# ---- quartet_axi_lite_access_controller_flat ----
Fig. 1: quartet_axi_lite_access_controller_flat, the metal 1 layer
Supply wires on this layer in gray. Cells faint in the background.
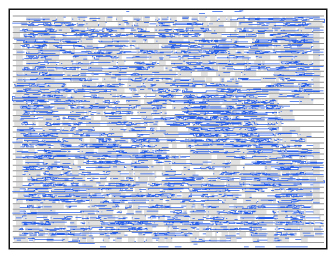

<file path="config.mk">
export PLATFORM = sky130hd
export DESIGN_NAME = quartet_axi_lite_access_controller_flat
export DESIGN_NICKNAME = d
export VERILOG_FILES = /design/src/rtl/quartet_axi_lite_access_controller_if.sv /design/src/rtl/quartet_axi_lite_access_controller.sv /design/src/flat_wrapper.sv
export SDC_FILE = /design/constraint.sdc
export NUM_CORES = 1
export LEC_CHECK = 0
export CORE_ASPECT_RATIO = 0.75
export CORE_MARGIN = 1
export CORE_UTILIZATION = 52
export DETAILED_ROUTE_END_ITERATION = 8
export PLACE_DENSITY_LB_ADDON = 0.08
export RECOVER_POWER = 100
export SLEW_MARGIN = 20
export SYNTH_ARGS = -nofsm -noshare
export SYNTH_HDL_FRONTEND = slang
export SYNTH_SLANG_ARGS = --single-unit
</file>
<file path="constraint.sdc">
create_clock -name clock -period 6.6 [get_ports clock]
set_clock_uncertainty 0.2 [all_clocks]
set_input_delay 1.98 -clock clock [delete_from_list [all_inputs] [get_ports clock]]
set_output_delay 1.98 -clock clock [all_outputs]
set_load 0.01 [all_outputs]
</file>
<file path="src/rtl/quartet_axi_lite_access_controller_if.sv">
// AXI4-Lite slave-side bundle for the quartet register access controller.
// The master modport is the host side; the slave modport is the controller.
interface quartet_axi_lite_access_controller_if #(
   parameter int ADDR_WIDTH = 32,
   parameter int DATA_WIDTH = 32
);
   logic [ADDR_WIDTH-1:0] awaddr;
   logic [2:0]            awprot;
   logic                  awvalid;
   logic                  awready;
   logic [DATA_WIDTH-1:0] wdata;
   logic [3:0]            wstrb;
   logic                  wvalid;
   logic                  wready;
   logic [1:0]            bresp;
   logic                  bvalid;
   logic                  bready;
   logic [ADDR_WIDTH-1:0] araddr;
   logic [2:0]            arprot;
   logic                  arvalid;
   logic                  arready;
   logic [DATA_WIDTH-1:0] rdata;
   logic [1:0]            rresp;
   logic                  rvalid;
   logic                  rready;

   modport master (
      output awaddr, awprot, awvalid, input awready,
      output wdata, wstrb, wvalid, input wready,
      input bresp, bvalid, output bready,
      output araddr, arprot, arvalid, input arready,
      input rdata, rresp, rvalid, output rready
   );

   modport slave (
      input awaddr, awprot, awvalid, output awready,
      input wdata, wstrb, wvalid, output wready,
      output bresp, bvalid, input bready,
      input araddr, arprot, arvalid, output arready,
      output rdata, rresp, rvalid, input rready
   );
endinterface

</file>
<file path="src/rtl/quartet_axi_lite_access_controller.sv">
// Bridges AXI4-Lite host traffic onto the quartet single register port,
// one req/ack access at a time with round-robin write/read arbitration.
module quartet_axi_lite_access_controller #(
   parameter int ADDR_WIDTH     = 32,
   parameter int DATA_WIDTH     = 32,
   parameter int TIMEOUT_CYCLES = 255
) (
   input  logic                  clock,
   input  logic                  reset,
   quartet_axi_lite_access_controller_if.slave s_axi,
   output logic                  reg_req,
   output logic                  reg_we,
   output logic [ADDR_WIDTH-1:0] reg_addr,
   output logic [DATA_WIDTH-1:0] reg_wdata,
   output logic [3:0]            reg_wstrb,
   input  logic                  reg_ack,
   input  logic [DATA_WIDTH-1:0] reg_rdata,
   input  logic                  reg_err
);
   typedef enum logic [1:0] {
      IDLE,
      ACCESS,
      RESP
   } state_e;

   localparam logic [1:0]  RESP_OKAY   = 2'b00;
   localparam logic [1:0]  RESP_SLVERR = 2'b10;
   localparam logic [15:0] TO_LAST     = 16'(TIMEOUT_CYCLES - 1);

   state_e                state_q, state_d;
   logic                  aw_full_q, aw_full_d;
   logic                  w_full_q, w_full_d;
   logic                  ar_full_q, ar_full_d;
   logic [ADDR_WIDTH-1:0] awaddr_q, awaddr_d;
   logic [DATA_WIDTH-1:0] wdata_q, wdata_d;
   logic [3:0]            wstrb_q, wstrb_d;
   logic [ADDR_WIDTH-1:0] araddr_q, araddr_d;
   logic                  prio_rd_q, prio_rd_d;
   logic [15:0]           cnt_q, cnt_d;
   logic                  req_q, req_d;
   logic                  we_q, we_d;
   logic [ADDR_WIDTH-1:0] addr_q, addr_d;
   logic [DATA_WIDTH-1:0] rwdata_q, rwdata_d;
   logic [3:0]            rwstrb_q, rwstrb_d;
   logic                  bvalid_q, bvalid_d;
   logic [1:0]            bresp_q, bresp_d;
   logic                  rvalid_q, rvalid_d;
   logic [1:0]            rresp_q, rresp_d;
   logic [DATA_WIDTH-1:0] rdata_q, rdata_d;

   logic aw_hs, w_hs, ar_hs;
   logic wr_pend, rd_pend;
   logic clr_wr, clr_rd;
   logic [1:0] ack_resp;
   logic unused_prot;

   assign unused_prot = ^{s_axi.awprot, s_axi.arprot};

   assign s_axi.awready = !aw_full_q && !reset;
   assign s_axi.wready  = !w_full_q && !reset;
   assign s_axi.arready = !ar_full_q && !reset;
   assign s_axi.bvalid  = bvalid_q;
   assign s_axi.bresp   = bresp_q;
   assign s_axi.rvalid  = rvalid_q;
   assign s_axi.rresp   = rresp_q;
   assign s_axi.rdata   = rdata_q;

   assign reg_req   = req_q;
   assign reg_we    = we_q;
   assign reg_addr  = addr_q;
   assign reg_wdata = rwdata_q;
   assign reg_wstrb = rwstrb_q;

   assign aw_hs    = s_axi.awvalid && s_axi.awready;
   assign w_hs     = s_axi.wvalid && s_axi.wready;
   assign ar_hs    = s_axi.arvalid && s_axi.arready;
   assign wr_pend  = aw_full_q && w_full_q;
   assign rd_pend  = ar_full_q;
   assign ack_resp = reg_err ? RESP_SLVERR : RESP_OKAY;

   always_comb begin
      state_d   = state_q;
      prio_rd_d = prio_rd_q;
      cnt_d     = cnt_q;
      req_d     = req_q;
      we_d      = we_q;
      addr_d    = addr_q;
      rwdata_d  = rwdata_q;
      rwstrb_d  = rwstrb_q;
      bvalid_d  = bvalid_q;
      bresp_d   = bresp_q;
      rvalid_d  = rvalid_q;
      rresp_d   = rresp_q;
      rdata_d   = rdata_q;
      clr_wr    = 1'b0;
      clr_rd    = 1'b0;

      unique case (state_q)
         IDLE: begin
            if (wr_pend || rd_pend) begin
               if (rd_pend && (!wr_pend || prio_rd_q)) begin
                  clr_rd = 1'b1;
                  we_d   = 1'b0;
                  addr_d = araddr_q;
               end else begin
                  clr_wr   = 1'b1;
                  we_d     = 1'b1;
                  addr_d   = awaddr_q;
                  rwdata_d = wdata_q;
                  rwstrb_d = wstrb_q;
               end
               if (wr_pend && rd_pend) prio_rd_d = !prio_rd_q;
               req_d   = 1'b1;
               cnt_d   = '0;
               state_d = ACCESS;
            end
         end
         ACCESS: begin
            // An ack on the last allowed cycle wins over the timeout.
            if (reg_ack) begin
               req_d   = 1'b0;
               state_d = RESP;
               if (we_q) begin
                  bvalid_d = 1'b1;
                  bresp_d  = ack_resp;
               end else begin
                  rvalid_d = 1'b1;
                  rresp_d  = ack_resp;
                  rdata_d  = reg_rdata;
               end
            end else if (cnt_q == TO_LAST) begin
               req_d   = 1'b0;
               state_d = RESP;
               if (we_q) begin
                  bvalid_d = 1'b1;
                  bresp_d  = RESP_SLVERR;
               end else begin
                  rvalid_d = 1'b1;
                  rresp_d  = RESP_SLVERR;
                  rdata_d  = '0;
               end
            end else begin
               cnt_d = cnt_q + 16'd1;
            end
         end
         RESP: begin
            if (bvalid_q && s_axi.bready) begin
               bvalid_d = 1'b0;
               state_d  = IDLE;
            end
            if (rvalid_q && s_axi.rready) begin
               rvalid_d = 1'b0;
               state_d  = IDLE;
            end
         end
         default: state_d = IDLE;
      endcase

      aw_full_d = (aw_full_q && !clr_wr) || aw_hs;
      w_full_d  = (w_full_q && !clr_wr) || w_hs;
      ar_full_d = (ar_full_q && !clr_rd) || ar_hs;
      awaddr_d  = aw_hs ? s_axi.awaddr : awaddr_q;
      wdata_d   = w_hs ? s_axi.wdata : wdata_q;
      wstrb_d   = w_hs ? s_axi.wstrb : wstrb_q;
      araddr_d  = ar_hs ? s_axi.araddr : araddr_q;
   end

   always_ff @(posedge clock) begin
      if (reset) begin
         state_q   <= IDLE;
         aw_full_q <= 1'b0;
         w_full_q  <= 1'b0;
         ar_full_q <= 1'b0;
         awaddr_q  <= '0;
         wdata_q   <= '0;
         wstrb_q   <= '0;
         araddr_q  <= '0;
         prio_rd_q <= 1'b1;
         cnt_q     <= '0;
         req_q     <= 1'b0;
         we_q      <= 1'b0;
         addr_q    <= '0;
         rwdata_q  <= '0;
         rwstrb_q  <= '0;
         bvalid_q  <= 1'b0;
         bresp_q   <= '0;
         rvalid_q  <= 1'b0;
         rresp_q   <= '0;
         rdata_q   <= '0;
      end else begin
         state_q   <= state_d;
         aw_full_q <= aw_full_d;
         w_full_q  <= w_full_d;
         ar_full_q <= ar_full_d;
         awaddr_q  <= awaddr_d;
         wdata_q   <= wdata_d;
         wstrb_q   <= wstrb_d;
         araddr_q  <= araddr_d;
         prio_rd_q <= prio_rd_d;
         cnt_q     <= cnt_d;
         req_q     <= req_d;
         we_q      <= we_d;
         addr_q    <= addr_d;
         rwdata_q  <= rwdata_d;
         rwstrb_q  <= rwstrb_d;
         bvalid_q  <= bvalid_d;
         bresp_q   <= bresp_d;
         rvalid_q  <= rvalid_d;
         rresp_q   <= rresp_d;
         rdata_q   <= rdata_d;
      end
   end
endmodule

</file>
<file path="src/flat_wrapper.sv">
// flat-port wrapper written by rule: the top's interface ports become plain ports
module quartet_axi_lite_access_controller_flat 
#(
   parameter int ADDR_WIDTH     = 32,
   parameter int DATA_WIDTH     = 32,
   parameter int TIMEOUT_CYCLES = 255
)
  (clock, reset, reg_req, reg_we, reg_addr, reg_wdata, reg_wstrb, reg_ack, reg_rdata, reg_err, s_axi_awaddr, s_axi_awprot, s_axi_awvalid, s_axi_awready, s_axi_wdata, s_axi_wstrb, s_axi_wvalid, s_axi_wready, s_axi_bresp, s_axi_bvalid, s_axi_bready, s_axi_araddr, s_axi_arprot, s_axi_arvalid, s_axi_arready, s_axi_rdata, s_axi_rresp, s_axi_rvalid, s_axi_rready);
  quartet_axi_lite_access_controller_if #(.ADDR_WIDTH(ADDR_WIDTH), .DATA_WIDTH(DATA_WIDTH)) s_axi_i ();
  input  logic clock;
  input  logic reset;
  output logic reg_req;
  output logic reg_we;
  output logic [ADDR_WIDTH-1:0] reg_addr;
  output logic [DATA_WIDTH-1:0] reg_wdata;
  output logic [3:0] reg_wstrb;
  input  logic reg_ack;
  input  logic [DATA_WIDTH-1:0] reg_rdata;
  input  logic reg_err;
  input wire logic [$bits(s_axi_i.awaddr)-1:0] s_axi_awaddr;
  input wire logic [$bits(s_axi_i.awprot)-1:0] s_axi_awprot;
  input wire logic [$bits(s_axi_i.awvalid)-1:0] s_axi_awvalid;
  output wire logic [$bits(s_axi_i.awready)-1:0] s_axi_awready;
  input wire logic [$bits(s_axi_i.wdata)-1:0] s_axi_wdata;
  input wire logic [$bits(s_axi_i.wstrb)-1:0] s_axi_wstrb;
  input wire logic [$bits(s_axi_i.wvalid)-1:0] s_axi_wvalid;
  output wire logic [$bits(s_axi_i.wready)-1:0] s_axi_wready;
  output wire logic [$bits(s_axi_i.bresp)-1:0] s_axi_bresp;
  output wire logic [$bits(s_axi_i.bvalid)-1:0] s_axi_bvalid;
  input wire logic [$bits(s_axi_i.bready)-1:0] s_axi_bready;
  input wire logic [$bits(s_axi_i.araddr)-1:0] s_axi_araddr;
  input wire logic [$bits(s_axi_i.arprot)-1:0] s_axi_arprot;
  input wire logic [$bits(s_axi_i.arvalid)-1:0] s_axi_arvalid;
  output wire logic [$bits(s_axi_i.arready)-1:0] s_axi_arready;
  output wire logic [$bits(s_axi_i.rdata)-1:0] s_axi_rdata;
  output wire logic [$bits(s_axi_i.rresp)-1:0] s_axi_rresp;
  output wire logic [$bits(s_axi_i.rvalid)-1:0] s_axi_rvalid;
  input wire logic [$bits(s_axi_i.rready)-1:0] s_axi_rready;
  assign s_axi_i.awaddr = s_axi_awaddr;
  assign s_axi_i.awprot = s_axi_awprot;
  assign s_axi_i.awvalid = s_axi_awvalid;
  assign s_axi_awready = s_axi_i.awready;
  assign s_axi_i.wdata = s_axi_wdata;
  assign s_axi_i.wstrb = s_axi_wstrb;
  assign s_axi_i.wvalid = s_axi_wvalid;
  assign s_axi_wready = s_axi_i.wready;
  assign s_axi_bresp = s_axi_i.bresp;
  assign s_axi_bvalid = s_axi_i.bvalid;
  assign s_axi_i.bready = s_axi_bready;
  assign s_axi_i.araddr = s_axi_araddr;
  assign s_axi_i.arprot = s_axi_arprot;
  assign s_axi_i.arvalid = s_axi_arvalid;
  assign s_axi_arready = s_axi_i.arready;
  assign s_axi_rdata = s_axi_i.rdata;
  assign s_axi_rresp = s_axi_i.rresp;
  assign s_axi_rvalid = s_axi_i.rvalid;
  assign s_axi_i.rready = s_axi_rready;
  quartet_axi_lite_access_controller #(.ADDR_WIDTH(ADDR_WIDTH), .DATA_WIDTH(DATA_WIDTH), .TIMEOUT_CYCLES(TIMEOUT_CYCLES)) u_core (.clock(clock), .reset(reset), .s_axi(s_axi_i), .reg_req(reg_req), .reg_we(reg_we), .reg_addr(reg_addr), .reg_wdata(reg_wdata), .reg_wstrb(reg_wstrb), .reg_ack(reg_ack), .reg_rdata(reg_rdata), .reg_err(reg_err));
endmodule
</file>
# ---- te_pwr_domain_seq ----
===== src/rtl/te_pwr_seq_pkg.sv =====
// te_pwr_seq_pkg: shared state encoding, domain indices and sizing helper for the domain sequencer
package te_pwr_seq_pkg;
  localparam int D_M2 = 0;
  localparam int D_M3 = 1;
  localparam int NUM_DOM = 2;
  typedef enum logic [2:0] {
    IDLE,
    PWR_UP,
    ISO_OFF,
    WAIT_PLL,
    DIS_RADIO,
    ISO_ON,
    PWR_DOWN
  } te_pwr_state_e;
  function automatic int max2(input int a, input int b);
    return (a > b) ? a : b;
  endfunction
endpackage


===== src/rtl/te_pwr_rr_arb2.sv =====
// te_pwr_rr_arb2: two-way round-robin arbiter; the pointer names the preferred domain on a tie
module te_pwr_rr_arb2
  import te_pwr_seq_pkg::*;
(
  input  logic               i_ck,
  input  logic               i_arst,
  input  logic [NUM_DOM-1:0] i_req,
  input  logic               i_advance,
  output logic [NUM_DOM-1:0] o_gnt
);
  logic r_rr_ptr;
  always_comb o_gnt = (&i_req) ? (r_rr_ptr ? 2'b10 : 2'b01) : i_req;
  always_ff @(posedge i_ck) begin
    if (i_arst) r_rr_ptr <= 1'b0;
    else if (i_advance && |o_gnt) r_rr_ptr <= ~o_gnt[1];
  end
endmodule


===== src/rtl/te_pwr_domain_seq.sv =====
// te_pwr_domain_seq: one shared FSM sequencing power, isolation and radio enable for two consumer domains
module te_pwr_domain_seq
  import te_pwr_seq_pkg::*;
#(
  parameter int SETTLE_CYCLES = 16,
  parameter int PLL_TIMEOUT   = 255
) (
  input  logic       i_ck,
  input  logic       i_arst,
  input  logic [1:0] i_pwr_req,
  input  logic       i_pll_settled,
  input  logic [1:0] i_err_clr,
  output logic [1:0] o_pwr_en,
  output logic [1:0] o_isolate,
  output logic [1:0] o_radio_enable,
  output logic [1:0] o_pwr_ack,
  output logic       o_busy,
  output logic [1:0] o_timeout_err
);
  localparam int CNT_W = $clog2(max2(SETTLE_CYCLES, PLL_TIMEOUT) + 1);
  localparam logic [CNT_W-1:0] SETTLE_LAST = CNT_W'(SETTLE_CYCLES - 1);
  localparam logic [CNT_W-1:0] PLL_LAST = CNT_W'(PLL_TIMEOUT - 1);
  te_pwr_state_e r_state, w_nxt;
  logic [CNT_W-1:0] r_cnt;
  logic       r_sel, r_busy;
  logic [1:0] r_up, r_pwr_en, r_iso, r_radio, r_terr;
  logic [1:0] w_want_up, w_want_dn, w_elig, w_gnt;
  logic       w_idx, w_req_sel, w_timeout;
  assign w_want_up = i_pwr_req & ~r_up & ~r_terr;
  assign w_want_dn = ~i_pwr_req & r_up;
  assign w_elig    = w_want_up | w_want_dn;
  assign w_req_sel = i_pwr_req[r_sel];
  assign w_idx     = (r_state == IDLE) ? w_gnt[1] : r_sel;
  te_pwr_rr_arb2 u_arb (
    .i_ck     (i_ck),
    .i_arst   (i_arst),
    .i_req    (w_elig),
    .i_advance(r_state == IDLE),
    .o_gnt    (w_gnt)
  );
  always_comb begin
    w_nxt = r_state;
    w_timeout = 1'b0;
    case (r_state)
      IDLE:      w_nxt = ~|w_elig ? IDLE : (|(w_gnt & w_want_up)) ? PWR_UP : DIS_RADIO;
      PWR_UP:    w_nxt = ~w_req_sel ? ISO_ON : (r_cnt == SETTLE_LAST) ? ISO_OFF : PWR_UP;
      ISO_OFF:   w_nxt = w_req_sel ? WAIT_PLL : ISO_ON;
      WAIT_PLL: begin
        w_timeout = w_req_sel & ~i_pll_settled & (r_cnt == PLL_LAST);
        w_nxt = (~w_req_sel | w_timeout) ? ISO_ON : i_pll_settled ? IDLE : WAIT_PLL;
      end
      DIS_RADIO: w_nxt = ISO_ON;
      ISO_ON:    w_nxt = PWR_DOWN;
      PWR_DOWN:  w_nxt = (r_cnt == SETTLE_LAST) ? IDLE : PWR_DOWN;
      default:   w_nxt = IDLE;
    endcase
  end
  always_ff @(posedge i_ck) begin
    if (i_arst) begin
      r_state <= IDLE;
      r_cnt   <= '0;
    end else begin
      r_state <= w_nxt;
      r_cnt   <= (w_nxt != r_state) ? '0 : (&r_cnt ? r_cnt : r_cnt + 1'b1);
    end
  end
  // Each output bit only moves on entry to the state that owns it, and only for the active domain.
  always_ff @(posedge i_ck) begin
    if (i_arst) begin
      r_sel    <= 1'b0;
      r_busy   <= 1'b0;
      r_up     <= '0;
      r_pwr_en <= '0;
      r_iso    <= 2'b11;
      r_radio  <= '0;
      r_terr   <= '0;
    end else begin
      r_busy <= (w_nxt != IDLE);
      r_terr <= (r_terr & ~i_err_clr) | ({1'b0, w_timeout} << r_sel);
      if (r_state == IDLE && w_nxt != IDLE) r_sel <= w_gnt[1];
      if (r_state == IDLE && w_nxt == PWR_UP) r_pwr_en[w_idx] <= 1'b1;
      if (r_state == ISO_ON) r_pwr_en[w_idx] <= 1'b0;
      if (w_nxt == ISO_OFF) r_iso[w_idx] <= 1'b0;
      if (w_nxt == ISO_ON) r_iso[w_idx] <= 1'b1;
      if (w_nxt == DIS_RADIO) begin
        r_radio[w_idx] <= 1'b0;
        r_up[w_idx]    <= 1'b0;
      end
      if (r_state == WAIT_PLL && w_nxt == IDLE) begin
        r_radio[w_idx] <= 1'b1;
        r_up[w_idx]    <= 1'b1;
      end
    end
  end
  assign o_pwr_en       = r_pwr_en;
  assign o_isolate      = r_iso;
  assign o_radio_enable = r_radio;
  assign o_pwr_ack      = r_radio;
  assign o_busy         = r_busy;
  assign o_timeout_err  = r_terr;
endmodule


===== config.mk =====
export PLATFORM = sky130hd
export DESIGN_NAME = te_pwr_domain_seq
export DESIGN_NICKNAME = d
export VERILOG_FILES = /design/src/rtl/te_pwr_seq_pkg.sv /design/src/rtl/te_pwr_rr_arb2.sv /design/src/rtl/te_pwr_domain_seq.sv
export SDC_FILE = /design/constraint.sdc
export NUM_CORES = 1
export LEC_CHECK = 0
export ABC_CLOCK_PERIOD_IN_PS = 2700
export CORE_MARGIN = 2
export CORE_UTILIZATION = 50
export DETAILED_ROUTE_END_ITERATION = 7
export GPL_TIMING_DRIVEN = 0
export PLACE_DENSITY = 0.75
export SLEW_MARGIN = 20
export SYNTH_ARGS = -nofsm -noshare
export SYNTH_HDL_FRONTEND = slang
export SYNTH_HIERARCHICAL = 1
export SYNTH_SLANG_ARGS = --single-unit

===== constraint.sdc =====
create_clock -name i_ck -period 2.7 [get_ports i_ck]
set_clock_uncertainty 0.1 [all_clocks]
set_input_delay 0.405 -clock i_ck [delete_from_list [all_inputs] [get_ports i_ck]]
set_output_delay 0.405 -clock i_ck [all_outputs]
set_load 0.05 [all_outputs]

Fig. 2: quartet_axi_lite_access_controller_flat, cells by drive strength
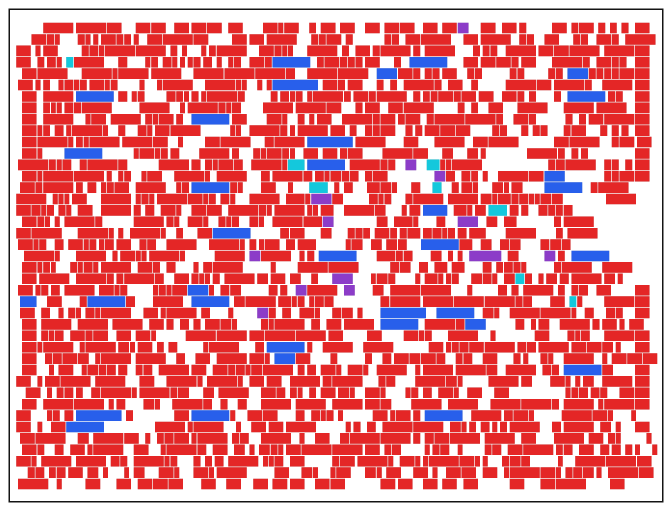
Key: purple = drive 3 to 4 [cells 13, share 0.99%, most used buf_4]; red = drive 1 or less [cells 1,252, share 96%, most used dfxtp_1]; cyan = drive 2 [cells 8, share 0.61%, most used clkinv_2]; blue = drive 6 and up [cells 34, share 2.6%, most used clkbuf_16]
Area Overhead vs Synth: 35.8%
final instance area: 12,500 um^2
final worst slack: 1.16 ns
Signal buffers: 259

## Picture notes: Fig. 1
1,290 nets have wire on it. The layer holds 44% of the routed length. The layer carries 10,200 um of wire. The longest straight run is 32.7 um. The wires run mostly horizontal.
detailed-route via count: 8,145
met1 Resource Use GR: 0.314
final WL: 23,000 um

==> impl_metrics.ini, quartet_axi_lite_access_controller_flat <==
; synthesis and place-and-route metrics
[floorplanning]
die_x_um = 156

[sta]
finalSetupViolCount = 0
slew_viol_final = 310

[run]
cap_violations = 5

[route]
wl_met1_um = 10200
wl_met3_um = 1850

[synth]
edf_count = 0
top_logic_kind = simple AND/OR/NAND/NOR gates

[worst_setup_path]
crit_fanout = 88
rr_endpoint = u_core.wdata_q[19]
critical_path_required_ns = 6.74

[clock_tree]
clock_latency_ns = 0.51

[grt]
grt.overflow.total = 0
busiest_layer = met2

[power_and_ir_drop]
ir_drop_mv = 0.206

[outcome]
violations = max-capacitance violations, max-slew violations
status = complete, but fails checks

[cells_and_area]
largest_class = registers
## quartet_axi_lite_access_controller_flat: state kept, by name (all words and copies together), names as in the netlist, 2 cells and up
register and flops:
u_core.araddr_q 32, u_core.awaddr_q 32, u_core.cnt_q 16, u_core.reg_addr 32, u_core.reg_wdata 32, u_core.reg_wstrb 4
u_core.s_axi.rdata 32, u_core.state_q 2, u_core.wdata_q 32, u_core.wstrb_q 4
## quartet_axi_lite_access_controller_flat: critical path: stages
cell and delay, ns:
buf_6 0.40, clkbuf_1 1.84, buf_4 0.86, nor3_1 0.10
o2111ai_1 0.11, o311ai_0 0.16
## quartet_axi_lite_access_controller_flat: through the flow
step	hold WS [ns]	cell area (um^2)	instances	setup slack, ns	power [mW]
global placement	0.238	11700	1504	1.37	2.45
floorplan	0.232	9200	1102	2.07	2.09
detailed placement	0.244	11700	1504	1.37	2.47
CTS	0.252	12500	1543	1.36	3.82
global route	0.266	12500	1543	0.878	3.95
finish	0.248	12500	1543	1.16	3.76
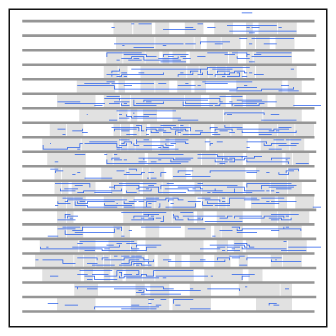
Fig. 3. The metal 1 layer (te_pwr_domain_seq).
Supply wires on this layer in gray. Cells faint in the background.
The layer holds 43% of the routed length. The wires run mostly horizontal. The longest straight run is 23.0 um. 191 nets have wire on it.
final WL: 3590 um
met1 Resource Use GR: 0.271
detailed-route via count: 1,349

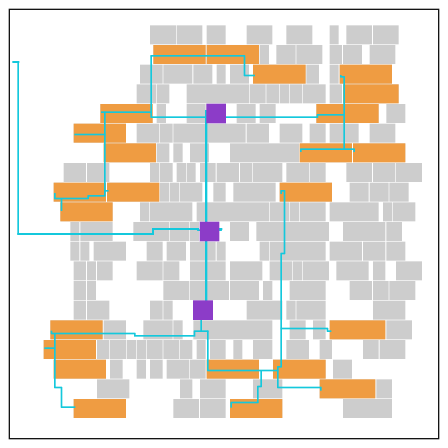
Fig. 4. Clock network drawn from the DEF (te_pwr_domain_seq).
Key: purple = cells driving clock nets [count 3]; orange = flip-flops [count 24]; cyan = clock wires [length 297 um]
There are 4 routed clock nets.
Skew-Pair Late Insertion Delay: 0.32 ns
clock share of power: 0.188
Clock Power: 0.262 mW

==> impl_metrics.ini, te_pwr_domain_seq <==
; synthesis and place-and-route metrics
[cells_and_area]
fin_area_um2 = 1960
fillers = 243
n_clock_buffer = 3
seq_area_um2 = 488
signal_buffers = 34

[clock_tree]
htree_levels = 1
cts_tree = done
ctsHoldBuffers = 0
cts_root_buffer = clkbuf_4

[worst_setup_path]
crit_fanout = 5
rr_worst_depth = 10

[grt]
busiest_layer = met2

[floorplanning]
rows = 20
io_pins = 18

[sta]
relSlewSlack = 0.498

[power_and_ir_drop]
combinationalPower_mw = 0.715
power.group.top = combinational cells
p_switching_mw = 0.523
p_seq_frac = 0.300

[run]
cap_violations = 0

[route]
wl_met1_um = 1540
viasPerCell = 5.92

[outcome]
status = finished, final reports clean

[placement]
hpwlAfterDp_um = 2530

[synth]
yosys-stat-cells = 165
[te_pwr_domain_seq: logic make-up (layout without fill, tap and decap cells)]
kind of cell	Yosys count	after routing	synth area share
compound gates	44	44	0.242
xor+xnor	3	3	0.0172
fa+ha+maj	2	2	0.0164
buf+inv	14	44	0.0640
flops	24	24	0.315
mux	5	5	0.0369
simple gates	73	73	0.308
[te_pwr_domain_seq: synthesized netlist by cell type (all sizes together) (3+ instances only)]
cell,count
a21oi,14
xnor2,3
o21ai,5
nand3,4
nor3,4
o32ai,3
inv,6
nor3b,3
nor2,18
a31oi,3
nor4,3
nand4,4
buf,5
mux2i,3
or2,3
nand2,11
dfxtp,24
[te_pwr_domain_seq: worst max-delay path, stage by stage]
cell and delay (ns):
dlygate4sd2_1 0.29, nor3b_2 0.19, or2_2 0.30, a21boi_4 0.16, and4bb_2 0.26, nor4_4 0.22, o32ai_4 0.18, buf_4 0.18
nor4b_4 0.25, and2_1 0.18, a22o_1 0.13
[te_pwr_domain_seq: what timing repair did]
item / CTS / global route
buffers inserted: 3 / 6
endpoints found under the setup margin: 15 / 14
endpoints found under the hold margin: 0 / 0
pin swaps: 2 / 11
gates resized: 9 / 17

# ---- seq_detect_param_flat ----
Fig. 5: seq_detect_param_flat, clock network drawn from the DEF
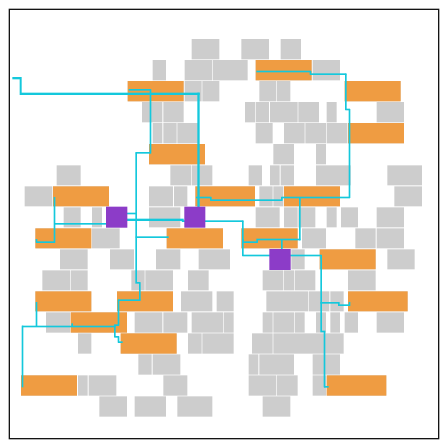

<file path="src/rtl/seq_det_pkg.sv">
// Shared constants, decode enum and width helper for the parametrised serial pattern detector.
package seq_det_pkg;

  localparam int unsigned SEQ_LEN_MAX = 32;
  localparam int unsigned FILL_EMPTY  = 0;

  typedef enum logic [1:0] {
    OpHold,
    OpSample,
    OpLoad
  } op_e;

  // Bits needed to hold any value 0..n (n itself included).
  function automatic int unsigned clog2p1(input int unsigned n);
    int unsigned w;
    w = 0;
    for (int unsigned v = n; v != 0; v = v >> 1) begin
      w++;
    end
    return (w == 0) ? 1 : w;
  endfunction

endpackage

</file>
<file path="src/rtl/seq_detect_param_if.sv">
// Stream, pattern-reload and status signals of the serial pattern detector.
interface seq_detect_param_if #(
  parameter int unsigned SEQ_LEN = 4,
  parameter int unsigned CNT_W   = 8
);

  localparam int unsigned PW = seq_det_pkg::clog2p1(SEQ_LEN);

  logic               din_valid;
  logic               din;
  logic               pat_load;
  logic [SEQ_LEN-1:0] pat_in;
  logic               cnt_clr;
  logic               d_out;
  logic [CNT_W-1:0]   match_cnt;
  logic [PW-1:0]      p_state;

  modport master (
    output din_valid, din, pat_load, pat_in, cnt_clr,
    input  d_out, match_cnt, p_state
  );

  modport slave (
    input  din_valid, din, pat_load, pat_in, cnt_clr,
    output d_out, match_cnt, p_state
  );

endinterface

</file>
<file path="src/rtl/seq_detect_param_sat_counter.sv">
// Saturating up-counter with synchronous clear; clear wins over increment.
module sat_counter #(
  parameter int unsigned W = 8
) (
  input  logic         clk,
  input  logic         reset,
  input  logic         inc,
  input  logic         clr,
  output logic [W-1:0] cnt
);

  logic [W-1:0] cnt_q, cnt_d;

  always_comb begin
    cnt_d = cnt_q;
    if (clr) begin
      cnt_d = '0;
    end else if (inc && (cnt_q != {W{1'b1}})) begin
      cnt_d = cnt_q + 1'b1;
    end
  end

  always_ff @(posedge clk) begin
    if (reset) begin
      cnt_q <= '0;
    end else begin
      cnt_q <= cnt_d;
    end
  end

  assign cnt = cnt_q;

endmodule

</file>
<file path="src/rtl/seq_detect_param.sv">
// Parametrised serial bit-pattern detector: reloadable pattern, optional overlap,
// registered one-cycle match pulse and saturating match counter.
module seq_detect_param
  import seq_det_pkg::*;
#(
  parameter int unsigned        SEQ_LEN     = 4,
  parameter logic [SEQ_LEN-1:0] DEF_PATTERN = 4'b1001,
  parameter bit                 OVERLAP     = 1'b1,
  parameter int unsigned        CNT_W       = 8
) (
  input  logic                clk,
  input  logic                reset,
  seq_detect_param_if.slave   bus
);

  localparam int unsigned   PW         = clog2p1(SEQ_LEN);
  localparam logic [PW-1:0] FILL_FULL  = PW'(SEQ_LEN);
  localparam logic [PW-1:0] FILL_START = PW'(FILL_EMPTY);

  logic [SEQ_LEN-1:0] pattern_q, pattern_d;
  logic [SEQ_LEN-1:0] hist_q, hist_d, hist_n;
  logic [PW-1:0]      fill_q, fill_d, fill_n;
  logic               d_out_q, d_out_d;
  logic               hit;
  op_e                op;

  always_comb begin
    op = OpHold;
    if (bus.pat_load) begin
      op = OpLoad;
    end else if (bus.din_valid) begin
      op = OpSample;
    end
  end

  assign hist_n = {hist_q[SEQ_LEN-2:0], bus.din};
  assign fill_n = (fill_q == FILL_FULL) ? FILL_FULL : fill_q + 1'b1;

  always_comb begin
    pattern_d = pattern_q;
    hist_d    = hist_q;
    fill_d    = fill_q;
    d_out_d   = 1'b0;
    hit       = 1'b0;
    unique case (op)
      OpLoad: begin
        // History is discarded so no match can straddle a pattern change.
        pattern_d = bus.pat_in;
        hist_d    = '0;
        fill_d    = FILL_START;
      end
      OpSample: begin
        hit     = (fill_n == FILL_FULL) && (hist_n == pattern_q);
        hist_d  = hist_n;
        d_out_d = hit;
        fill_d  = (hit && !OVERLAP) ? FILL_START : fill_n;
      end
      default: ;
    endcase
  end

  always_ff @(posedge clk) begin
    if (reset) begin
      pattern_q <= DEF_PATTERN;
      hist_q    <= '0;
      fill_q    <= FILL_START;
      d_out_q   <= 1'b0;
    end else begin
      pattern_q <= pattern_d;
      hist_q    <= hist_d;
      fill_q    <= fill_d;
      d_out_q   <= d_out_d;
    end
  end

  sat_counter #(
    .W(CNT_W)
  ) u_match_cnt (
    .clk   (clk),
    .reset (reset),
    .inc   (hit),
    .clr   (bus.cnt_clr),
    .cnt   (bus.match_cnt)
  );

  assign bus.d_out   = d_out_q;
  assign bus.p_state = fill_q;

endmodule

</file>
<file path="src/flat_wrapper.sv">
// flat-port wrapper written by rule: the top's interface ports become plain ports
module seq_detect_param_flat import seq_det_pkg::*;
#(
  parameter int unsigned        SEQ_LEN     = 4,
  parameter logic [SEQ_LEN-1:0] DEF_PATTERN = 4'b1001,
  parameter bit                 OVERLAP     = 1'b1,
  parameter int unsigned        CNT_W       = 8
)
  (clk, reset, bus_din_valid, bus_din, bus_pat_load, bus_pat_in, bus_cnt_clr, bus_d_out, bus_match_cnt, bus_p_state);
  seq_detect_param_if #(.SEQ_LEN(SEQ_LEN), .CNT_W(CNT_W)) bus_i ();
  input  logic clk;
  input  logic reset;
  input wire logic [$bits(bus_i.din_valid)-1:0] bus_din_valid;
  input wire logic [$bits(bus_i.din)-1:0] bus_din;
  input wire logic [$bits(bus_i.pat_load)-1:0] bus_pat_load;
  input wire logic [$bits(bus_i.pat_in)-1:0] bus_pat_in;
  input wire logic [$bits(bus_i.cnt_clr)-1:0] bus_cnt_clr;
  output wire logic [$bits(bus_i.d_out)-1:0] bus_d_out;
  output wire logic [$bits(bus_i.match_cnt)-1:0] bus_match_cnt;
  output wire logic [$bits(bus_i.p_state)-1:0] bus_p_state;
  assign bus_i.din_valid = bus_din_valid;
  assign bus_i.din = bus_din;
  assign bus_i.pat_load = bus_pat_load;
  assign bus_i.pat_in = bus_pat_in;
  assign bus_i.cnt_clr = bus_cnt_clr;
  assign bus_d_out = bus_i.d_out;
  assign bus_match_cnt = bus_i.match_cnt;
  assign bus_p_state = bus_i.p_state;
  seq_detect_param #(.SEQ_LEN(SEQ_LEN), .DEF_PATTERN(DEF_PATTERN), .OVERLAP(OVERLAP), .CNT_W(CNT_W)) u_core (.clk(clk), .reset(reset), .bus(bus_i));
endmodule
</file>
<file path="config.mk">
export PLATFORM = sky130hd
export DESIGN_NAME = seq_detect_param_flat
export DESIGN_NICKNAME = d
export VERILOG_FILES = /design/src/rtl/seq_det_pkg.sv /design/src/rtl/seq_detect_param_if.sv /design/src/rtl/seq_detect_param_sat_counter.sv /design/src/rtl/seq_detect_param.sv /design/src/flat_wrapper.sv
export SDC_FILE = /design/constraint.sdc
export NUM_CORES = 1
export LEC_CHECK = 0
export CAP_MARGIN = 20
export CELL_PAD_IN_SITES_DETAIL_PLACEMENT = 0
export CELL_PAD_IN_SITES_GLOBAL_PLACEMENT = 1
export CORE_MARGIN = 1
export CORE_UTILIZATION = 32
export CTS_CLUSTER_SIZE = 14
export DETAILED_ROUTE_END_ITERATION = 10
export MAX_ROUTING_LAYER = met4
export PLACE_DENSITY = 0.71
export SLEW_MARGIN = 20
export SYNTH_ARGS = -nofsm -noshare
export SYNTH_HDL_FRONTEND = slang
export SYNTH_SLANG_ARGS = --single-unit
export TNS_END_PERCENT = 5
</file>
<file path="constraint.sdc">
create_clock -name clk -period 2.6 [get_ports clk]
set_clock_uncertainty 0.15 [all_clocks]
set_input_delay 0.78 -clock clk [delete_from_list [all_inputs] [get_ports clk]]
set_output_delay 0.78 -clock clk [all_outputs]
set_load 0.05 [all_outputs]
</file>
# ---- ahb_write_sequencer_flat ----
<file path="src/rtl/ahb_pkg.sv">
// Shared definitions for the AHB register-write sequencer: register select codes,
// sequencer state encoding and the beat-to-data mux.
package ahb_pkg;

  localparam logic [1:0] WSEL_PAYLOAD_0 = 2'd0;
  localparam logic [1:0] WSEL_PAYLOAD_1 = 2'd1;
  localparam logic [1:0] WSEL_DATA_SIZE = 2'd2;

  typedef enum logic [1:0] {IDLE, ISSUE, CHECK, DONE} seq_state_t;

  function automatic logic [7:0] beat_data(input logic [1:0] wsel,
                                           input logic [7:0] p0,
                                           input logic [7:0] p1,
                                           input logic [4:0] sz);
    case (wsel)
      WSEL_PAYLOAD_0: beat_data = p0;
      WSEL_PAYLOAD_1: beat_data = p1;
      default:        beat_data = {3'b000, sz};
    endcase
  endfunction

endpackage

</file>
<file path="src/rtl/ahb_write_sequencer_if.sv">
// Requester, AHB write and completion signals of the write sequencer.
// master = sequencer side, slave = requesters plus register slave.
interface ahb_write_sequencer_if #(
  parameter int N_REQ = 2
);
  localparam int ID_W = $clog2(N_REQ);

  logic [N_REQ-1:0]   req_valid;
  logic [N_REQ*8-1:0] req_payload_0;
  logic [N_REQ*8-1:0] req_payload_1;
  logic [N_REQ*5-1:0] req_data_size;
  logic [N_REQ-1:0]   req_ready;
  logic               hsel_x;
  logic               hwrite;
  logic               hready;
  logic [1:0]         write_select;
  logic [7:0]         hwdata;
  logic               hresp;
  logic               done_valid;
  logic [ID_W-1:0]    done_id;
  logic               done_err;
  logic [1:0]         done_beat;
  logic               busy;

  modport master (
    input  req_valid, req_payload_0, req_payload_1, req_data_size, hresp,
    output req_ready, hsel_x, hwrite, hready, write_select, hwdata,
           done_valid, done_id, done_err, done_beat, busy
  );

  modport slave (
    output req_valid, req_payload_0, req_payload_1, req_data_size, hresp,
    input  req_ready, hsel_x, hwrite, hready, write_select, hwdata,
           done_valid, done_id, done_err, done_beat, busy
  );

endinterface

</file>
<file path="src/rtl/ahb_rr_arbiter.sv">
// Combinational round-robin arbiter: first requester at or after ptr_i, wrapping,
// wins; nothing is granted while enable_i is low.
module ahb_rr_arbiter #(
  parameter int N_REQ = 2,
  localparam int ID_W = $clog2(N_REQ)
) (
  input  logic [N_REQ-1:0] req_i,
  input  logic [ID_W-1:0]  ptr_i,
  input  logic             enable_i,
  output logic [N_REQ-1:0] gnt_o,
  output logic [ID_W-1:0]  gnt_id_o
);

  logic            found;
  logic [ID_W-1:0] idx;

  always_comb begin
    gnt_o    = '0;
    gnt_id_o = '0;
    found    = 1'b0;
    idx      = '0;
    for (int k = 0; k < N_REQ; k++) begin
      idx = ID_W'((int'(ptr_i) + k) % N_REQ);
      if (enable_i && !found && req_i[idx]) begin
        gnt_o[idx] = 1'b1;
        gnt_id_o   = idx;
        found      = 1'b1;
      end
    end
  end

endmodule

</file>
<file path="src/rtl/ahb_write_sequencer.sv">
// Arbitrates 3-byte write jobs from N_REQ requesters and issues them as three
// single-beat AHB writes with per-beat retry on registered hresp errors.
//
// state | meaning
// IDLE  | waiting for a job; req_ready strobes the RR winner
// ISSUE | one write beat on the bus
// CHECK | bus idle, hresp for the previous beat sampled
// DONE  | done_valid pulse, RR pointer advances past the owner
module ahb_write_sequencer
  import ahb_pkg::*;
#(
  parameter int N_REQ     = 2,
  parameter int MAX_RETRY = 2,
  parameter int RCNT_W    = 2
) (
  input logic                   hclk,
  input logic                   hreset,
  ahb_write_sequencer_if.master bus
);

  localparam int ID_W = $clog2(N_REQ);

  localparam logic [1:0] ST_IDLE  = IDLE;
  localparam logic [1:0] ST_ISSUE = ISSUE;
  localparam logic [1:0] ST_CHECK = CHECK;
  localparam logic [1:0] ST_DONE  = DONE;

  localparam logic [RCNT_W-1:0] RETRY_LIMIT = RCNT_W'(MAX_RETRY);
  localparam logic [ID_W-1:0]   LAST_ID     = ID_W'(N_REQ - 1);

  logic [1:0]        state_q, state_d;
  logic [1:0]        beat_q, beat_d;
  logic [RCNT_W-1:0] retry_q, retry_d;
  logic              err_q, err_d;
  logic [ID_W-1:0]   gid_q, gid_d;
  logic [ID_W-1:0]   ptr_q, ptr_d;
  logic [7:0]        p0_q, p0_d;
  logic [7:0]        p1_q, p1_d;
  logic [4:0]        sz_q, sz_d;

  logic              bus_act_q;
  logic [1:0]        wsel_q;
  logic [7:0]        hwdata_q;
  logic              done_valid_q;
  logic [ID_W-1:0]   done_id_q;
  logic              done_err_q;
  logic [1:0]        done_beat_q;
  logic              busy_q;

  logic [N_REQ-1:0]  gnt;
  logic [ID_W-1:0]   gnt_id;
  logic [7:0]        sel_p0, sel_p1;
  logic [4:0]        sel_sz;

  ahb_rr_arbiter #(.N_REQ(N_REQ)) u_arb (
    .req_i    (bus.req_valid),
    .ptr_i    (ptr_q),
    .enable_i (state_q == ST_IDLE),
    .gnt_o    (gnt),
    .gnt_id_o (gnt_id)
  );

  always_comb begin
    sel_p0 = '0;
    sel_p1 = '0;
    sel_sz = '0;
    for (int i = 0; i < N_REQ; i++) begin
      if (gnt[i]) begin
        sel_p0 = bus.req_payload_0[i*8 +: 8];
        sel_p1 = bus.req_payload_1[i*8 +: 8];
        sel_sz = bus.req_data_size[i*5 +: 5];
      end
    end
  end

  always_comb begin
    state_d = state_q;
    beat_d  = beat_q;
    retry_d = retry_q;
    err_d   = err_q;
    gid_d   = gid_q;
    ptr_d   = ptr_q;
    p0_d    = p0_q;
    p1_d    = p1_q;
    sz_d    = sz_q;
    case (state_q)
      ST_IDLE: begin
        if (|gnt) begin
          gid_d   = gnt_id;
          p0_d    = sel_p0;
          p1_d    = sel_p1;
          sz_d    = sel_sz;
          beat_d  = WSEL_PAYLOAD_0;
          retry_d = '0;
          err_d   = 1'b0;
          state_d = ST_ISSUE;
        end
      end
      ST_ISSUE: state_d = ST_CHECK;
      ST_CHECK: begin
        if (!bus.hresp) begin
          if (beat_q == WSEL_DATA_SIZE) begin
            state_d = ST_DONE;
          end else begin
            beat_d  = beat_q + 2'd1;
            retry_d = '0;
            state_d = ST_ISSUE;
          end
        end else if (retry_q < RETRY_LIMIT) begin
          retry_d = retry_q + 1'b1;
          state_d = ST_ISSUE;
        end else begin
          err_d   = 1'b1;
          state_d = ST_DONE;
        end
      end
      ST_DONE: begin
        ptr_d   = (gid_q == LAST_ID) ? '0 : gid_q + 1'b1;
        state_d = ST_IDLE;
      end
      default: state_d = ST_IDLE;
    endcase
  end

  // Bus and completion outputs are registered from the next state so they line up
  // with the state they describe.
  always_ff @(posedge hclk) begin
    if (hreset) begin
      state_q      <= ST_IDLE;
      beat_q       <= '0;
      retry_q      <= '0;
      err_q        <= 1'b0;
      gid_q        <= '0;
      ptr_q        <= '0;
      p0_q         <= '0;
      p1_q         <= '0;
      sz_q         <= '0;
      bus_act_q    <= 1'b0;
      wsel_q       <= '0;
      hwdata_q     <= '0;
      done_valid_q <= 1'b0;
      done_id_q    <= '0;
      done_err_q   <= 1'b0;
      done_beat_q  <= '0;
      busy_q       <= 1'b0;
    end else begin
      state_q      <= state_d;
      beat_q       <= beat_d;
      retry_q      <= retry_d;
      err_q        <= err_d;
      gid_q        <= gid_d;
      ptr_q        <= ptr_d;
      p0_q         <= p0_d;
      p1_q         <= p1_d;
      sz_q         <= sz_d;
      bus_act_q    <= (state_d == ST_ISSUE);
      if (state_d == ST_ISSUE) begin
        wsel_q   <= beat_d;
        hwdata_q <= beat_data(beat_d, p0_d, p1_d, sz_d);
      end
      done_valid_q <= (state_d == ST_DONE);
      done_id_q    <= (state_d == ST_DONE) ? gid_q : '0;
      done_err_q   <= (state_d == ST_DONE) && err_d;
      done_beat_q  <= ((state_d == ST_DONE) && err_d) ? beat_q : '0;
      busy_q       <= (state_d != ST_IDLE);
    end
  end

  assign bus.req_ready    = gnt;
  assign bus.hsel_x       = bus_act_q;
  assign bus.hwrite       = bus_act_q;
  assign bus.hready       = bus_act_q;
  assign bus.write_select = wsel_q;
  assign bus.hwdata       = hwdata_q;
  assign bus.done_valid   = done_valid_q;
  assign bus.done_id      = done_id_q;
  assign bus.done_err     = done_err_q;
  assign bus.done_beat    = done_beat_q;
  assign bus.busy         = busy_q;

endmodule

</file>
<file path="src/flat_wrapper.sv">
// flat-port wrapper written by rule: the top's interface ports become plain ports
module ahb_write_sequencer_flat import ahb_pkg::*;
#(
  parameter int N_REQ     = 2,
  parameter int MAX_RETRY = 2,
  parameter int RCNT_W    = 2
)
  (hclk, hreset, bus_req_valid, bus_req_payload_0, bus_req_payload_1, bus_req_data_size, bus_hresp, bus_req_ready, bus_hsel_x, bus_hwrite, bus_hready, bus_write_select, bus_hwdata, bus_done_valid, bus_done_id, bus_done_err, bus_done_beat, bus_busy);
  ahb_write_sequencer_if #(.N_REQ(N_REQ)) bus_i ();
  input logic hclk;
  input logic hreset;
  input wire logic [$bits(bus_i.req_valid)-1:0] bus_req_valid;
  input wire logic [$bits(bus_i.req_payload_0)-1:0] bus_req_payload_0;
  input wire logic [$bits(bus_i.req_payload_1)-1:0] bus_req_payload_1;
  input wire logic [$bits(bus_i.req_data_size)-1:0] bus_req_data_size;
  input wire logic [$bits(bus_i.hresp)-1:0] bus_hresp;
  output wire logic [$bits(bus_i.req_ready)-1:0] bus_req_ready;
  output wire logic [$bits(bus_i.hsel_x)-1:0] bus_hsel_x;
  output wire logic [$bits(bus_i.hwrite)-1:0] bus_hwrite;
  output wire logic [$bits(bus_i.hready)-1:0] bus_hready;
  output wire logic [$bits(bus_i.write_select)-1:0] bus_write_select;
  output wire logic [$bits(bus_i.hwdata)-1:0] bus_hwdata;
  output wire logic [$bits(bus_i.done_valid)-1:0] bus_done_valid;
  output wire logic [$bits(bus_i.done_id)-1:0] bus_done_id;
  output wire logic [$bits(bus_i.done_err)-1:0] bus_done_err;
  output wire logic [$bits(bus_i.done_beat)-1:0] bus_done_beat;
  output wire logic [$bits(bus_i.busy)-1:0] bus_busy;
  assign bus_i.req_valid = bus_req_valid;
  assign bus_i.req_payload_0 = bus_req_payload_0;
  assign bus_i.req_payload_1 = bus_req_payload_1;
  assign bus_i.req_data_size = bus_req_data_size;
  assign bus_i.hresp = bus_hresp;
  assign bus_req_ready = bus_i.req_ready;
  assign bus_hsel_x = bus_i.hsel_x;
  assign bus_hwrite = bus_i.hwrite;
  assign bus_hready = bus_i.hready;
  assign bus_write_select = bus_i.write_select;
  assign bus_hwdata = bus_i.hwdata;
  assign bus_done_valid = bus_i.done_valid;
  assign bus_done_id = bus_i.done_id;
  assign bus_done_err = bus_i.done_err;
  assign bus_done_beat = bus_i.done_beat;
  assign bus_busy = bus_i.busy;
  ahb_write_sequencer #(.N_REQ(N_REQ), .MAX_RETRY(MAX_RETRY), .RCNT_W(RCNT_W)) u_core (.hclk(hclk), .hreset(hreset), .bus(bus_i));
endmodule
</file>
<file path="config.mk">
export PLATFORM = sky130hd
export DESIGN_NAME = ahb_write_sequencer_flat
export DESIGN_NICKNAME = d
export VERILOG_FILES = /design/src/rtl/ahb_pkg.sv /design/src/rtl/ahb_write_sequencer_if.sv /design/src/rtl/ahb_rr_arbiter.sv /design/src/rtl/ahb_write_sequencer.sv /design/src/flat_wrapper.sv
export SDC_FILE = /design/constraint.sdc
export NUM_CORES = 1
export LEC_CHECK = 0
export CORE_ASPECT_RATIO = 0.5
export CORE_UTILIZATION = 40
export CTS_CLUSTER_DIAMETER = 40
export CTS_CLUSTER_SIZE = 10
export DETAILED_ROUTE_END_ITERATION = 6
export HOLD_SLACK_MARGIN = 0.03
export PLACE_DENSITY = 0.69
export REMOVE_ABC_BUFFERS = 1
export SYNTH_ARGS = -nofsm -noshare
export SYNTH_HDL_FRONTEND = slang
export SYNTH_HIERARCHICAL = 1
export SYNTH_SLANG_ARGS = --single-unit
export TNS_END_PERCENT = 50
</file>
<file path="constraint.sdc">
create_clock -name hclk -period 3.79 [get_ports hclk]
set_input_delay 0.379 -clock hclk [delete_from_list [all_inputs] [get_ports hclk]]
set_output_delay 0.379 -clock hclk [all_outputs]
set_load 0.005 [all_outputs]
</file>
# ---- branch_redirect_unit_flat ----
## config.mk

```make
export PLATFORM = sky130hd
export DESIGN_NAME = branch_redirect_unit_flat
export DESIGN_NICKNAME = d
export VERILOG_FILES = /design/src/rtl/branch_redirect_unit_if.sv /design/src/rtl/branch_redirect_unit.sv /design/src/flat_wrapper.sv
export SDC_FILE = /design/constraint.sdc
export NUM_CORES = 1
export LEC_CHECK = 0
export ABC_AREA = 1
export CORE_ASPECT_RATIO = 1.1
export CORE_UTILIZATION = 45
export CTS_CLUSTER_SIZE = 14
export DETAILED_ROUTE_END_ITERATION = 6
export PLACE_DENSITY = 0.72
export SYNTH_ARGS = -nofsm -noshare
export SYNTH_HDL_FRONTEND = slang
export SYNTH_SLANG_ARGS = --single-unit
```

## constraint.sdc

```tcl
create_clock -name clk -period 2.7 [get_ports clk]
set_input_delay 0.54 -clock clk [delete_from_list [all_inputs] [get_ports clk]]
set_output_delay 0.54 -clock clk [all_outputs]
set_load 0.01 [all_outputs]
```

## src/rtl/branch_redirect_unit_if.sv

```systemverilog
// Instruction-memory fetch bus: req/ack handshake with a held address.
// The redirect unit is the master; the instruction memory is the slave.
interface branch_redirect_unit_if;
    logic        imem_req;
    logic [31:0] imem_addr;
    logic        imem_ack;

    modport master (
        output imem_req,
        output imem_addr,
        input  imem_ack
    );

    modport slave (
        input  imem_req,
        input  imem_addr,
        output imem_ack
    );
endinterface

```

## src/rtl/branch_redirect_unit.sv

```systemverilog
// Fetch-PC owner: sequential fetch over imem, redirect/flush on taken branches and jumps, annul
// on not-taken likely branches. Define BRANCH_STATS_EN to build saturating branch counters.
module branch_redirect_unit #(
    parameter logic [31:0] RESET_PC = 32'h0000_0000,
    parameter int unsigned STATS_W  = 16
) (
    input  logic                   clk,
    input  logic                   rst_n,
    branch_redirect_unit_if.master imem_bus,
    input  logic                   stall,
    input  logic                   br_valid,
    input  logic [3:0]             br_func,
    input  logic                   br_taken,
    input  logic [31:0]            br_pc,
    input  logic [15:0]            br_offset,
    input  logic                   jmp_valid,
    input  logic [25:0]            jmp_index,
    output logic [31:0]            pc,
    output logic                   pc_valid,
    output logic                   flush,
    output logic                   annul,
    output logic [STATS_W-1:0]     stat_branches,
    output logic [STATS_W-1:0]     stat_taken
);

    typedef enum logic [1:0] {StIdle, StFetch, StDrain, StRedirect} state_e;

    state_e      state_q, state_d;
    logic [31:0] addr_q, addr_d;
    logic [31:0] target_q, target_d;
    logic [31:0] pc_q, pc_d;
    logic        pc_valid_q, pc_valid_d;
    logic        flush_q, annul_q;

    logic        br_legal, br_event, redirect, annul_event;
    logic [31:0] pc_plus4, br_target, jmp_target, target;

    // A simultaneous jump masks the branch completely (no redirect, annul or count from it).
    assign br_legal    = (br_func == 4'b0010) || (br_func == 4'b0011) || br_func[3];
    assign br_event    = br_valid && br_legal && !jmp_valid;
    assign redirect    = jmp_valid || (br_event && br_taken);
    assign annul_event = br_event && !br_taken && br_func[3] && br_func[0];

    assign pc_plus4   = br_pc + 32'd4;
    assign br_target  = pc_plus4 + {{14{br_offset[15]}}, br_offset, 2'b00};
    assign jmp_target = {pc_plus4[31:28], jmp_index, 2'b00};
    assign target     = jmp_valid ? jmp_target : br_target;

    always_comb begin
        state_d    = state_q;
        addr_d     = addr_q;
        target_d   = target_q;
        pc_d       = pc_q;
        pc_valid_d = 1'b0;
        unique case (state_q)
            StIdle, StRedirect: begin
                if (redirect) begin
                    addr_d  = target;
                    state_d = StRedirect;
                end else if (!stall) begin
                    state_d = StFetch;
                end else begin
                    state_d = StIdle;
                end
            end
            StFetch: begin
                if (redirect) begin
                    // An ack in the redirect cycle belongs to the squashed path and is dropped.
                    if (imem_bus.imem_ack) begin
                        addr_d  = target;
                        state_d = StRedirect;
                    end else begin
                        target_d = target;
                        state_d  = StDrain;
                    end
                end else if (imem_bus.imem_ack) begin
                    pc_d       = addr_q;
                    pc_valid_d = 1'b1;
                    addr_d     = addr_q + 32'd4;
                    state_d    = stall ? StIdle : StFetch;
                end
            end
            StDrain: begin
                if (imem_bus.imem_ack) begin
                    addr_d  = redirect ? target : target_q;
                    state_d = StRedirect;
                end else if (redirect) begin
                    target_d = target;
                end
            end
            default: state_d = StIdle;
        endcase
    end

    always_ff @(posedge clk or negedge rst_n) begin
        if (!rst_n) begin
            state_q    <= StIdle;
            addr_q     <= RESET_PC;
            target_q   <= RESET_PC;
            pc_q       <= RESET_PC;
            pc_valid_q <= 1'b0;
            flush_q    <= 1'b0;
            annul_q    <= 1'b0;
        end else begin
            state_q    <= state_d;
            addr_q     <= addr_d;
            target_q   <= target_d;
            pc_q       <= pc_d;
            pc_valid_q <= pc_valid_d;
            flush_q    <= redirect;
            annul_q    <= annul_event;
        end
    end

    assign imem_bus.imem_req  = (state_q == StFetch) || (state_q == StDrain);
    assign imem_bus.imem_addr = addr_q;
    assign pc                 = pc_q;
    assign pc_valid           = pc_valid_q;
    assign flush              = flush_q;
    assign annul              = annul_q;

`ifdef BRANCH_STATS_EN
    logic [STATS_W-1:0] br_cnt_q, taken_cnt_q;

    always_ff @(posedge clk or negedge rst_n) begin
        if (!rst_n) begin
            br_cnt_q    <= '0;
            taken_cnt_q <= '0;
        end else begin
            if (br_event && !(&br_cnt_q)) begin
                br_cnt_q <= br_cnt_q + STATS_W'(1);
            end
            if (br_event && br_taken && !(&taken_cnt_q)) begin
                taken_cnt_q <= taken_cnt_q + STATS_W'(1);
            end
        end
    end

    assign stat_branches = br_cnt_q;
    assign stat_taken    = taken_cnt_q;
`else
    assign stat_branches = '0;
    assign stat_taken    = '0;
`endif

endmodule

```

## src/flat_wrapper.sv

```systemverilog
// flat-port wrapper written by rule: the top's interface ports become plain ports
module branch_redirect_unit_flat 
#(
    parameter logic [31:0] RESET_PC = 32'h0000_0000,
    parameter int unsigned STATS_W  = 16
)
  (clk, rst_n, stall, br_valid, br_func, br_taken, br_pc, br_offset, jmp_valid, jmp_index, pc, pc_valid, flush, annul, stat_branches, stat_taken, imem_bus_imem_req, imem_bus_imem_addr, imem_bus_imem_ack);
  branch_redirect_unit_if imem_bus_i ();
  input  logic clk;
  input  logic rst_n;
  input  logic stall;
  input  logic br_valid;
  input  logic [3:0] br_func;
  input  logic br_taken;
  input  logic [31:0] br_pc;
  input  logic [15:0] br_offset;
  input  logic jmp_valid;
  input  logic [25:0] jmp_index;
  output logic [31:0] pc;
  output logic pc_valid;
  output logic flush;
  output logic annul;
  output logic [STATS_W-1:0] stat_branches;
  output logic [STATS_W-1:0] stat_taken;
  output wire logic [$bits(imem_bus_i.imem_req)-1:0] imem_bus_imem_req;
  output wire logic [$bits(imem_bus_i.imem_addr)-1:0] imem_bus_imem_addr;
  input wire logic [$bits(imem_bus_i.imem_ack)-1:0] imem_bus_imem_ack;
  assign imem_bus_imem_req = imem_bus_i.imem_req;
  assign imem_bus_imem_addr = imem_bus_i.imem_addr;
  assign imem_bus_i.imem_ack = imem_bus_imem_ack;
  branch_redirect_unit #(.RESET_PC(RESET_PC), .STATS_W(STATS_W)) u_core (.clk(clk), .rst_n(rst_n), .imem_bus(imem_bus_i), .stall(stall), .br_valid(br_valid), .br_func(br_func), .br_taken(br_taken), .br_pc(br_pc), .br_offset(br_offset), .jmp_valid(jmp_valid), .jmp_index(jmp_index), .pc(pc), .pc_valid(pc_valid), .flush(flush), .annul(annul), .stat_branches(stat_branches), .stat_taken(stat_taken));
endmodule
```

# ---- serial_frame_tx ----
$ cat src/rtl/serial_frame_tx.sv
// Serial frame transmitter: start(0), 8 data bits LSB first, optional odd parity, stop(1).
// One byte per valid/ready handshake; back-to-back frames with no idle gap.
module serial_frame_tx #(
  parameter int CLKS_PER_BIT = 1,
  parameter int PARITY_EN    = 1
) (
  input  logic       clk,
  input  logic       reset,
  input  logic [7:0] in_data,
  input  logic       in_valid,
  output logic       in_ready,
  output logic       tx,
  output logic       busy,
  output logic       done
);

  typedef enum logic [2:0] {
    S_IDLE   = 3'd0,
    S_START  = 3'd1,
    S_DATA   = 3'd2,
    S_PARITY = 3'd3,
    S_STOP   = 3'd4
  } state_t;

  localparam logic [15:0] BAUD_MAX = 16'(CLKS_PER_BIT - 1);

  state_t      state_q, state_d;
  logic [15:0] baud_q, baud_d;
  logic [2:0]  bit_q, bit_d;
  logic [7:0]  shreg_q, shreg_d;
  logic        par_q, par_d;
  logic        tx_q, tx_d;

  logic last_baud;
  logic accept;

  assign last_baud = (baud_q == BAUD_MAX);
  assign in_ready  = (state_q == S_IDLE) || ((state_q == S_STOP) && last_baud);
  assign done      = (state_q == S_STOP) && last_baud;
  assign busy      = (state_q != S_IDLE);
  assign tx        = tx_q;
  assign accept    = in_valid && in_ready;

  always_comb begin
    state_d = state_q;
    baud_d  = 16'd0;
    bit_d   = bit_q;
    shreg_d = shreg_q;
    par_d   = par_q;

    if (state_q != S_IDLE) begin
      baud_d = last_baud ? 16'd0 : baud_q + 16'd1;
    end

    case (state_q)
      S_IDLE: begin
        if (accept) state_d = S_START;
      end
      S_START: begin
        if (last_baud) begin
          state_d = S_DATA;
          bit_d   = 3'd0;
        end
      end
      S_DATA: begin
        if (last_baud) begin
          shreg_d = {1'b0, shreg_q[7:1]};
          if (bit_q == 3'd7) begin
            state_d = (PARITY_EN != 0) ? S_PARITY : S_STOP;
          end else begin
            bit_d = bit_q + 3'd1;
          end
        end
      end
      S_PARITY: begin
        if (last_baud) state_d = S_STOP;
      end
      S_STOP: begin
        if (last_baud) state_d = accept ? S_START : S_IDLE;
      end
      default: state_d = S_IDLE;
    endcase

    if (accept) begin
      shreg_d = in_data;
      par_d   = ~^in_data;
    end

    // Line level is registered from the next state so it changes with the state.
    case (state_d)
      S_START:  tx_d = 1'b0;
      S_DATA:   tx_d = shreg_d[0];
      S_PARITY: tx_d = par_d;
      default:  tx_d = 1'b1;
    endcase
  end

  always_ff @(posedge clk) begin
    if (reset) begin
      state_q <= S_IDLE;
      baud_q  <= 16'd0;
      bit_q   <= 3'd0;
      tx_q    <= 1'b1;
    end else begin
      state_q <= state_d;
      baud_q  <= baud_d;
      bit_q   <= bit_d;
      tx_q    <= tx_d;
    end
  end

  always_ff @(posedge clk) begin
    shreg_q <= shreg_d;
    par_q   <= par_d;
  end

endmodule

$ cat config.mk
export PLATFORM = sky130hd
export DESIGN_NAME = serial_frame_tx
export DESIGN_NICKNAME = d
export VERILOG_FILES = /design/src/rtl/serial_frame_tx.sv
export SDC_FILE = /design/constraint.sdc
export NUM_CORES = 1
export LEC_CHECK = 0
export CORE_MARGIN = 2
export CORE_UTILIZATION = 25
export CTS_CLUSTER_DIAMETER = 200
export DETAILED_ROUTE_END_ITERATION = 16
export MAX_ROUTING_LAYER = met4
export PLACE_DENSITY_LB_ADDON = 0.25
export RECOVER_POWER = 50
export SETUP_SLACK_MARGIN = 0.2
export SLEW_MARGIN = 5
export SYNTH_ARGS = -nofsm -noshare
export SYNTH_HDL_FRONTEND = slang
export SYNTH_SLANG_ARGS = --single-unit
$ cat constraint.sdc
create_clock -name clk -period 4.3 [get_ports clk]
set_clock_uncertainty 0.2 [all_clocks]
set_input_delay 0.86 -clock clk [delete_from_list [all_inputs] [get_ports clk]]
set_output_delay 0.86 -clock clk [all_outputs]
set_load 0.01 [all_outputs]
Fig. 6: ahb_write_sequencer_flat, the metal 1 layer
Supply wires on this layer in gray. Cells faint in the background.
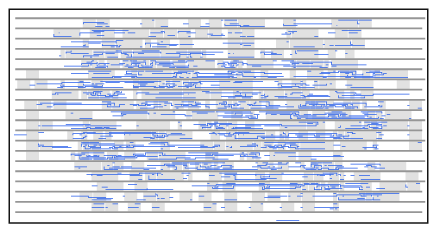
The layer carries 2,780 um of wire. The longest straight run is 29.0 um. The wires run mostly horizontal. The layer holds 45% of the routed length.
met1 Resource Use GR: 0.259
detailed-route via count: 2,245
final WL: 6110 um

==> impl_metrics.ini, ahb_write_sequencer_flat <==
; synthesis and place-and-route metrics
[worst_setup_path]
max_stage_delay_ns = 0.54
crit_top_cell = buf_4
worst_setup_path_start_kind = register

[placement]
dp_slack_ns = 0.936
hpwlAfterDp_um = 4250

[sta]
relSlewSlack = 0.465
min_period_ns = 2.97

[outcome]
status = complete, but fails checks
violations = design-rule violations

[clock_tree]
cts_resized = 0
clock_latency_ns = 0.29

[grt]
grt_pass1_wl_um = 10300

[synth]
synthTopCellsByCount = 47 x dfxtp_1, 35 x nor2_1, 20 x mux2i_1
ys.flops = 47
top_cell = dfxtp_1
top_cells_by_area = dfxtp_1 39%, mux2i_1 8.4%, nor2_1 5.5%
synth.distinct_cells = 46
synth_seq_share = 0.395

[power_and_ir_drop]
total_power_mw = 1.52
power_frac_comb = 0.265

[floorplanning]
rows = 19

[route]
drc = 2

[run]
cap_violations = 0

[worst_hold_path]
hold-path-cell-count = 2
hp-start = u_core/bus.write_select[0]
## ahb_write_sequencer_flat: worst reg2reg max path: cells and delay by family (launching register included)
family	cells	cell delay, ns
buf+inv	3	0.76
compound gates	3	0.70
simple gates	4	0.85
flops	1	0.54
## ahb_write_sequencer_flat: cell type report
cell class	count	area (um^2)	share of cell area
clock buffers	6	139	0.0426
clock inverters	2	35.0	0.0107
inverters	4	15.0	0.00461
multi-input cells	192	1310	0.401
flip-flops and latches	47	941	0.289
well taps	73	91.3	0.0280
repair buffers	75	731	0.224
## ahb_write_sequencer_flat: routing by layer
metal,track usage,vias to the layer above,part of all wire
li1,-,1115,-
met5,0,-,0
met4,0.0598,0,0.0095
met3,0.0400,7,0.054
met2,0.358,69,0.48
met1,0.259,1054,0.45
## ahb_write_sequencer_flat: logic make-up after synthesis
family / after synthesis / share of synthesized area
AOI/OAI and AO/OA: 78 / 0.242
adders and majority gates: 2 / 0.0105
buffers and inverters: 30 / 0.0609
DFF: 47 / 0.395
muxes: 21 / 0.0887
and+or+nand+nor: 91 / 0.203
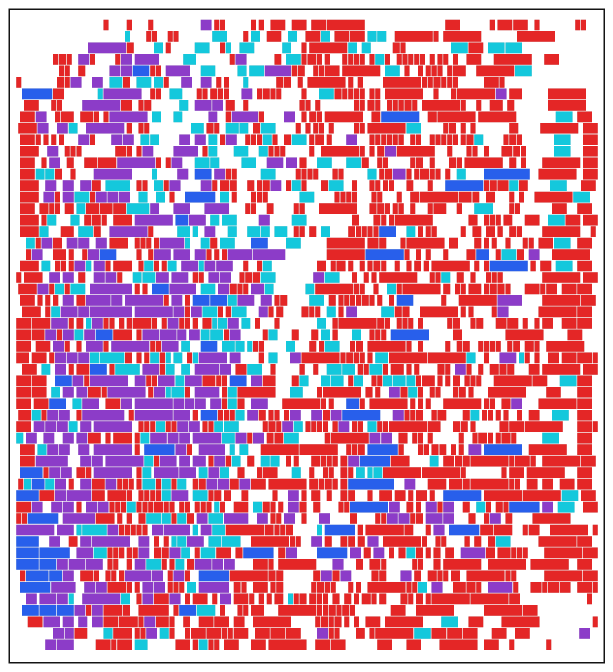
Fig. 7. Cells by drive strength (branch_redirect_unit_flat).
Key: blue = drive 6 and up [cells 57, share 3.0%, most used buf_6]; purple = drive 3 to 4 [cells 315, share 17%, most used buf_4]; red = drive 1 or less [cells 1,267, share 67%, most used nand2_1]; cyan = drive 2 [cells 254, share 13%, most used nand2_2]
Signal buffers: 391
final instance area: 15,000 um^2

==> impl_metrics.ini, branch_redirect_unit_flat <==
; synthesis and place-and-route metrics
[clock_tree]
cts_tree = done
cts_resized = 163
clockBufferDepth = 2

[sta]
min_period_ns = 3.26
finalSetupViolCount = 47
final.setup.worst_slack_ns = -0.564

[grt]
grt_pass1_vias = 10600
track_usage = 0.305

[power_and_ir_drop]
p_switching_mw = 5.09
total_power_mw = 11.1

[synth]
async_reset_ff_frac = 1.00

[outcome]
violations = negative setup slack
status = complete, but fails checks

[worst_setup_path]
path_depth = 28
crit_fanout = 4

[cells_and_area]
synthToLayoutAreaGrowth_pct = 57.7
-- branch_redirect_unit_flat: cell type report --
cell class / count / area, um^2 / area share
sequential: 101 / 2530 / 0.168
tap: 256 / 320 / 0.0213
clock buffer: 9 / 225 / 0.0150
clock inverter: 7 / 105 / 0.00701
timing repair buffer: 391 / 3550 / 0.237
multi-input combinational: 1207 / 7570 / 0.505
inverter: 178 / 701 / 0.0467
-- branch_redirect_unit_flat: layout by cell type (no fill, tap or decap), types with 7 or more instances in the layout --
cell / count
a21oi_1: 44
nor2_2: 19
buf_12: 10
ha_1: 16
nor3_2: 7
inv_1: 142
buf_6: 20
conb_1: 32
mux2_2: 19
nand4_1: 18
dfrtp_1: 101
inv_2: 25
a21oi_2: 23
nor2_4: 15
a31oi_1: 18
nor2_1: 82
o21a_1: 13
xnor2_1: 7
o21ai_1: 10
nor3_4: 10
dlymetal6s2s_1: 11
nand2_1: 464
clkdlybuf4s50_1: 126
nor3_1: 10
buf_4: 211
inv_4: 7
xor2_1: 24
clkbuf_16: 9
or2_2: 17
ha_4: 23
nand2_4: 22
nand2_2: 94
nand3_2: 38
nand3_1: 75
o21ai_0: 34
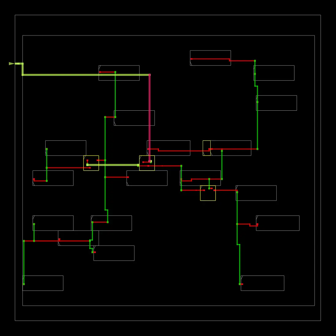
Fig. 8. Clock wiring as the flow saved it (seq_detect_param_flat).
clock tree sinks: 19
total number of sequential cells: 19

About Fig. 5:
Key: purple = cells driving clock nets [count 3]; orange = flip-flops [count 19]; cyan = clock wires [length 248 um]
Position of the flops: spread over the die. There are 4 routed clock nets.
Clock Power: 0.148 mW
Skew-Pair Late Insertion Delay: 0.29 ns
clock share of power: 0.292

==> impl_metrics.ini, seq_detect_param_flat <==
; synthesis and place-and-route metrics
[route]
highest_layer = met4
postRouteAntennaNets = 0
drtPass1Iterations = 3

[synth]
top_cells_by_area = dfxtp_1 42%, mux2i_1 6.6%, ha_1 4.1%
ys_chip_area_um2 = 912
flop_cell = dfxtp_1

[sta]
slew_viol_final = 0
rsz0062_at_grt = no
whs_ns = 0.352
min_period_ns = 2.57

[clock_tree]
clk_pin_slew_ns = 0.11
cts_resized = 8
cts_tree = done

[worst_setup_path]
path_delay_family = simple AND/OR/NAND/NOR gates

[cells_and_area]
diodes = 0
finalNetCount = 143

[power_and_ir_drop]
power_frac_comb = 0.114
p_leak_nw = 0.517

[floorplanning]
die_y_um = 55.4

[outcome]
status = finished, final reports clean

[grt]
grt_use_met2 = 0.250

[placement]
port_buffers = 21
seq_detect_param_flat: final timing paths:
kind / startpoint / end / slack [ns] / cells after the start
setup / recovery: bus_din / u_core.u_match_cnt.cnt[3] / 0.03 / 7
hold reg to reg: u_core.bus.p_state[2] / u_core.bus.p_state[2] / 0.35 / 2
setup reg to reg: u_core.bus.p_state[0] / u_core.u_match_cnt.cnt[3] / 0.08 / 8
hold / removal: u_core.bus.p_state[2] / u_core.bus.p_state[2] / 0.35 / 2
seq_detect_param_flat: registers in the layout, indices dropped and copies added, names as in the netlist:
register,cells
u_core.pattern_q,4
u_core.bus.d_out,1
u_core.bus.p_state,3
u_core.u_match_cnt.cnt,8
u_core.hist_q,3
seq_detect_param_flat: final cells by class:
cell class                 count  area, um^2
multi-input combinational     70         515
inverter                       5        18.8
fill                         264        1310
clock buffer                   4        26.3
sequential                    19         384
tap                           30        37.5
timing repair buffer          31         295
seq_detect_param_flat: cells by family (layout without fill, tap and decap cells):
group,after synthesis,in the layout,synth area share
mux,7,7,0.0782
flops,19,19,0.417
buf+inv,12,40,0.0507
xor+xnor,4,4,0.0384
compound gates,20,20,0.162
simple gates,36,36,0.213
fa+ha+maj,3,3,0.0412
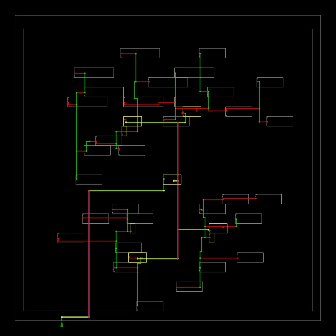
Fig. 9. Clock wiring as the flow saved it (serial_frame_tx).
Skew-Pair Late Insertion Delay: 0.28 ns
Clock Power: 0.218 mW
TritonCTS buffer count: 5

==> impl_metrics.ini, serial_frame_tx <==
; synthesis and place-and-route metrics
[outcome]
status = finished, final reports clean

[sta]
rsz0062_at_grt = no
whs_ns = 0.259
period_used_share = 0.822
finalSetupViolCount = 0

[synth]
ys_chip_area_um2 = 1660
yosysWarningCount = 0
synthTopCellsByCount = 25 x dfxtp_1, 20 x nor2_1, 14 x nand2_1

[route]
routed-wl-met2_um = 1450
postRouteAntennaNets = 0
wl_per_cell_um = 12.3

[cells_and_area]
most-common-layout-cells = 25 x dfxtp_1, 20 x nor2_1, 14 x nand2_1
comb_cells = 130

[worst_setup_path]
r2r_start = baud_q[0]
crit_fanout = 6
max_stage_delay_ns = 0.56

[floorplanning]
die_y_um = 85.4

[placement]
dpl.cell_count = 261

[power_and_ir_drop]
internal_power_mw = 0.511
switching_share = 0.265

[grt]
grt.overflow.total = 0
[serial_frame_tx: logic make-up after synthesis]
| kind of cell | share of synthesized area |
|---|---|
| buffers and inverters | 0.0340 |
| flip-flops | 0.429 |
| adder cells (fa/ha/maj) | 0.0302 |
| AND-OR/OR-AND | 0.121 |
| AND/OR/NAND/NOR | 0.268 |
| XOR/XNOR | 0.106 |
| multiplexers | 0.0121 |
[serial_frame_tx: flip-flops by register name, summed over array words and instances (netlist names)]
signal   cells
shreg_q      8
par_q        1
bit_q        3
baud_q      16
state_q      3
tx           1
[serial_frame_tx: worst max path at each step]
stage          startpoint  endpoint  slack (ns)  cells past startpoint
4_1_cts         baud_q[0]  in_ready        0.99                      6
3_3_place_gp    baud_q[0]  in_ready        1.39                      6
5_1_grt         baud_q[0]  in_ready        0.60                      6
6_report        baud_q[0]  in_ready        0.77                      6
3_5_place_dp    baud_q[0]  in_ready        1.34                      6
2_1_floorplan   baud_q[0]  in_ready        1.95                      5
[serial_frame_tx: through the flow]
stage | utilization | area (um^2)
floorplan | - | 1660
global placement | 0.292 | 1870
detailed placement | 0.292 | 1870
CTS | 0.305 | 1950
global route | 0.301 | 1920
finish | 0.301 | 1920

# ---- lsu_mem_port_flat ----
===== src/rtl/lsu_mem_port_if.sv =====
// Bundle of pipeline request/response and data-memory signals for lsu_mem_port.
// slave = the load/store unit; master = pipeline plus memory on the other side.
interface lsu_mem_port_if #(
    parameter int ADDR_W = 8
);
    logic              req_valid_i;
    logic              req_ready_o;
    logic              req_we_i;
    logic [31:0]       req_addr_i;
    logic [31:0]       req_wdata_i;
    logic [2:0]        req_load_type_i;
    logic [1:0]        req_store_type_i;

    logic              resp_valid_o;
    logic              resp_ready_i;
    logic [31:0]       resp_rdata_o;
    logic              resp_fault_o;

    logic              mem_rd_en_o;
    logic              mem_wr_en_o;
    logic [ADDR_W-1:0] mem_addr_o;
    logic [31:0]       mem_wr_data_o;
    logic [2:0]        mem_load_type_o;
    logic [1:0]        mem_store_type_o;
    logic [31:0]       mem_rd_data_i;

    modport slave (
        input  req_valid_i, req_we_i, req_addr_i, req_wdata_i,
               req_load_type_i, req_store_type_i, resp_ready_i, mem_rd_data_i,
        output req_ready_o, resp_valid_o, resp_rdata_o, resp_fault_o,
               mem_rd_en_o, mem_wr_en_o, mem_addr_o, mem_wr_data_o,
               mem_load_type_o, mem_store_type_o
    );

    modport master (
        output req_valid_i, req_we_i, req_addr_i, req_wdata_i,
               req_load_type_i, req_store_type_i, resp_ready_i, mem_rd_data_i,
        input  req_ready_o, resp_valid_o, resp_rdata_o, resp_fault_o,
               mem_rd_en_o, mem_wr_en_o, mem_addr_o, mem_wr_data_o,
               mem_load_type_o, mem_store_type_o
    );
endinterface


===== src/rtl/lsu_mem_port.sv =====
// Single-outstanding load/store port: checks a MEM-stage request, issues one
// memory cycle, and holds the response until the pipeline takes it.
module lsu_mem_port #(
    parameter int ADDR_W    = 8,
    parameter bit CHK_ALIGN = 1'b1
) (
    input  logic                clk,
    input  logic                rst,
    lsu_mem_port_if.slave       bus,
    output logic [1:0]          state_o
);
    // Handshakes: a transfer happens on a rising edge where valid and ready are
    // both 1; valid holds its payload until then, ready never waits on valid.
    typedef enum logic [1:0] {
        IDLE  = 2'd0,
        ISSUE = 2'd1,
        RESP  = 2'd2
    } state_e;

    state_e            state_q, state_d;
    logic              we_q, we_d;
    logic [ADDR_W-1:0] addr_q, addr_d;
    logic [31:0]       wdata_q, wdata_d;
    logic [2:0]        ltype_q, ltype_d;
    logic [1:0]        stype_q, stype_d;
    logic [31:0]       rdata_q, rdata_d;
    logic              fault_q, fault_d;

    logic addr_hi_bad;
    logic type_bad;
    logic misalign;
    logic req_fault;

    assign addr_hi_bad = (bus.req_addr_i >> ADDR_W) != 32'd0;

    always_comb begin
        type_bad = 1'b0;
        misalign = 1'b0;
        if (bus.req_we_i) begin
            type_bad = (bus.req_store_type_i == 2'd3);
            misalign = ((bus.req_store_type_i == 2'd1) && bus.req_addr_i[0]) ||
                       ((bus.req_store_type_i == 2'd2) && (bus.req_addr_i[1:0] != 2'd0));
        end else begin
            type_bad = (bus.req_load_type_i == 3'd3) || (bus.req_load_type_i >= 3'd6);
            misalign = (((bus.req_load_type_i == 3'd1) || (bus.req_load_type_i == 3'd5)) &&
                        bus.req_addr_i[0]) ||
                       ((bus.req_load_type_i == 3'd2) && (bus.req_addr_i[1:0] != 2'd0));
        end
        req_fault = addr_hi_bad | type_bad | (CHK_ALIGN & misalign);
    end

    always_comb begin
        state_d = state_q;
        we_d    = we_q;
        addr_d  = addr_q;
        wdata_d = wdata_q;
        ltype_d = ltype_q;
        stype_d = stype_q;
        rdata_d = rdata_q;
        fault_d = fault_q;
        case (state_q)
            IDLE: begin
                if (bus.req_valid_i) begin
                    we_d    = bus.req_we_i;
                    addr_d  = bus.req_addr_i[ADDR_W-1:0];
                    wdata_d = bus.req_wdata_i;
                    ltype_d = bus.req_load_type_i;
                    stype_d = bus.req_store_type_i;
                    rdata_d = 32'd0;
                    fault_d = req_fault;
                    // A faulting request skips memory entirely.
                    state_d = req_fault ? RESP : ISSUE;
                end
            end
            ISSUE: begin
                rdata_d = we_q ? 32'd0 : bus.mem_rd_data_i;
                fault_d = 1'b0;
                state_d = RESP;
            end
            RESP: begin
                if (bus.resp_ready_i) begin
                    state_d = IDLE;
                end
            end
            default: state_d = IDLE;
        endcase
    end

    always_ff @(posedge clk) begin
        if (rst) begin
            state_q <= IDLE;
            we_q    <= 1'b0;
            addr_q  <= '0;
            wdata_q <= 32'd0;
            ltype_q <= 3'd0;
            stype_q <= 2'd0;
            rdata_q <= 32'd0;
            fault_q <= 1'b0;
        end else begin
            state_q <= state_d;
            we_q    <= we_d;
            addr_q  <= addr_d;
            wdata_q <= wdata_d;
            ltype_q <= ltype_d;
            stype_q <= stype_d;
            rdata_q <= rdata_d;
            fault_q <= fault_d;
        end
    end

    // Enables are gated by rst directly so a reset landing on ISSUE never writes.
    assign bus.mem_rd_en_o      = (state_q == ISSUE) && !we_q && !rst;
    assign bus.mem_wr_en_o      = (state_q == ISSUE) &&  we_q && !rst;
    assign bus.mem_addr_o       = addr_q;
    assign bus.mem_wr_data_o    = wdata_q;
    assign bus.mem_load_type_o  = ltype_q;
    assign bus.mem_store_type_o = stype_q;

    assign bus.req_ready_o  = (state_q == IDLE);
    assign bus.resp_valid_o = (state_q == RESP);
    assign bus.resp_rdata_o = rdata_q;
    assign bus.resp_fault_o = fault_q;
    assign state_o          = state_q;
endmodule


===== src/flat_wrapper.sv =====
// flat-port wrapper written by rule: the top's interface ports become plain ports
module lsu_mem_port_flat 
#(
    parameter int ADDR_W    = 8,
    parameter bit CHK_ALIGN = 1'b1
)
  (clk, rst, state_o, bus_req_valid_i, bus_req_we_i, bus_req_addr_i, bus_req_wdata_i, bus_req_load_type_i, bus_req_store_type_i, bus_resp_ready_i, bus_mem_rd_data_i, bus_req_ready_o, bus_resp_valid_o, bus_resp_rdata_o, bus_resp_fault_o, bus_mem_rd_en_o, bus_mem_wr_en_o, bus_mem_addr_o, bus_mem_wr_data_o, bus_mem_load_type_o, bus_mem_store_type_o);
  lsu_mem_port_if #(.ADDR_W(ADDR_W)) bus_i ();
  input  logic clk;
  input  logic rst;
  output logic [1:0] state_o;
  input wire logic [$bits(bus_i.req_valid_i)-1:0] bus_req_valid_i;
  input wire logic [$bits(bus_i.req_we_i)-1:0] bus_req_we_i;
  input wire logic [$bits(bus_i.req_addr_i)-1:0] bus_req_addr_i;
  input wire logic [$bits(bus_i.req_wdata_i)-1:0] bus_req_wdata_i;
  input wire logic [$bits(bus_i.req_load_type_i)-1:0] bus_req_load_type_i;
  input wire logic [$bits(bus_i.req_store_type_i)-1:0] bus_req_store_type_i;
  input wire logic [$bits(bus_i.resp_ready_i)-1:0] bus_resp_ready_i;
  input wire logic [$bits(bus_i.mem_rd_data_i)-1:0] bus_mem_rd_data_i;
  output wire logic [$bits(bus_i.req_ready_o)-1:0] bus_req_ready_o;
  output wire logic [$bits(bus_i.resp_valid_o)-1:0] bus_resp_valid_o;
  output wire logic [$bits(bus_i.resp_rdata_o)-1:0] bus_resp_rdata_o;
  output wire logic [$bits(bus_i.resp_fault_o)-1:0] bus_resp_fault_o;
  output wire logic [$bits(bus_i.mem_rd_en_o)-1:0] bus_mem_rd_en_o;
  output wire logic [$bits(bus_i.mem_wr_en_o)-1:0] bus_mem_wr_en_o;
  output wire logic [$bits(bus_i.mem_addr_o)-1:0] bus_mem_addr_o;
  output wire logic [$bits(bus_i.mem_wr_data_o)-1:0] bus_mem_wr_data_o;
  output wire logic [$bits(bus_i.mem_load_type_o)-1:0] bus_mem_load_type_o;
  output wire logic [$bits(bus_i.mem_store_type_o)-1:0] bus_mem_store_type_o;
  assign bus_i.req_valid_i = bus_req_valid_i;
  assign bus_i.req_we_i = bus_req_we_i;
  assign bus_i.req_addr_i = bus_req_addr_i;
  assign bus_i.req_wdata_i = bus_req_wdata_i;
  assign bus_i.req_load_type_i = bus_req_load_type_i;
  assign bus_i.req_store_type_i = bus_req_store_type_i;
  assign bus_i.resp_ready_i = bus_resp_ready_i;
  assign bus_i.mem_rd_data_i = bus_mem_rd_data_i;
  assign bus_req_ready_o = bus_i.req_ready_o;
  assign bus_resp_valid_o = bus_i.resp_valid_o;
  assign bus_resp_rdata_o = bus_i.resp_rdata_o;
  assign bus_resp_fault_o = bus_i.resp_fault_o;
  assign bus_mem_rd_en_o = bus_i.mem_rd_en_o;
  assign bus_mem_wr_en_o = bus_i.mem_wr_en_o;
  assign bus_mem_addr_o = bus_i.mem_addr_o;
  assign bus_mem_wr_data_o = bus_i.mem_wr_data_o;
  assign bus_mem_load_type_o = bus_i.mem_load_type_o;
  assign bus_mem_store_type_o = bus_i.mem_store_type_o;
  lsu_mem_port #(.ADDR_W(ADDR_W), .CHK_ALIGN(CHK_ALIGN)) u_core (.clk(clk), .rst(rst), .bus(bus_i), .state_o(state_o));
endmodule

===== config.mk =====
export PLATFORM = sky130hd
export DESIGN_NAME = lsu_mem_port_flat
export DESIGN_NICKNAME = d
export VERILOG_FILES = /design/src/rtl/lsu_mem_port_if.sv /design/src/rtl/lsu_mem_port.sv /design/src/flat_wrapper.sv
export SDC_FILE = /design/constraint.sdc
export NUM_CORES = 1
export LEC_CHECK = 0
export CORE_ASPECT_RATIO = 1.75
export CORE_UTILIZATION = 37
export CTS_BUF_LIST = sky130_fd_sc_hd__clkbuf_4
export DETAILED_ROUTE_END_ITERATION = 10
export PLACE_DENSITY = 0.88
export REMOVE_ABC_BUFFERS = 1
export SETUP_SLACK_MARGIN = 0.3
export SYNTH_ARGS = -nofsm -noshare
export SYNTH_HDL_FRONTEND = slang
export SYNTH_SLANG_ARGS = --single-unit

===== constraint.sdc =====
create_clock -name clk -period 1.4 [get_ports clk]
set_input_delay 0.14 -clock clk [delete_from_list [all_inputs] [get_ports clk]]
set_output_delay 0.14 -clock clk [all_outputs]
set_load 0.01 [all_outputs]

# ---- grid_move ----
===== src/rtl/env_step_pkg.sv =====
// Shared grid-world types and constants for the environment
// stage and the agent's exploration logic.
package q_env_pkg;

    localparam int ROW_BITS   = 3;
    localparam int COL_BITS   = 3;
    localparam int ACT_BITS   = 2;
    localparam int STATE_W    = ROW_BITS + COL_BITS;
    localparam int ADDR_W     = STATE_W + ACT_BITS;
    localparam int DATA_WIDTH = 32;
    localparam int STEP_W     = 16;
    localparam int EP_W       = 16;
    localparam int NUM_ROWS   = 1 << ROW_BITS;
    localparam int NUM_COLS   = 1 << COL_BITS;

    typedef logic [STATE_W-1:0]  grid_t;
    typedef logic [ACT_BITS-1:0] act_t;

    localparam grid_t GOAL_STATE  = 6'b111_111;
    localparam grid_t START_STATE = '0;

    localparam act_t ACT_LEFT  = 2'b00;
    localparam act_t ACT_UP    = 2'b01;
    localparam act_t ACT_RIGHT = 2'b10;
    localparam act_t ACT_DOWN  = 2'b11;

    localparam logic [ROW_BITS-1:0] ROW_MAX =
        ROW_BITS'(NUM_ROWS - 1);
    localparam logic [COL_BITS-1:0] COL_MAX =
        COL_BITS'(NUM_COLS - 1);

    typedef enum logic [1:0] {
        IDLE,
        ISSUE,
        CAP,
        OUT
    } fsm_t;

endpackage


===== src/rtl/env_step_grid_move.sv =====
// Combinational grid move with wall clamping; no wrap-around.
module grid_move
    import q_env_pkg::*;
(
    input  grid_t state,
    input  act_t  action,
    output grid_t next_state,
    output logic  wall_hit
);

    logic [ROW_BITS-1:0] row;
    logic [COL_BITS-1:0] col;

    assign row = state[STATE_W-1:COL_BITS];
    assign col = state[COL_BITS-1:0];

    always_comb begin
        next_state = state;
        wall_hit   = 1'b0;
        unique case (action)
            ACT_LEFT:
                if (col == '0) wall_hit = 1'b1;
                else next_state = {row, col - 1'b1};
            ACT_UP:
                if (row == '0) wall_hit = 1'b1;
                else next_state = {row - 1'b1, col};
            ACT_RIGHT:
                if (col == COL_MAX) wall_hit = 1'b1;
                else next_state = {row, col + 1'b1};
            ACT_DOWN:
                if (row == ROW_MAX) wall_hit = 1'b1;
                else next_state = {row + 1'b1, col};
        endcase
    end

endmodule


===== config.mk =====
export PLATFORM = sky130hd
export DESIGN_NAME = grid_move
export DESIGN_NICKNAME = d
export VERILOG_FILES = /design/src/rtl/env_step_pkg.sv /design/src/rtl/env_step_grid_move.sv
export SDC_FILE = /design/constraint.sdc
export NUM_CORES = 1
export LEC_CHECK = 0
export CORE_AREA = 2 2 39 41
export DETAILED_ROUTE_END_ITERATION = 6
export DIE_AREA = 0 0 41 43
export PLACE_DENSITY = 0.56
export SYNTH_ARGS = -nofsm -noshare
export SYNTH_HDL_FRONTEND = slang
export SYNTH_SLANG_ARGS = --single-unit
export TNS_END_PERCENT = 5

===== constraint.sdc =====
create_clock -name vclk -period 2.13
set_clock_uncertainty 0.2 [all_clocks]
set_input_delay 0.213 -clock vclk [all_inputs]
set_output_delay 0.213 -clock vclk [all_outputs]
set_load 0.01 [all_outputs]

# ---- frame_sync_detector ----
`src/rtl/frame_sync_detector.sv`:
```
// OFDM packet-boundary detector: magnitude vs. delay-correlation run detection with frame start/end strobes.
// Latency: the input pair on cycle n drives the FSM outputs on cycle n+3 (two pipeline stages plus a registered FSM).
// Backpressure: none. One pair is accepted per clock. Optional max-length abort is enabled by FRAME_SYNC_MAXLEN_EN.
module frame_sync_detector #(
  parameter int                DATA_W        = 21,
  parameter int                SHIFT         = 10,
  parameter int                START_RUN     = 32,
  parameter int                END_RUN       = 48,
  parameter logic [DATA_W-1:0] END_THRESH    = 21'h07001,
  parameter int                HOLDOFF       = 16,
  parameter int                CNT_W         = 16,
  parameter int                MAX_FRAME_LEN = 4096
) (
  input  logic              Clk,
  input  logic              Rst_n,
  input  logic              SumMagnituderEnable,
  input  logic [DATA_W-1:0] SumMagnituder,
  input  logic              SumDelayCorrelationEnable,
  input  logic [DATA_W-1:0] SumDelayCorrelation,
  output logic              FrameFind,
  output logic              FrameStart,
  output logic              FrameEnd,
  output logic [CNT_W-1:0]  FrameLen,
  output logic              FrameAbort
);

  // Reject configurations the run/length counters cannot represent.
  if (START_RUN < 1 || START_RUN >= 2**CNT_W) begin : g_bad_start_run
    $error("frame_sync_detector: START_RUN out of range");
  end
  if (END_RUN < 1 || END_RUN >= 2**CNT_W) begin : g_bad_end_run
    $error("frame_sync_detector: END_RUN out of range");
  end
  if (HOLDOFF < 0 || HOLDOFF >= 2**CNT_W) begin : g_bad_holdoff
    $error("frame_sync_detector: HOLDOFF out of range");
  end
  if (MAX_FRAME_LEN < 1 || MAX_FRAME_LEN >= 2**CNT_W) begin : g_bad_max_len
    $error("frame_sync_detector: MAX_FRAME_LEN out of range");
  end

  localparam int               HOLD_LAST_I = (HOLDOFF > 0) ? HOLDOFF - 1 : 0;
  localparam logic [CNT_W-1:0] START_LAST  = CNT_W'(START_RUN - 1);
  localparam logic [CNT_W-1:0] END_LAST    = CNT_W'(END_RUN - 1);
  localparam logic [CNT_W-1:0] HOLD_LAST   = CNT_W'(HOLD_LAST_I);
  localparam logic [CNT_W-1:0] LEN_SAT     = {CNT_W{1'b1}};

  typedef enum logic [1:0] {
    ST_IDLE    = 2'd0,
    ST_LOCKED  = 2'd1,
    ST_HOLDOFF = 2'd2
  } state_t;

  // Stage 1 registers
  logic              s1_vld;
  logic [DATA_W-1:0] s1_mag;
  logic [DATA_W-1:0] s1_corr;

  // Stage 2 registers
  logic s2_vld;
  logic s2_det;
  logic s2_low;

  // FSM state and counters
  state_t           state, state_nxt;
  logic [CNT_W-1:0] start_cnt, start_cnt_nxt;
  logic [CNT_W-1:0] end_cnt, end_cnt_nxt;
  logic [CNT_W-1:0] len_cnt, len_cnt_nxt;
  logic [CNT_W-1:0] hold_cnt, hold_cnt_nxt;
  logic [CNT_W-1:0] frame_len, frame_len_nxt;
  logic             start_nxt, end_nxt, abort_nxt;
  logic             frame_start, frame_end, frame_abort;

  logic             pair_vld;
  logic [CNT_W-1:0] len_inc;
  logic             end_run_hit;
  logic             abort_hit;
  state_t           after_lock;

  assign pair_vld = SumMagnituderEnable & SumDelayCorrelationEnable;

  // Stage 1: capture the pair; data is forced to zero when the pair is not valid.
  always_ff @(posedge Clk or negedge Rst_n) begin
    if (!Rst_n) begin
      s1_vld  <= 1'b0;
      s1_mag  <= '0;
      s1_corr <= '0;
    end else begin
      s1_vld  <= pair_vld;
      s1_mag  <= pair_vld ? SumMagnituder : '0;
      s1_corr <= pair_vld ? SumDelayCorrelation : '0;
    end
  end

  // Stage 2: detection and low-energy compares, qualified by the valid flag.
  always_ff @(posedge Clk or negedge Rst_n) begin
    if (!Rst_n) begin
      s2_vld <= 1'b0;
      s2_det <= 1'b0;
      s2_low <= 1'b0;
    end else begin
      s2_vld <= s1_vld;
      s2_det <= s1_vld & ((s1_mag >> SHIFT) < s1_corr);
      s2_low <= s1_vld & (s1_mag < END_THRESH);
    end
  end

  // Length including the current pair, saturating at the counter maximum.
  assign len_inc     = (len_cnt == LEN_SAT) ? len_cnt : len_cnt + CNT_W'(1);
  assign end_run_hit = s2_low && (end_cnt == END_LAST);
  assign after_lock  = (HOLDOFF == 0) ? ST_IDLE : ST_HOLDOFF;

`ifdef FRAME_SYNC_MAXLEN_EN
  assign abort_hit = (len_inc == CNT_W'(MAX_FRAME_LEN));
`else
  assign abort_hit = 1'b0;
`endif

  // FSM next-state, counter updates and strobe generation.
  always_comb begin
    state_nxt     = state;
    start_cnt_nxt = start_cnt;
    end_cnt_nxt   = end_cnt;
    len_cnt_nxt   = len_cnt;
    hold_cnt_nxt  = hold_cnt;
    frame_len_nxt = frame_len;
    start_nxt     = 1'b0;
    end_nxt       = 1'b0;
    abort_nxt     = 1'b0;
    case (state)
      ST_IDLE: begin
        if (s2_vld && s2_det) begin
          if (start_cnt == START_LAST) begin
            state_nxt     = ST_LOCKED;
            start_nxt     = 1'b1;
            start_cnt_nxt = '0;
            len_cnt_nxt   = '0;
            end_cnt_nxt   = '0;
          end else begin
            start_cnt_nxt = start_cnt + CNT_W'(1);
          end
        end else begin
          start_cnt_nxt = '0;
        end
      end
      ST_LOCKED: begin
        if (!s2_vld) begin
          // A validity gap terminates the frame without counting the gap.
          state_nxt     = after_lock;
          end_nxt       = 1'b1;
          frame_len_nxt = len_cnt;
          end_cnt_nxt   = '0;
          hold_cnt_nxt  = '0;
        end else begin
          len_cnt_nxt = len_inc;
          end_cnt_nxt = s2_low ? end_cnt + CNT_W'(1) : '0;
          if (end_run_hit) begin
            // Natural end wins over an abort on the same pair.
            state_nxt     = after_lock;
            end_nxt       = 1'b1;
            frame_len_nxt = len_inc;
            end_cnt_nxt   = '0;
            hold_cnt_nxt  = '0;
          end else if (abort_hit) begin
            state_nxt     = after_lock;
            end_nxt       = 1'b1;
            abort_nxt     = 1'b1;
            frame_len_nxt = len_inc;
            end_cnt_nxt   = '0;
            hold_cnt_nxt  = '0;
          end
        end
      end
      ST_HOLDOFF: begin
        // Pairs are ignored here; only clock cycles are counted.
        start_cnt_nxt = '0;
        if (hold_cnt == HOLD_LAST) begin
          state_nxt    = ST_IDLE;
          hold_cnt_nxt = '0;
        end else begin
          hold_cnt_nxt = hold_cnt + CNT_W'(1);
        end
      end
      default: begin
        state_nxt = ST_IDLE;
      end
    endcase
  end

  // FSM state, counters and registered strobes.
  always_ff @(posedge Clk or negedge Rst_n) begin
    if (!Rst_n) begin
      state       <= ST_IDLE;
      start_cnt   <= '0;
      end_cnt     <= '0;
      len_cnt     <= '0;
      hold_cnt    <= '0;
      frame_len   <= '0;
      frame_start <= 1'b0;
      frame_end   <= 1'b0;
      frame_abort <= 1'b0;
    end else begin
      state       <= state_nxt;
      start_cnt   <= start_cnt_nxt;
      end_cnt     <= end_cnt_nxt;
      len_cnt     <= len_cnt_nxt;
      hold_cnt    <= hold_cnt_nxt;
      frame_len   <= frame_len_nxt;
      frame_start <= start_nxt;
      frame_end   <= end_nxt;
      frame_abort <= abort_nxt;
    end
  end

  assign FrameFind  = (state == ST_LOCKED);
  assign FrameStart = frame_start;
  assign FrameEnd   = frame_end;
  assign FrameLen   = frame_len;
  assign FrameAbort = frame_abort;

endmodule

```
`config.mk`:
```
export PLATFORM = sky130hd
export DESIGN_NAME = frame_sync_detector
export DESIGN_NICKNAME = d
export VERILOG_FILES = /design/src/rtl/frame_sync_detector.sv
export SDC_FILE = /design/constraint.sdc
export NUM_CORES = 1
export LEC_CHECK = 0
export CAP_MARGIN = 20
export CORE_UTILIZATION = 40
export CTS_CLUSTER_SIZE = 8
export DETAILED_ROUTE_END_ITERATION = 7
export PLACE_DENSITY_LB_ADDON = 0.08
export RECOVER_POWER = 25
export SYNTH_ARGS = -nofsm -noshare
export SYNTH_HDL_FRONTEND = slang
export SYNTH_SLANG_ARGS = --single-unit
export TNS_END_PERCENT = 10
```
`constraint.sdc`:
```
create_clock -name Clk -period 2.9 [get_ports Clk]
set_input_delay 0.58 -clock Clk [delete_from_list [all_inputs] [get_ports Clk]]
set_output_delay 0.58 -clock Clk [all_outputs]
set_load 0.01 [all_outputs]
```
# ---- btn_debounce_flat ----
## config.mk

```make
export PLATFORM = sky130hd
export DESIGN_NAME = btn_debounce_flat
export DESIGN_NICKNAME = d
export VERILOG_FILES = /design/src/rtl/btn_debounce_if.sv /design/src/rtl/btn_debounce_ch.sv /design/src/rtl/btn_debounce.sv /design/src/flat_wrapper.sv
export SDC_FILE = /design/constraint.sdc
export NUM_CORES = 1
export LEC_CHECK = 0
export CAP_MARGIN = 0
export CELL_PAD_IN_SITES_DETAIL_PLACEMENT = 1
export CELL_PAD_IN_SITES_GLOBAL_PLACEMENT = 1
export CORE_MARGIN = 2
export CORE_UTILIZATION = 49
export DETAILED_ROUTE_END_ITERATION = 8
export PLACE_DENSITY_LB_ADDON = 0.12
export SLEW_MARGIN = 30
export SYNTH_ARGS = -nofsm -noshare
export SYNTH_HDL_FRONTEND = slang
export SYNTH_SLANG_ARGS = --single-unit
```

## constraint.sdc

```tcl
create_clock -name clk -period 2.45 [get_ports clk]
set_input_delay 0.49 -clock clk [delete_from_list [all_inputs] [get_ports clk]]
set_output_delay 0.49 -clock clk [all_outputs]
set_load 0.02 [all_outputs]
```

## src/rtl/btn_debounce_if.sv

```systemverilog
// rtl/btn_debounce_if.sv - button conditioner bus: raw pins in, clean level and strobes out
// master drives the raw pins and observes the conditioned outputs; slave is the conditioner.
interface btn_debounce_if #(
  parameter int N_BTN = 3
);
  logic [N_BTN-1:0] btn_raw;
  logic [N_BTN-1:0] btn_level;
  logic [N_BTN-1:0] btn_press;
  logic [N_BTN-1:0] btn_release;
  logic [N_BTN-1:0] btn_long;

  modport master (
    output btn_raw,
    input  btn_level,
    input  btn_press,
    input  btn_release,
    input  btn_long
  );

  modport slave (
    input  btn_raw,
    output btn_level,
    output btn_press,
    output btn_release,
    output btn_long
  );
endinterface

```

## src/rtl/btn_debounce_ch.sv

```systemverilog
// rtl/btn_debounce_ch.sv - single-channel synchroniser, debounce and long-press detector
// Every output is a flop; btn_raw only ever reaches the first synchroniser stage.
module btn_debounce_ch #(
  parameter int DEBOUNCE_CYCLES = 500000,
  parameter int LONG_CYCLES     = 50000000,
  parameter bit ACTIVE_LOW      = 1'b0
) (
  input  logic clk,
  input  logic rst_n,
  input  logic btn_raw,
  output logic btn_level,
  output logic btn_press,
  output logic btn_release,
  output logic btn_long
);
  localparam int DW = $clog2(DEBOUNCE_CYCLES + 1);
  localparam int HW = $clog2(LONG_CYCLES + 1);
  localparam logic [DW-1:0] D_LAST = DW'(DEBOUNCE_CYCLES - 1);
  localparam logic [HW-1:0] H_LAST = HW'(LONG_CYCLES - 1);

  logic          w_raw_pol;
  logic          r_s1;
  logic          r_s2;
  logic          r_level;
  logic          r_press;
  logic          r_release;
  logic          r_long;
  logic          r_long_done;
  logic [DW-1:0] r_dcnt;
  logic [HW-1:0] r_hcnt;

  assign w_raw_pol = ACTIVE_LOW ? ~btn_raw : btn_raw;

  always_ff @(posedge clk or negedge rst_n) begin
    if (!rst_n) begin
      r_s1 <= 1'b0;
      r_s2 <= 1'b0;
    end else begin
      r_s1 <= w_raw_pol;
      r_s2 <= r_s1;
    end
  end

  // Any return to the current level before acceptance restarts the count.
  always_ff @(posedge clk or negedge rst_n) begin
    if (!rst_n) begin
      r_dcnt    <= '0;
      r_level   <= 1'b0;
      r_press   <= 1'b0;
      r_release <= 1'b0;
    end else begin
      r_press   <= 1'b0;
      r_release <= 1'b0;
      if (r_s2 == r_level) begin
        r_dcnt <= '0;
      end else if (r_dcnt == D_LAST) begin
        r_dcnt    <= '0;
        r_level   <= r_s2;
        r_press   <= r_s2;
        r_release <= ~r_s2;
      end else begin
        r_dcnt <= r_dcnt + 1'b1;
      end
    end
  end

  // hcnt is 0 in the press-strobe cycle, so btn_long lands LONG_CYCLES later.
  always_ff @(posedge clk or negedge rst_n) begin
    if (!rst_n) begin
      r_hcnt      <= '0;
      r_long      <= 1'b0;
      r_long_done <= 1'b0;
    end else begin
      r_long <= 1'b0;
      if (!r_level) begin
        r_hcnt <= '0;
      end else if (!r_long_done) begin
        if (r_hcnt == H_LAST) begin
          r_long      <= 1'b1;
          r_long_done <= 1'b1;
        end else begin
          r_hcnt <= r_hcnt + 1'b1;
        end
      end
      if (r_release) begin
        r_long_done <= 1'b0;
      end
    end
  end

  assign btn_level   = r_level;
  assign btn_press   = r_press;
  assign btn_release = r_release;
  assign btn_long    = r_long;
endmodule

```

## src/rtl/btn_debounce.sv

```systemverilog
// rtl/btn_debounce.sv - N-channel button conditioner built from independent channel slices
// Channels share only clk and rst_n.
module btn_debounce #(
  parameter int N_BTN           = 3,
  parameter int DEBOUNCE_CYCLES = 500000,
  parameter int LONG_CYCLES     = 50000000,
  parameter bit ACTIVE_LOW      = 1'b0
) (
  input  logic               clk,
  input  logic               rst_n,
  btn_debounce_if.slave      bus
);
  logic [N_BTN-1:0] w_level;
  logic [N_BTN-1:0] w_press;
  logic [N_BTN-1:0] w_release;
  logic [N_BTN-1:0] w_long;

  for (genvar g = 0; g < N_BTN; g++) begin : g_ch
    btn_debounce_ch #(
      .DEBOUNCE_CYCLES (DEBOUNCE_CYCLES),
      .LONG_CYCLES     (LONG_CYCLES),
      .ACTIVE_LOW      (ACTIVE_LOW)
    ) u_ch (
      .clk         (clk),
      .rst_n       (rst_n),
      .btn_raw     (bus.btn_raw[g]),
      .btn_level   (w_level[g]),
      .btn_press   (w_press[g]),
      .btn_release (w_release[g]),
      .btn_long    (w_long[g])
    );
  end

  assign bus.btn_level   = w_level;
  assign bus.btn_press   = w_press;
  assign bus.btn_release = w_release;
  assign bus.btn_long    = w_long;
endmodule

```

## src/flat_wrapper.sv

```systemverilog
// flat-port wrapper written by rule: the top's interface ports become plain ports
module btn_debounce_flat 
#(
  parameter int N_BTN           = 3,
  parameter int DEBOUNCE_CYCLES = 500000,
  parameter int LONG_CYCLES     = 50000000,
  parameter bit ACTIVE_LOW      = 1'b0
)
  (clk, rst_n, bus_btn_raw, bus_btn_level, bus_btn_press, bus_btn_release, bus_btn_long);
  btn_debounce_if #(.N_BTN(N_BTN)) bus_i ();
  input  logic clk;
  input  logic rst_n;
  input wire logic [$bits(bus_i.btn_raw)-1:0] bus_btn_raw;
  output wire logic [$bits(bus_i.btn_level)-1:0] bus_btn_level;
  output wire logic [$bits(bus_i.btn_press)-1:0] bus_btn_press;
  output wire logic [$bits(bus_i.btn_release)-1:0] bus_btn_release;
  output wire logic [$bits(bus_i.btn_long)-1:0] bus_btn_long;
  assign bus_i.btn_raw = bus_btn_raw;
  assign bus_btn_level = bus_i.btn_level;
  assign bus_btn_press = bus_i.btn_press;
  assign bus_btn_release = bus_i.btn_release;
  assign bus_btn_long = bus_i.btn_long;
  btn_debounce #(.N_BTN(N_BTN), .DEBOUNCE_CYCLES(DEBOUNCE_CYCLES), .LONG_CYCLES(LONG_CYCLES), .ACTIVE_LOW(ACTIVE_LOW)) u_core (.clk(clk), .rst_n(rst_n), .bus(bus_i));
endmodule
```


==> notes/layouts.md <==
Pictures saved along the way, in no particular order.

Clock wiring as the flow saved it.
shot_01.png
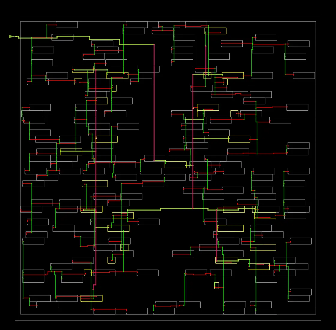
shot_02.png
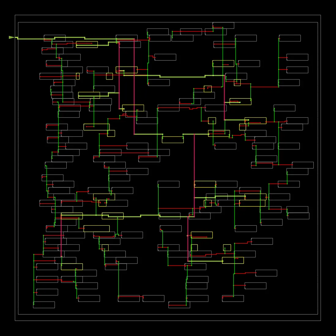
shot_03.png
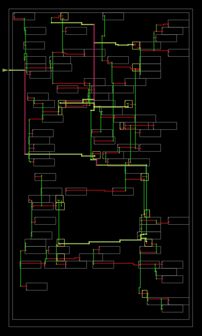
- most sequential cells: shot_01.png
- fewest clock buffers: shot_03.png
- shot_01.png = btn_debounce_flat
- shot_03.png = lsu_mem_port_flat
- shot_02.png = frame_sync_detector

Fig. 10: lsu_mem_port_flat, cell classes on the final placement
The bar under the picture is 20 um long.
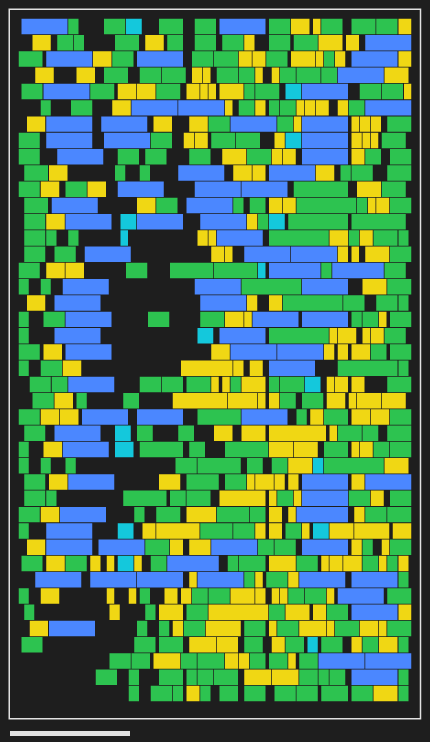
Key: yellow = all other logic [cells 208, share of their area 26%]; cyan = clock drivers and dummy loads [cells 16, share of their area 1.9%]; green = other buffers and delay cells [cells 253, share of their area 42%]; blue = flip-flops [cells 81, share of their area 30%]
# rows: 42
fraction of area in registers: 0.291
final instance area: 5960 um^2

==> impl_metrics.ini, lsu_mem_port_flat <==
; synthesis and place-and-route metrics
[floorplanning]
io_pins = 190

[route]
num_vias = 3531
wirelength_um = 13600

[power_and_ir_drop]
switching_share = 0.295
p_switching_mw = 1.46
combinationalPower_mw = 1.27
power.group.top = registers

[worst_setup_path]
r2r_start = u_core.state_o[1]

[synth]
synthTopCellsByCount = 94 x nand2_1, 81 x dfxtp_1, 50 x a21oi_1
syn_area_um2 = 2860
muxShareOfSynthArea = 0.00350
synth_cells = 311
ys_chip_area_um2 = 2860

[outcome]
status = complete, but fails checks
violations = negative setup slack

[grt]
grt_pass1_wl_um = 16800

[clock_tree]
cts_setup_buffers = 13
ctsHoldBuffers = 1

[placement]
finalWeightedCongestion = 0.806

[sta]
hold_viol = 0
final.setup.worst_slack_ns = -0.171
finalSetupViolCount = 47
whs_ns = 0.111

[cells_and_area]
final_core_util = 0.794
-- lsu_mem_port_flat: cell type report --
cell class	instances	area, um^2	share of cell area
clock buffers	10	75.1	0.0126
clock inverters	6	33.8	0.00567
inverters	1	3.75	0.000629
multi-input cells	207	1550	0.259
flip-flops and latches	81	1730	0.291
well taps	88	110	0.0185
repair buffers	253	2460	0.413
-- lsu_mem_port_flat: state kept, by name, summed over array words and instances (netlist names) --
name                         count
u_core.bus.mem_wr_data_o        32
u_core.state_o                   2
u_core.bus.resp_rdata_o         32
u_core.bus.mem_load_type_o       3
u_core.we_q                      1
u_core.bus.resp_fault_o          1
u_core.bus.mem_addr_o            8
u_core.bus.mem_store_type_o      2
-- lsu_mem_port_flat: worst min path at each step --
stage / to / slack (ns) / cells after the start
floorplan: u_core.bus.mem_addr_o[0] / 0.21 / 1
global placement: u_core.we_q / 0.38 / 2
detailed placement: u_core.we_q / 0.39 / 2
CTS: u_core.bus.mem_wr_data_o[23] / 0.20 / 3
global route: u_core.state_o[0] / 0.1 / 5
finish: u_core.state_o[0] / 0.11 / 5
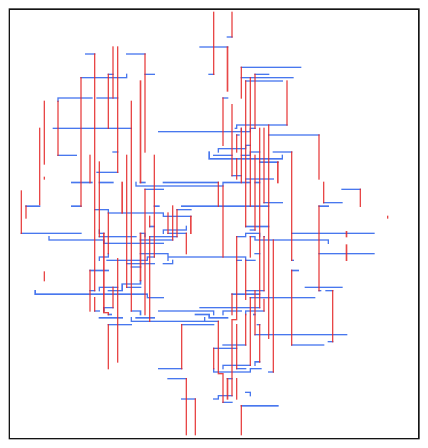
Fig. 11. Routed metal, one color a layer (grid_move).
Two of the layers only.
Key: red = met2 [wire length 518 um]; blue = met1 [wire length 358 um]
Routed WL per cell: 10.5 um
detailed-route via count: 407
Total GRT Usage: 0.121

==> impl_metrics.ini, grid_move <==
; synthesis and place-and-route metrics
[outcome]
status = finished, final reports clean

[placement]
dp_slack_ns = -0.422
dpl.cell_count = 87

[power_and_ir_drop]
switching_share = 0.444
total_power_mw = 0.117

[floorplanning]
core_area_um2 = 1380

[route]
routed-wl-met2_um = 518
drc = 0

[cells_and_area]
final_core_util = 0.427
bufAreaShareNonClock = 0.411
drive_above_1_share = 0.324
layout_top_cell = buf_4
sh_comb_area = 0.517

[clock_tree]
ctsHoldBuffers = 0

[worst_hold_path]
hp-start = state[1]

[grt]
grt_pass1_wl_um = 1570

[sta]
tns_ns = 0

[synth]
synth_cells = 44
==> grid_move: cells by family after synthesis <==
| group | share of synthesized area |
|---|---|
| buf+inv | 0.112 |
| xor+xnor | 0.0558 |
| fa+ha+maj | 0.239 |
| simple gates | 0.255 |
| compound gates | 0.339 |
==> grid_move: synthesized netlist by cell type <==
cell	count	share of area
inv_1	6	0.072
a21boi_0	1	0.024
nor3_1	1	0.016
o21ai_0	1	0.016
a32o_1	1	0.032
o22ai_1	1	0.020
a311oi_2	1	0.048
a31oi_1	1	0.020
a41o_1	1	0.032
nor2_1	4	0.048
a22oi_1	1	0.024
nand2_1	3	0.036
buf_4	1	0.024
nand3_1	1	0.016
nand3b_1	1	0.024
o21ai_1	1	0.016
o211ai_1	1	0.024
nand2b_1	3	0.060
a221oi_1	1	0.028
buf_2	1	0.016
nor3b_1	1	0.024
xnor2_1	2	0.056
ha_1	6	0.24
a22o_1	1	0.028
and4b_1	1	0.032
o31a_1	1	0.028
==> grid_move: power by group through the flow <==
stage	logic [mW]	registers, mW	clock network (mW)
finish	0.117	0	0
global route	0.130	0	0
CTS	0.119	0	0
detailed placement	0.125	0	0
global placement	0.124	0	0
floorplan	0.0530	0	0
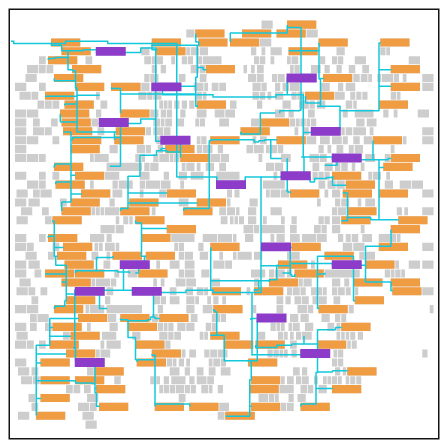
Fig. 12. Clock network drawn from the DEF (frame_sync_detector).
Key: cyan = clock wires [length 1,740 um]; purple = cells driving clock nets [count 17]; orange = flip-flops [count 130]
Position of the flops: spread over the die. There are 18 routed clock nets.
Clock Power: 2.21 mW
clock share of power: 0.519
Skew-Pair Late Insertion Delay: 0.43 ns
clock skew: 0.00990 ns

==> impl_metrics.ini, frame_sync_detector <==
; synthesis and place-and-route metrics
[synth]
top_cell = dfrtp_1
syn_nets = 769
flop_cell = dfrtp_1
top_cells_by_area = dfrtp_1 49%, o21ai_0 5.3%, and3_1 4.5%

[run]
cap_violations = 0

[power_and_ir_drop]
internal_power_mw = 3.30

[worst_hold_path]
hp-start = s1_vld

[outcome]
status = finished, final reports clean

[route]
highest_layer = met4
wl_met1_um = 6980

[grt]
grt_max_degree = 51

[worst_setup_path]
path_depth = 6
crit_start = start_cnt[12]
cp_slowest_cell = or4_1
critical_path.endpoint = len_cnt[9]

[sta]
period_used_share = 0.926

[clock_tree]
cts_setup_buffers = 0
frame_sync_detector: sequential cells by signal, summed over array words and instances, names as in the netlist, 2 cells and up:
register,count
start_cnt,16
s1_mag,21
hold_cnt,16
state,2
len_cnt,16
s1_corr,21
FrameLen,16
end_cnt,16
frame_sync_detector: area by class of cell:
cell class	instances	area [um^2]	area share
sequential	130	3250	0.398
multi-input combinational	515	3150	0.385
timing repair buffer	84	796	0.0974
clock buffer	18	429	0.0525
tap	216	270	0.0331
clock inverter	14	180	0.0220
inverter	25	93.8	0.0115
frame_sync_detector: cells by family (layout without fill, tap and decap cells):
kind of cell	Yosys count	count (layout)	synth area share
AND-OR/OR-AND	183	183	0.180
XOR/XNOR	8	8	0.0105
adder cells (fa/ha/maj)	17	17	0.0320
buffers and inverters	61	141	0.0374
flip-flops	130	130	0.489
multiplexers	4	4	0.00621
other	1	1	0.000564
AND/OR/NAND/NOR	302	302	0.245
frame_sync_detector: per-layer routing:
metal	GRT usage	vias to the layer above
met1	0.248	2750
met5	0	-
met2	0.320	155
met3	0.0501	26
li1	-	2764
met4	0.0649	0
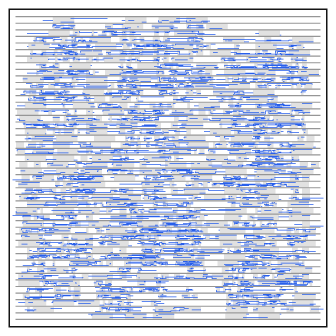
Fig. 13. The metal 1 layer (btn_debounce_flat).
Supply wires on this layer in gray. Cells faint in the background.
763 nets have wire on it. The wires run mostly horizontal. The longest straight run is 26.7 um. The layer holds 45% of the routed length.
final WL: 17,200 um
met1 Resource Use GR: 0.280

==> impl_metrics.ini, btn_debounce_flat <==
; synthesis and place-and-route metrics
[clock_tree]
cts_setup_buffers = 0

[placement]
finalWeightedCongestion = 0.817

[worst_setup_path]
cp.arrival_ns = 1.84
r2r_start = u_core.g_ch[0].u_ch.r_dcnt[0]
crit_type = register to primary output
cp-end-kind = primary output

[sta]
fmax_mhz = 429
slew_viol_final = 0
whs_ns = 0.0494

[floorplanning]
floorplan.core_util = 0.498

[route]
viasPerCell = 5.61

[power_and_ir_drop]
switching_share = 0.216

[synth]
muxShareOfSynthArea = 0.0221

[outcome]
status = finished, final reports clean

[grt]
grt_max_degree = 62
grt_pass1_wl_um = 29900
==> btn_debounce_flat: metal layers <==
metal | track usage | part of all wire
met1 | 0.280 | 0.45
met4 | 0.0751 | 0.018
met2 | 0.383 | 0.51
met5 | 0 | 0
met3 | 0.0391 | 0.021
==> btn_debounce_flat: critical path: cells and delay by family (launching register included) <==
| family | cells | cell delay [ns] |
|---|---|---|
| buffers and inverters | 2 | 1.03 |
| DFF | 1 | 0.38 |
==> btn_debounce_flat: power groups by stage <==
stage | logic [mW] | clock network, mW | registers, mW
floorplan | 0.0318 | 0 | 2.65
global placement | 0.106 | 0 | 2.66
detailed placement | 0.110 | 0 | 2.66
CTS | 0.111 | 2.79 | 2.61
global route | 0.122 | 2.90 | 2.61
finish | 0.105 | 2.72 | 2.61
==> btn_debounce_flat: kinds of logic after synthesis <==
group | after synthesis
AND/OR/NAND/NOR | 432
flip-flops | 156
XOR/XNOR | 98
buffers and inverters | 46
AND-OR/OR-AND | 38
multiplexers | 17
adder cells (fa/ha/maj) | 6
==> btn_debounce_flat: cell type report <==
class	instances	area [um^2]
inverter	5	18.8
clock inverter	13	166
multi-input combinational	591	3730
sequential	156	3900
tap	216	270
fill	1768	6920
clock buffer	19	443
timing repair buffer	34	322

# ---- button_conditioner_flat ----
Fig. 14: button_conditioner_flat, cell classes on the final placement
The bar under the picture is 50 um long.
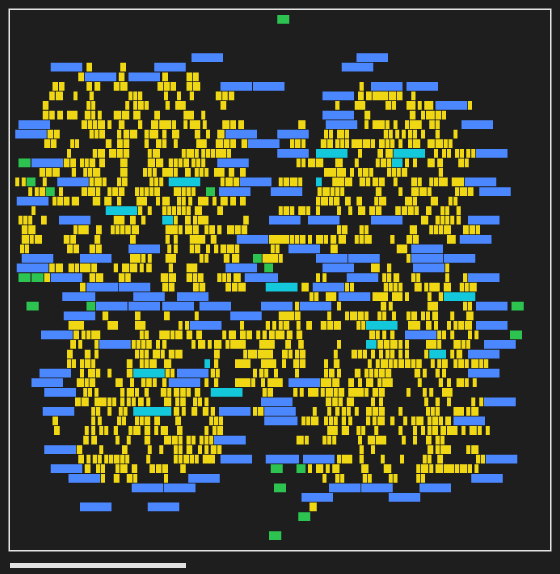

[src/rtl/btn_pkg.sv]
// Shared types and timing defaults for the push-button front end.
// The channel state enum and the counter-width helper live here.
package btn_pkg;

  typedef enum logic [1:0] {ARM, IDLE, HELD, REPEAT} btn_state_t;

  localparam int DEF_DEBOUNCE_CYCLES = 500_000;
  localparam int DEF_REPEAT_DELAY    = 25_000_000;
  localparam int DEF_REPEAT_PERIOD   = 10_000_000;

  // Smallest width that holds the largest of the three timing constants.
  function automatic int cnt_width(input int a, input int b, input int c);
    int m;
    m = a;
    if (b > m) m = b;
    if (c > m) m = c;
    return (m < 2) ? 1 : $clog2(m + 1);
  endfunction

endpackage

[src/rtl/button_conditioner_if.sv]
// Button-side signal bundle: raw active-low inputs, conditioned pulses and levels, channel states.
// master drives the raw buttons; slave is the conditioner.
interface button_conditioner_if;
  logic                  move_n;
  logic                  select_n;
  logic                  move_pulse;
  logic                  select_pulse;
  logic                  move_held;
  logic                  select_held;
  btn_pkg::btn_state_t   move_state;
  btn_pkg::btn_state_t   select_state;

  modport master (
    output move_n, select_n,
    input  move_pulse, select_pulse, move_held, select_held, move_state, select_state
  );

  modport slave (
    input  move_n, select_n,
    output move_pulse, select_pulse, move_held, select_held, move_state, select_state
  );
endinterface

[src/rtl/btn_debounce_ch.sv]
// One button channel: 2-FF synchroniser, stability-counter debounce, press FSM with optional auto-repeat.
// Pulse and level outputs are registered; the FSM reacts to the debounced level as it is accepted.
module btn_debounce_ch
  import btn_pkg::*;
#(
  parameter int DEBOUNCE_CYCLES = DEF_DEBOUNCE_CYCLES,
  parameter int REPEAT_DELAY    = DEF_REPEAT_DELAY,
  parameter int REPEAT_PERIOD   = DEF_REPEAT_PERIOD,
  parameter int CNT_W           = cnt_width(DEBOUNCE_CYCLES, REPEAT_DELAY, REPEAT_PERIOD),
  parameter bit REPEAT_EN       = 1'b1
) (
  input  logic       clk,
  input  logic       rst,
  input  logic       btn_n,
  input  logic       hold_freeze,
  output logic       pulse,
  output logic       held,
  output btn_state_t state
);

  localparam logic [CNT_W-1:0] DB_LAST  = CNT_W'(DEBOUNCE_CYCLES - 1);
  localparam logic [CNT_W-1:0] DLY_LAST = CNT_W'(REPEAT_DELAY - 1);
  localparam logic [CNT_W-1:0] PER_LAST = CNT_W'(REPEAT_PERIOD - 1);

  logic             sync1_q, sync1_d, sync2_q, sync2_d;
  logic [CNT_W-1:0] db_cnt_q, db_cnt_d;
  logic             level_q, level_d;
  logic [CNT_W-1:0] rcnt_q, rcnt_d;
  btn_state_t       state_q, state_d;
  logic             pulse_q, pulse_d;
  logic             s_pressed;

  function automatic logic [CNT_W-1:0] sat_inc(input logic [CNT_W-1:0] v);
    return (&v) ? v : v + CNT_W'(1);
  endfunction

  assign s_pressed = ~sync2_q;

  always_comb begin
    sync1_d  = btn_n;
    sync2_d  = sync1_q;
    level_d  = level_q;
    db_cnt_d = '0;
    if (s_pressed != level_q) begin
      if (db_cnt_q == DB_LAST) level_d = s_pressed;
      else                     db_cnt_d = sat_inc(db_cnt_q);
    end

    state_d = state_q;
    rcnt_d  = rcnt_q;
    pulse_d = 1'b0;
    unique case (state_q)
      // Arm only once the button is debounced-released with nothing pending,
      // so a press held through reset never fires.
      ARM: begin
        if (level_q || s_pressed) begin
          rcnt_d = '0;
        end else if (rcnt_q == DB_LAST) begin
          rcnt_d  = '0;
          state_d = IDLE;
        end else begin
          rcnt_d = sat_inc(rcnt_q);
        end
      end
      IDLE: begin
        rcnt_d = '0;
        if (level_d && !level_q) begin
          pulse_d = 1'b1;
          state_d = HELD;
        end
      end
      HELD: begin
        if (!level_d) begin
          rcnt_d  = '0;
          state_d = IDLE;
        end else if (REPEAT_EN && !hold_freeze) begin
          if (rcnt_q == DLY_LAST) begin
            pulse_d = 1'b1;
            rcnt_d  = '0;
            state_d = REPEAT;
          end else begin
            rcnt_d = sat_inc(rcnt_q);
          end
        end
      end
      REPEAT: begin
        if (!level_d) begin
          rcnt_d  = '0;
          state_d = IDLE;
        end else if (!hold_freeze) begin
          if (rcnt_q == PER_LAST) begin
            pulse_d = 1'b1;
            rcnt_d  = '0;
          end else begin
            rcnt_d = sat_inc(rcnt_q);
          end
        end
      end
      default: state_d = ARM;
    endcase
  end

  always_ff @(posedge clk or posedge rst) begin
    if (rst) begin
      sync1_q  <= 1'b1;
      sync2_q  <= 1'b1;
      db_cnt_q <= '0;
      level_q  <= 1'b0;
      rcnt_q   <= '0;
      state_q  <= ARM;
      pulse_q  <= 1'b0;
    end else begin
      sync1_q  <= sync1_d;
      sync2_q  <= sync2_d;
      db_cnt_q <= db_cnt_d;
      level_q  <= level_d;
      rcnt_q   <= rcnt_d;
      state_q  <= state_d;
      pulse_q  <= pulse_d;
    end
  end

  assign pulse = pulse_q;
  assign held  = level_q;
  assign state = state_q;

endmodule

[src/rtl/button_conditioner.sv]
// Conditions the active-low move and select buttons into single-cycle pulses for the game core.
// Move auto-repeats while held; holding select freezes that repeat.
module button_conditioner
  import btn_pkg::*;
#(
  parameter int DEBOUNCE_CYCLES = DEF_DEBOUNCE_CYCLES,
  parameter int REPEAT_DELAY    = DEF_REPEAT_DELAY,
  parameter int REPEAT_PERIOD   = DEF_REPEAT_PERIOD,
  parameter int CNT_W           = cnt_width(DEBOUNCE_CYCLES, REPEAT_DELAY, REPEAT_PERIOD)
) (
  input logic                 clk,
  input logic                 rst,
  button_conditioner_if.slave btn
);

  btn_debounce_ch #(
    .DEBOUNCE_CYCLES (DEBOUNCE_CYCLES),
    .REPEAT_DELAY    (REPEAT_DELAY),
    .REPEAT_PERIOD   (REPEAT_PERIOD),
    .CNT_W           (CNT_W),
    .REPEAT_EN       (1'b1)
  ) u_move (
    .clk         (clk),
    .rst         (rst),
    .btn_n       (btn.move_n),
    .hold_freeze (btn.select_held),
    .pulse       (btn.move_pulse),
    .held        (btn.move_held),
    .state       (btn.move_state)
  );

  btn_debounce_ch #(
    .DEBOUNCE_CYCLES (DEBOUNCE_CYCLES),
    .REPEAT_DELAY    (REPEAT_DELAY),
    .REPEAT_PERIOD   (REPEAT_PERIOD),
    .CNT_W           (CNT_W),
    .REPEAT_EN       (1'b0)
  ) u_select (
    .clk         (clk),
    .rst         (rst),
    .btn_n       (btn.select_n),
    .hold_freeze (1'b0),
    .pulse       (btn.select_pulse),
    .held        (btn.select_held),
    .state       (btn.select_state)
  );

endmodule

[src/flat_wrapper.sv]
// flat-port wrapper written by rule: the top's interface ports become plain ports
module button_conditioner_flat import btn_pkg::*;
#(
  parameter int DEBOUNCE_CYCLES = DEF_DEBOUNCE_CYCLES,
  parameter int REPEAT_DELAY    = DEF_REPEAT_DELAY,
  parameter int REPEAT_PERIOD   = DEF_REPEAT_PERIOD,
  parameter int CNT_W           = cnt_width(DEBOUNCE_CYCLES, REPEAT_DELAY, REPEAT_PERIOD)
)
  (clk, rst, btn_move_n, btn_select_n, btn_move_pulse, btn_select_pulse, btn_move_held, btn_select_held, btn_move_state, btn_select_state);
  button_conditioner_if btn_i ();
  input logic clk;
  input logic rst;
  input wire logic [$bits(btn_i.move_n)-1:0] btn_move_n;
  input wire logic [$bits(btn_i.select_n)-1:0] btn_select_n;
  output wire logic [$bits(btn_i.move_pulse)-1:0] btn_move_pulse;
  output wire logic [$bits(btn_i.select_pulse)-1:0] btn_select_pulse;
  output wire logic [$bits(btn_i.move_held)-1:0] btn_move_held;
  output wire logic [$bits(btn_i.select_held)-1:0] btn_select_held;
  output wire logic [$bits(btn_i.move_state)-1:0] btn_move_state;
  output wire logic [$bits(btn_i.select_state)-1:0] btn_select_state;
  assign btn_i.move_n = btn_move_n;
  assign btn_i.select_n = btn_select_n;
  assign btn_move_pulse = btn_i.move_pulse;
  assign btn_select_pulse = btn_i.select_pulse;
  assign btn_move_held = btn_i.move_held;
  assign btn_select_held = btn_i.select_held;
  assign btn_move_state = btn_i.move_state;
  assign btn_select_state = btn_i.select_state;
  button_conditioner #(.DEBOUNCE_CYCLES(DEBOUNCE_CYCLES), .REPEAT_DELAY(REPEAT_DELAY), .REPEAT_PERIOD(REPEAT_PERIOD), .CNT_W(CNT_W)) u_core (.clk(clk), .rst(rst), .btn(btn_i));
endmodule
[config.mk]
export PLATFORM = sky130hd
export DESIGN_NAME = button_conditioner_flat
export DESIGN_NICKNAME = d
export VERILOG_FILES = /design/src/rtl/btn_pkg.sv /design/src/rtl/button_conditioner_if.sv /design/src/rtl/btn_debounce_ch.sv /design/src/rtl/button_conditioner.sv /design/src/flat_wrapper.sv
export SDC_FILE = /design/constraint.sdc
export NUM_CORES = 1
export LEC_CHECK = 0
export ABC_AREA = 1
export CORE_UTILIZATION = 35
export CTS_CLUSTER_SIZE = 24
export DETAILED_ROUTE_END_ITERATION = 10
export PLACE_DENSITY_LB_ADDON = 0.3
export SYNTH_ARGS = -nofsm -noshare
export SYNTH_HDL_FRONTEND = slang
export SYNTH_SLANG_ARGS = --single-unit
[constraint.sdc]
create_clock -name clk -period 4.15 [get_ports clk]
set_clock_uncertainty 0.05 [all_clocks]
set_input_delay 0.83 -clock clk [delete_from_list [all_inputs] [get_ports clk]]
set_output_delay 0.83 -clock clk [all_outputs]
set_load 0.1 [all_outputs]
# ---- multiword_adder_seq ----
--- config.mk ---
export PLATFORM = sky130hd
export DESIGN_NAME = multiword_adder_seq
export DESIGN_NICKNAME = d
export VERILOG_FILES = /design/src/rtl/multiword_adder_seq_pkg.sv /design/src/rtl/multiword_adder_seq_ripple_add_slice.sv /design/src/rtl/multiword_adder_seq.sv
export SDC_FILE = /design/constraint.sdc
export NUM_CORES = 1
export LEC_CHECK = 0
export ABC_AREA = 1
export CAP_MARGIN = 40
export CORE_MARGIN = 2
export CORE_UTILIZATION = 40
export DETAILED_ROUTE_END_ITERATION = 6
export PLACE_DENSITY_LB_ADDON = 0.08
export SLEW_MARGIN = 10
export SYNTH_ARGS = -nofsm -noshare
export SYNTH_HDL_FRONTEND = slang
export SYNTH_HIERARCHICAL = 1
export SYNTH_SLANG_ARGS = --single-unit
--- constraint.sdc ---
create_clock -name clk -period 8.4 [get_ports clk]
set_input_delay 1.26 -clock clk [delete_from_list [all_inputs] [get_ports clk]]
set_output_delay 1.26 -clock clk [all_outputs]
set_load 0.03 [all_outputs]
--- src/rtl/multiword_adder_seq_pkg.sv ---
// Shared definitions for the multiword adder sequencer: state encoding and clog2.
package multiword_adder_seq_pkg;

  // Encoding 3 is unused; the FSM returns to IDLE if it ever decodes it.
  typedef enum logic [1:0] {
    IDLE = 2'd0,
    RUN  = 2'd1,
    DONE = 2'd2
  } state_t;

  function automatic int clog2(input int n);
    int r;
    int v;
    r = 0;
    v = n - 1;
    while (v > 0) begin
      r++;
      v = v >> 1;
    end
    return r;
  endfunction

endpackage

--- src/rtl/multiword_adder_seq_ripple_add_slice.sv ---
// SIZE-bit gate-level ripple-carry adder slice, purely combinational.
module ripple_add_slice #(
  parameter int SIZE = 4
) (
  output wire             co,
  output wire [SIZE-1:0]  sum,
  input  logic [SIZE-1:0] a,
  input  logic [SIZE-1:0] b,
  input  logic            ci
);

  wire [SIZE:0]   c;
  wire [SIZE-1:0] p;
  wire [SIZE-1:0] g;
  wire [SIZE-1:0] t;

  assign c[0] = ci;

  for (genvar i = 0; i < SIZE; i++) begin : g_bit
    xor u_p   (p[i],   a[i], b[i]);
    xor u_s   (sum[i], p[i], c[i]);
    and u_g   (g[i],   a[i], b[i]);
    and u_t   (t[i],   p[i], c[i]);
    or  u_c   (c[i+1], g[i], t[i]);
  end

  assign co = c[SIZE];

endmodule

--- src/rtl/multiword_adder_seq.sv ---
// Adds two WORDS*SIZE-bit operands through one shared SIZE-bit slice, LSW first.
//
// state | meaning
// IDLE  | waiting for operands, in_ready=1
// RUN   | one slice word per cycle, idx selects the word
// DONE  | result presented, held until out_ready
module multiword_adder_seq
  import multiword_adder_seq_pkg::*;
#(
  parameter  int SIZE  = 4,
  parameter  int WORDS = 4,
  localparam int W     = SIZE * WORDS
) (
  input  logic         clk,
  input  logic         rst,
  input  logic         in_valid,
  output logic         in_ready,
  input  logic [W-1:0] a,
  input  logic [W-1:0] b,
  input  logic         ci,
  output logic         out_valid,
  input  logic         out_ready,
  output logic [W-1:0] sum,
  output logic         co,
  output logic         ovf,
  output logic         busy
);

  localparam int IDXW = (clog2(WORDS) > 1) ? clog2(WORDS) : 1;

  state_t            state_q, state_d;
  logic [IDXW-1:0]   idx_q;
  logic              carry_q;
  logic [W-1:0]      a_q, b_q;
  logic [W-1:0]      sum_q;
  logic              co_q, ovf_q;

  logic [SIZE-1:0]   slice_a, slice_b;
  wire  [SIZE-1:0]   slice_sum;
  wire               slice_co;
  logic              last_word;

  assign slice_a   = a_q[idx_q*SIZE +: SIZE];
  assign slice_b   = b_q[idx_q*SIZE +: SIZE];
  assign last_word = (idx_q == IDXW'(WORDS - 1));

  ripple_add_slice #(.SIZE(SIZE)) u_slice (
    .co  (slice_co),
    .sum (slice_sum),
    .a   (slice_a),
    .b   (slice_b),
    .ci  (carry_q)
  );

  always_comb begin
    state_d = state_q;
    case (state_q)
      IDLE:    if (in_valid)  state_d = RUN;
      RUN:     if (last_word) state_d = DONE;
      DONE:    if (out_ready) state_d = IDLE;
      default: state_d = IDLE;
    endcase
  end

  always_ff @(posedge clk) begin
    if (rst) begin
      state_q <= IDLE;
      idx_q   <= '0;
      carry_q <= 1'b0;
      a_q     <= '0;
      b_q     <= '0;
      sum_q   <= '0;
      co_q    <= 1'b0;
      ovf_q   <= 1'b0;
    end else begin
      state_q <= state_d;
      case (state_q)
        IDLE: begin
          if (in_valid) begin
            a_q     <= a;
            b_q     <= b;
            carry_q <= ci;
            idx_q   <= '0;
            sum_q   <= '0;
          end
        end
        RUN: begin
          sum_q[idx_q*SIZE +: SIZE] <= slice_sum;
          carry_q                   <= slice_co;
          if (last_word) begin
            co_q  <= slice_co;
            ovf_q <= (a_q[W-1] == b_q[W-1]) && (slice_sum[SIZE-1] != a_q[W-1]);
          end else begin
            idx_q <= idx_q + IDXW'(1);
          end
        end
        default: ;
      endcase
    end
  end

  assign in_ready  = (state_q == IDLE);
  assign busy      = !in_ready;
  assign out_valid = (state_q == DONE);
  assign sum       = sum_q;
  assign co        = co_q;
  assign ovf       = ovf_q;

endmodule

# ---- rv_wb_arbiter ----
`src/rtl/rv_wb_pkg.sv`:
```
// rv_wb_pkg: shared widths, writeback request type and source encoding for rv_wb_arbiter.
package rv_wb_pkg;
  localparam int XLEN_DEF = 32;
  localparam int NREGS_DEF = 32;
  localparam int REG_ADDR_W = 5;
  typedef struct packed {
    logic valid;
    logic [REG_ADDR_W-1:0] rd;
    logic [XLEN_DEF-1:0] data;
  } wb_req_t;
  typedef enum logic [1:0] {WB_SRC_NONE, WB_SRC_ALU, WB_SRC_LSU} wb_src_e;
endpackage

```
`src/rtl/rv_wb_scoreboard.sv`:
```
// rv_wb_scoreboard: per-register pending bits with set/clear and source busy lookups.
// RV_WB_BYPASS_EN hides busy for a source being written this cycle.
module rv_wb_scoreboard
  import rv_wb_pkg::*;
#(
  parameter int NREGS = NREGS_DEF
) (
  input  logic                  clk,
  input  logic                  reset_n,
  input  logic                  set_en,
  input  logic [REG_ADDR_W-1:0] set_addr,
  input  logic                  clr_en,
  input  logic [REG_ADDR_W-1:0] clr_addr,
  input  logic [REG_ADDR_W-1:0] rs1_addr,
  input  logic [REG_ADDR_W-1:0] rs2_addr,
  output logic [NREGS-1:0]      pending,
  output logic                  rs1_busy,
  output logic                  rs2_busy
);
  logic [NREGS-1:0] set_mask, clr_mask;
  always_comb begin
    set_mask = '0;
    clr_mask = '0;
    set_mask[set_addr] = set_en && set_addr != '0;
    clr_mask[clr_addr] = clr_en;
  end
  always_ff @(posedge clk) begin
    if (!reset_n) pending <= '0;
    else pending <= (pending | set_mask) & ~clr_mask;
  end
`ifdef RV_WB_BYPASS_EN
  assign rs1_busy = pending[rs1_addr] && !(clr_en && clr_addr == rs1_addr);
  assign rs2_busy = pending[rs2_addr] && !(clr_en && clr_addr == rs2_addr);
`else
  assign rs1_busy = pending[rs1_addr];
  assign rs2_busy = pending[rs2_addr];
`endif
endmodule

```
`src/rtl/rv_wb_arbiter.sv`:
```
// rv_wb_arbiter: arbitrates ALU/LSU writebacks onto a registered register-file write port.
// RV_WB_BYPASS_EN adds rs1_fwd_o/rs2_fwd_o forwarding from the write port.
module rv_wb_arbiter
  import rv_wb_pkg::*;
#(
  parameter int XLEN = XLEN_DEF,
  parameter int NREGS = NREGS_DEF,
  parameter int STARVE_LIMIT = 2
) (
  input  logic                  clk,
  input  logic                  reset_n,
  input  logic                  issue_valid_i,
  input  logic [REG_ADDR_W-1:0] issue_rd_i,
  output logic                  issue_ready_o,
  input  logic                  alu_valid_i,
  input  logic [REG_ADDR_W-1:0] alu_rd_i,
  input  logic [XLEN-1:0]       alu_data_i,
  output logic                  alu_ready_o,
  input  logic                  lsu_valid_i,
  input  logic [REG_ADDR_W-1:0] lsu_rd_i,
  input  logic [XLEN-1:0]       lsu_data_i,
  output logic                  lsu_ready_o,
  input  logic [REG_ADDR_W-1:0] rs1_addr_i,
  input  logic [REG_ADDR_W-1:0] rs2_addr_i,
  output logic                  rs1_busy_o,
  output logic                  rs2_busy_o,
`ifdef RV_WB_BYPASS_EN
  output logic [XLEN-1:0]       rs1_fwd_o,
  output logic [XLEN-1:0]       rs2_fwd_o,
`endif
  output logic [REG_ADDR_W-1:0] rd_addr_o,
  output logic                  wr_en_o,
  output logic [XLEN-1:0]       wr_data_o,
  output logic                  wb_err_o
);
  localparam int CW = $clog2(STARVE_LIMIT + 1);
  localparam logic [CW-1:0] LIM = CW'(STARVE_LIMIT);
  logic [CW-1:0] starve;
  logic [NREGS-1:0] pending;
  wb_req_t alu_req, lsu_req, gnt_req;
  wb_src_e src;
  assign alu_req = {alu_valid_i, alu_rd_i, alu_data_i};
  assign lsu_req = {lsu_valid_i, lsu_rd_i, lsu_data_i};
  // LSU has priority; a starved ALU overrides it once
  always_comb begin
    src = (alu_valid_i && (!lsu_valid_i || starve == LIM)) ? WB_SRC_ALU :
          lsu_valid_i ? WB_SRC_LSU : WB_SRC_NONE;
    gnt_req = src == WB_SRC_ALU ? alu_req : src == WB_SRC_LSU ? lsu_req : '0;
  end
  assign alu_ready_o = src == WB_SRC_ALU;
  assign lsu_ready_o = src == WB_SRC_LSU;
  assign issue_ready_o = !pending[issue_rd_i];
  always_ff @(posedge clk) begin
    if (!reset_n) begin
      wr_en_o <= 1'b0;
      rd_addr_o <= '0;
      wr_data_o <= '0;
      wb_err_o <= 1'b0;
      starve <= '0;
    end else begin
      wr_en_o <= gnt_req.valid && gnt_req.rd != '0;
      if (gnt_req.valid) begin
        rd_addr_o <= gnt_req.rd;
        wr_data_o <= gnt_req.data;
      end
      if (gnt_req.valid && gnt_req.rd != '0 && !pending[gnt_req.rd]) wb_err_o <= 1'b1;
      starve <= src == WB_SRC_ALU ? '0 :
                (src == WB_SRC_LSU && alu_valid_i && starve != LIM) ? starve + 1'b1 : starve;
    end
  end
  rv_wb_scoreboard #(.NREGS(NREGS)) u_sb (
    .clk      (clk),
    .reset_n  (reset_n),
    .set_en   (issue_valid_i && issue_ready_o),
    .set_addr (issue_rd_i),
    .clr_en   (wr_en_o),
    .clr_addr (rd_addr_o),
    .rs1_addr (rs1_addr_i),
    .rs2_addr (rs2_addr_i),
    .pending  (pending),
    .rs1_busy (rs1_busy_o),
    .rs2_busy (rs2_busy_o)
  );
`ifdef RV_WB_BYPASS_EN
  assign rs1_fwd_o = (wr_en_o && rd_addr_o == rs1_addr_i) ? wr_data_o : '0;
  assign rs2_fwd_o = (wr_en_o && rd_addr_o == rs2_addr_i) ? wr_data_o : '0;
`endif
endmodule
```
`config.mk`:
```
export PLATFORM = sky130hd
export DESIGN_NAME = rv_wb_arbiter
export DESIGN_NICKNAME = d
export VERILOG_FILES = /design/src/rtl/rv_wb_pkg.sv /design/src/rtl/rv_wb_scoreboard.sv /design/src/rtl/rv_wb_arbiter.sv
export SDC_FILE = /design/constraint.sdc
export NUM_CORES = 1
export LEC_CHECK = 0
export CAP_MARGIN = 20
export CORE_MARGIN = 8
export CORE_UTILIZATION = 34
export CTS_BUF_LIST = sky130_fd_sc_hd__clkbuf_8 sky130_fd_sc_hd__clkbuf_16
export DETAILED_ROUTE_END_ITERATION = 10
export GPL_ROUTABILITY_DRIVEN = 0
export HOLD_SLACK_MARGIN = 0.1
export PLACE_DENSITY = 0.67
export SLEW_MARGIN = 0
export SYNTH_ARGS = -nofsm -noshare
export SYNTH_HDL_FRONTEND = slang
export SYNTH_SLANG_ARGS = --single-unit
```
`constraint.sdc`:
```
create_clock -name clk -period 3.1 [get_ports clk]
set_input_delay 0.62 -clock clk [delete_from_list [all_inputs] [get_ports clk]]
set_output_delay 0.62 -clock clk [all_outputs]
set_load 0.01 [all_outputs]
```
# ---- xera4_port_timer ----
[src/rtl/xera4_pkg.sv]
// ---------------------------------------------------------------------------
// xera4_pkg
// Shared definitions for the xera4 port peripherals: register offsets within
// the 7-byte port window, CTRL bit positions, and the timer / MI state
// encodings.
// ---------------------------------------------------------------------------
package xera4_pkg;

    // Register offsets relative to BASE
    localparam logic [2:0] OFF_CTRL     = 3'd0;
    localparam logic [2:0] OFF_RELOAD_L = 3'd1;
    localparam logic [2:0] OFF_RELOAD_H = 3'd2;
    localparam logic [2:0] OFF_PRESCALE = 3'd3;
    localparam logic [2:0] OFF_STATUS   = 3'd4;
    localparam logic [2:0] OFF_COUNT_L  = 3'd5;
    localparam logic [2:0] OFF_COUNT_H  = 3'd6;
    localparam logic [2:0] OFF_LAST     = OFF_COUNT_H;

    // CTRL bit indices
    localparam int CTRL_EN   = 0;
    localparam int CTRL_AUTO = 1;
    localparam int CTRL_IRQ  = 2;

    // MI stays high for two clocks after each low pulse (count loaded as N-1)
    localparam logic [3:0] MI_GAP_CNT = 4'd1;

    typedef enum logic {
        T_IDLE = 1'b0,
        T_RUN  = 1'b1
    } tmr_state_e;

    typedef enum logic [1:0] {
        M_IDLE = 2'd0,
        M_LOW  = 2'd1,
        M_GAP  = 2'd2
    } mi_state_e;

endpackage

[src/rtl/xera4_port_wdet.sv]
// ---------------------------------------------------------------------------
// xera4_port_wdet
// Port write-event detector and window decode, shared by xera4 port
// peripherals. The CPU holds its write strobe level between OUT
// instructions, so a write is recognised as a strobe that is high and either
// newly risen or accompanied by a changed address or data value, relative to
// the values seen on the previous clock. History resets to zero, so a strobe
// already high when reset is released still produces one event.
//
// Ports
//   clk, rst_n      clock, async active-low reset
//   port_add_i      CPU port address
//   port_out_i      CPU write data
//   port_we_i       CPU write level
//   wr_evt_o        write event this clock (any address)
//   in_win_o        port_add_i lies within BASE..BASE+OFF_LAST
//   offset_o        port_add_i - BASE (valid when in_win_o)
//   add_chg_o       port_add_i differs from the previous clock
// ---------------------------------------------------------------------------
module xera4_port_wdet
    import xera4_pkg::*;
#(
    parameter logic [15:0] BASE = 16'hFF00
) (
    input  logic        clk,
    input  logic        rst_n,
    input  logic [15:0] port_add_i,
    input  logic [7:0]  port_out_i,
    input  logic        port_we_i,
    output logic        wr_evt_o,
    output logic        in_win_o,
    output logic [2:0]  offset_o,
    output logic        add_chg_o
);

    logic [15:0] add_q;
    logic [7:0]  out_q;
    logic        we_q;
    logic [15:0] rel;

    // Unsigned subtraction: addresses below BASE wrap to large values and
    // fall outside the window with a single compare.
    assign rel       = port_add_i - BASE;
    assign in_win_o  = (rel <= {13'd0, OFF_LAST});
    assign offset_o  = rel[2:0];
    assign add_chg_o = (port_add_i != add_q);
    assign wr_evt_o  = port_we_i & (~we_q | add_chg_o | (port_out_i != out_q));

    always_ff @(posedge clk or negedge rst_n) begin
        if (!rst_n) begin
            add_q <= 16'h0000;
            out_q <= 8'h00;
            we_q  <= 1'b0;
        end else begin
            add_q <= port_add_i;
            out_q <= port_out_i;
            we_q  <= port_we_i;
        end
    end

endmodule

[src/rtl/xera4_port_timer.sv]
// ---------------------------------------------------------------------------
// xera4_port_timer
// CPU-port mapped 16-bit down-counting timer with prescaler, auto-reload and
// a pulsed active-low interrupt line.
//
// Ports
//   clk, rst_n   clock, async active-low reset
//   Port_Add     CPU port address
//   Port_Out     CPU write data
//   Port_we      CPU write level (held between OUT instructions)
//   Port_In      registered read data, 8'h00 outside the window
//   MI           interrupt, idle high, low pulse of PULSE_LEN clocks
//
// Timer FSM
//   state  | meaning
//   T_IDLE | counter halted, holds its value
//   T_RUN  | prescaler running, counter decrements on each tick
//
// MI FSM
//   state  | meaning
//   M_IDLE | MI high, waiting for an interrupting expiry
//   M_LOW  | MI low for PULSE_LEN clocks
//   M_GAP  | MI high for two clocks; further expiries are dropped
// ---------------------------------------------------------------------------
module xera4_port_timer
    import xera4_pkg::*;
#(
    parameter logic [15:0] BASE      = 16'hFF00,
    parameter int unsigned PULSE_LEN = 2
) (
    input  logic        clk,
    input  logic        rst_n,
    input  logic [15:0] Port_Add,
    input  logic [7:0]  Port_Out,
    input  logic        Port_we,
    output logic [7:0]  Port_In,
    output logic        MI
);

    localparam logic [3:0] PULSE_CNT = 4'(PULSE_LEN - 1);

    logic       wr_evt;
    logic       in_win;
    logic       add_chg;
    logic [2:0] offset;
    logic       wr;

    logic [2:0]  ctrl_q,     ctrl_d;
    logic [7:0]  reload_l_q, reload_l_d;
    logic [7:0]  reload_h_q, reload_h_d;
    logic [7:0]  prescale_q, prescale_d;
    logic        expired_q,  expired_d;
    logic [15:0] count_q,    count_d;
    logic [7:0]  psc_q,      psc_d;
    logic [7:0]  shadow_q,   shadow_d;
    logic [7:0]  port_in_q,  port_in_d;
    logic        irq_pend_q, irq_pend_d;
    logic        mi_q,       mi_d;
    logic [3:0]  mi_cnt_q,   mi_cnt_d;
    tmr_state_e  tmr_state_q, tmr_state_d;
    mi_state_e   mi_state_q,  mi_state_d;

    logic        en_rise;
    logic        en_fall;
    logic        expiry;

    xera4_port_wdet #(
        .BASE (BASE)
    ) u_wdet (
        .clk        (clk),
        .rst_n      (rst_n),
        .port_add_i (Port_Add),
        .port_out_i (Port_Out),
        .port_we_i  (Port_we),
        .wr_evt_o   (wr_evt),
        .in_win_o   (in_win),
        .offset_o   (offset),
        .add_chg_o  (add_chg)
    );

    assign wr      = wr_evt & in_win;
    assign en_rise = wr & (offset == OFF_CTRL) & ~ctrl_q[CTRL_EN] &  Port_Out[CTRL_EN];
    assign en_fall = wr & (offset == OFF_CTRL) &  ctrl_q[CTRL_EN] & ~Port_Out[CTRL_EN];

    // Register file writes, timer FSM and expiry
    always_comb begin
        ctrl_d      = ctrl_q;
        reload_l_d  = reload_l_q;
        reload_h_d  = reload_h_q;
        prescale_d  = prescale_q;
        expired_d   = expired_q;
        count_d     = count_q;
        psc_d       = psc_q;
        tmr_state_d = tmr_state_q;
        expiry      = 1'b0;

        if (wr) begin
            case (offset)
                OFF_CTRL:     ctrl_d     = Port_Out[2:0];
                OFF_RELOAD_L: reload_l_d = Port_Out;
                OFF_RELOAD_H: reload_h_d = Port_Out;
                OFF_PRESCALE: prescale_d = Port_Out;
                OFF_STATUS:   if (Port_Out[0]) expired_d = 1'b0;
                default:      ;
            endcase
        end

        // Loads always use the reload value held before this clock's writes.
        case (tmr_state_q)
            T_IDLE: begin
                if (en_rise) begin
                    tmr_state_d = T_RUN;
                    count_d     = {reload_h_q, reload_l_q};
                    psc_d       = 8'h00;
                end
            end
            T_RUN: begin
                if (en_fall) begin
                    tmr_state_d = T_IDLE;
                end else if (psc_q == prescale_q) begin
                    psc_d = 8'h00;
                    if (count_q == 16'h0000) begin
                        expiry = 1'b1;
                        if (ctrl_q[CTRL_AUTO]) begin
                            count_d = {reload_h_q, reload_l_q};
                        end else begin
                            ctrl_d[CTRL_EN] = 1'b0;
                            tmr_state_d     = T_IDLE;
                        end
                    end else begin
                        count_d = count_q - 16'd1;
                    end
                end else begin
                    psc_d = psc_q + 8'd1;
                end
            end
            default: tmr_state_d = T_IDLE;
        endcase

        // Expiry beats a simultaneous clear
        if (expiry) expired_d = 1'b1;
    end

    assign irq_pend_d = expiry & ctrl_q[CTRL_IRQ];

    // COUNT_H shadow captures the high byte when the CPU moves onto COUNT_L,
    // giving a coherent 16-bit snapshot across the two byte reads.
    always_comb begin
        shadow_d = shadow_q;
        if (add_chg && in_win && (offset == OFF_COUNT_L)) shadow_d = count_q[15:8];
    end

    always_comb begin
        port_in_d = 8'h00;
        if (in_win) begin
            case (offset)
                OFF_CTRL:     port_in_d = {5'd0, ctrl_q};
                OFF_RELOAD_L: port_in_d = reload_l_q;
                OFF_RELOAD_H: port_in_d = reload_h_q;
                OFF_PRESCALE: port_in_d = prescale_q;
                OFF_STATUS:   port_in_d = {7'd0, expired_q};
                OFF_COUNT_L:  port_in_d = count_q[7:0];
                OFF_COUNT_H:  port_in_d = shadow_q;
                default:      port_in_d = 8'h00;
            endcase
        end
    end

    // MI FSM. The expiry is registered first, so MI falls on the clock after
    // the expiry. An expiry arriving exactly as the gap completes starts the
    // next pulse, which lets a 4-clock expiry period give a steady
    // low-2/high-2 waveform.
    always_comb begin
        mi_state_d = mi_state_q;
        mi_cnt_d   = mi_cnt_q;
        case (mi_state_q)
            M_IDLE: begin
                if (irq_pend_q) begin
                    mi_state_d = M_LOW;
                    mi_cnt_d   = PULSE_CNT;
                end
            end
            M_LOW: begin
                if (mi_cnt_q == 4'd0) begin
                    mi_state_d = M_GAP;
                    mi_cnt_d   = MI_GAP_CNT;
                end else begin
                    mi_cnt_d = mi_cnt_q - 4'd1;
                end
            end
            M_GAP: begin
                if (mi_cnt_q == 4'd0) begin
                    if (irq_pend_q) begin
                        mi_state_d = M_LOW;
                        mi_cnt_d   = PULSE_CNT;
                    end else begin
                        mi_state_d = M_IDLE;
                    end
                end else begin
                    mi_cnt_d = mi_cnt_q - 4'd1;
                end
            end
            default: mi_state_d = M_IDLE;
        endcase
        mi_d = (mi_state_d != M_LOW);
    end

    always_ff @(posedge clk or negedge rst_n) begin
        if (!rst_n) begin
            ctrl_q      <= 3'd0;
            reload_l_q  <= 8'h00;
            reload_h_q  <= 8'h00;
            prescale_q  <= 8'h00;
            expired_q   <= 1'b0;
            count_q     <= 16'h0000;
            psc_q       <= 8'h00;
            shadow_q    <= 8'h00;
            port_in_q   <= 8'h00;
            irq_pend_q  <= 1'b0;
            mi_q        <= 1'b1;
            mi_cnt_q    <= 4'd0;
            tmr_state_q <= T_IDLE;
            mi_state_q  <= M_IDLE;
        end else begin
            ctrl_q      <= ctrl_d;
            reload_l_q  <= reload_l_d;
            reload_h_q  <= reload_h_d;
            prescale_q  <= prescale_d;
            expired_q   <= expired_d;
            count_q     <= count_d;
            psc_q       <= psc_d;
            shadow_q    <= shadow_d;
            port_in_q   <= port_in_d;
            irq_pend_q  <= irq_pend_d;
            mi_q        <= mi_d;
            mi_cnt_q    <= mi_cnt_d;
            tmr_state_q <= tmr_state_d;
            mi_state_q  <= mi_state_d;
        end
    end

    assign Port_In = port_in_q;
    assign MI      = mi_q;

endmodule
[config.mk]
export PLATFORM = sky130hd
export DESIGN_NAME = xera4_port_timer
export DESIGN_NICKNAME = d
export VERILOG_FILES = /design/src/rtl/xera4_pkg.sv /design/src/rtl/xera4_port_wdet.sv /design/src/rtl/xera4_port_timer.sv
export SDC_FILE = /design/constraint.sdc
export NUM_CORES = 1
export LEC_CHECK = 0
export CAP_MARGIN = 0
export CORE_ASPECT_RATIO = 1.2
export CORE_MARGIN = 2
export CORE_UTILIZATION = 59
export DETAILED_ROUTE_END_ITERATION = 12
export GPL_TIMING_DRIVEN = 0
export PLACE_DENSITY_LB_ADDON = 0.25
export SYNTH_ARGS = -nofsm -noshare
export SYNTH_HDL_FRONTEND = slang
export SYNTH_SLANG_ARGS = --single-unit
[constraint.sdc]
create_clock -name clk -period 3.1 [get_ports clk]
set_clock_uncertainty 0.2 [all_clocks]
set_input_delay 0.62 -clock clk [delete_from_list [all_inputs] [get_ports clk]]
set_output_delay 0.62 -clock clk [all_outputs]
set_load 0.01 [all_outputs]
Fig. 15: rv_wb_arbiter, cells by drive strength
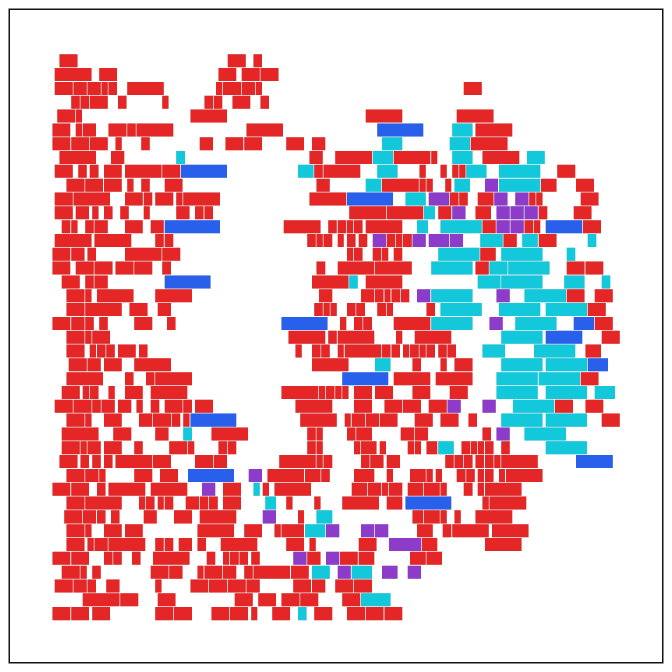
Key: cyan = drive 2 [cells 65, share 10%, most used mux4_2]; red = drive 1 or less [cells 508, share 82%, most used clkdlybuf4s50_1]; purple = drive 3 to 4 [cells 32, share 5.2%, most used buf_4]; blue = drive 6 and up [cells 15, share 2.4%, most used clkbuf_16]
final instance area: 6250 um^2
Area Overhead vs Synth: 45.7%
final worst slack: 0.0425 ns

==> impl_metrics.ini, rv_wb_arbiter <==
; synthesis and place-and-route metrics
[cells_and_area]
drive_above_1_share = 0.181
nNonClkInverters = 8
final_core_util = 0.501

[route]
highest_layer = met4
wl_met3_um = 1970
num_vias = 4508
drtPass1Iterations = 5

[sta]
period_used_share = 0.986
relSlewSlack = 0.617

[power_and_ir_drop]
p_leak_nw = 2.24

[floorplanning]
nWellTaps = 172
io_pins = 138

[synth]
syn_nets = 566
synth_seq_share = 0.341
avgSynthCellArea_um2 = 9.11
ys_chip_area_um2 = 4290
yosysWarningCount = 0

[clock_tree]
htree_levels = 3
cts_tree = done
clockBufferDepth = 2

[run]
cap_violations = 0

[placement]
dpl_cell_area_um2 = 5900

[worst_setup_path]
r2r_start = u_sb.pending[27]
rr_endpoint = u_sb.pending[22]
crit_fanout = 8

[outcome]
status = finished, final reports clean
## rv_wb_arbiter: kinds of logic (layout without fill, tap and decap cells)
family          after synthesis  after routing  share of synthesized area
flops                        73             73                      0.341
simple gates                184            184                      0.228
xor+xnor                      1              1                    0.00204
compound gates              125            125                      0.189
fa+ha+maj                     1              1                    0.00292
buf+inv                      44            193                     0.0554
mux                          43             43                      0.183
## rv_wb_arbiter: worst max-delay path by stage
stage / end / slack, ns / cells past startpoint
2_1_floorplan: rs1_busy_o / 0.14 / 4
3_3_place_gp: rs2_busy_o / -0.51 / 6
3_5_place_dp: rs1_busy_o / -0.55 / 6
4_1_cts: issue_ready_o / 0.02 / 7
5_1_grt: u_sb.pending[24] / -0.04 / 13
6_report: rs1_busy_o / 0.04 / 6
## rv_wb_arbiter: critical path, stage by stage
cell and delay [ns]:
clkdlybuf4s50_1 0.48, buf_6 0.14, mux4_2 0.31, mux4_2 0.49, mux2_2 0.27, buf_2 0.14
## rv_wb_arbiter: sequential cells by signal, summed over array words and instances (netlist names)
| register | cells |
|---|---|
| wr_data_o | 32 |
| wr_en_o | 1 |
| starve | 2 |
| rd_addr_o | 5 |
| wb_err_o | 1 |
| u_sb.pending | 32 |
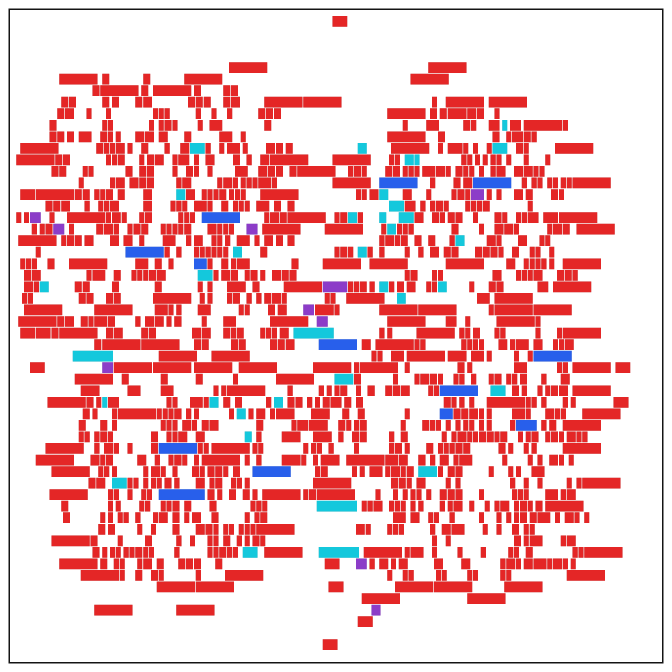
Fig. 16. Cells by drive strength (button_conditioner_flat).
Key: blue = drive 6 and up [cells 13, share 1.1%, most used clkbuf_16]; purple = drive 3 to 4 [cells 10, share 0.84%, most used buf_4]; cyan = drive 2 [cells 35, share 2.9%, most used or2_2]; red = drive 1 or less [cells 1,133, share 95%, most used nand2_1]
final worst slack: 1.20 ns
Signal buffers: 18

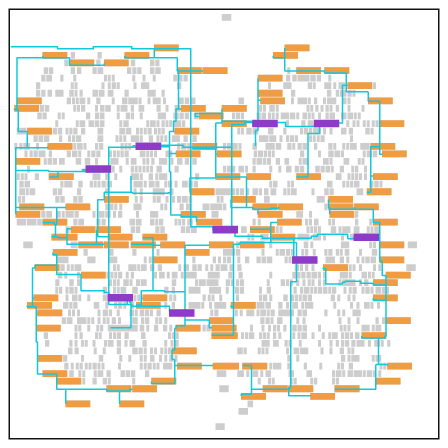
Fig. 17. Clock network drawn from the DEF (button_conditioner_flat).
Key: cyan = clock wires [length 1,760 um]; orange = flip-flops [count 112]; purple = cells driving clock nets [count 9]
Position of the flops: spread over the die. There are 10 routed clock nets.
Clock Power: 0.935 mW
clock share of power: 0.438
Skew-Pair Late Insertion Delay: 0.37 ns

About Fig. 14:
Key: cyan = clock drivers and dummy loads [cells 16, share of their area 3.7%]; yellow = all other logic [cells 1,045, share of their area 60%]; blue = flip-flops [cells 112, share of their area 34%]; green = other buffers and delay cells [cells 18, share of their area 2.0%]
fraction of area in registers: 0.325
final instance area: 8650 um^2
# rows: 55

==> impl_metrics.ini, button_conditioner_flat <==
; synthesis and place-and-route metrics
[worst_setup_path]
max_stage_delay_ns = 1.19
critical_path_required_ns = 3.27

[cells_and_area]
comb_cells = 906
fillers = 2413
final_core_util = 0.383
flops = 112

[synth]
synth_cells = 1199
yosysWarningCount = 0
ys_chip_area_um2 = 8050

[grt]
antenna_found_initial = 0
grt_pass1_vias = 7469

[outcome]
status = finished, final reports clean

[clock_tree]
clockBufferDepth = 2

[sta]
whs_ns = 0.311
period_used_share = 0.712

[placement]
port_buffers = 11
## button_conditioner_flat: stage by stage
step | instances | worst slack, ns | cell area, um^2
3_5_place_dp | 1460 | 1.48 | 8340
3_3_place_gp | 1460 | 1.52 | 8340
4_1_cts | 1476 | 1.15 | 8650
2_1_floorplan | 1199 | 0.318 | 8050
6_report | 1476 | 1.20 | 8650
5_1_grt | 1476 | 1.13 | 8650
## button_conditioner_flat: where the power goes
| part | switching [mW] | internal, mW |
|---|---|---|
| logic | 0.0591 | 0.0220 |
| registers | 0.0142 | 1.10 |
| clock network | 0.445 | 0.490 |
| total | 0.519 | 1.61 |
## button_conditioner_flat: registers in the layout, indices dropped and copies added (netlist names)
register / cells
u_core.u_move.state: 2
u_core.u_select.db_cnt_q: 25
u_core.u_move.db_cnt_q: 25
u_core.u_select.sync2_q: 1
u_core.u_select.pulse: 1
u_core.u_move.sync2_q: 1
u_core.u_select.state: 2
u_core.u_move.pulse: 1
u_core.u_select.sync1_q: 1
u_core.u_move.sync1_q: 1
u_core.u_select.rcnt_q: 25
u_core.u_select.held: 1
u_core.u_move.held: 1
u_core.u_move.rcnt_q: 25
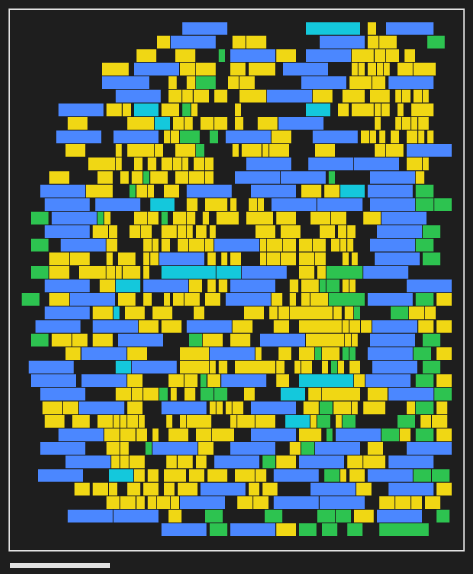
Fig. 18. Cell classes on the final placement (xera4_port_timer).
The bar under the picture is 20 um long.
Key: blue = flip-flops [cells 102, share of their area 42%]; yellow = all other logic [cells 358, share of their area 45%]; cyan = clock drivers and dummy loads [cells 15, share of their area 3.8%]; green = other buffers and delay cells [cells 68, share of their area 9.4%]
fraction of area in registers: 0.407
final instance area: 6270 um^2
Core Footprint: 8940 um^2
# rows: 38

==> impl_metrics.ini, xera4_port_timer <==
; synthesis and place-and-route metrics
[route]
wl_met1_um = 5360
wl_per_cell_um = 18.9

[worst_setup_path]
path_delay_family = simple AND/OR/NAND/NOR gates
path_depth = 7
ff2ff_setup_slack_ns = 0.09
r2r_start = count_q[7]

[clock_tree]
clk_pin_slew_ns = 0.09
cts_num_sinks = 102
cts_tree = done

[synth]
yosys-stat-cells = 480
yosysWarningCount = 0
yosys.area_share.simple = 0.175

[grt]
grt.overflow.total = 0

[sta]
slew_viol_final = 0
hold_viol = 0

[outcome]
status = finished, final reports clean

[floorplanning]
die-area_um2 = 9870
-- xera4_port_timer: metrics by stage --
step	hold slack [ns]	instance area [um^2]	cells	setup TNS, ns
final	0.0193	6270	663	0
after floorplan	0.124	5360	480	0
after global placement	0.285	5860	635	-281.98
after global routing	0.0506	6270	663	-0.527
after detailed placement	0.297	5890	636	-35.28
after CTS	0.0288	6240	661	0
-- xera4_port_timer: cell usage after synthesis (all sizes together), types with 7 or more instances --
cell      n
dfrtp   101
mux2     54
nand2    36
xor2     32
nor2     26
o21ai    22
nand3    17
nor3     14
nor4     14
clkbuf   11
o311ai   10
buf       9
ha        9
inv       9
mux2i     8
nor3b     8
a21oi     7
and3      7
or4       7
-- xera4_port_timer: power by group --
| part | leakage (nW) | switching, mW | internal [mW] | total [mW] |
|---|---|---|---|---|
| Combinational | 1.28 | 0.0931 | 0.0608 | 0.154 |
| Sequential | 1.33 | 0.00803 | 1.35 | 1.35 |
| Clock | 0.117 | 0.463 | 0.536 | 1.00 |
| Total | 2.72 | 0.564 | 1.94 | 2.51 |
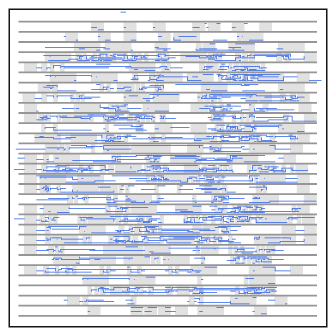
Fig. 19. The metal 1 layer (multiword_adder_seq).
Supply wires on this layer in gray. Cells faint in the background.
The layer holds 49% of the routed length. 411 nets have wire on it. The layer carries 2,800 um of wire. The wires run mostly horizontal.
met1 Resource Use GR: 0.222
final WL: 5760 um
detailed-route via count: 2,331

==> impl_metrics.ini, multiword_adder_seq <==
; synthesis and place-and-route metrics
[outcome]
status = finished, final reports clean

[sta]
period_used_share = 0.427

[floorplanning]
die_x_um = 84.7
die_y_um = 84.7

[route]
wl_per_cell_um = 11.7
viasPerCell = 4.75

[clock_tree]
cts_resized = 0
numCtsBuffers = 5
clockBufferDepth = 2
cts_num_sinks = 55

[synth]
yosysWarningCount = 6
top_area_cell = dfxtp_1
top_cell_area_share = 0.422
synth_seq_share = 0.422
syn_area_um2 = 2610
top_cells_by_area = dfxtp_1 42%, nor2_1 15%, o21ai_0 9.6%

[power_and_ir_drop]
internal_power_mw = 0.454
ir_drop_mv = 0.100
clkPwrFrac = 0.326

[grt]
antenna_found_initial = 0
grt_max_degree = 53

[worst_setup_path]
worst_setup_path_start_kind = register

[cells_and_area]
synthToLayoutAreaGrowth_pct = 26.9
## multiword_adder_seq: layout make-up
cell class / count / area (um^2) / area share
clock inverter: 3 / 67.6 / 0.0204
timing repair buffer: 58 / 586 / 0.177
tap: 77 / 96.3 / 0.0291
sequential: 55 / 1100 / 0.333
inverter: 32 / 120 / 0.0363
multi-input combinational: 261 / 1270 / 0.384
clock buffer: 5 / 68.8 / 0.0208
## multiword_adder_seq: layer usage
layer  track usage  up-vias  part of all wire
li1              -     1254                 -
met1         0.222     1016              0.49
met2         0.281       52              0.46
met3        0.0364        9             0.043
met4        0.0534        0             0.013
met5             0        -                 0
## multiword_adder_seq: kinds of logic after synthesis
| family | count (synthesis) | share of synthesized area |
|---|---|---|
| compound gates | 74 | 0.146 |
| fa+ha+maj | 10 | 0.0595 |
| buf+inv | 50 | 0.0912 |
| flops | 55 | 0.422 |
| simple gates | 177 | 0.281 |
## multiword_adder_seq: path summary, 6_finish.rpt
path	endpoint	slack, ns	startpoint
hold reg to reg	b_q[11]	0.49	b_q[11]
hold / removal	b_q[11]	0.49	b_q[11]
setup / recovery	sum[15]	4.82	idx_q[0]
setup reg to reg	sum[15]	4.82	idx_q[0]


==> screenshots <==
Cells by drive strength.
panel A
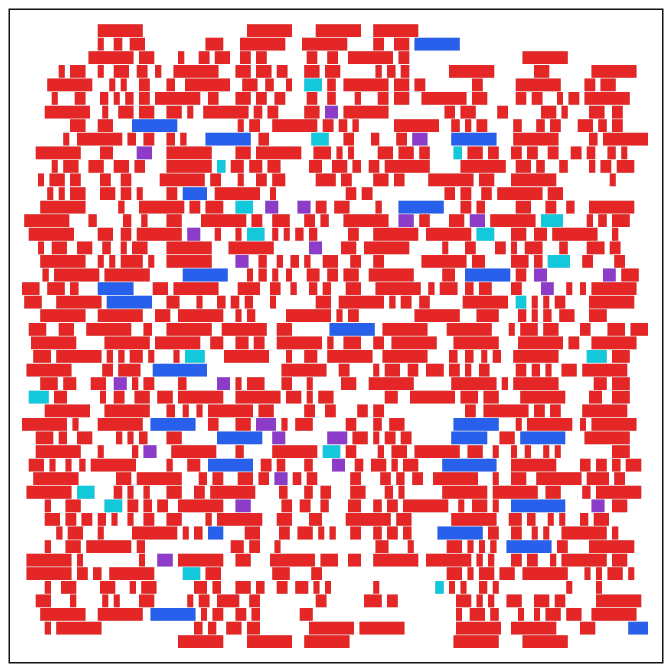
panel B
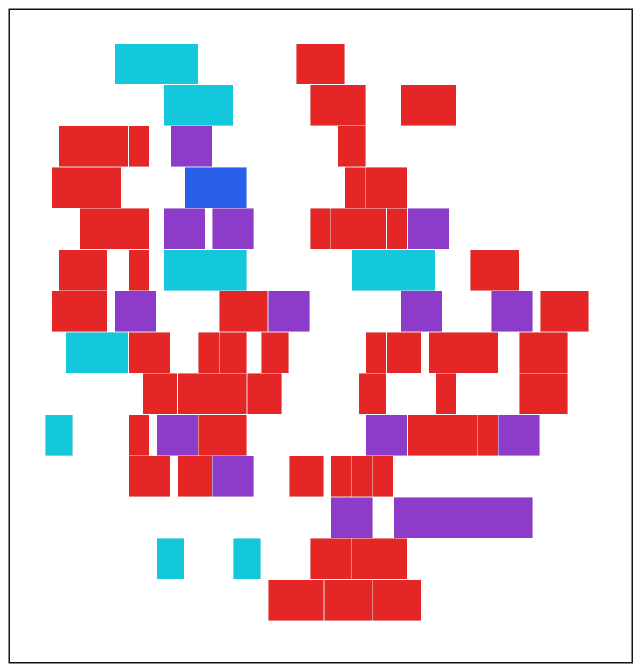
panel C
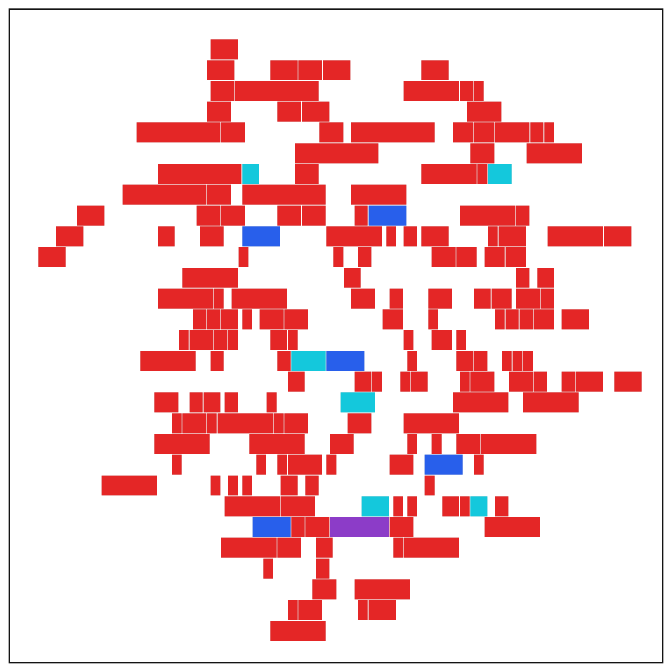
panel D
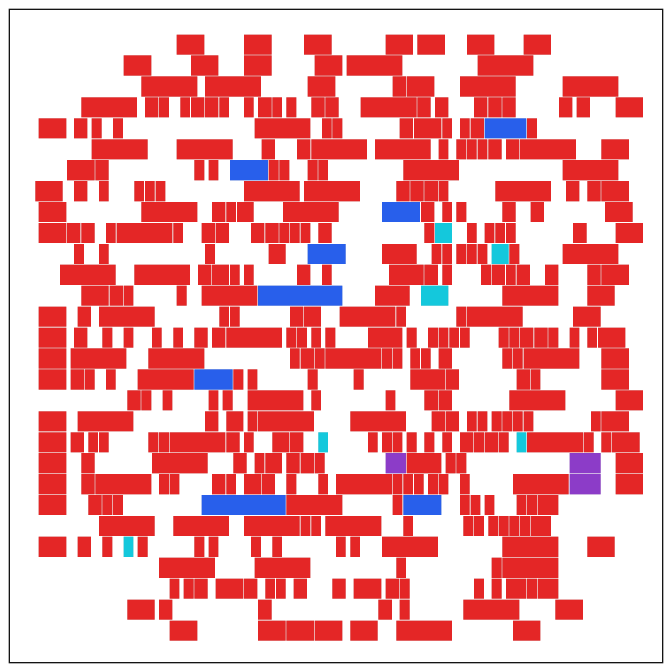
panel E
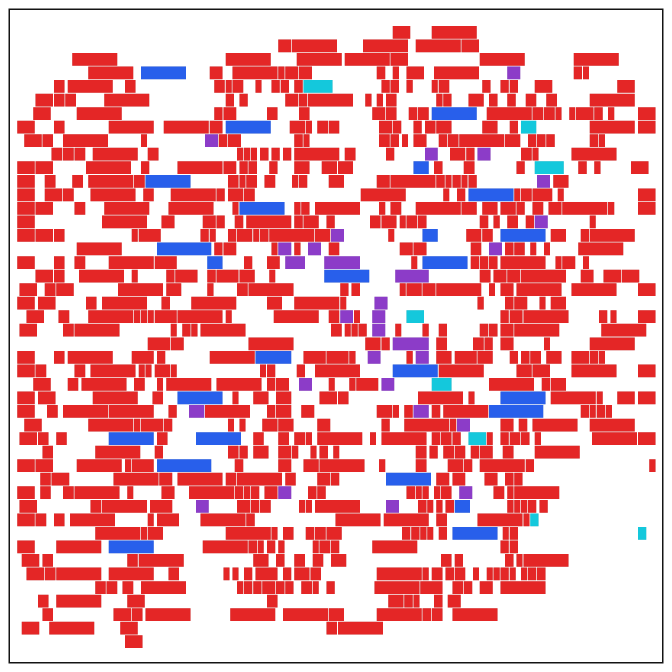
panel F
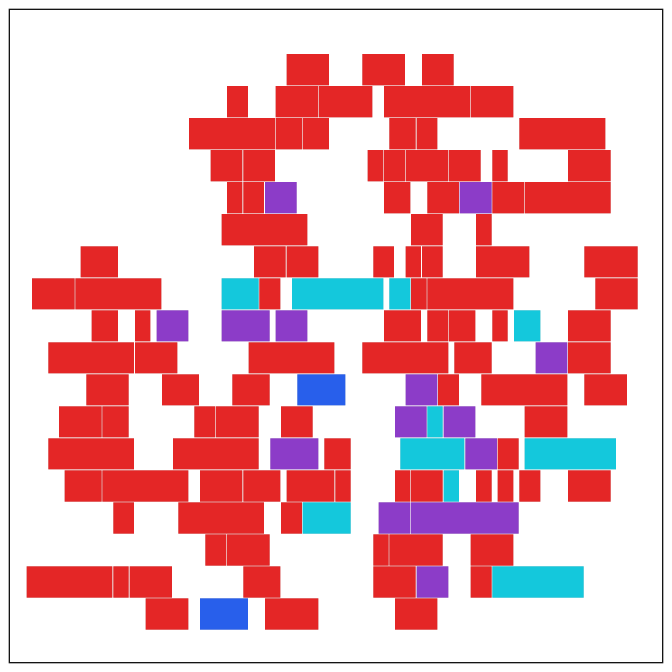
panel F -> seq_detect_param_flat
panel E -> frame_sync_detector
panel D -> multiword_adder_seq
panel A -> btn_debounce_flat
panel B -> grid_move
panel C -> serial_frame_tx

Key to panel A:
Key: cyan = drive 2 [cells 18, share 2.2%, most used or4b_2]; purple = drive 3 to 4 [cells 24, share 2.9%, most used buf_4]; red = drive 1 or less [cells 751, share 92%, most used dfrtp_1]; blue = drive 6 and up [cells 25, share 3.1%, most used clkbuf_16]


==> gallery <==
Cell classes on the final placement.
Plate I
The bar under the picture is 50 um long.
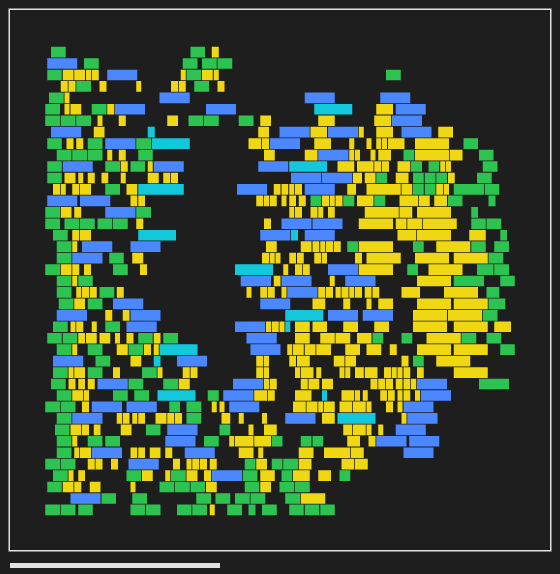
Plate II
The bar under the picture is 20 um long.
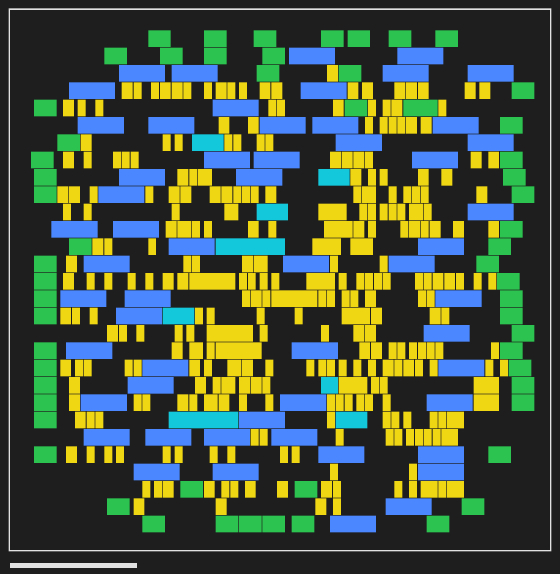
Plate III
The bar under the picture is 20 um long.
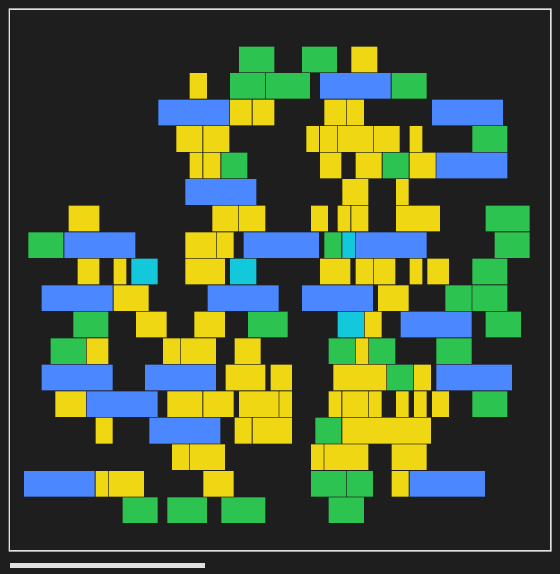
Plate IV
The bar under the picture is 20 um long.
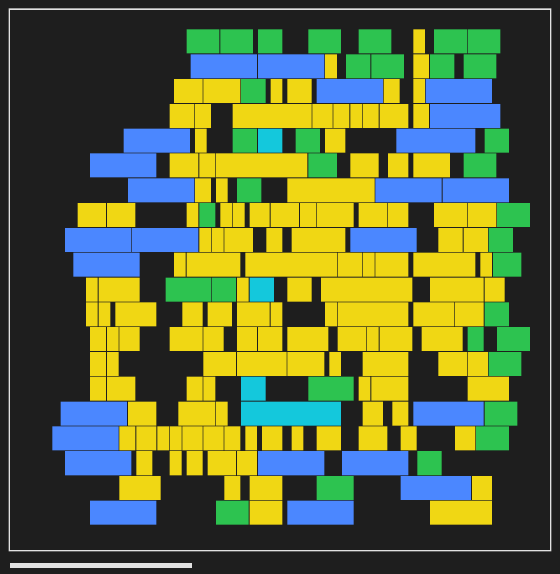
Plate V
The bar under the picture is 20 um long.
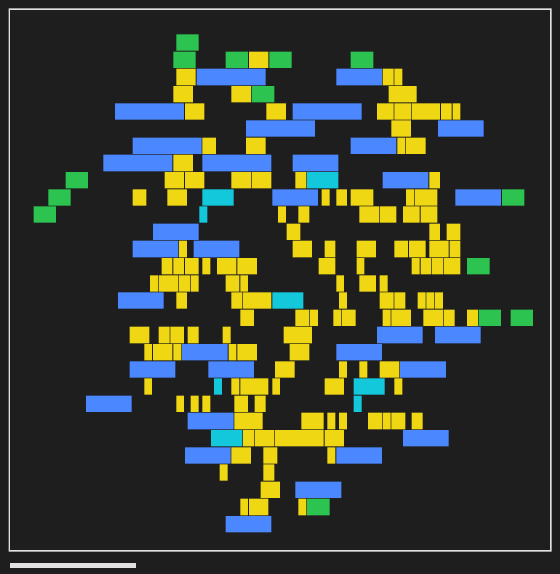
Plate VI
The bar under the picture is 50 um long.
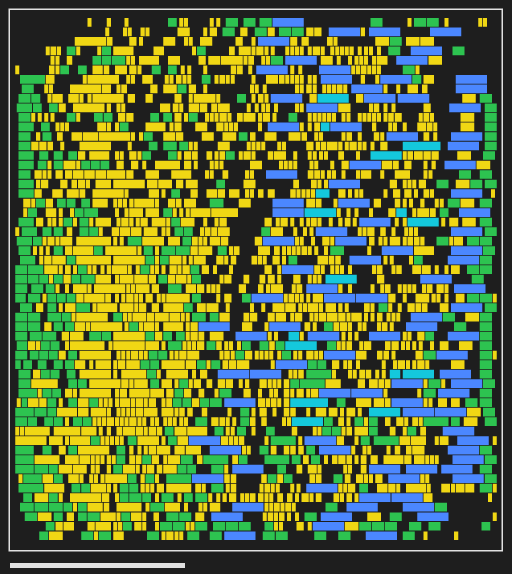
The one with the most sequential cells is Plate VI.
The one with the largest die is Plate VI.
multiword_adder_seq: Plate II
branch_redirect_unit_flat: Plate VI
serial_frame_tx: Plate V
rv_wb_arbiter: Plate I
seq_detect_param_flat: Plate III
te_pwr_domain_seq: Plate IV

Key to Plate IV:
Key: blue = flip-flops [cells 24, share of their area 25%]; green = other buffers and delay cells [cells 34, share of their area 16%]; yellow = all other logic [cells 133, share of their area 56%]; cyan = clock drivers and dummy loads [cells 4, share of their area 2.7%]

Power figures rest on the tool's default switching activity, not on a simulated workload.
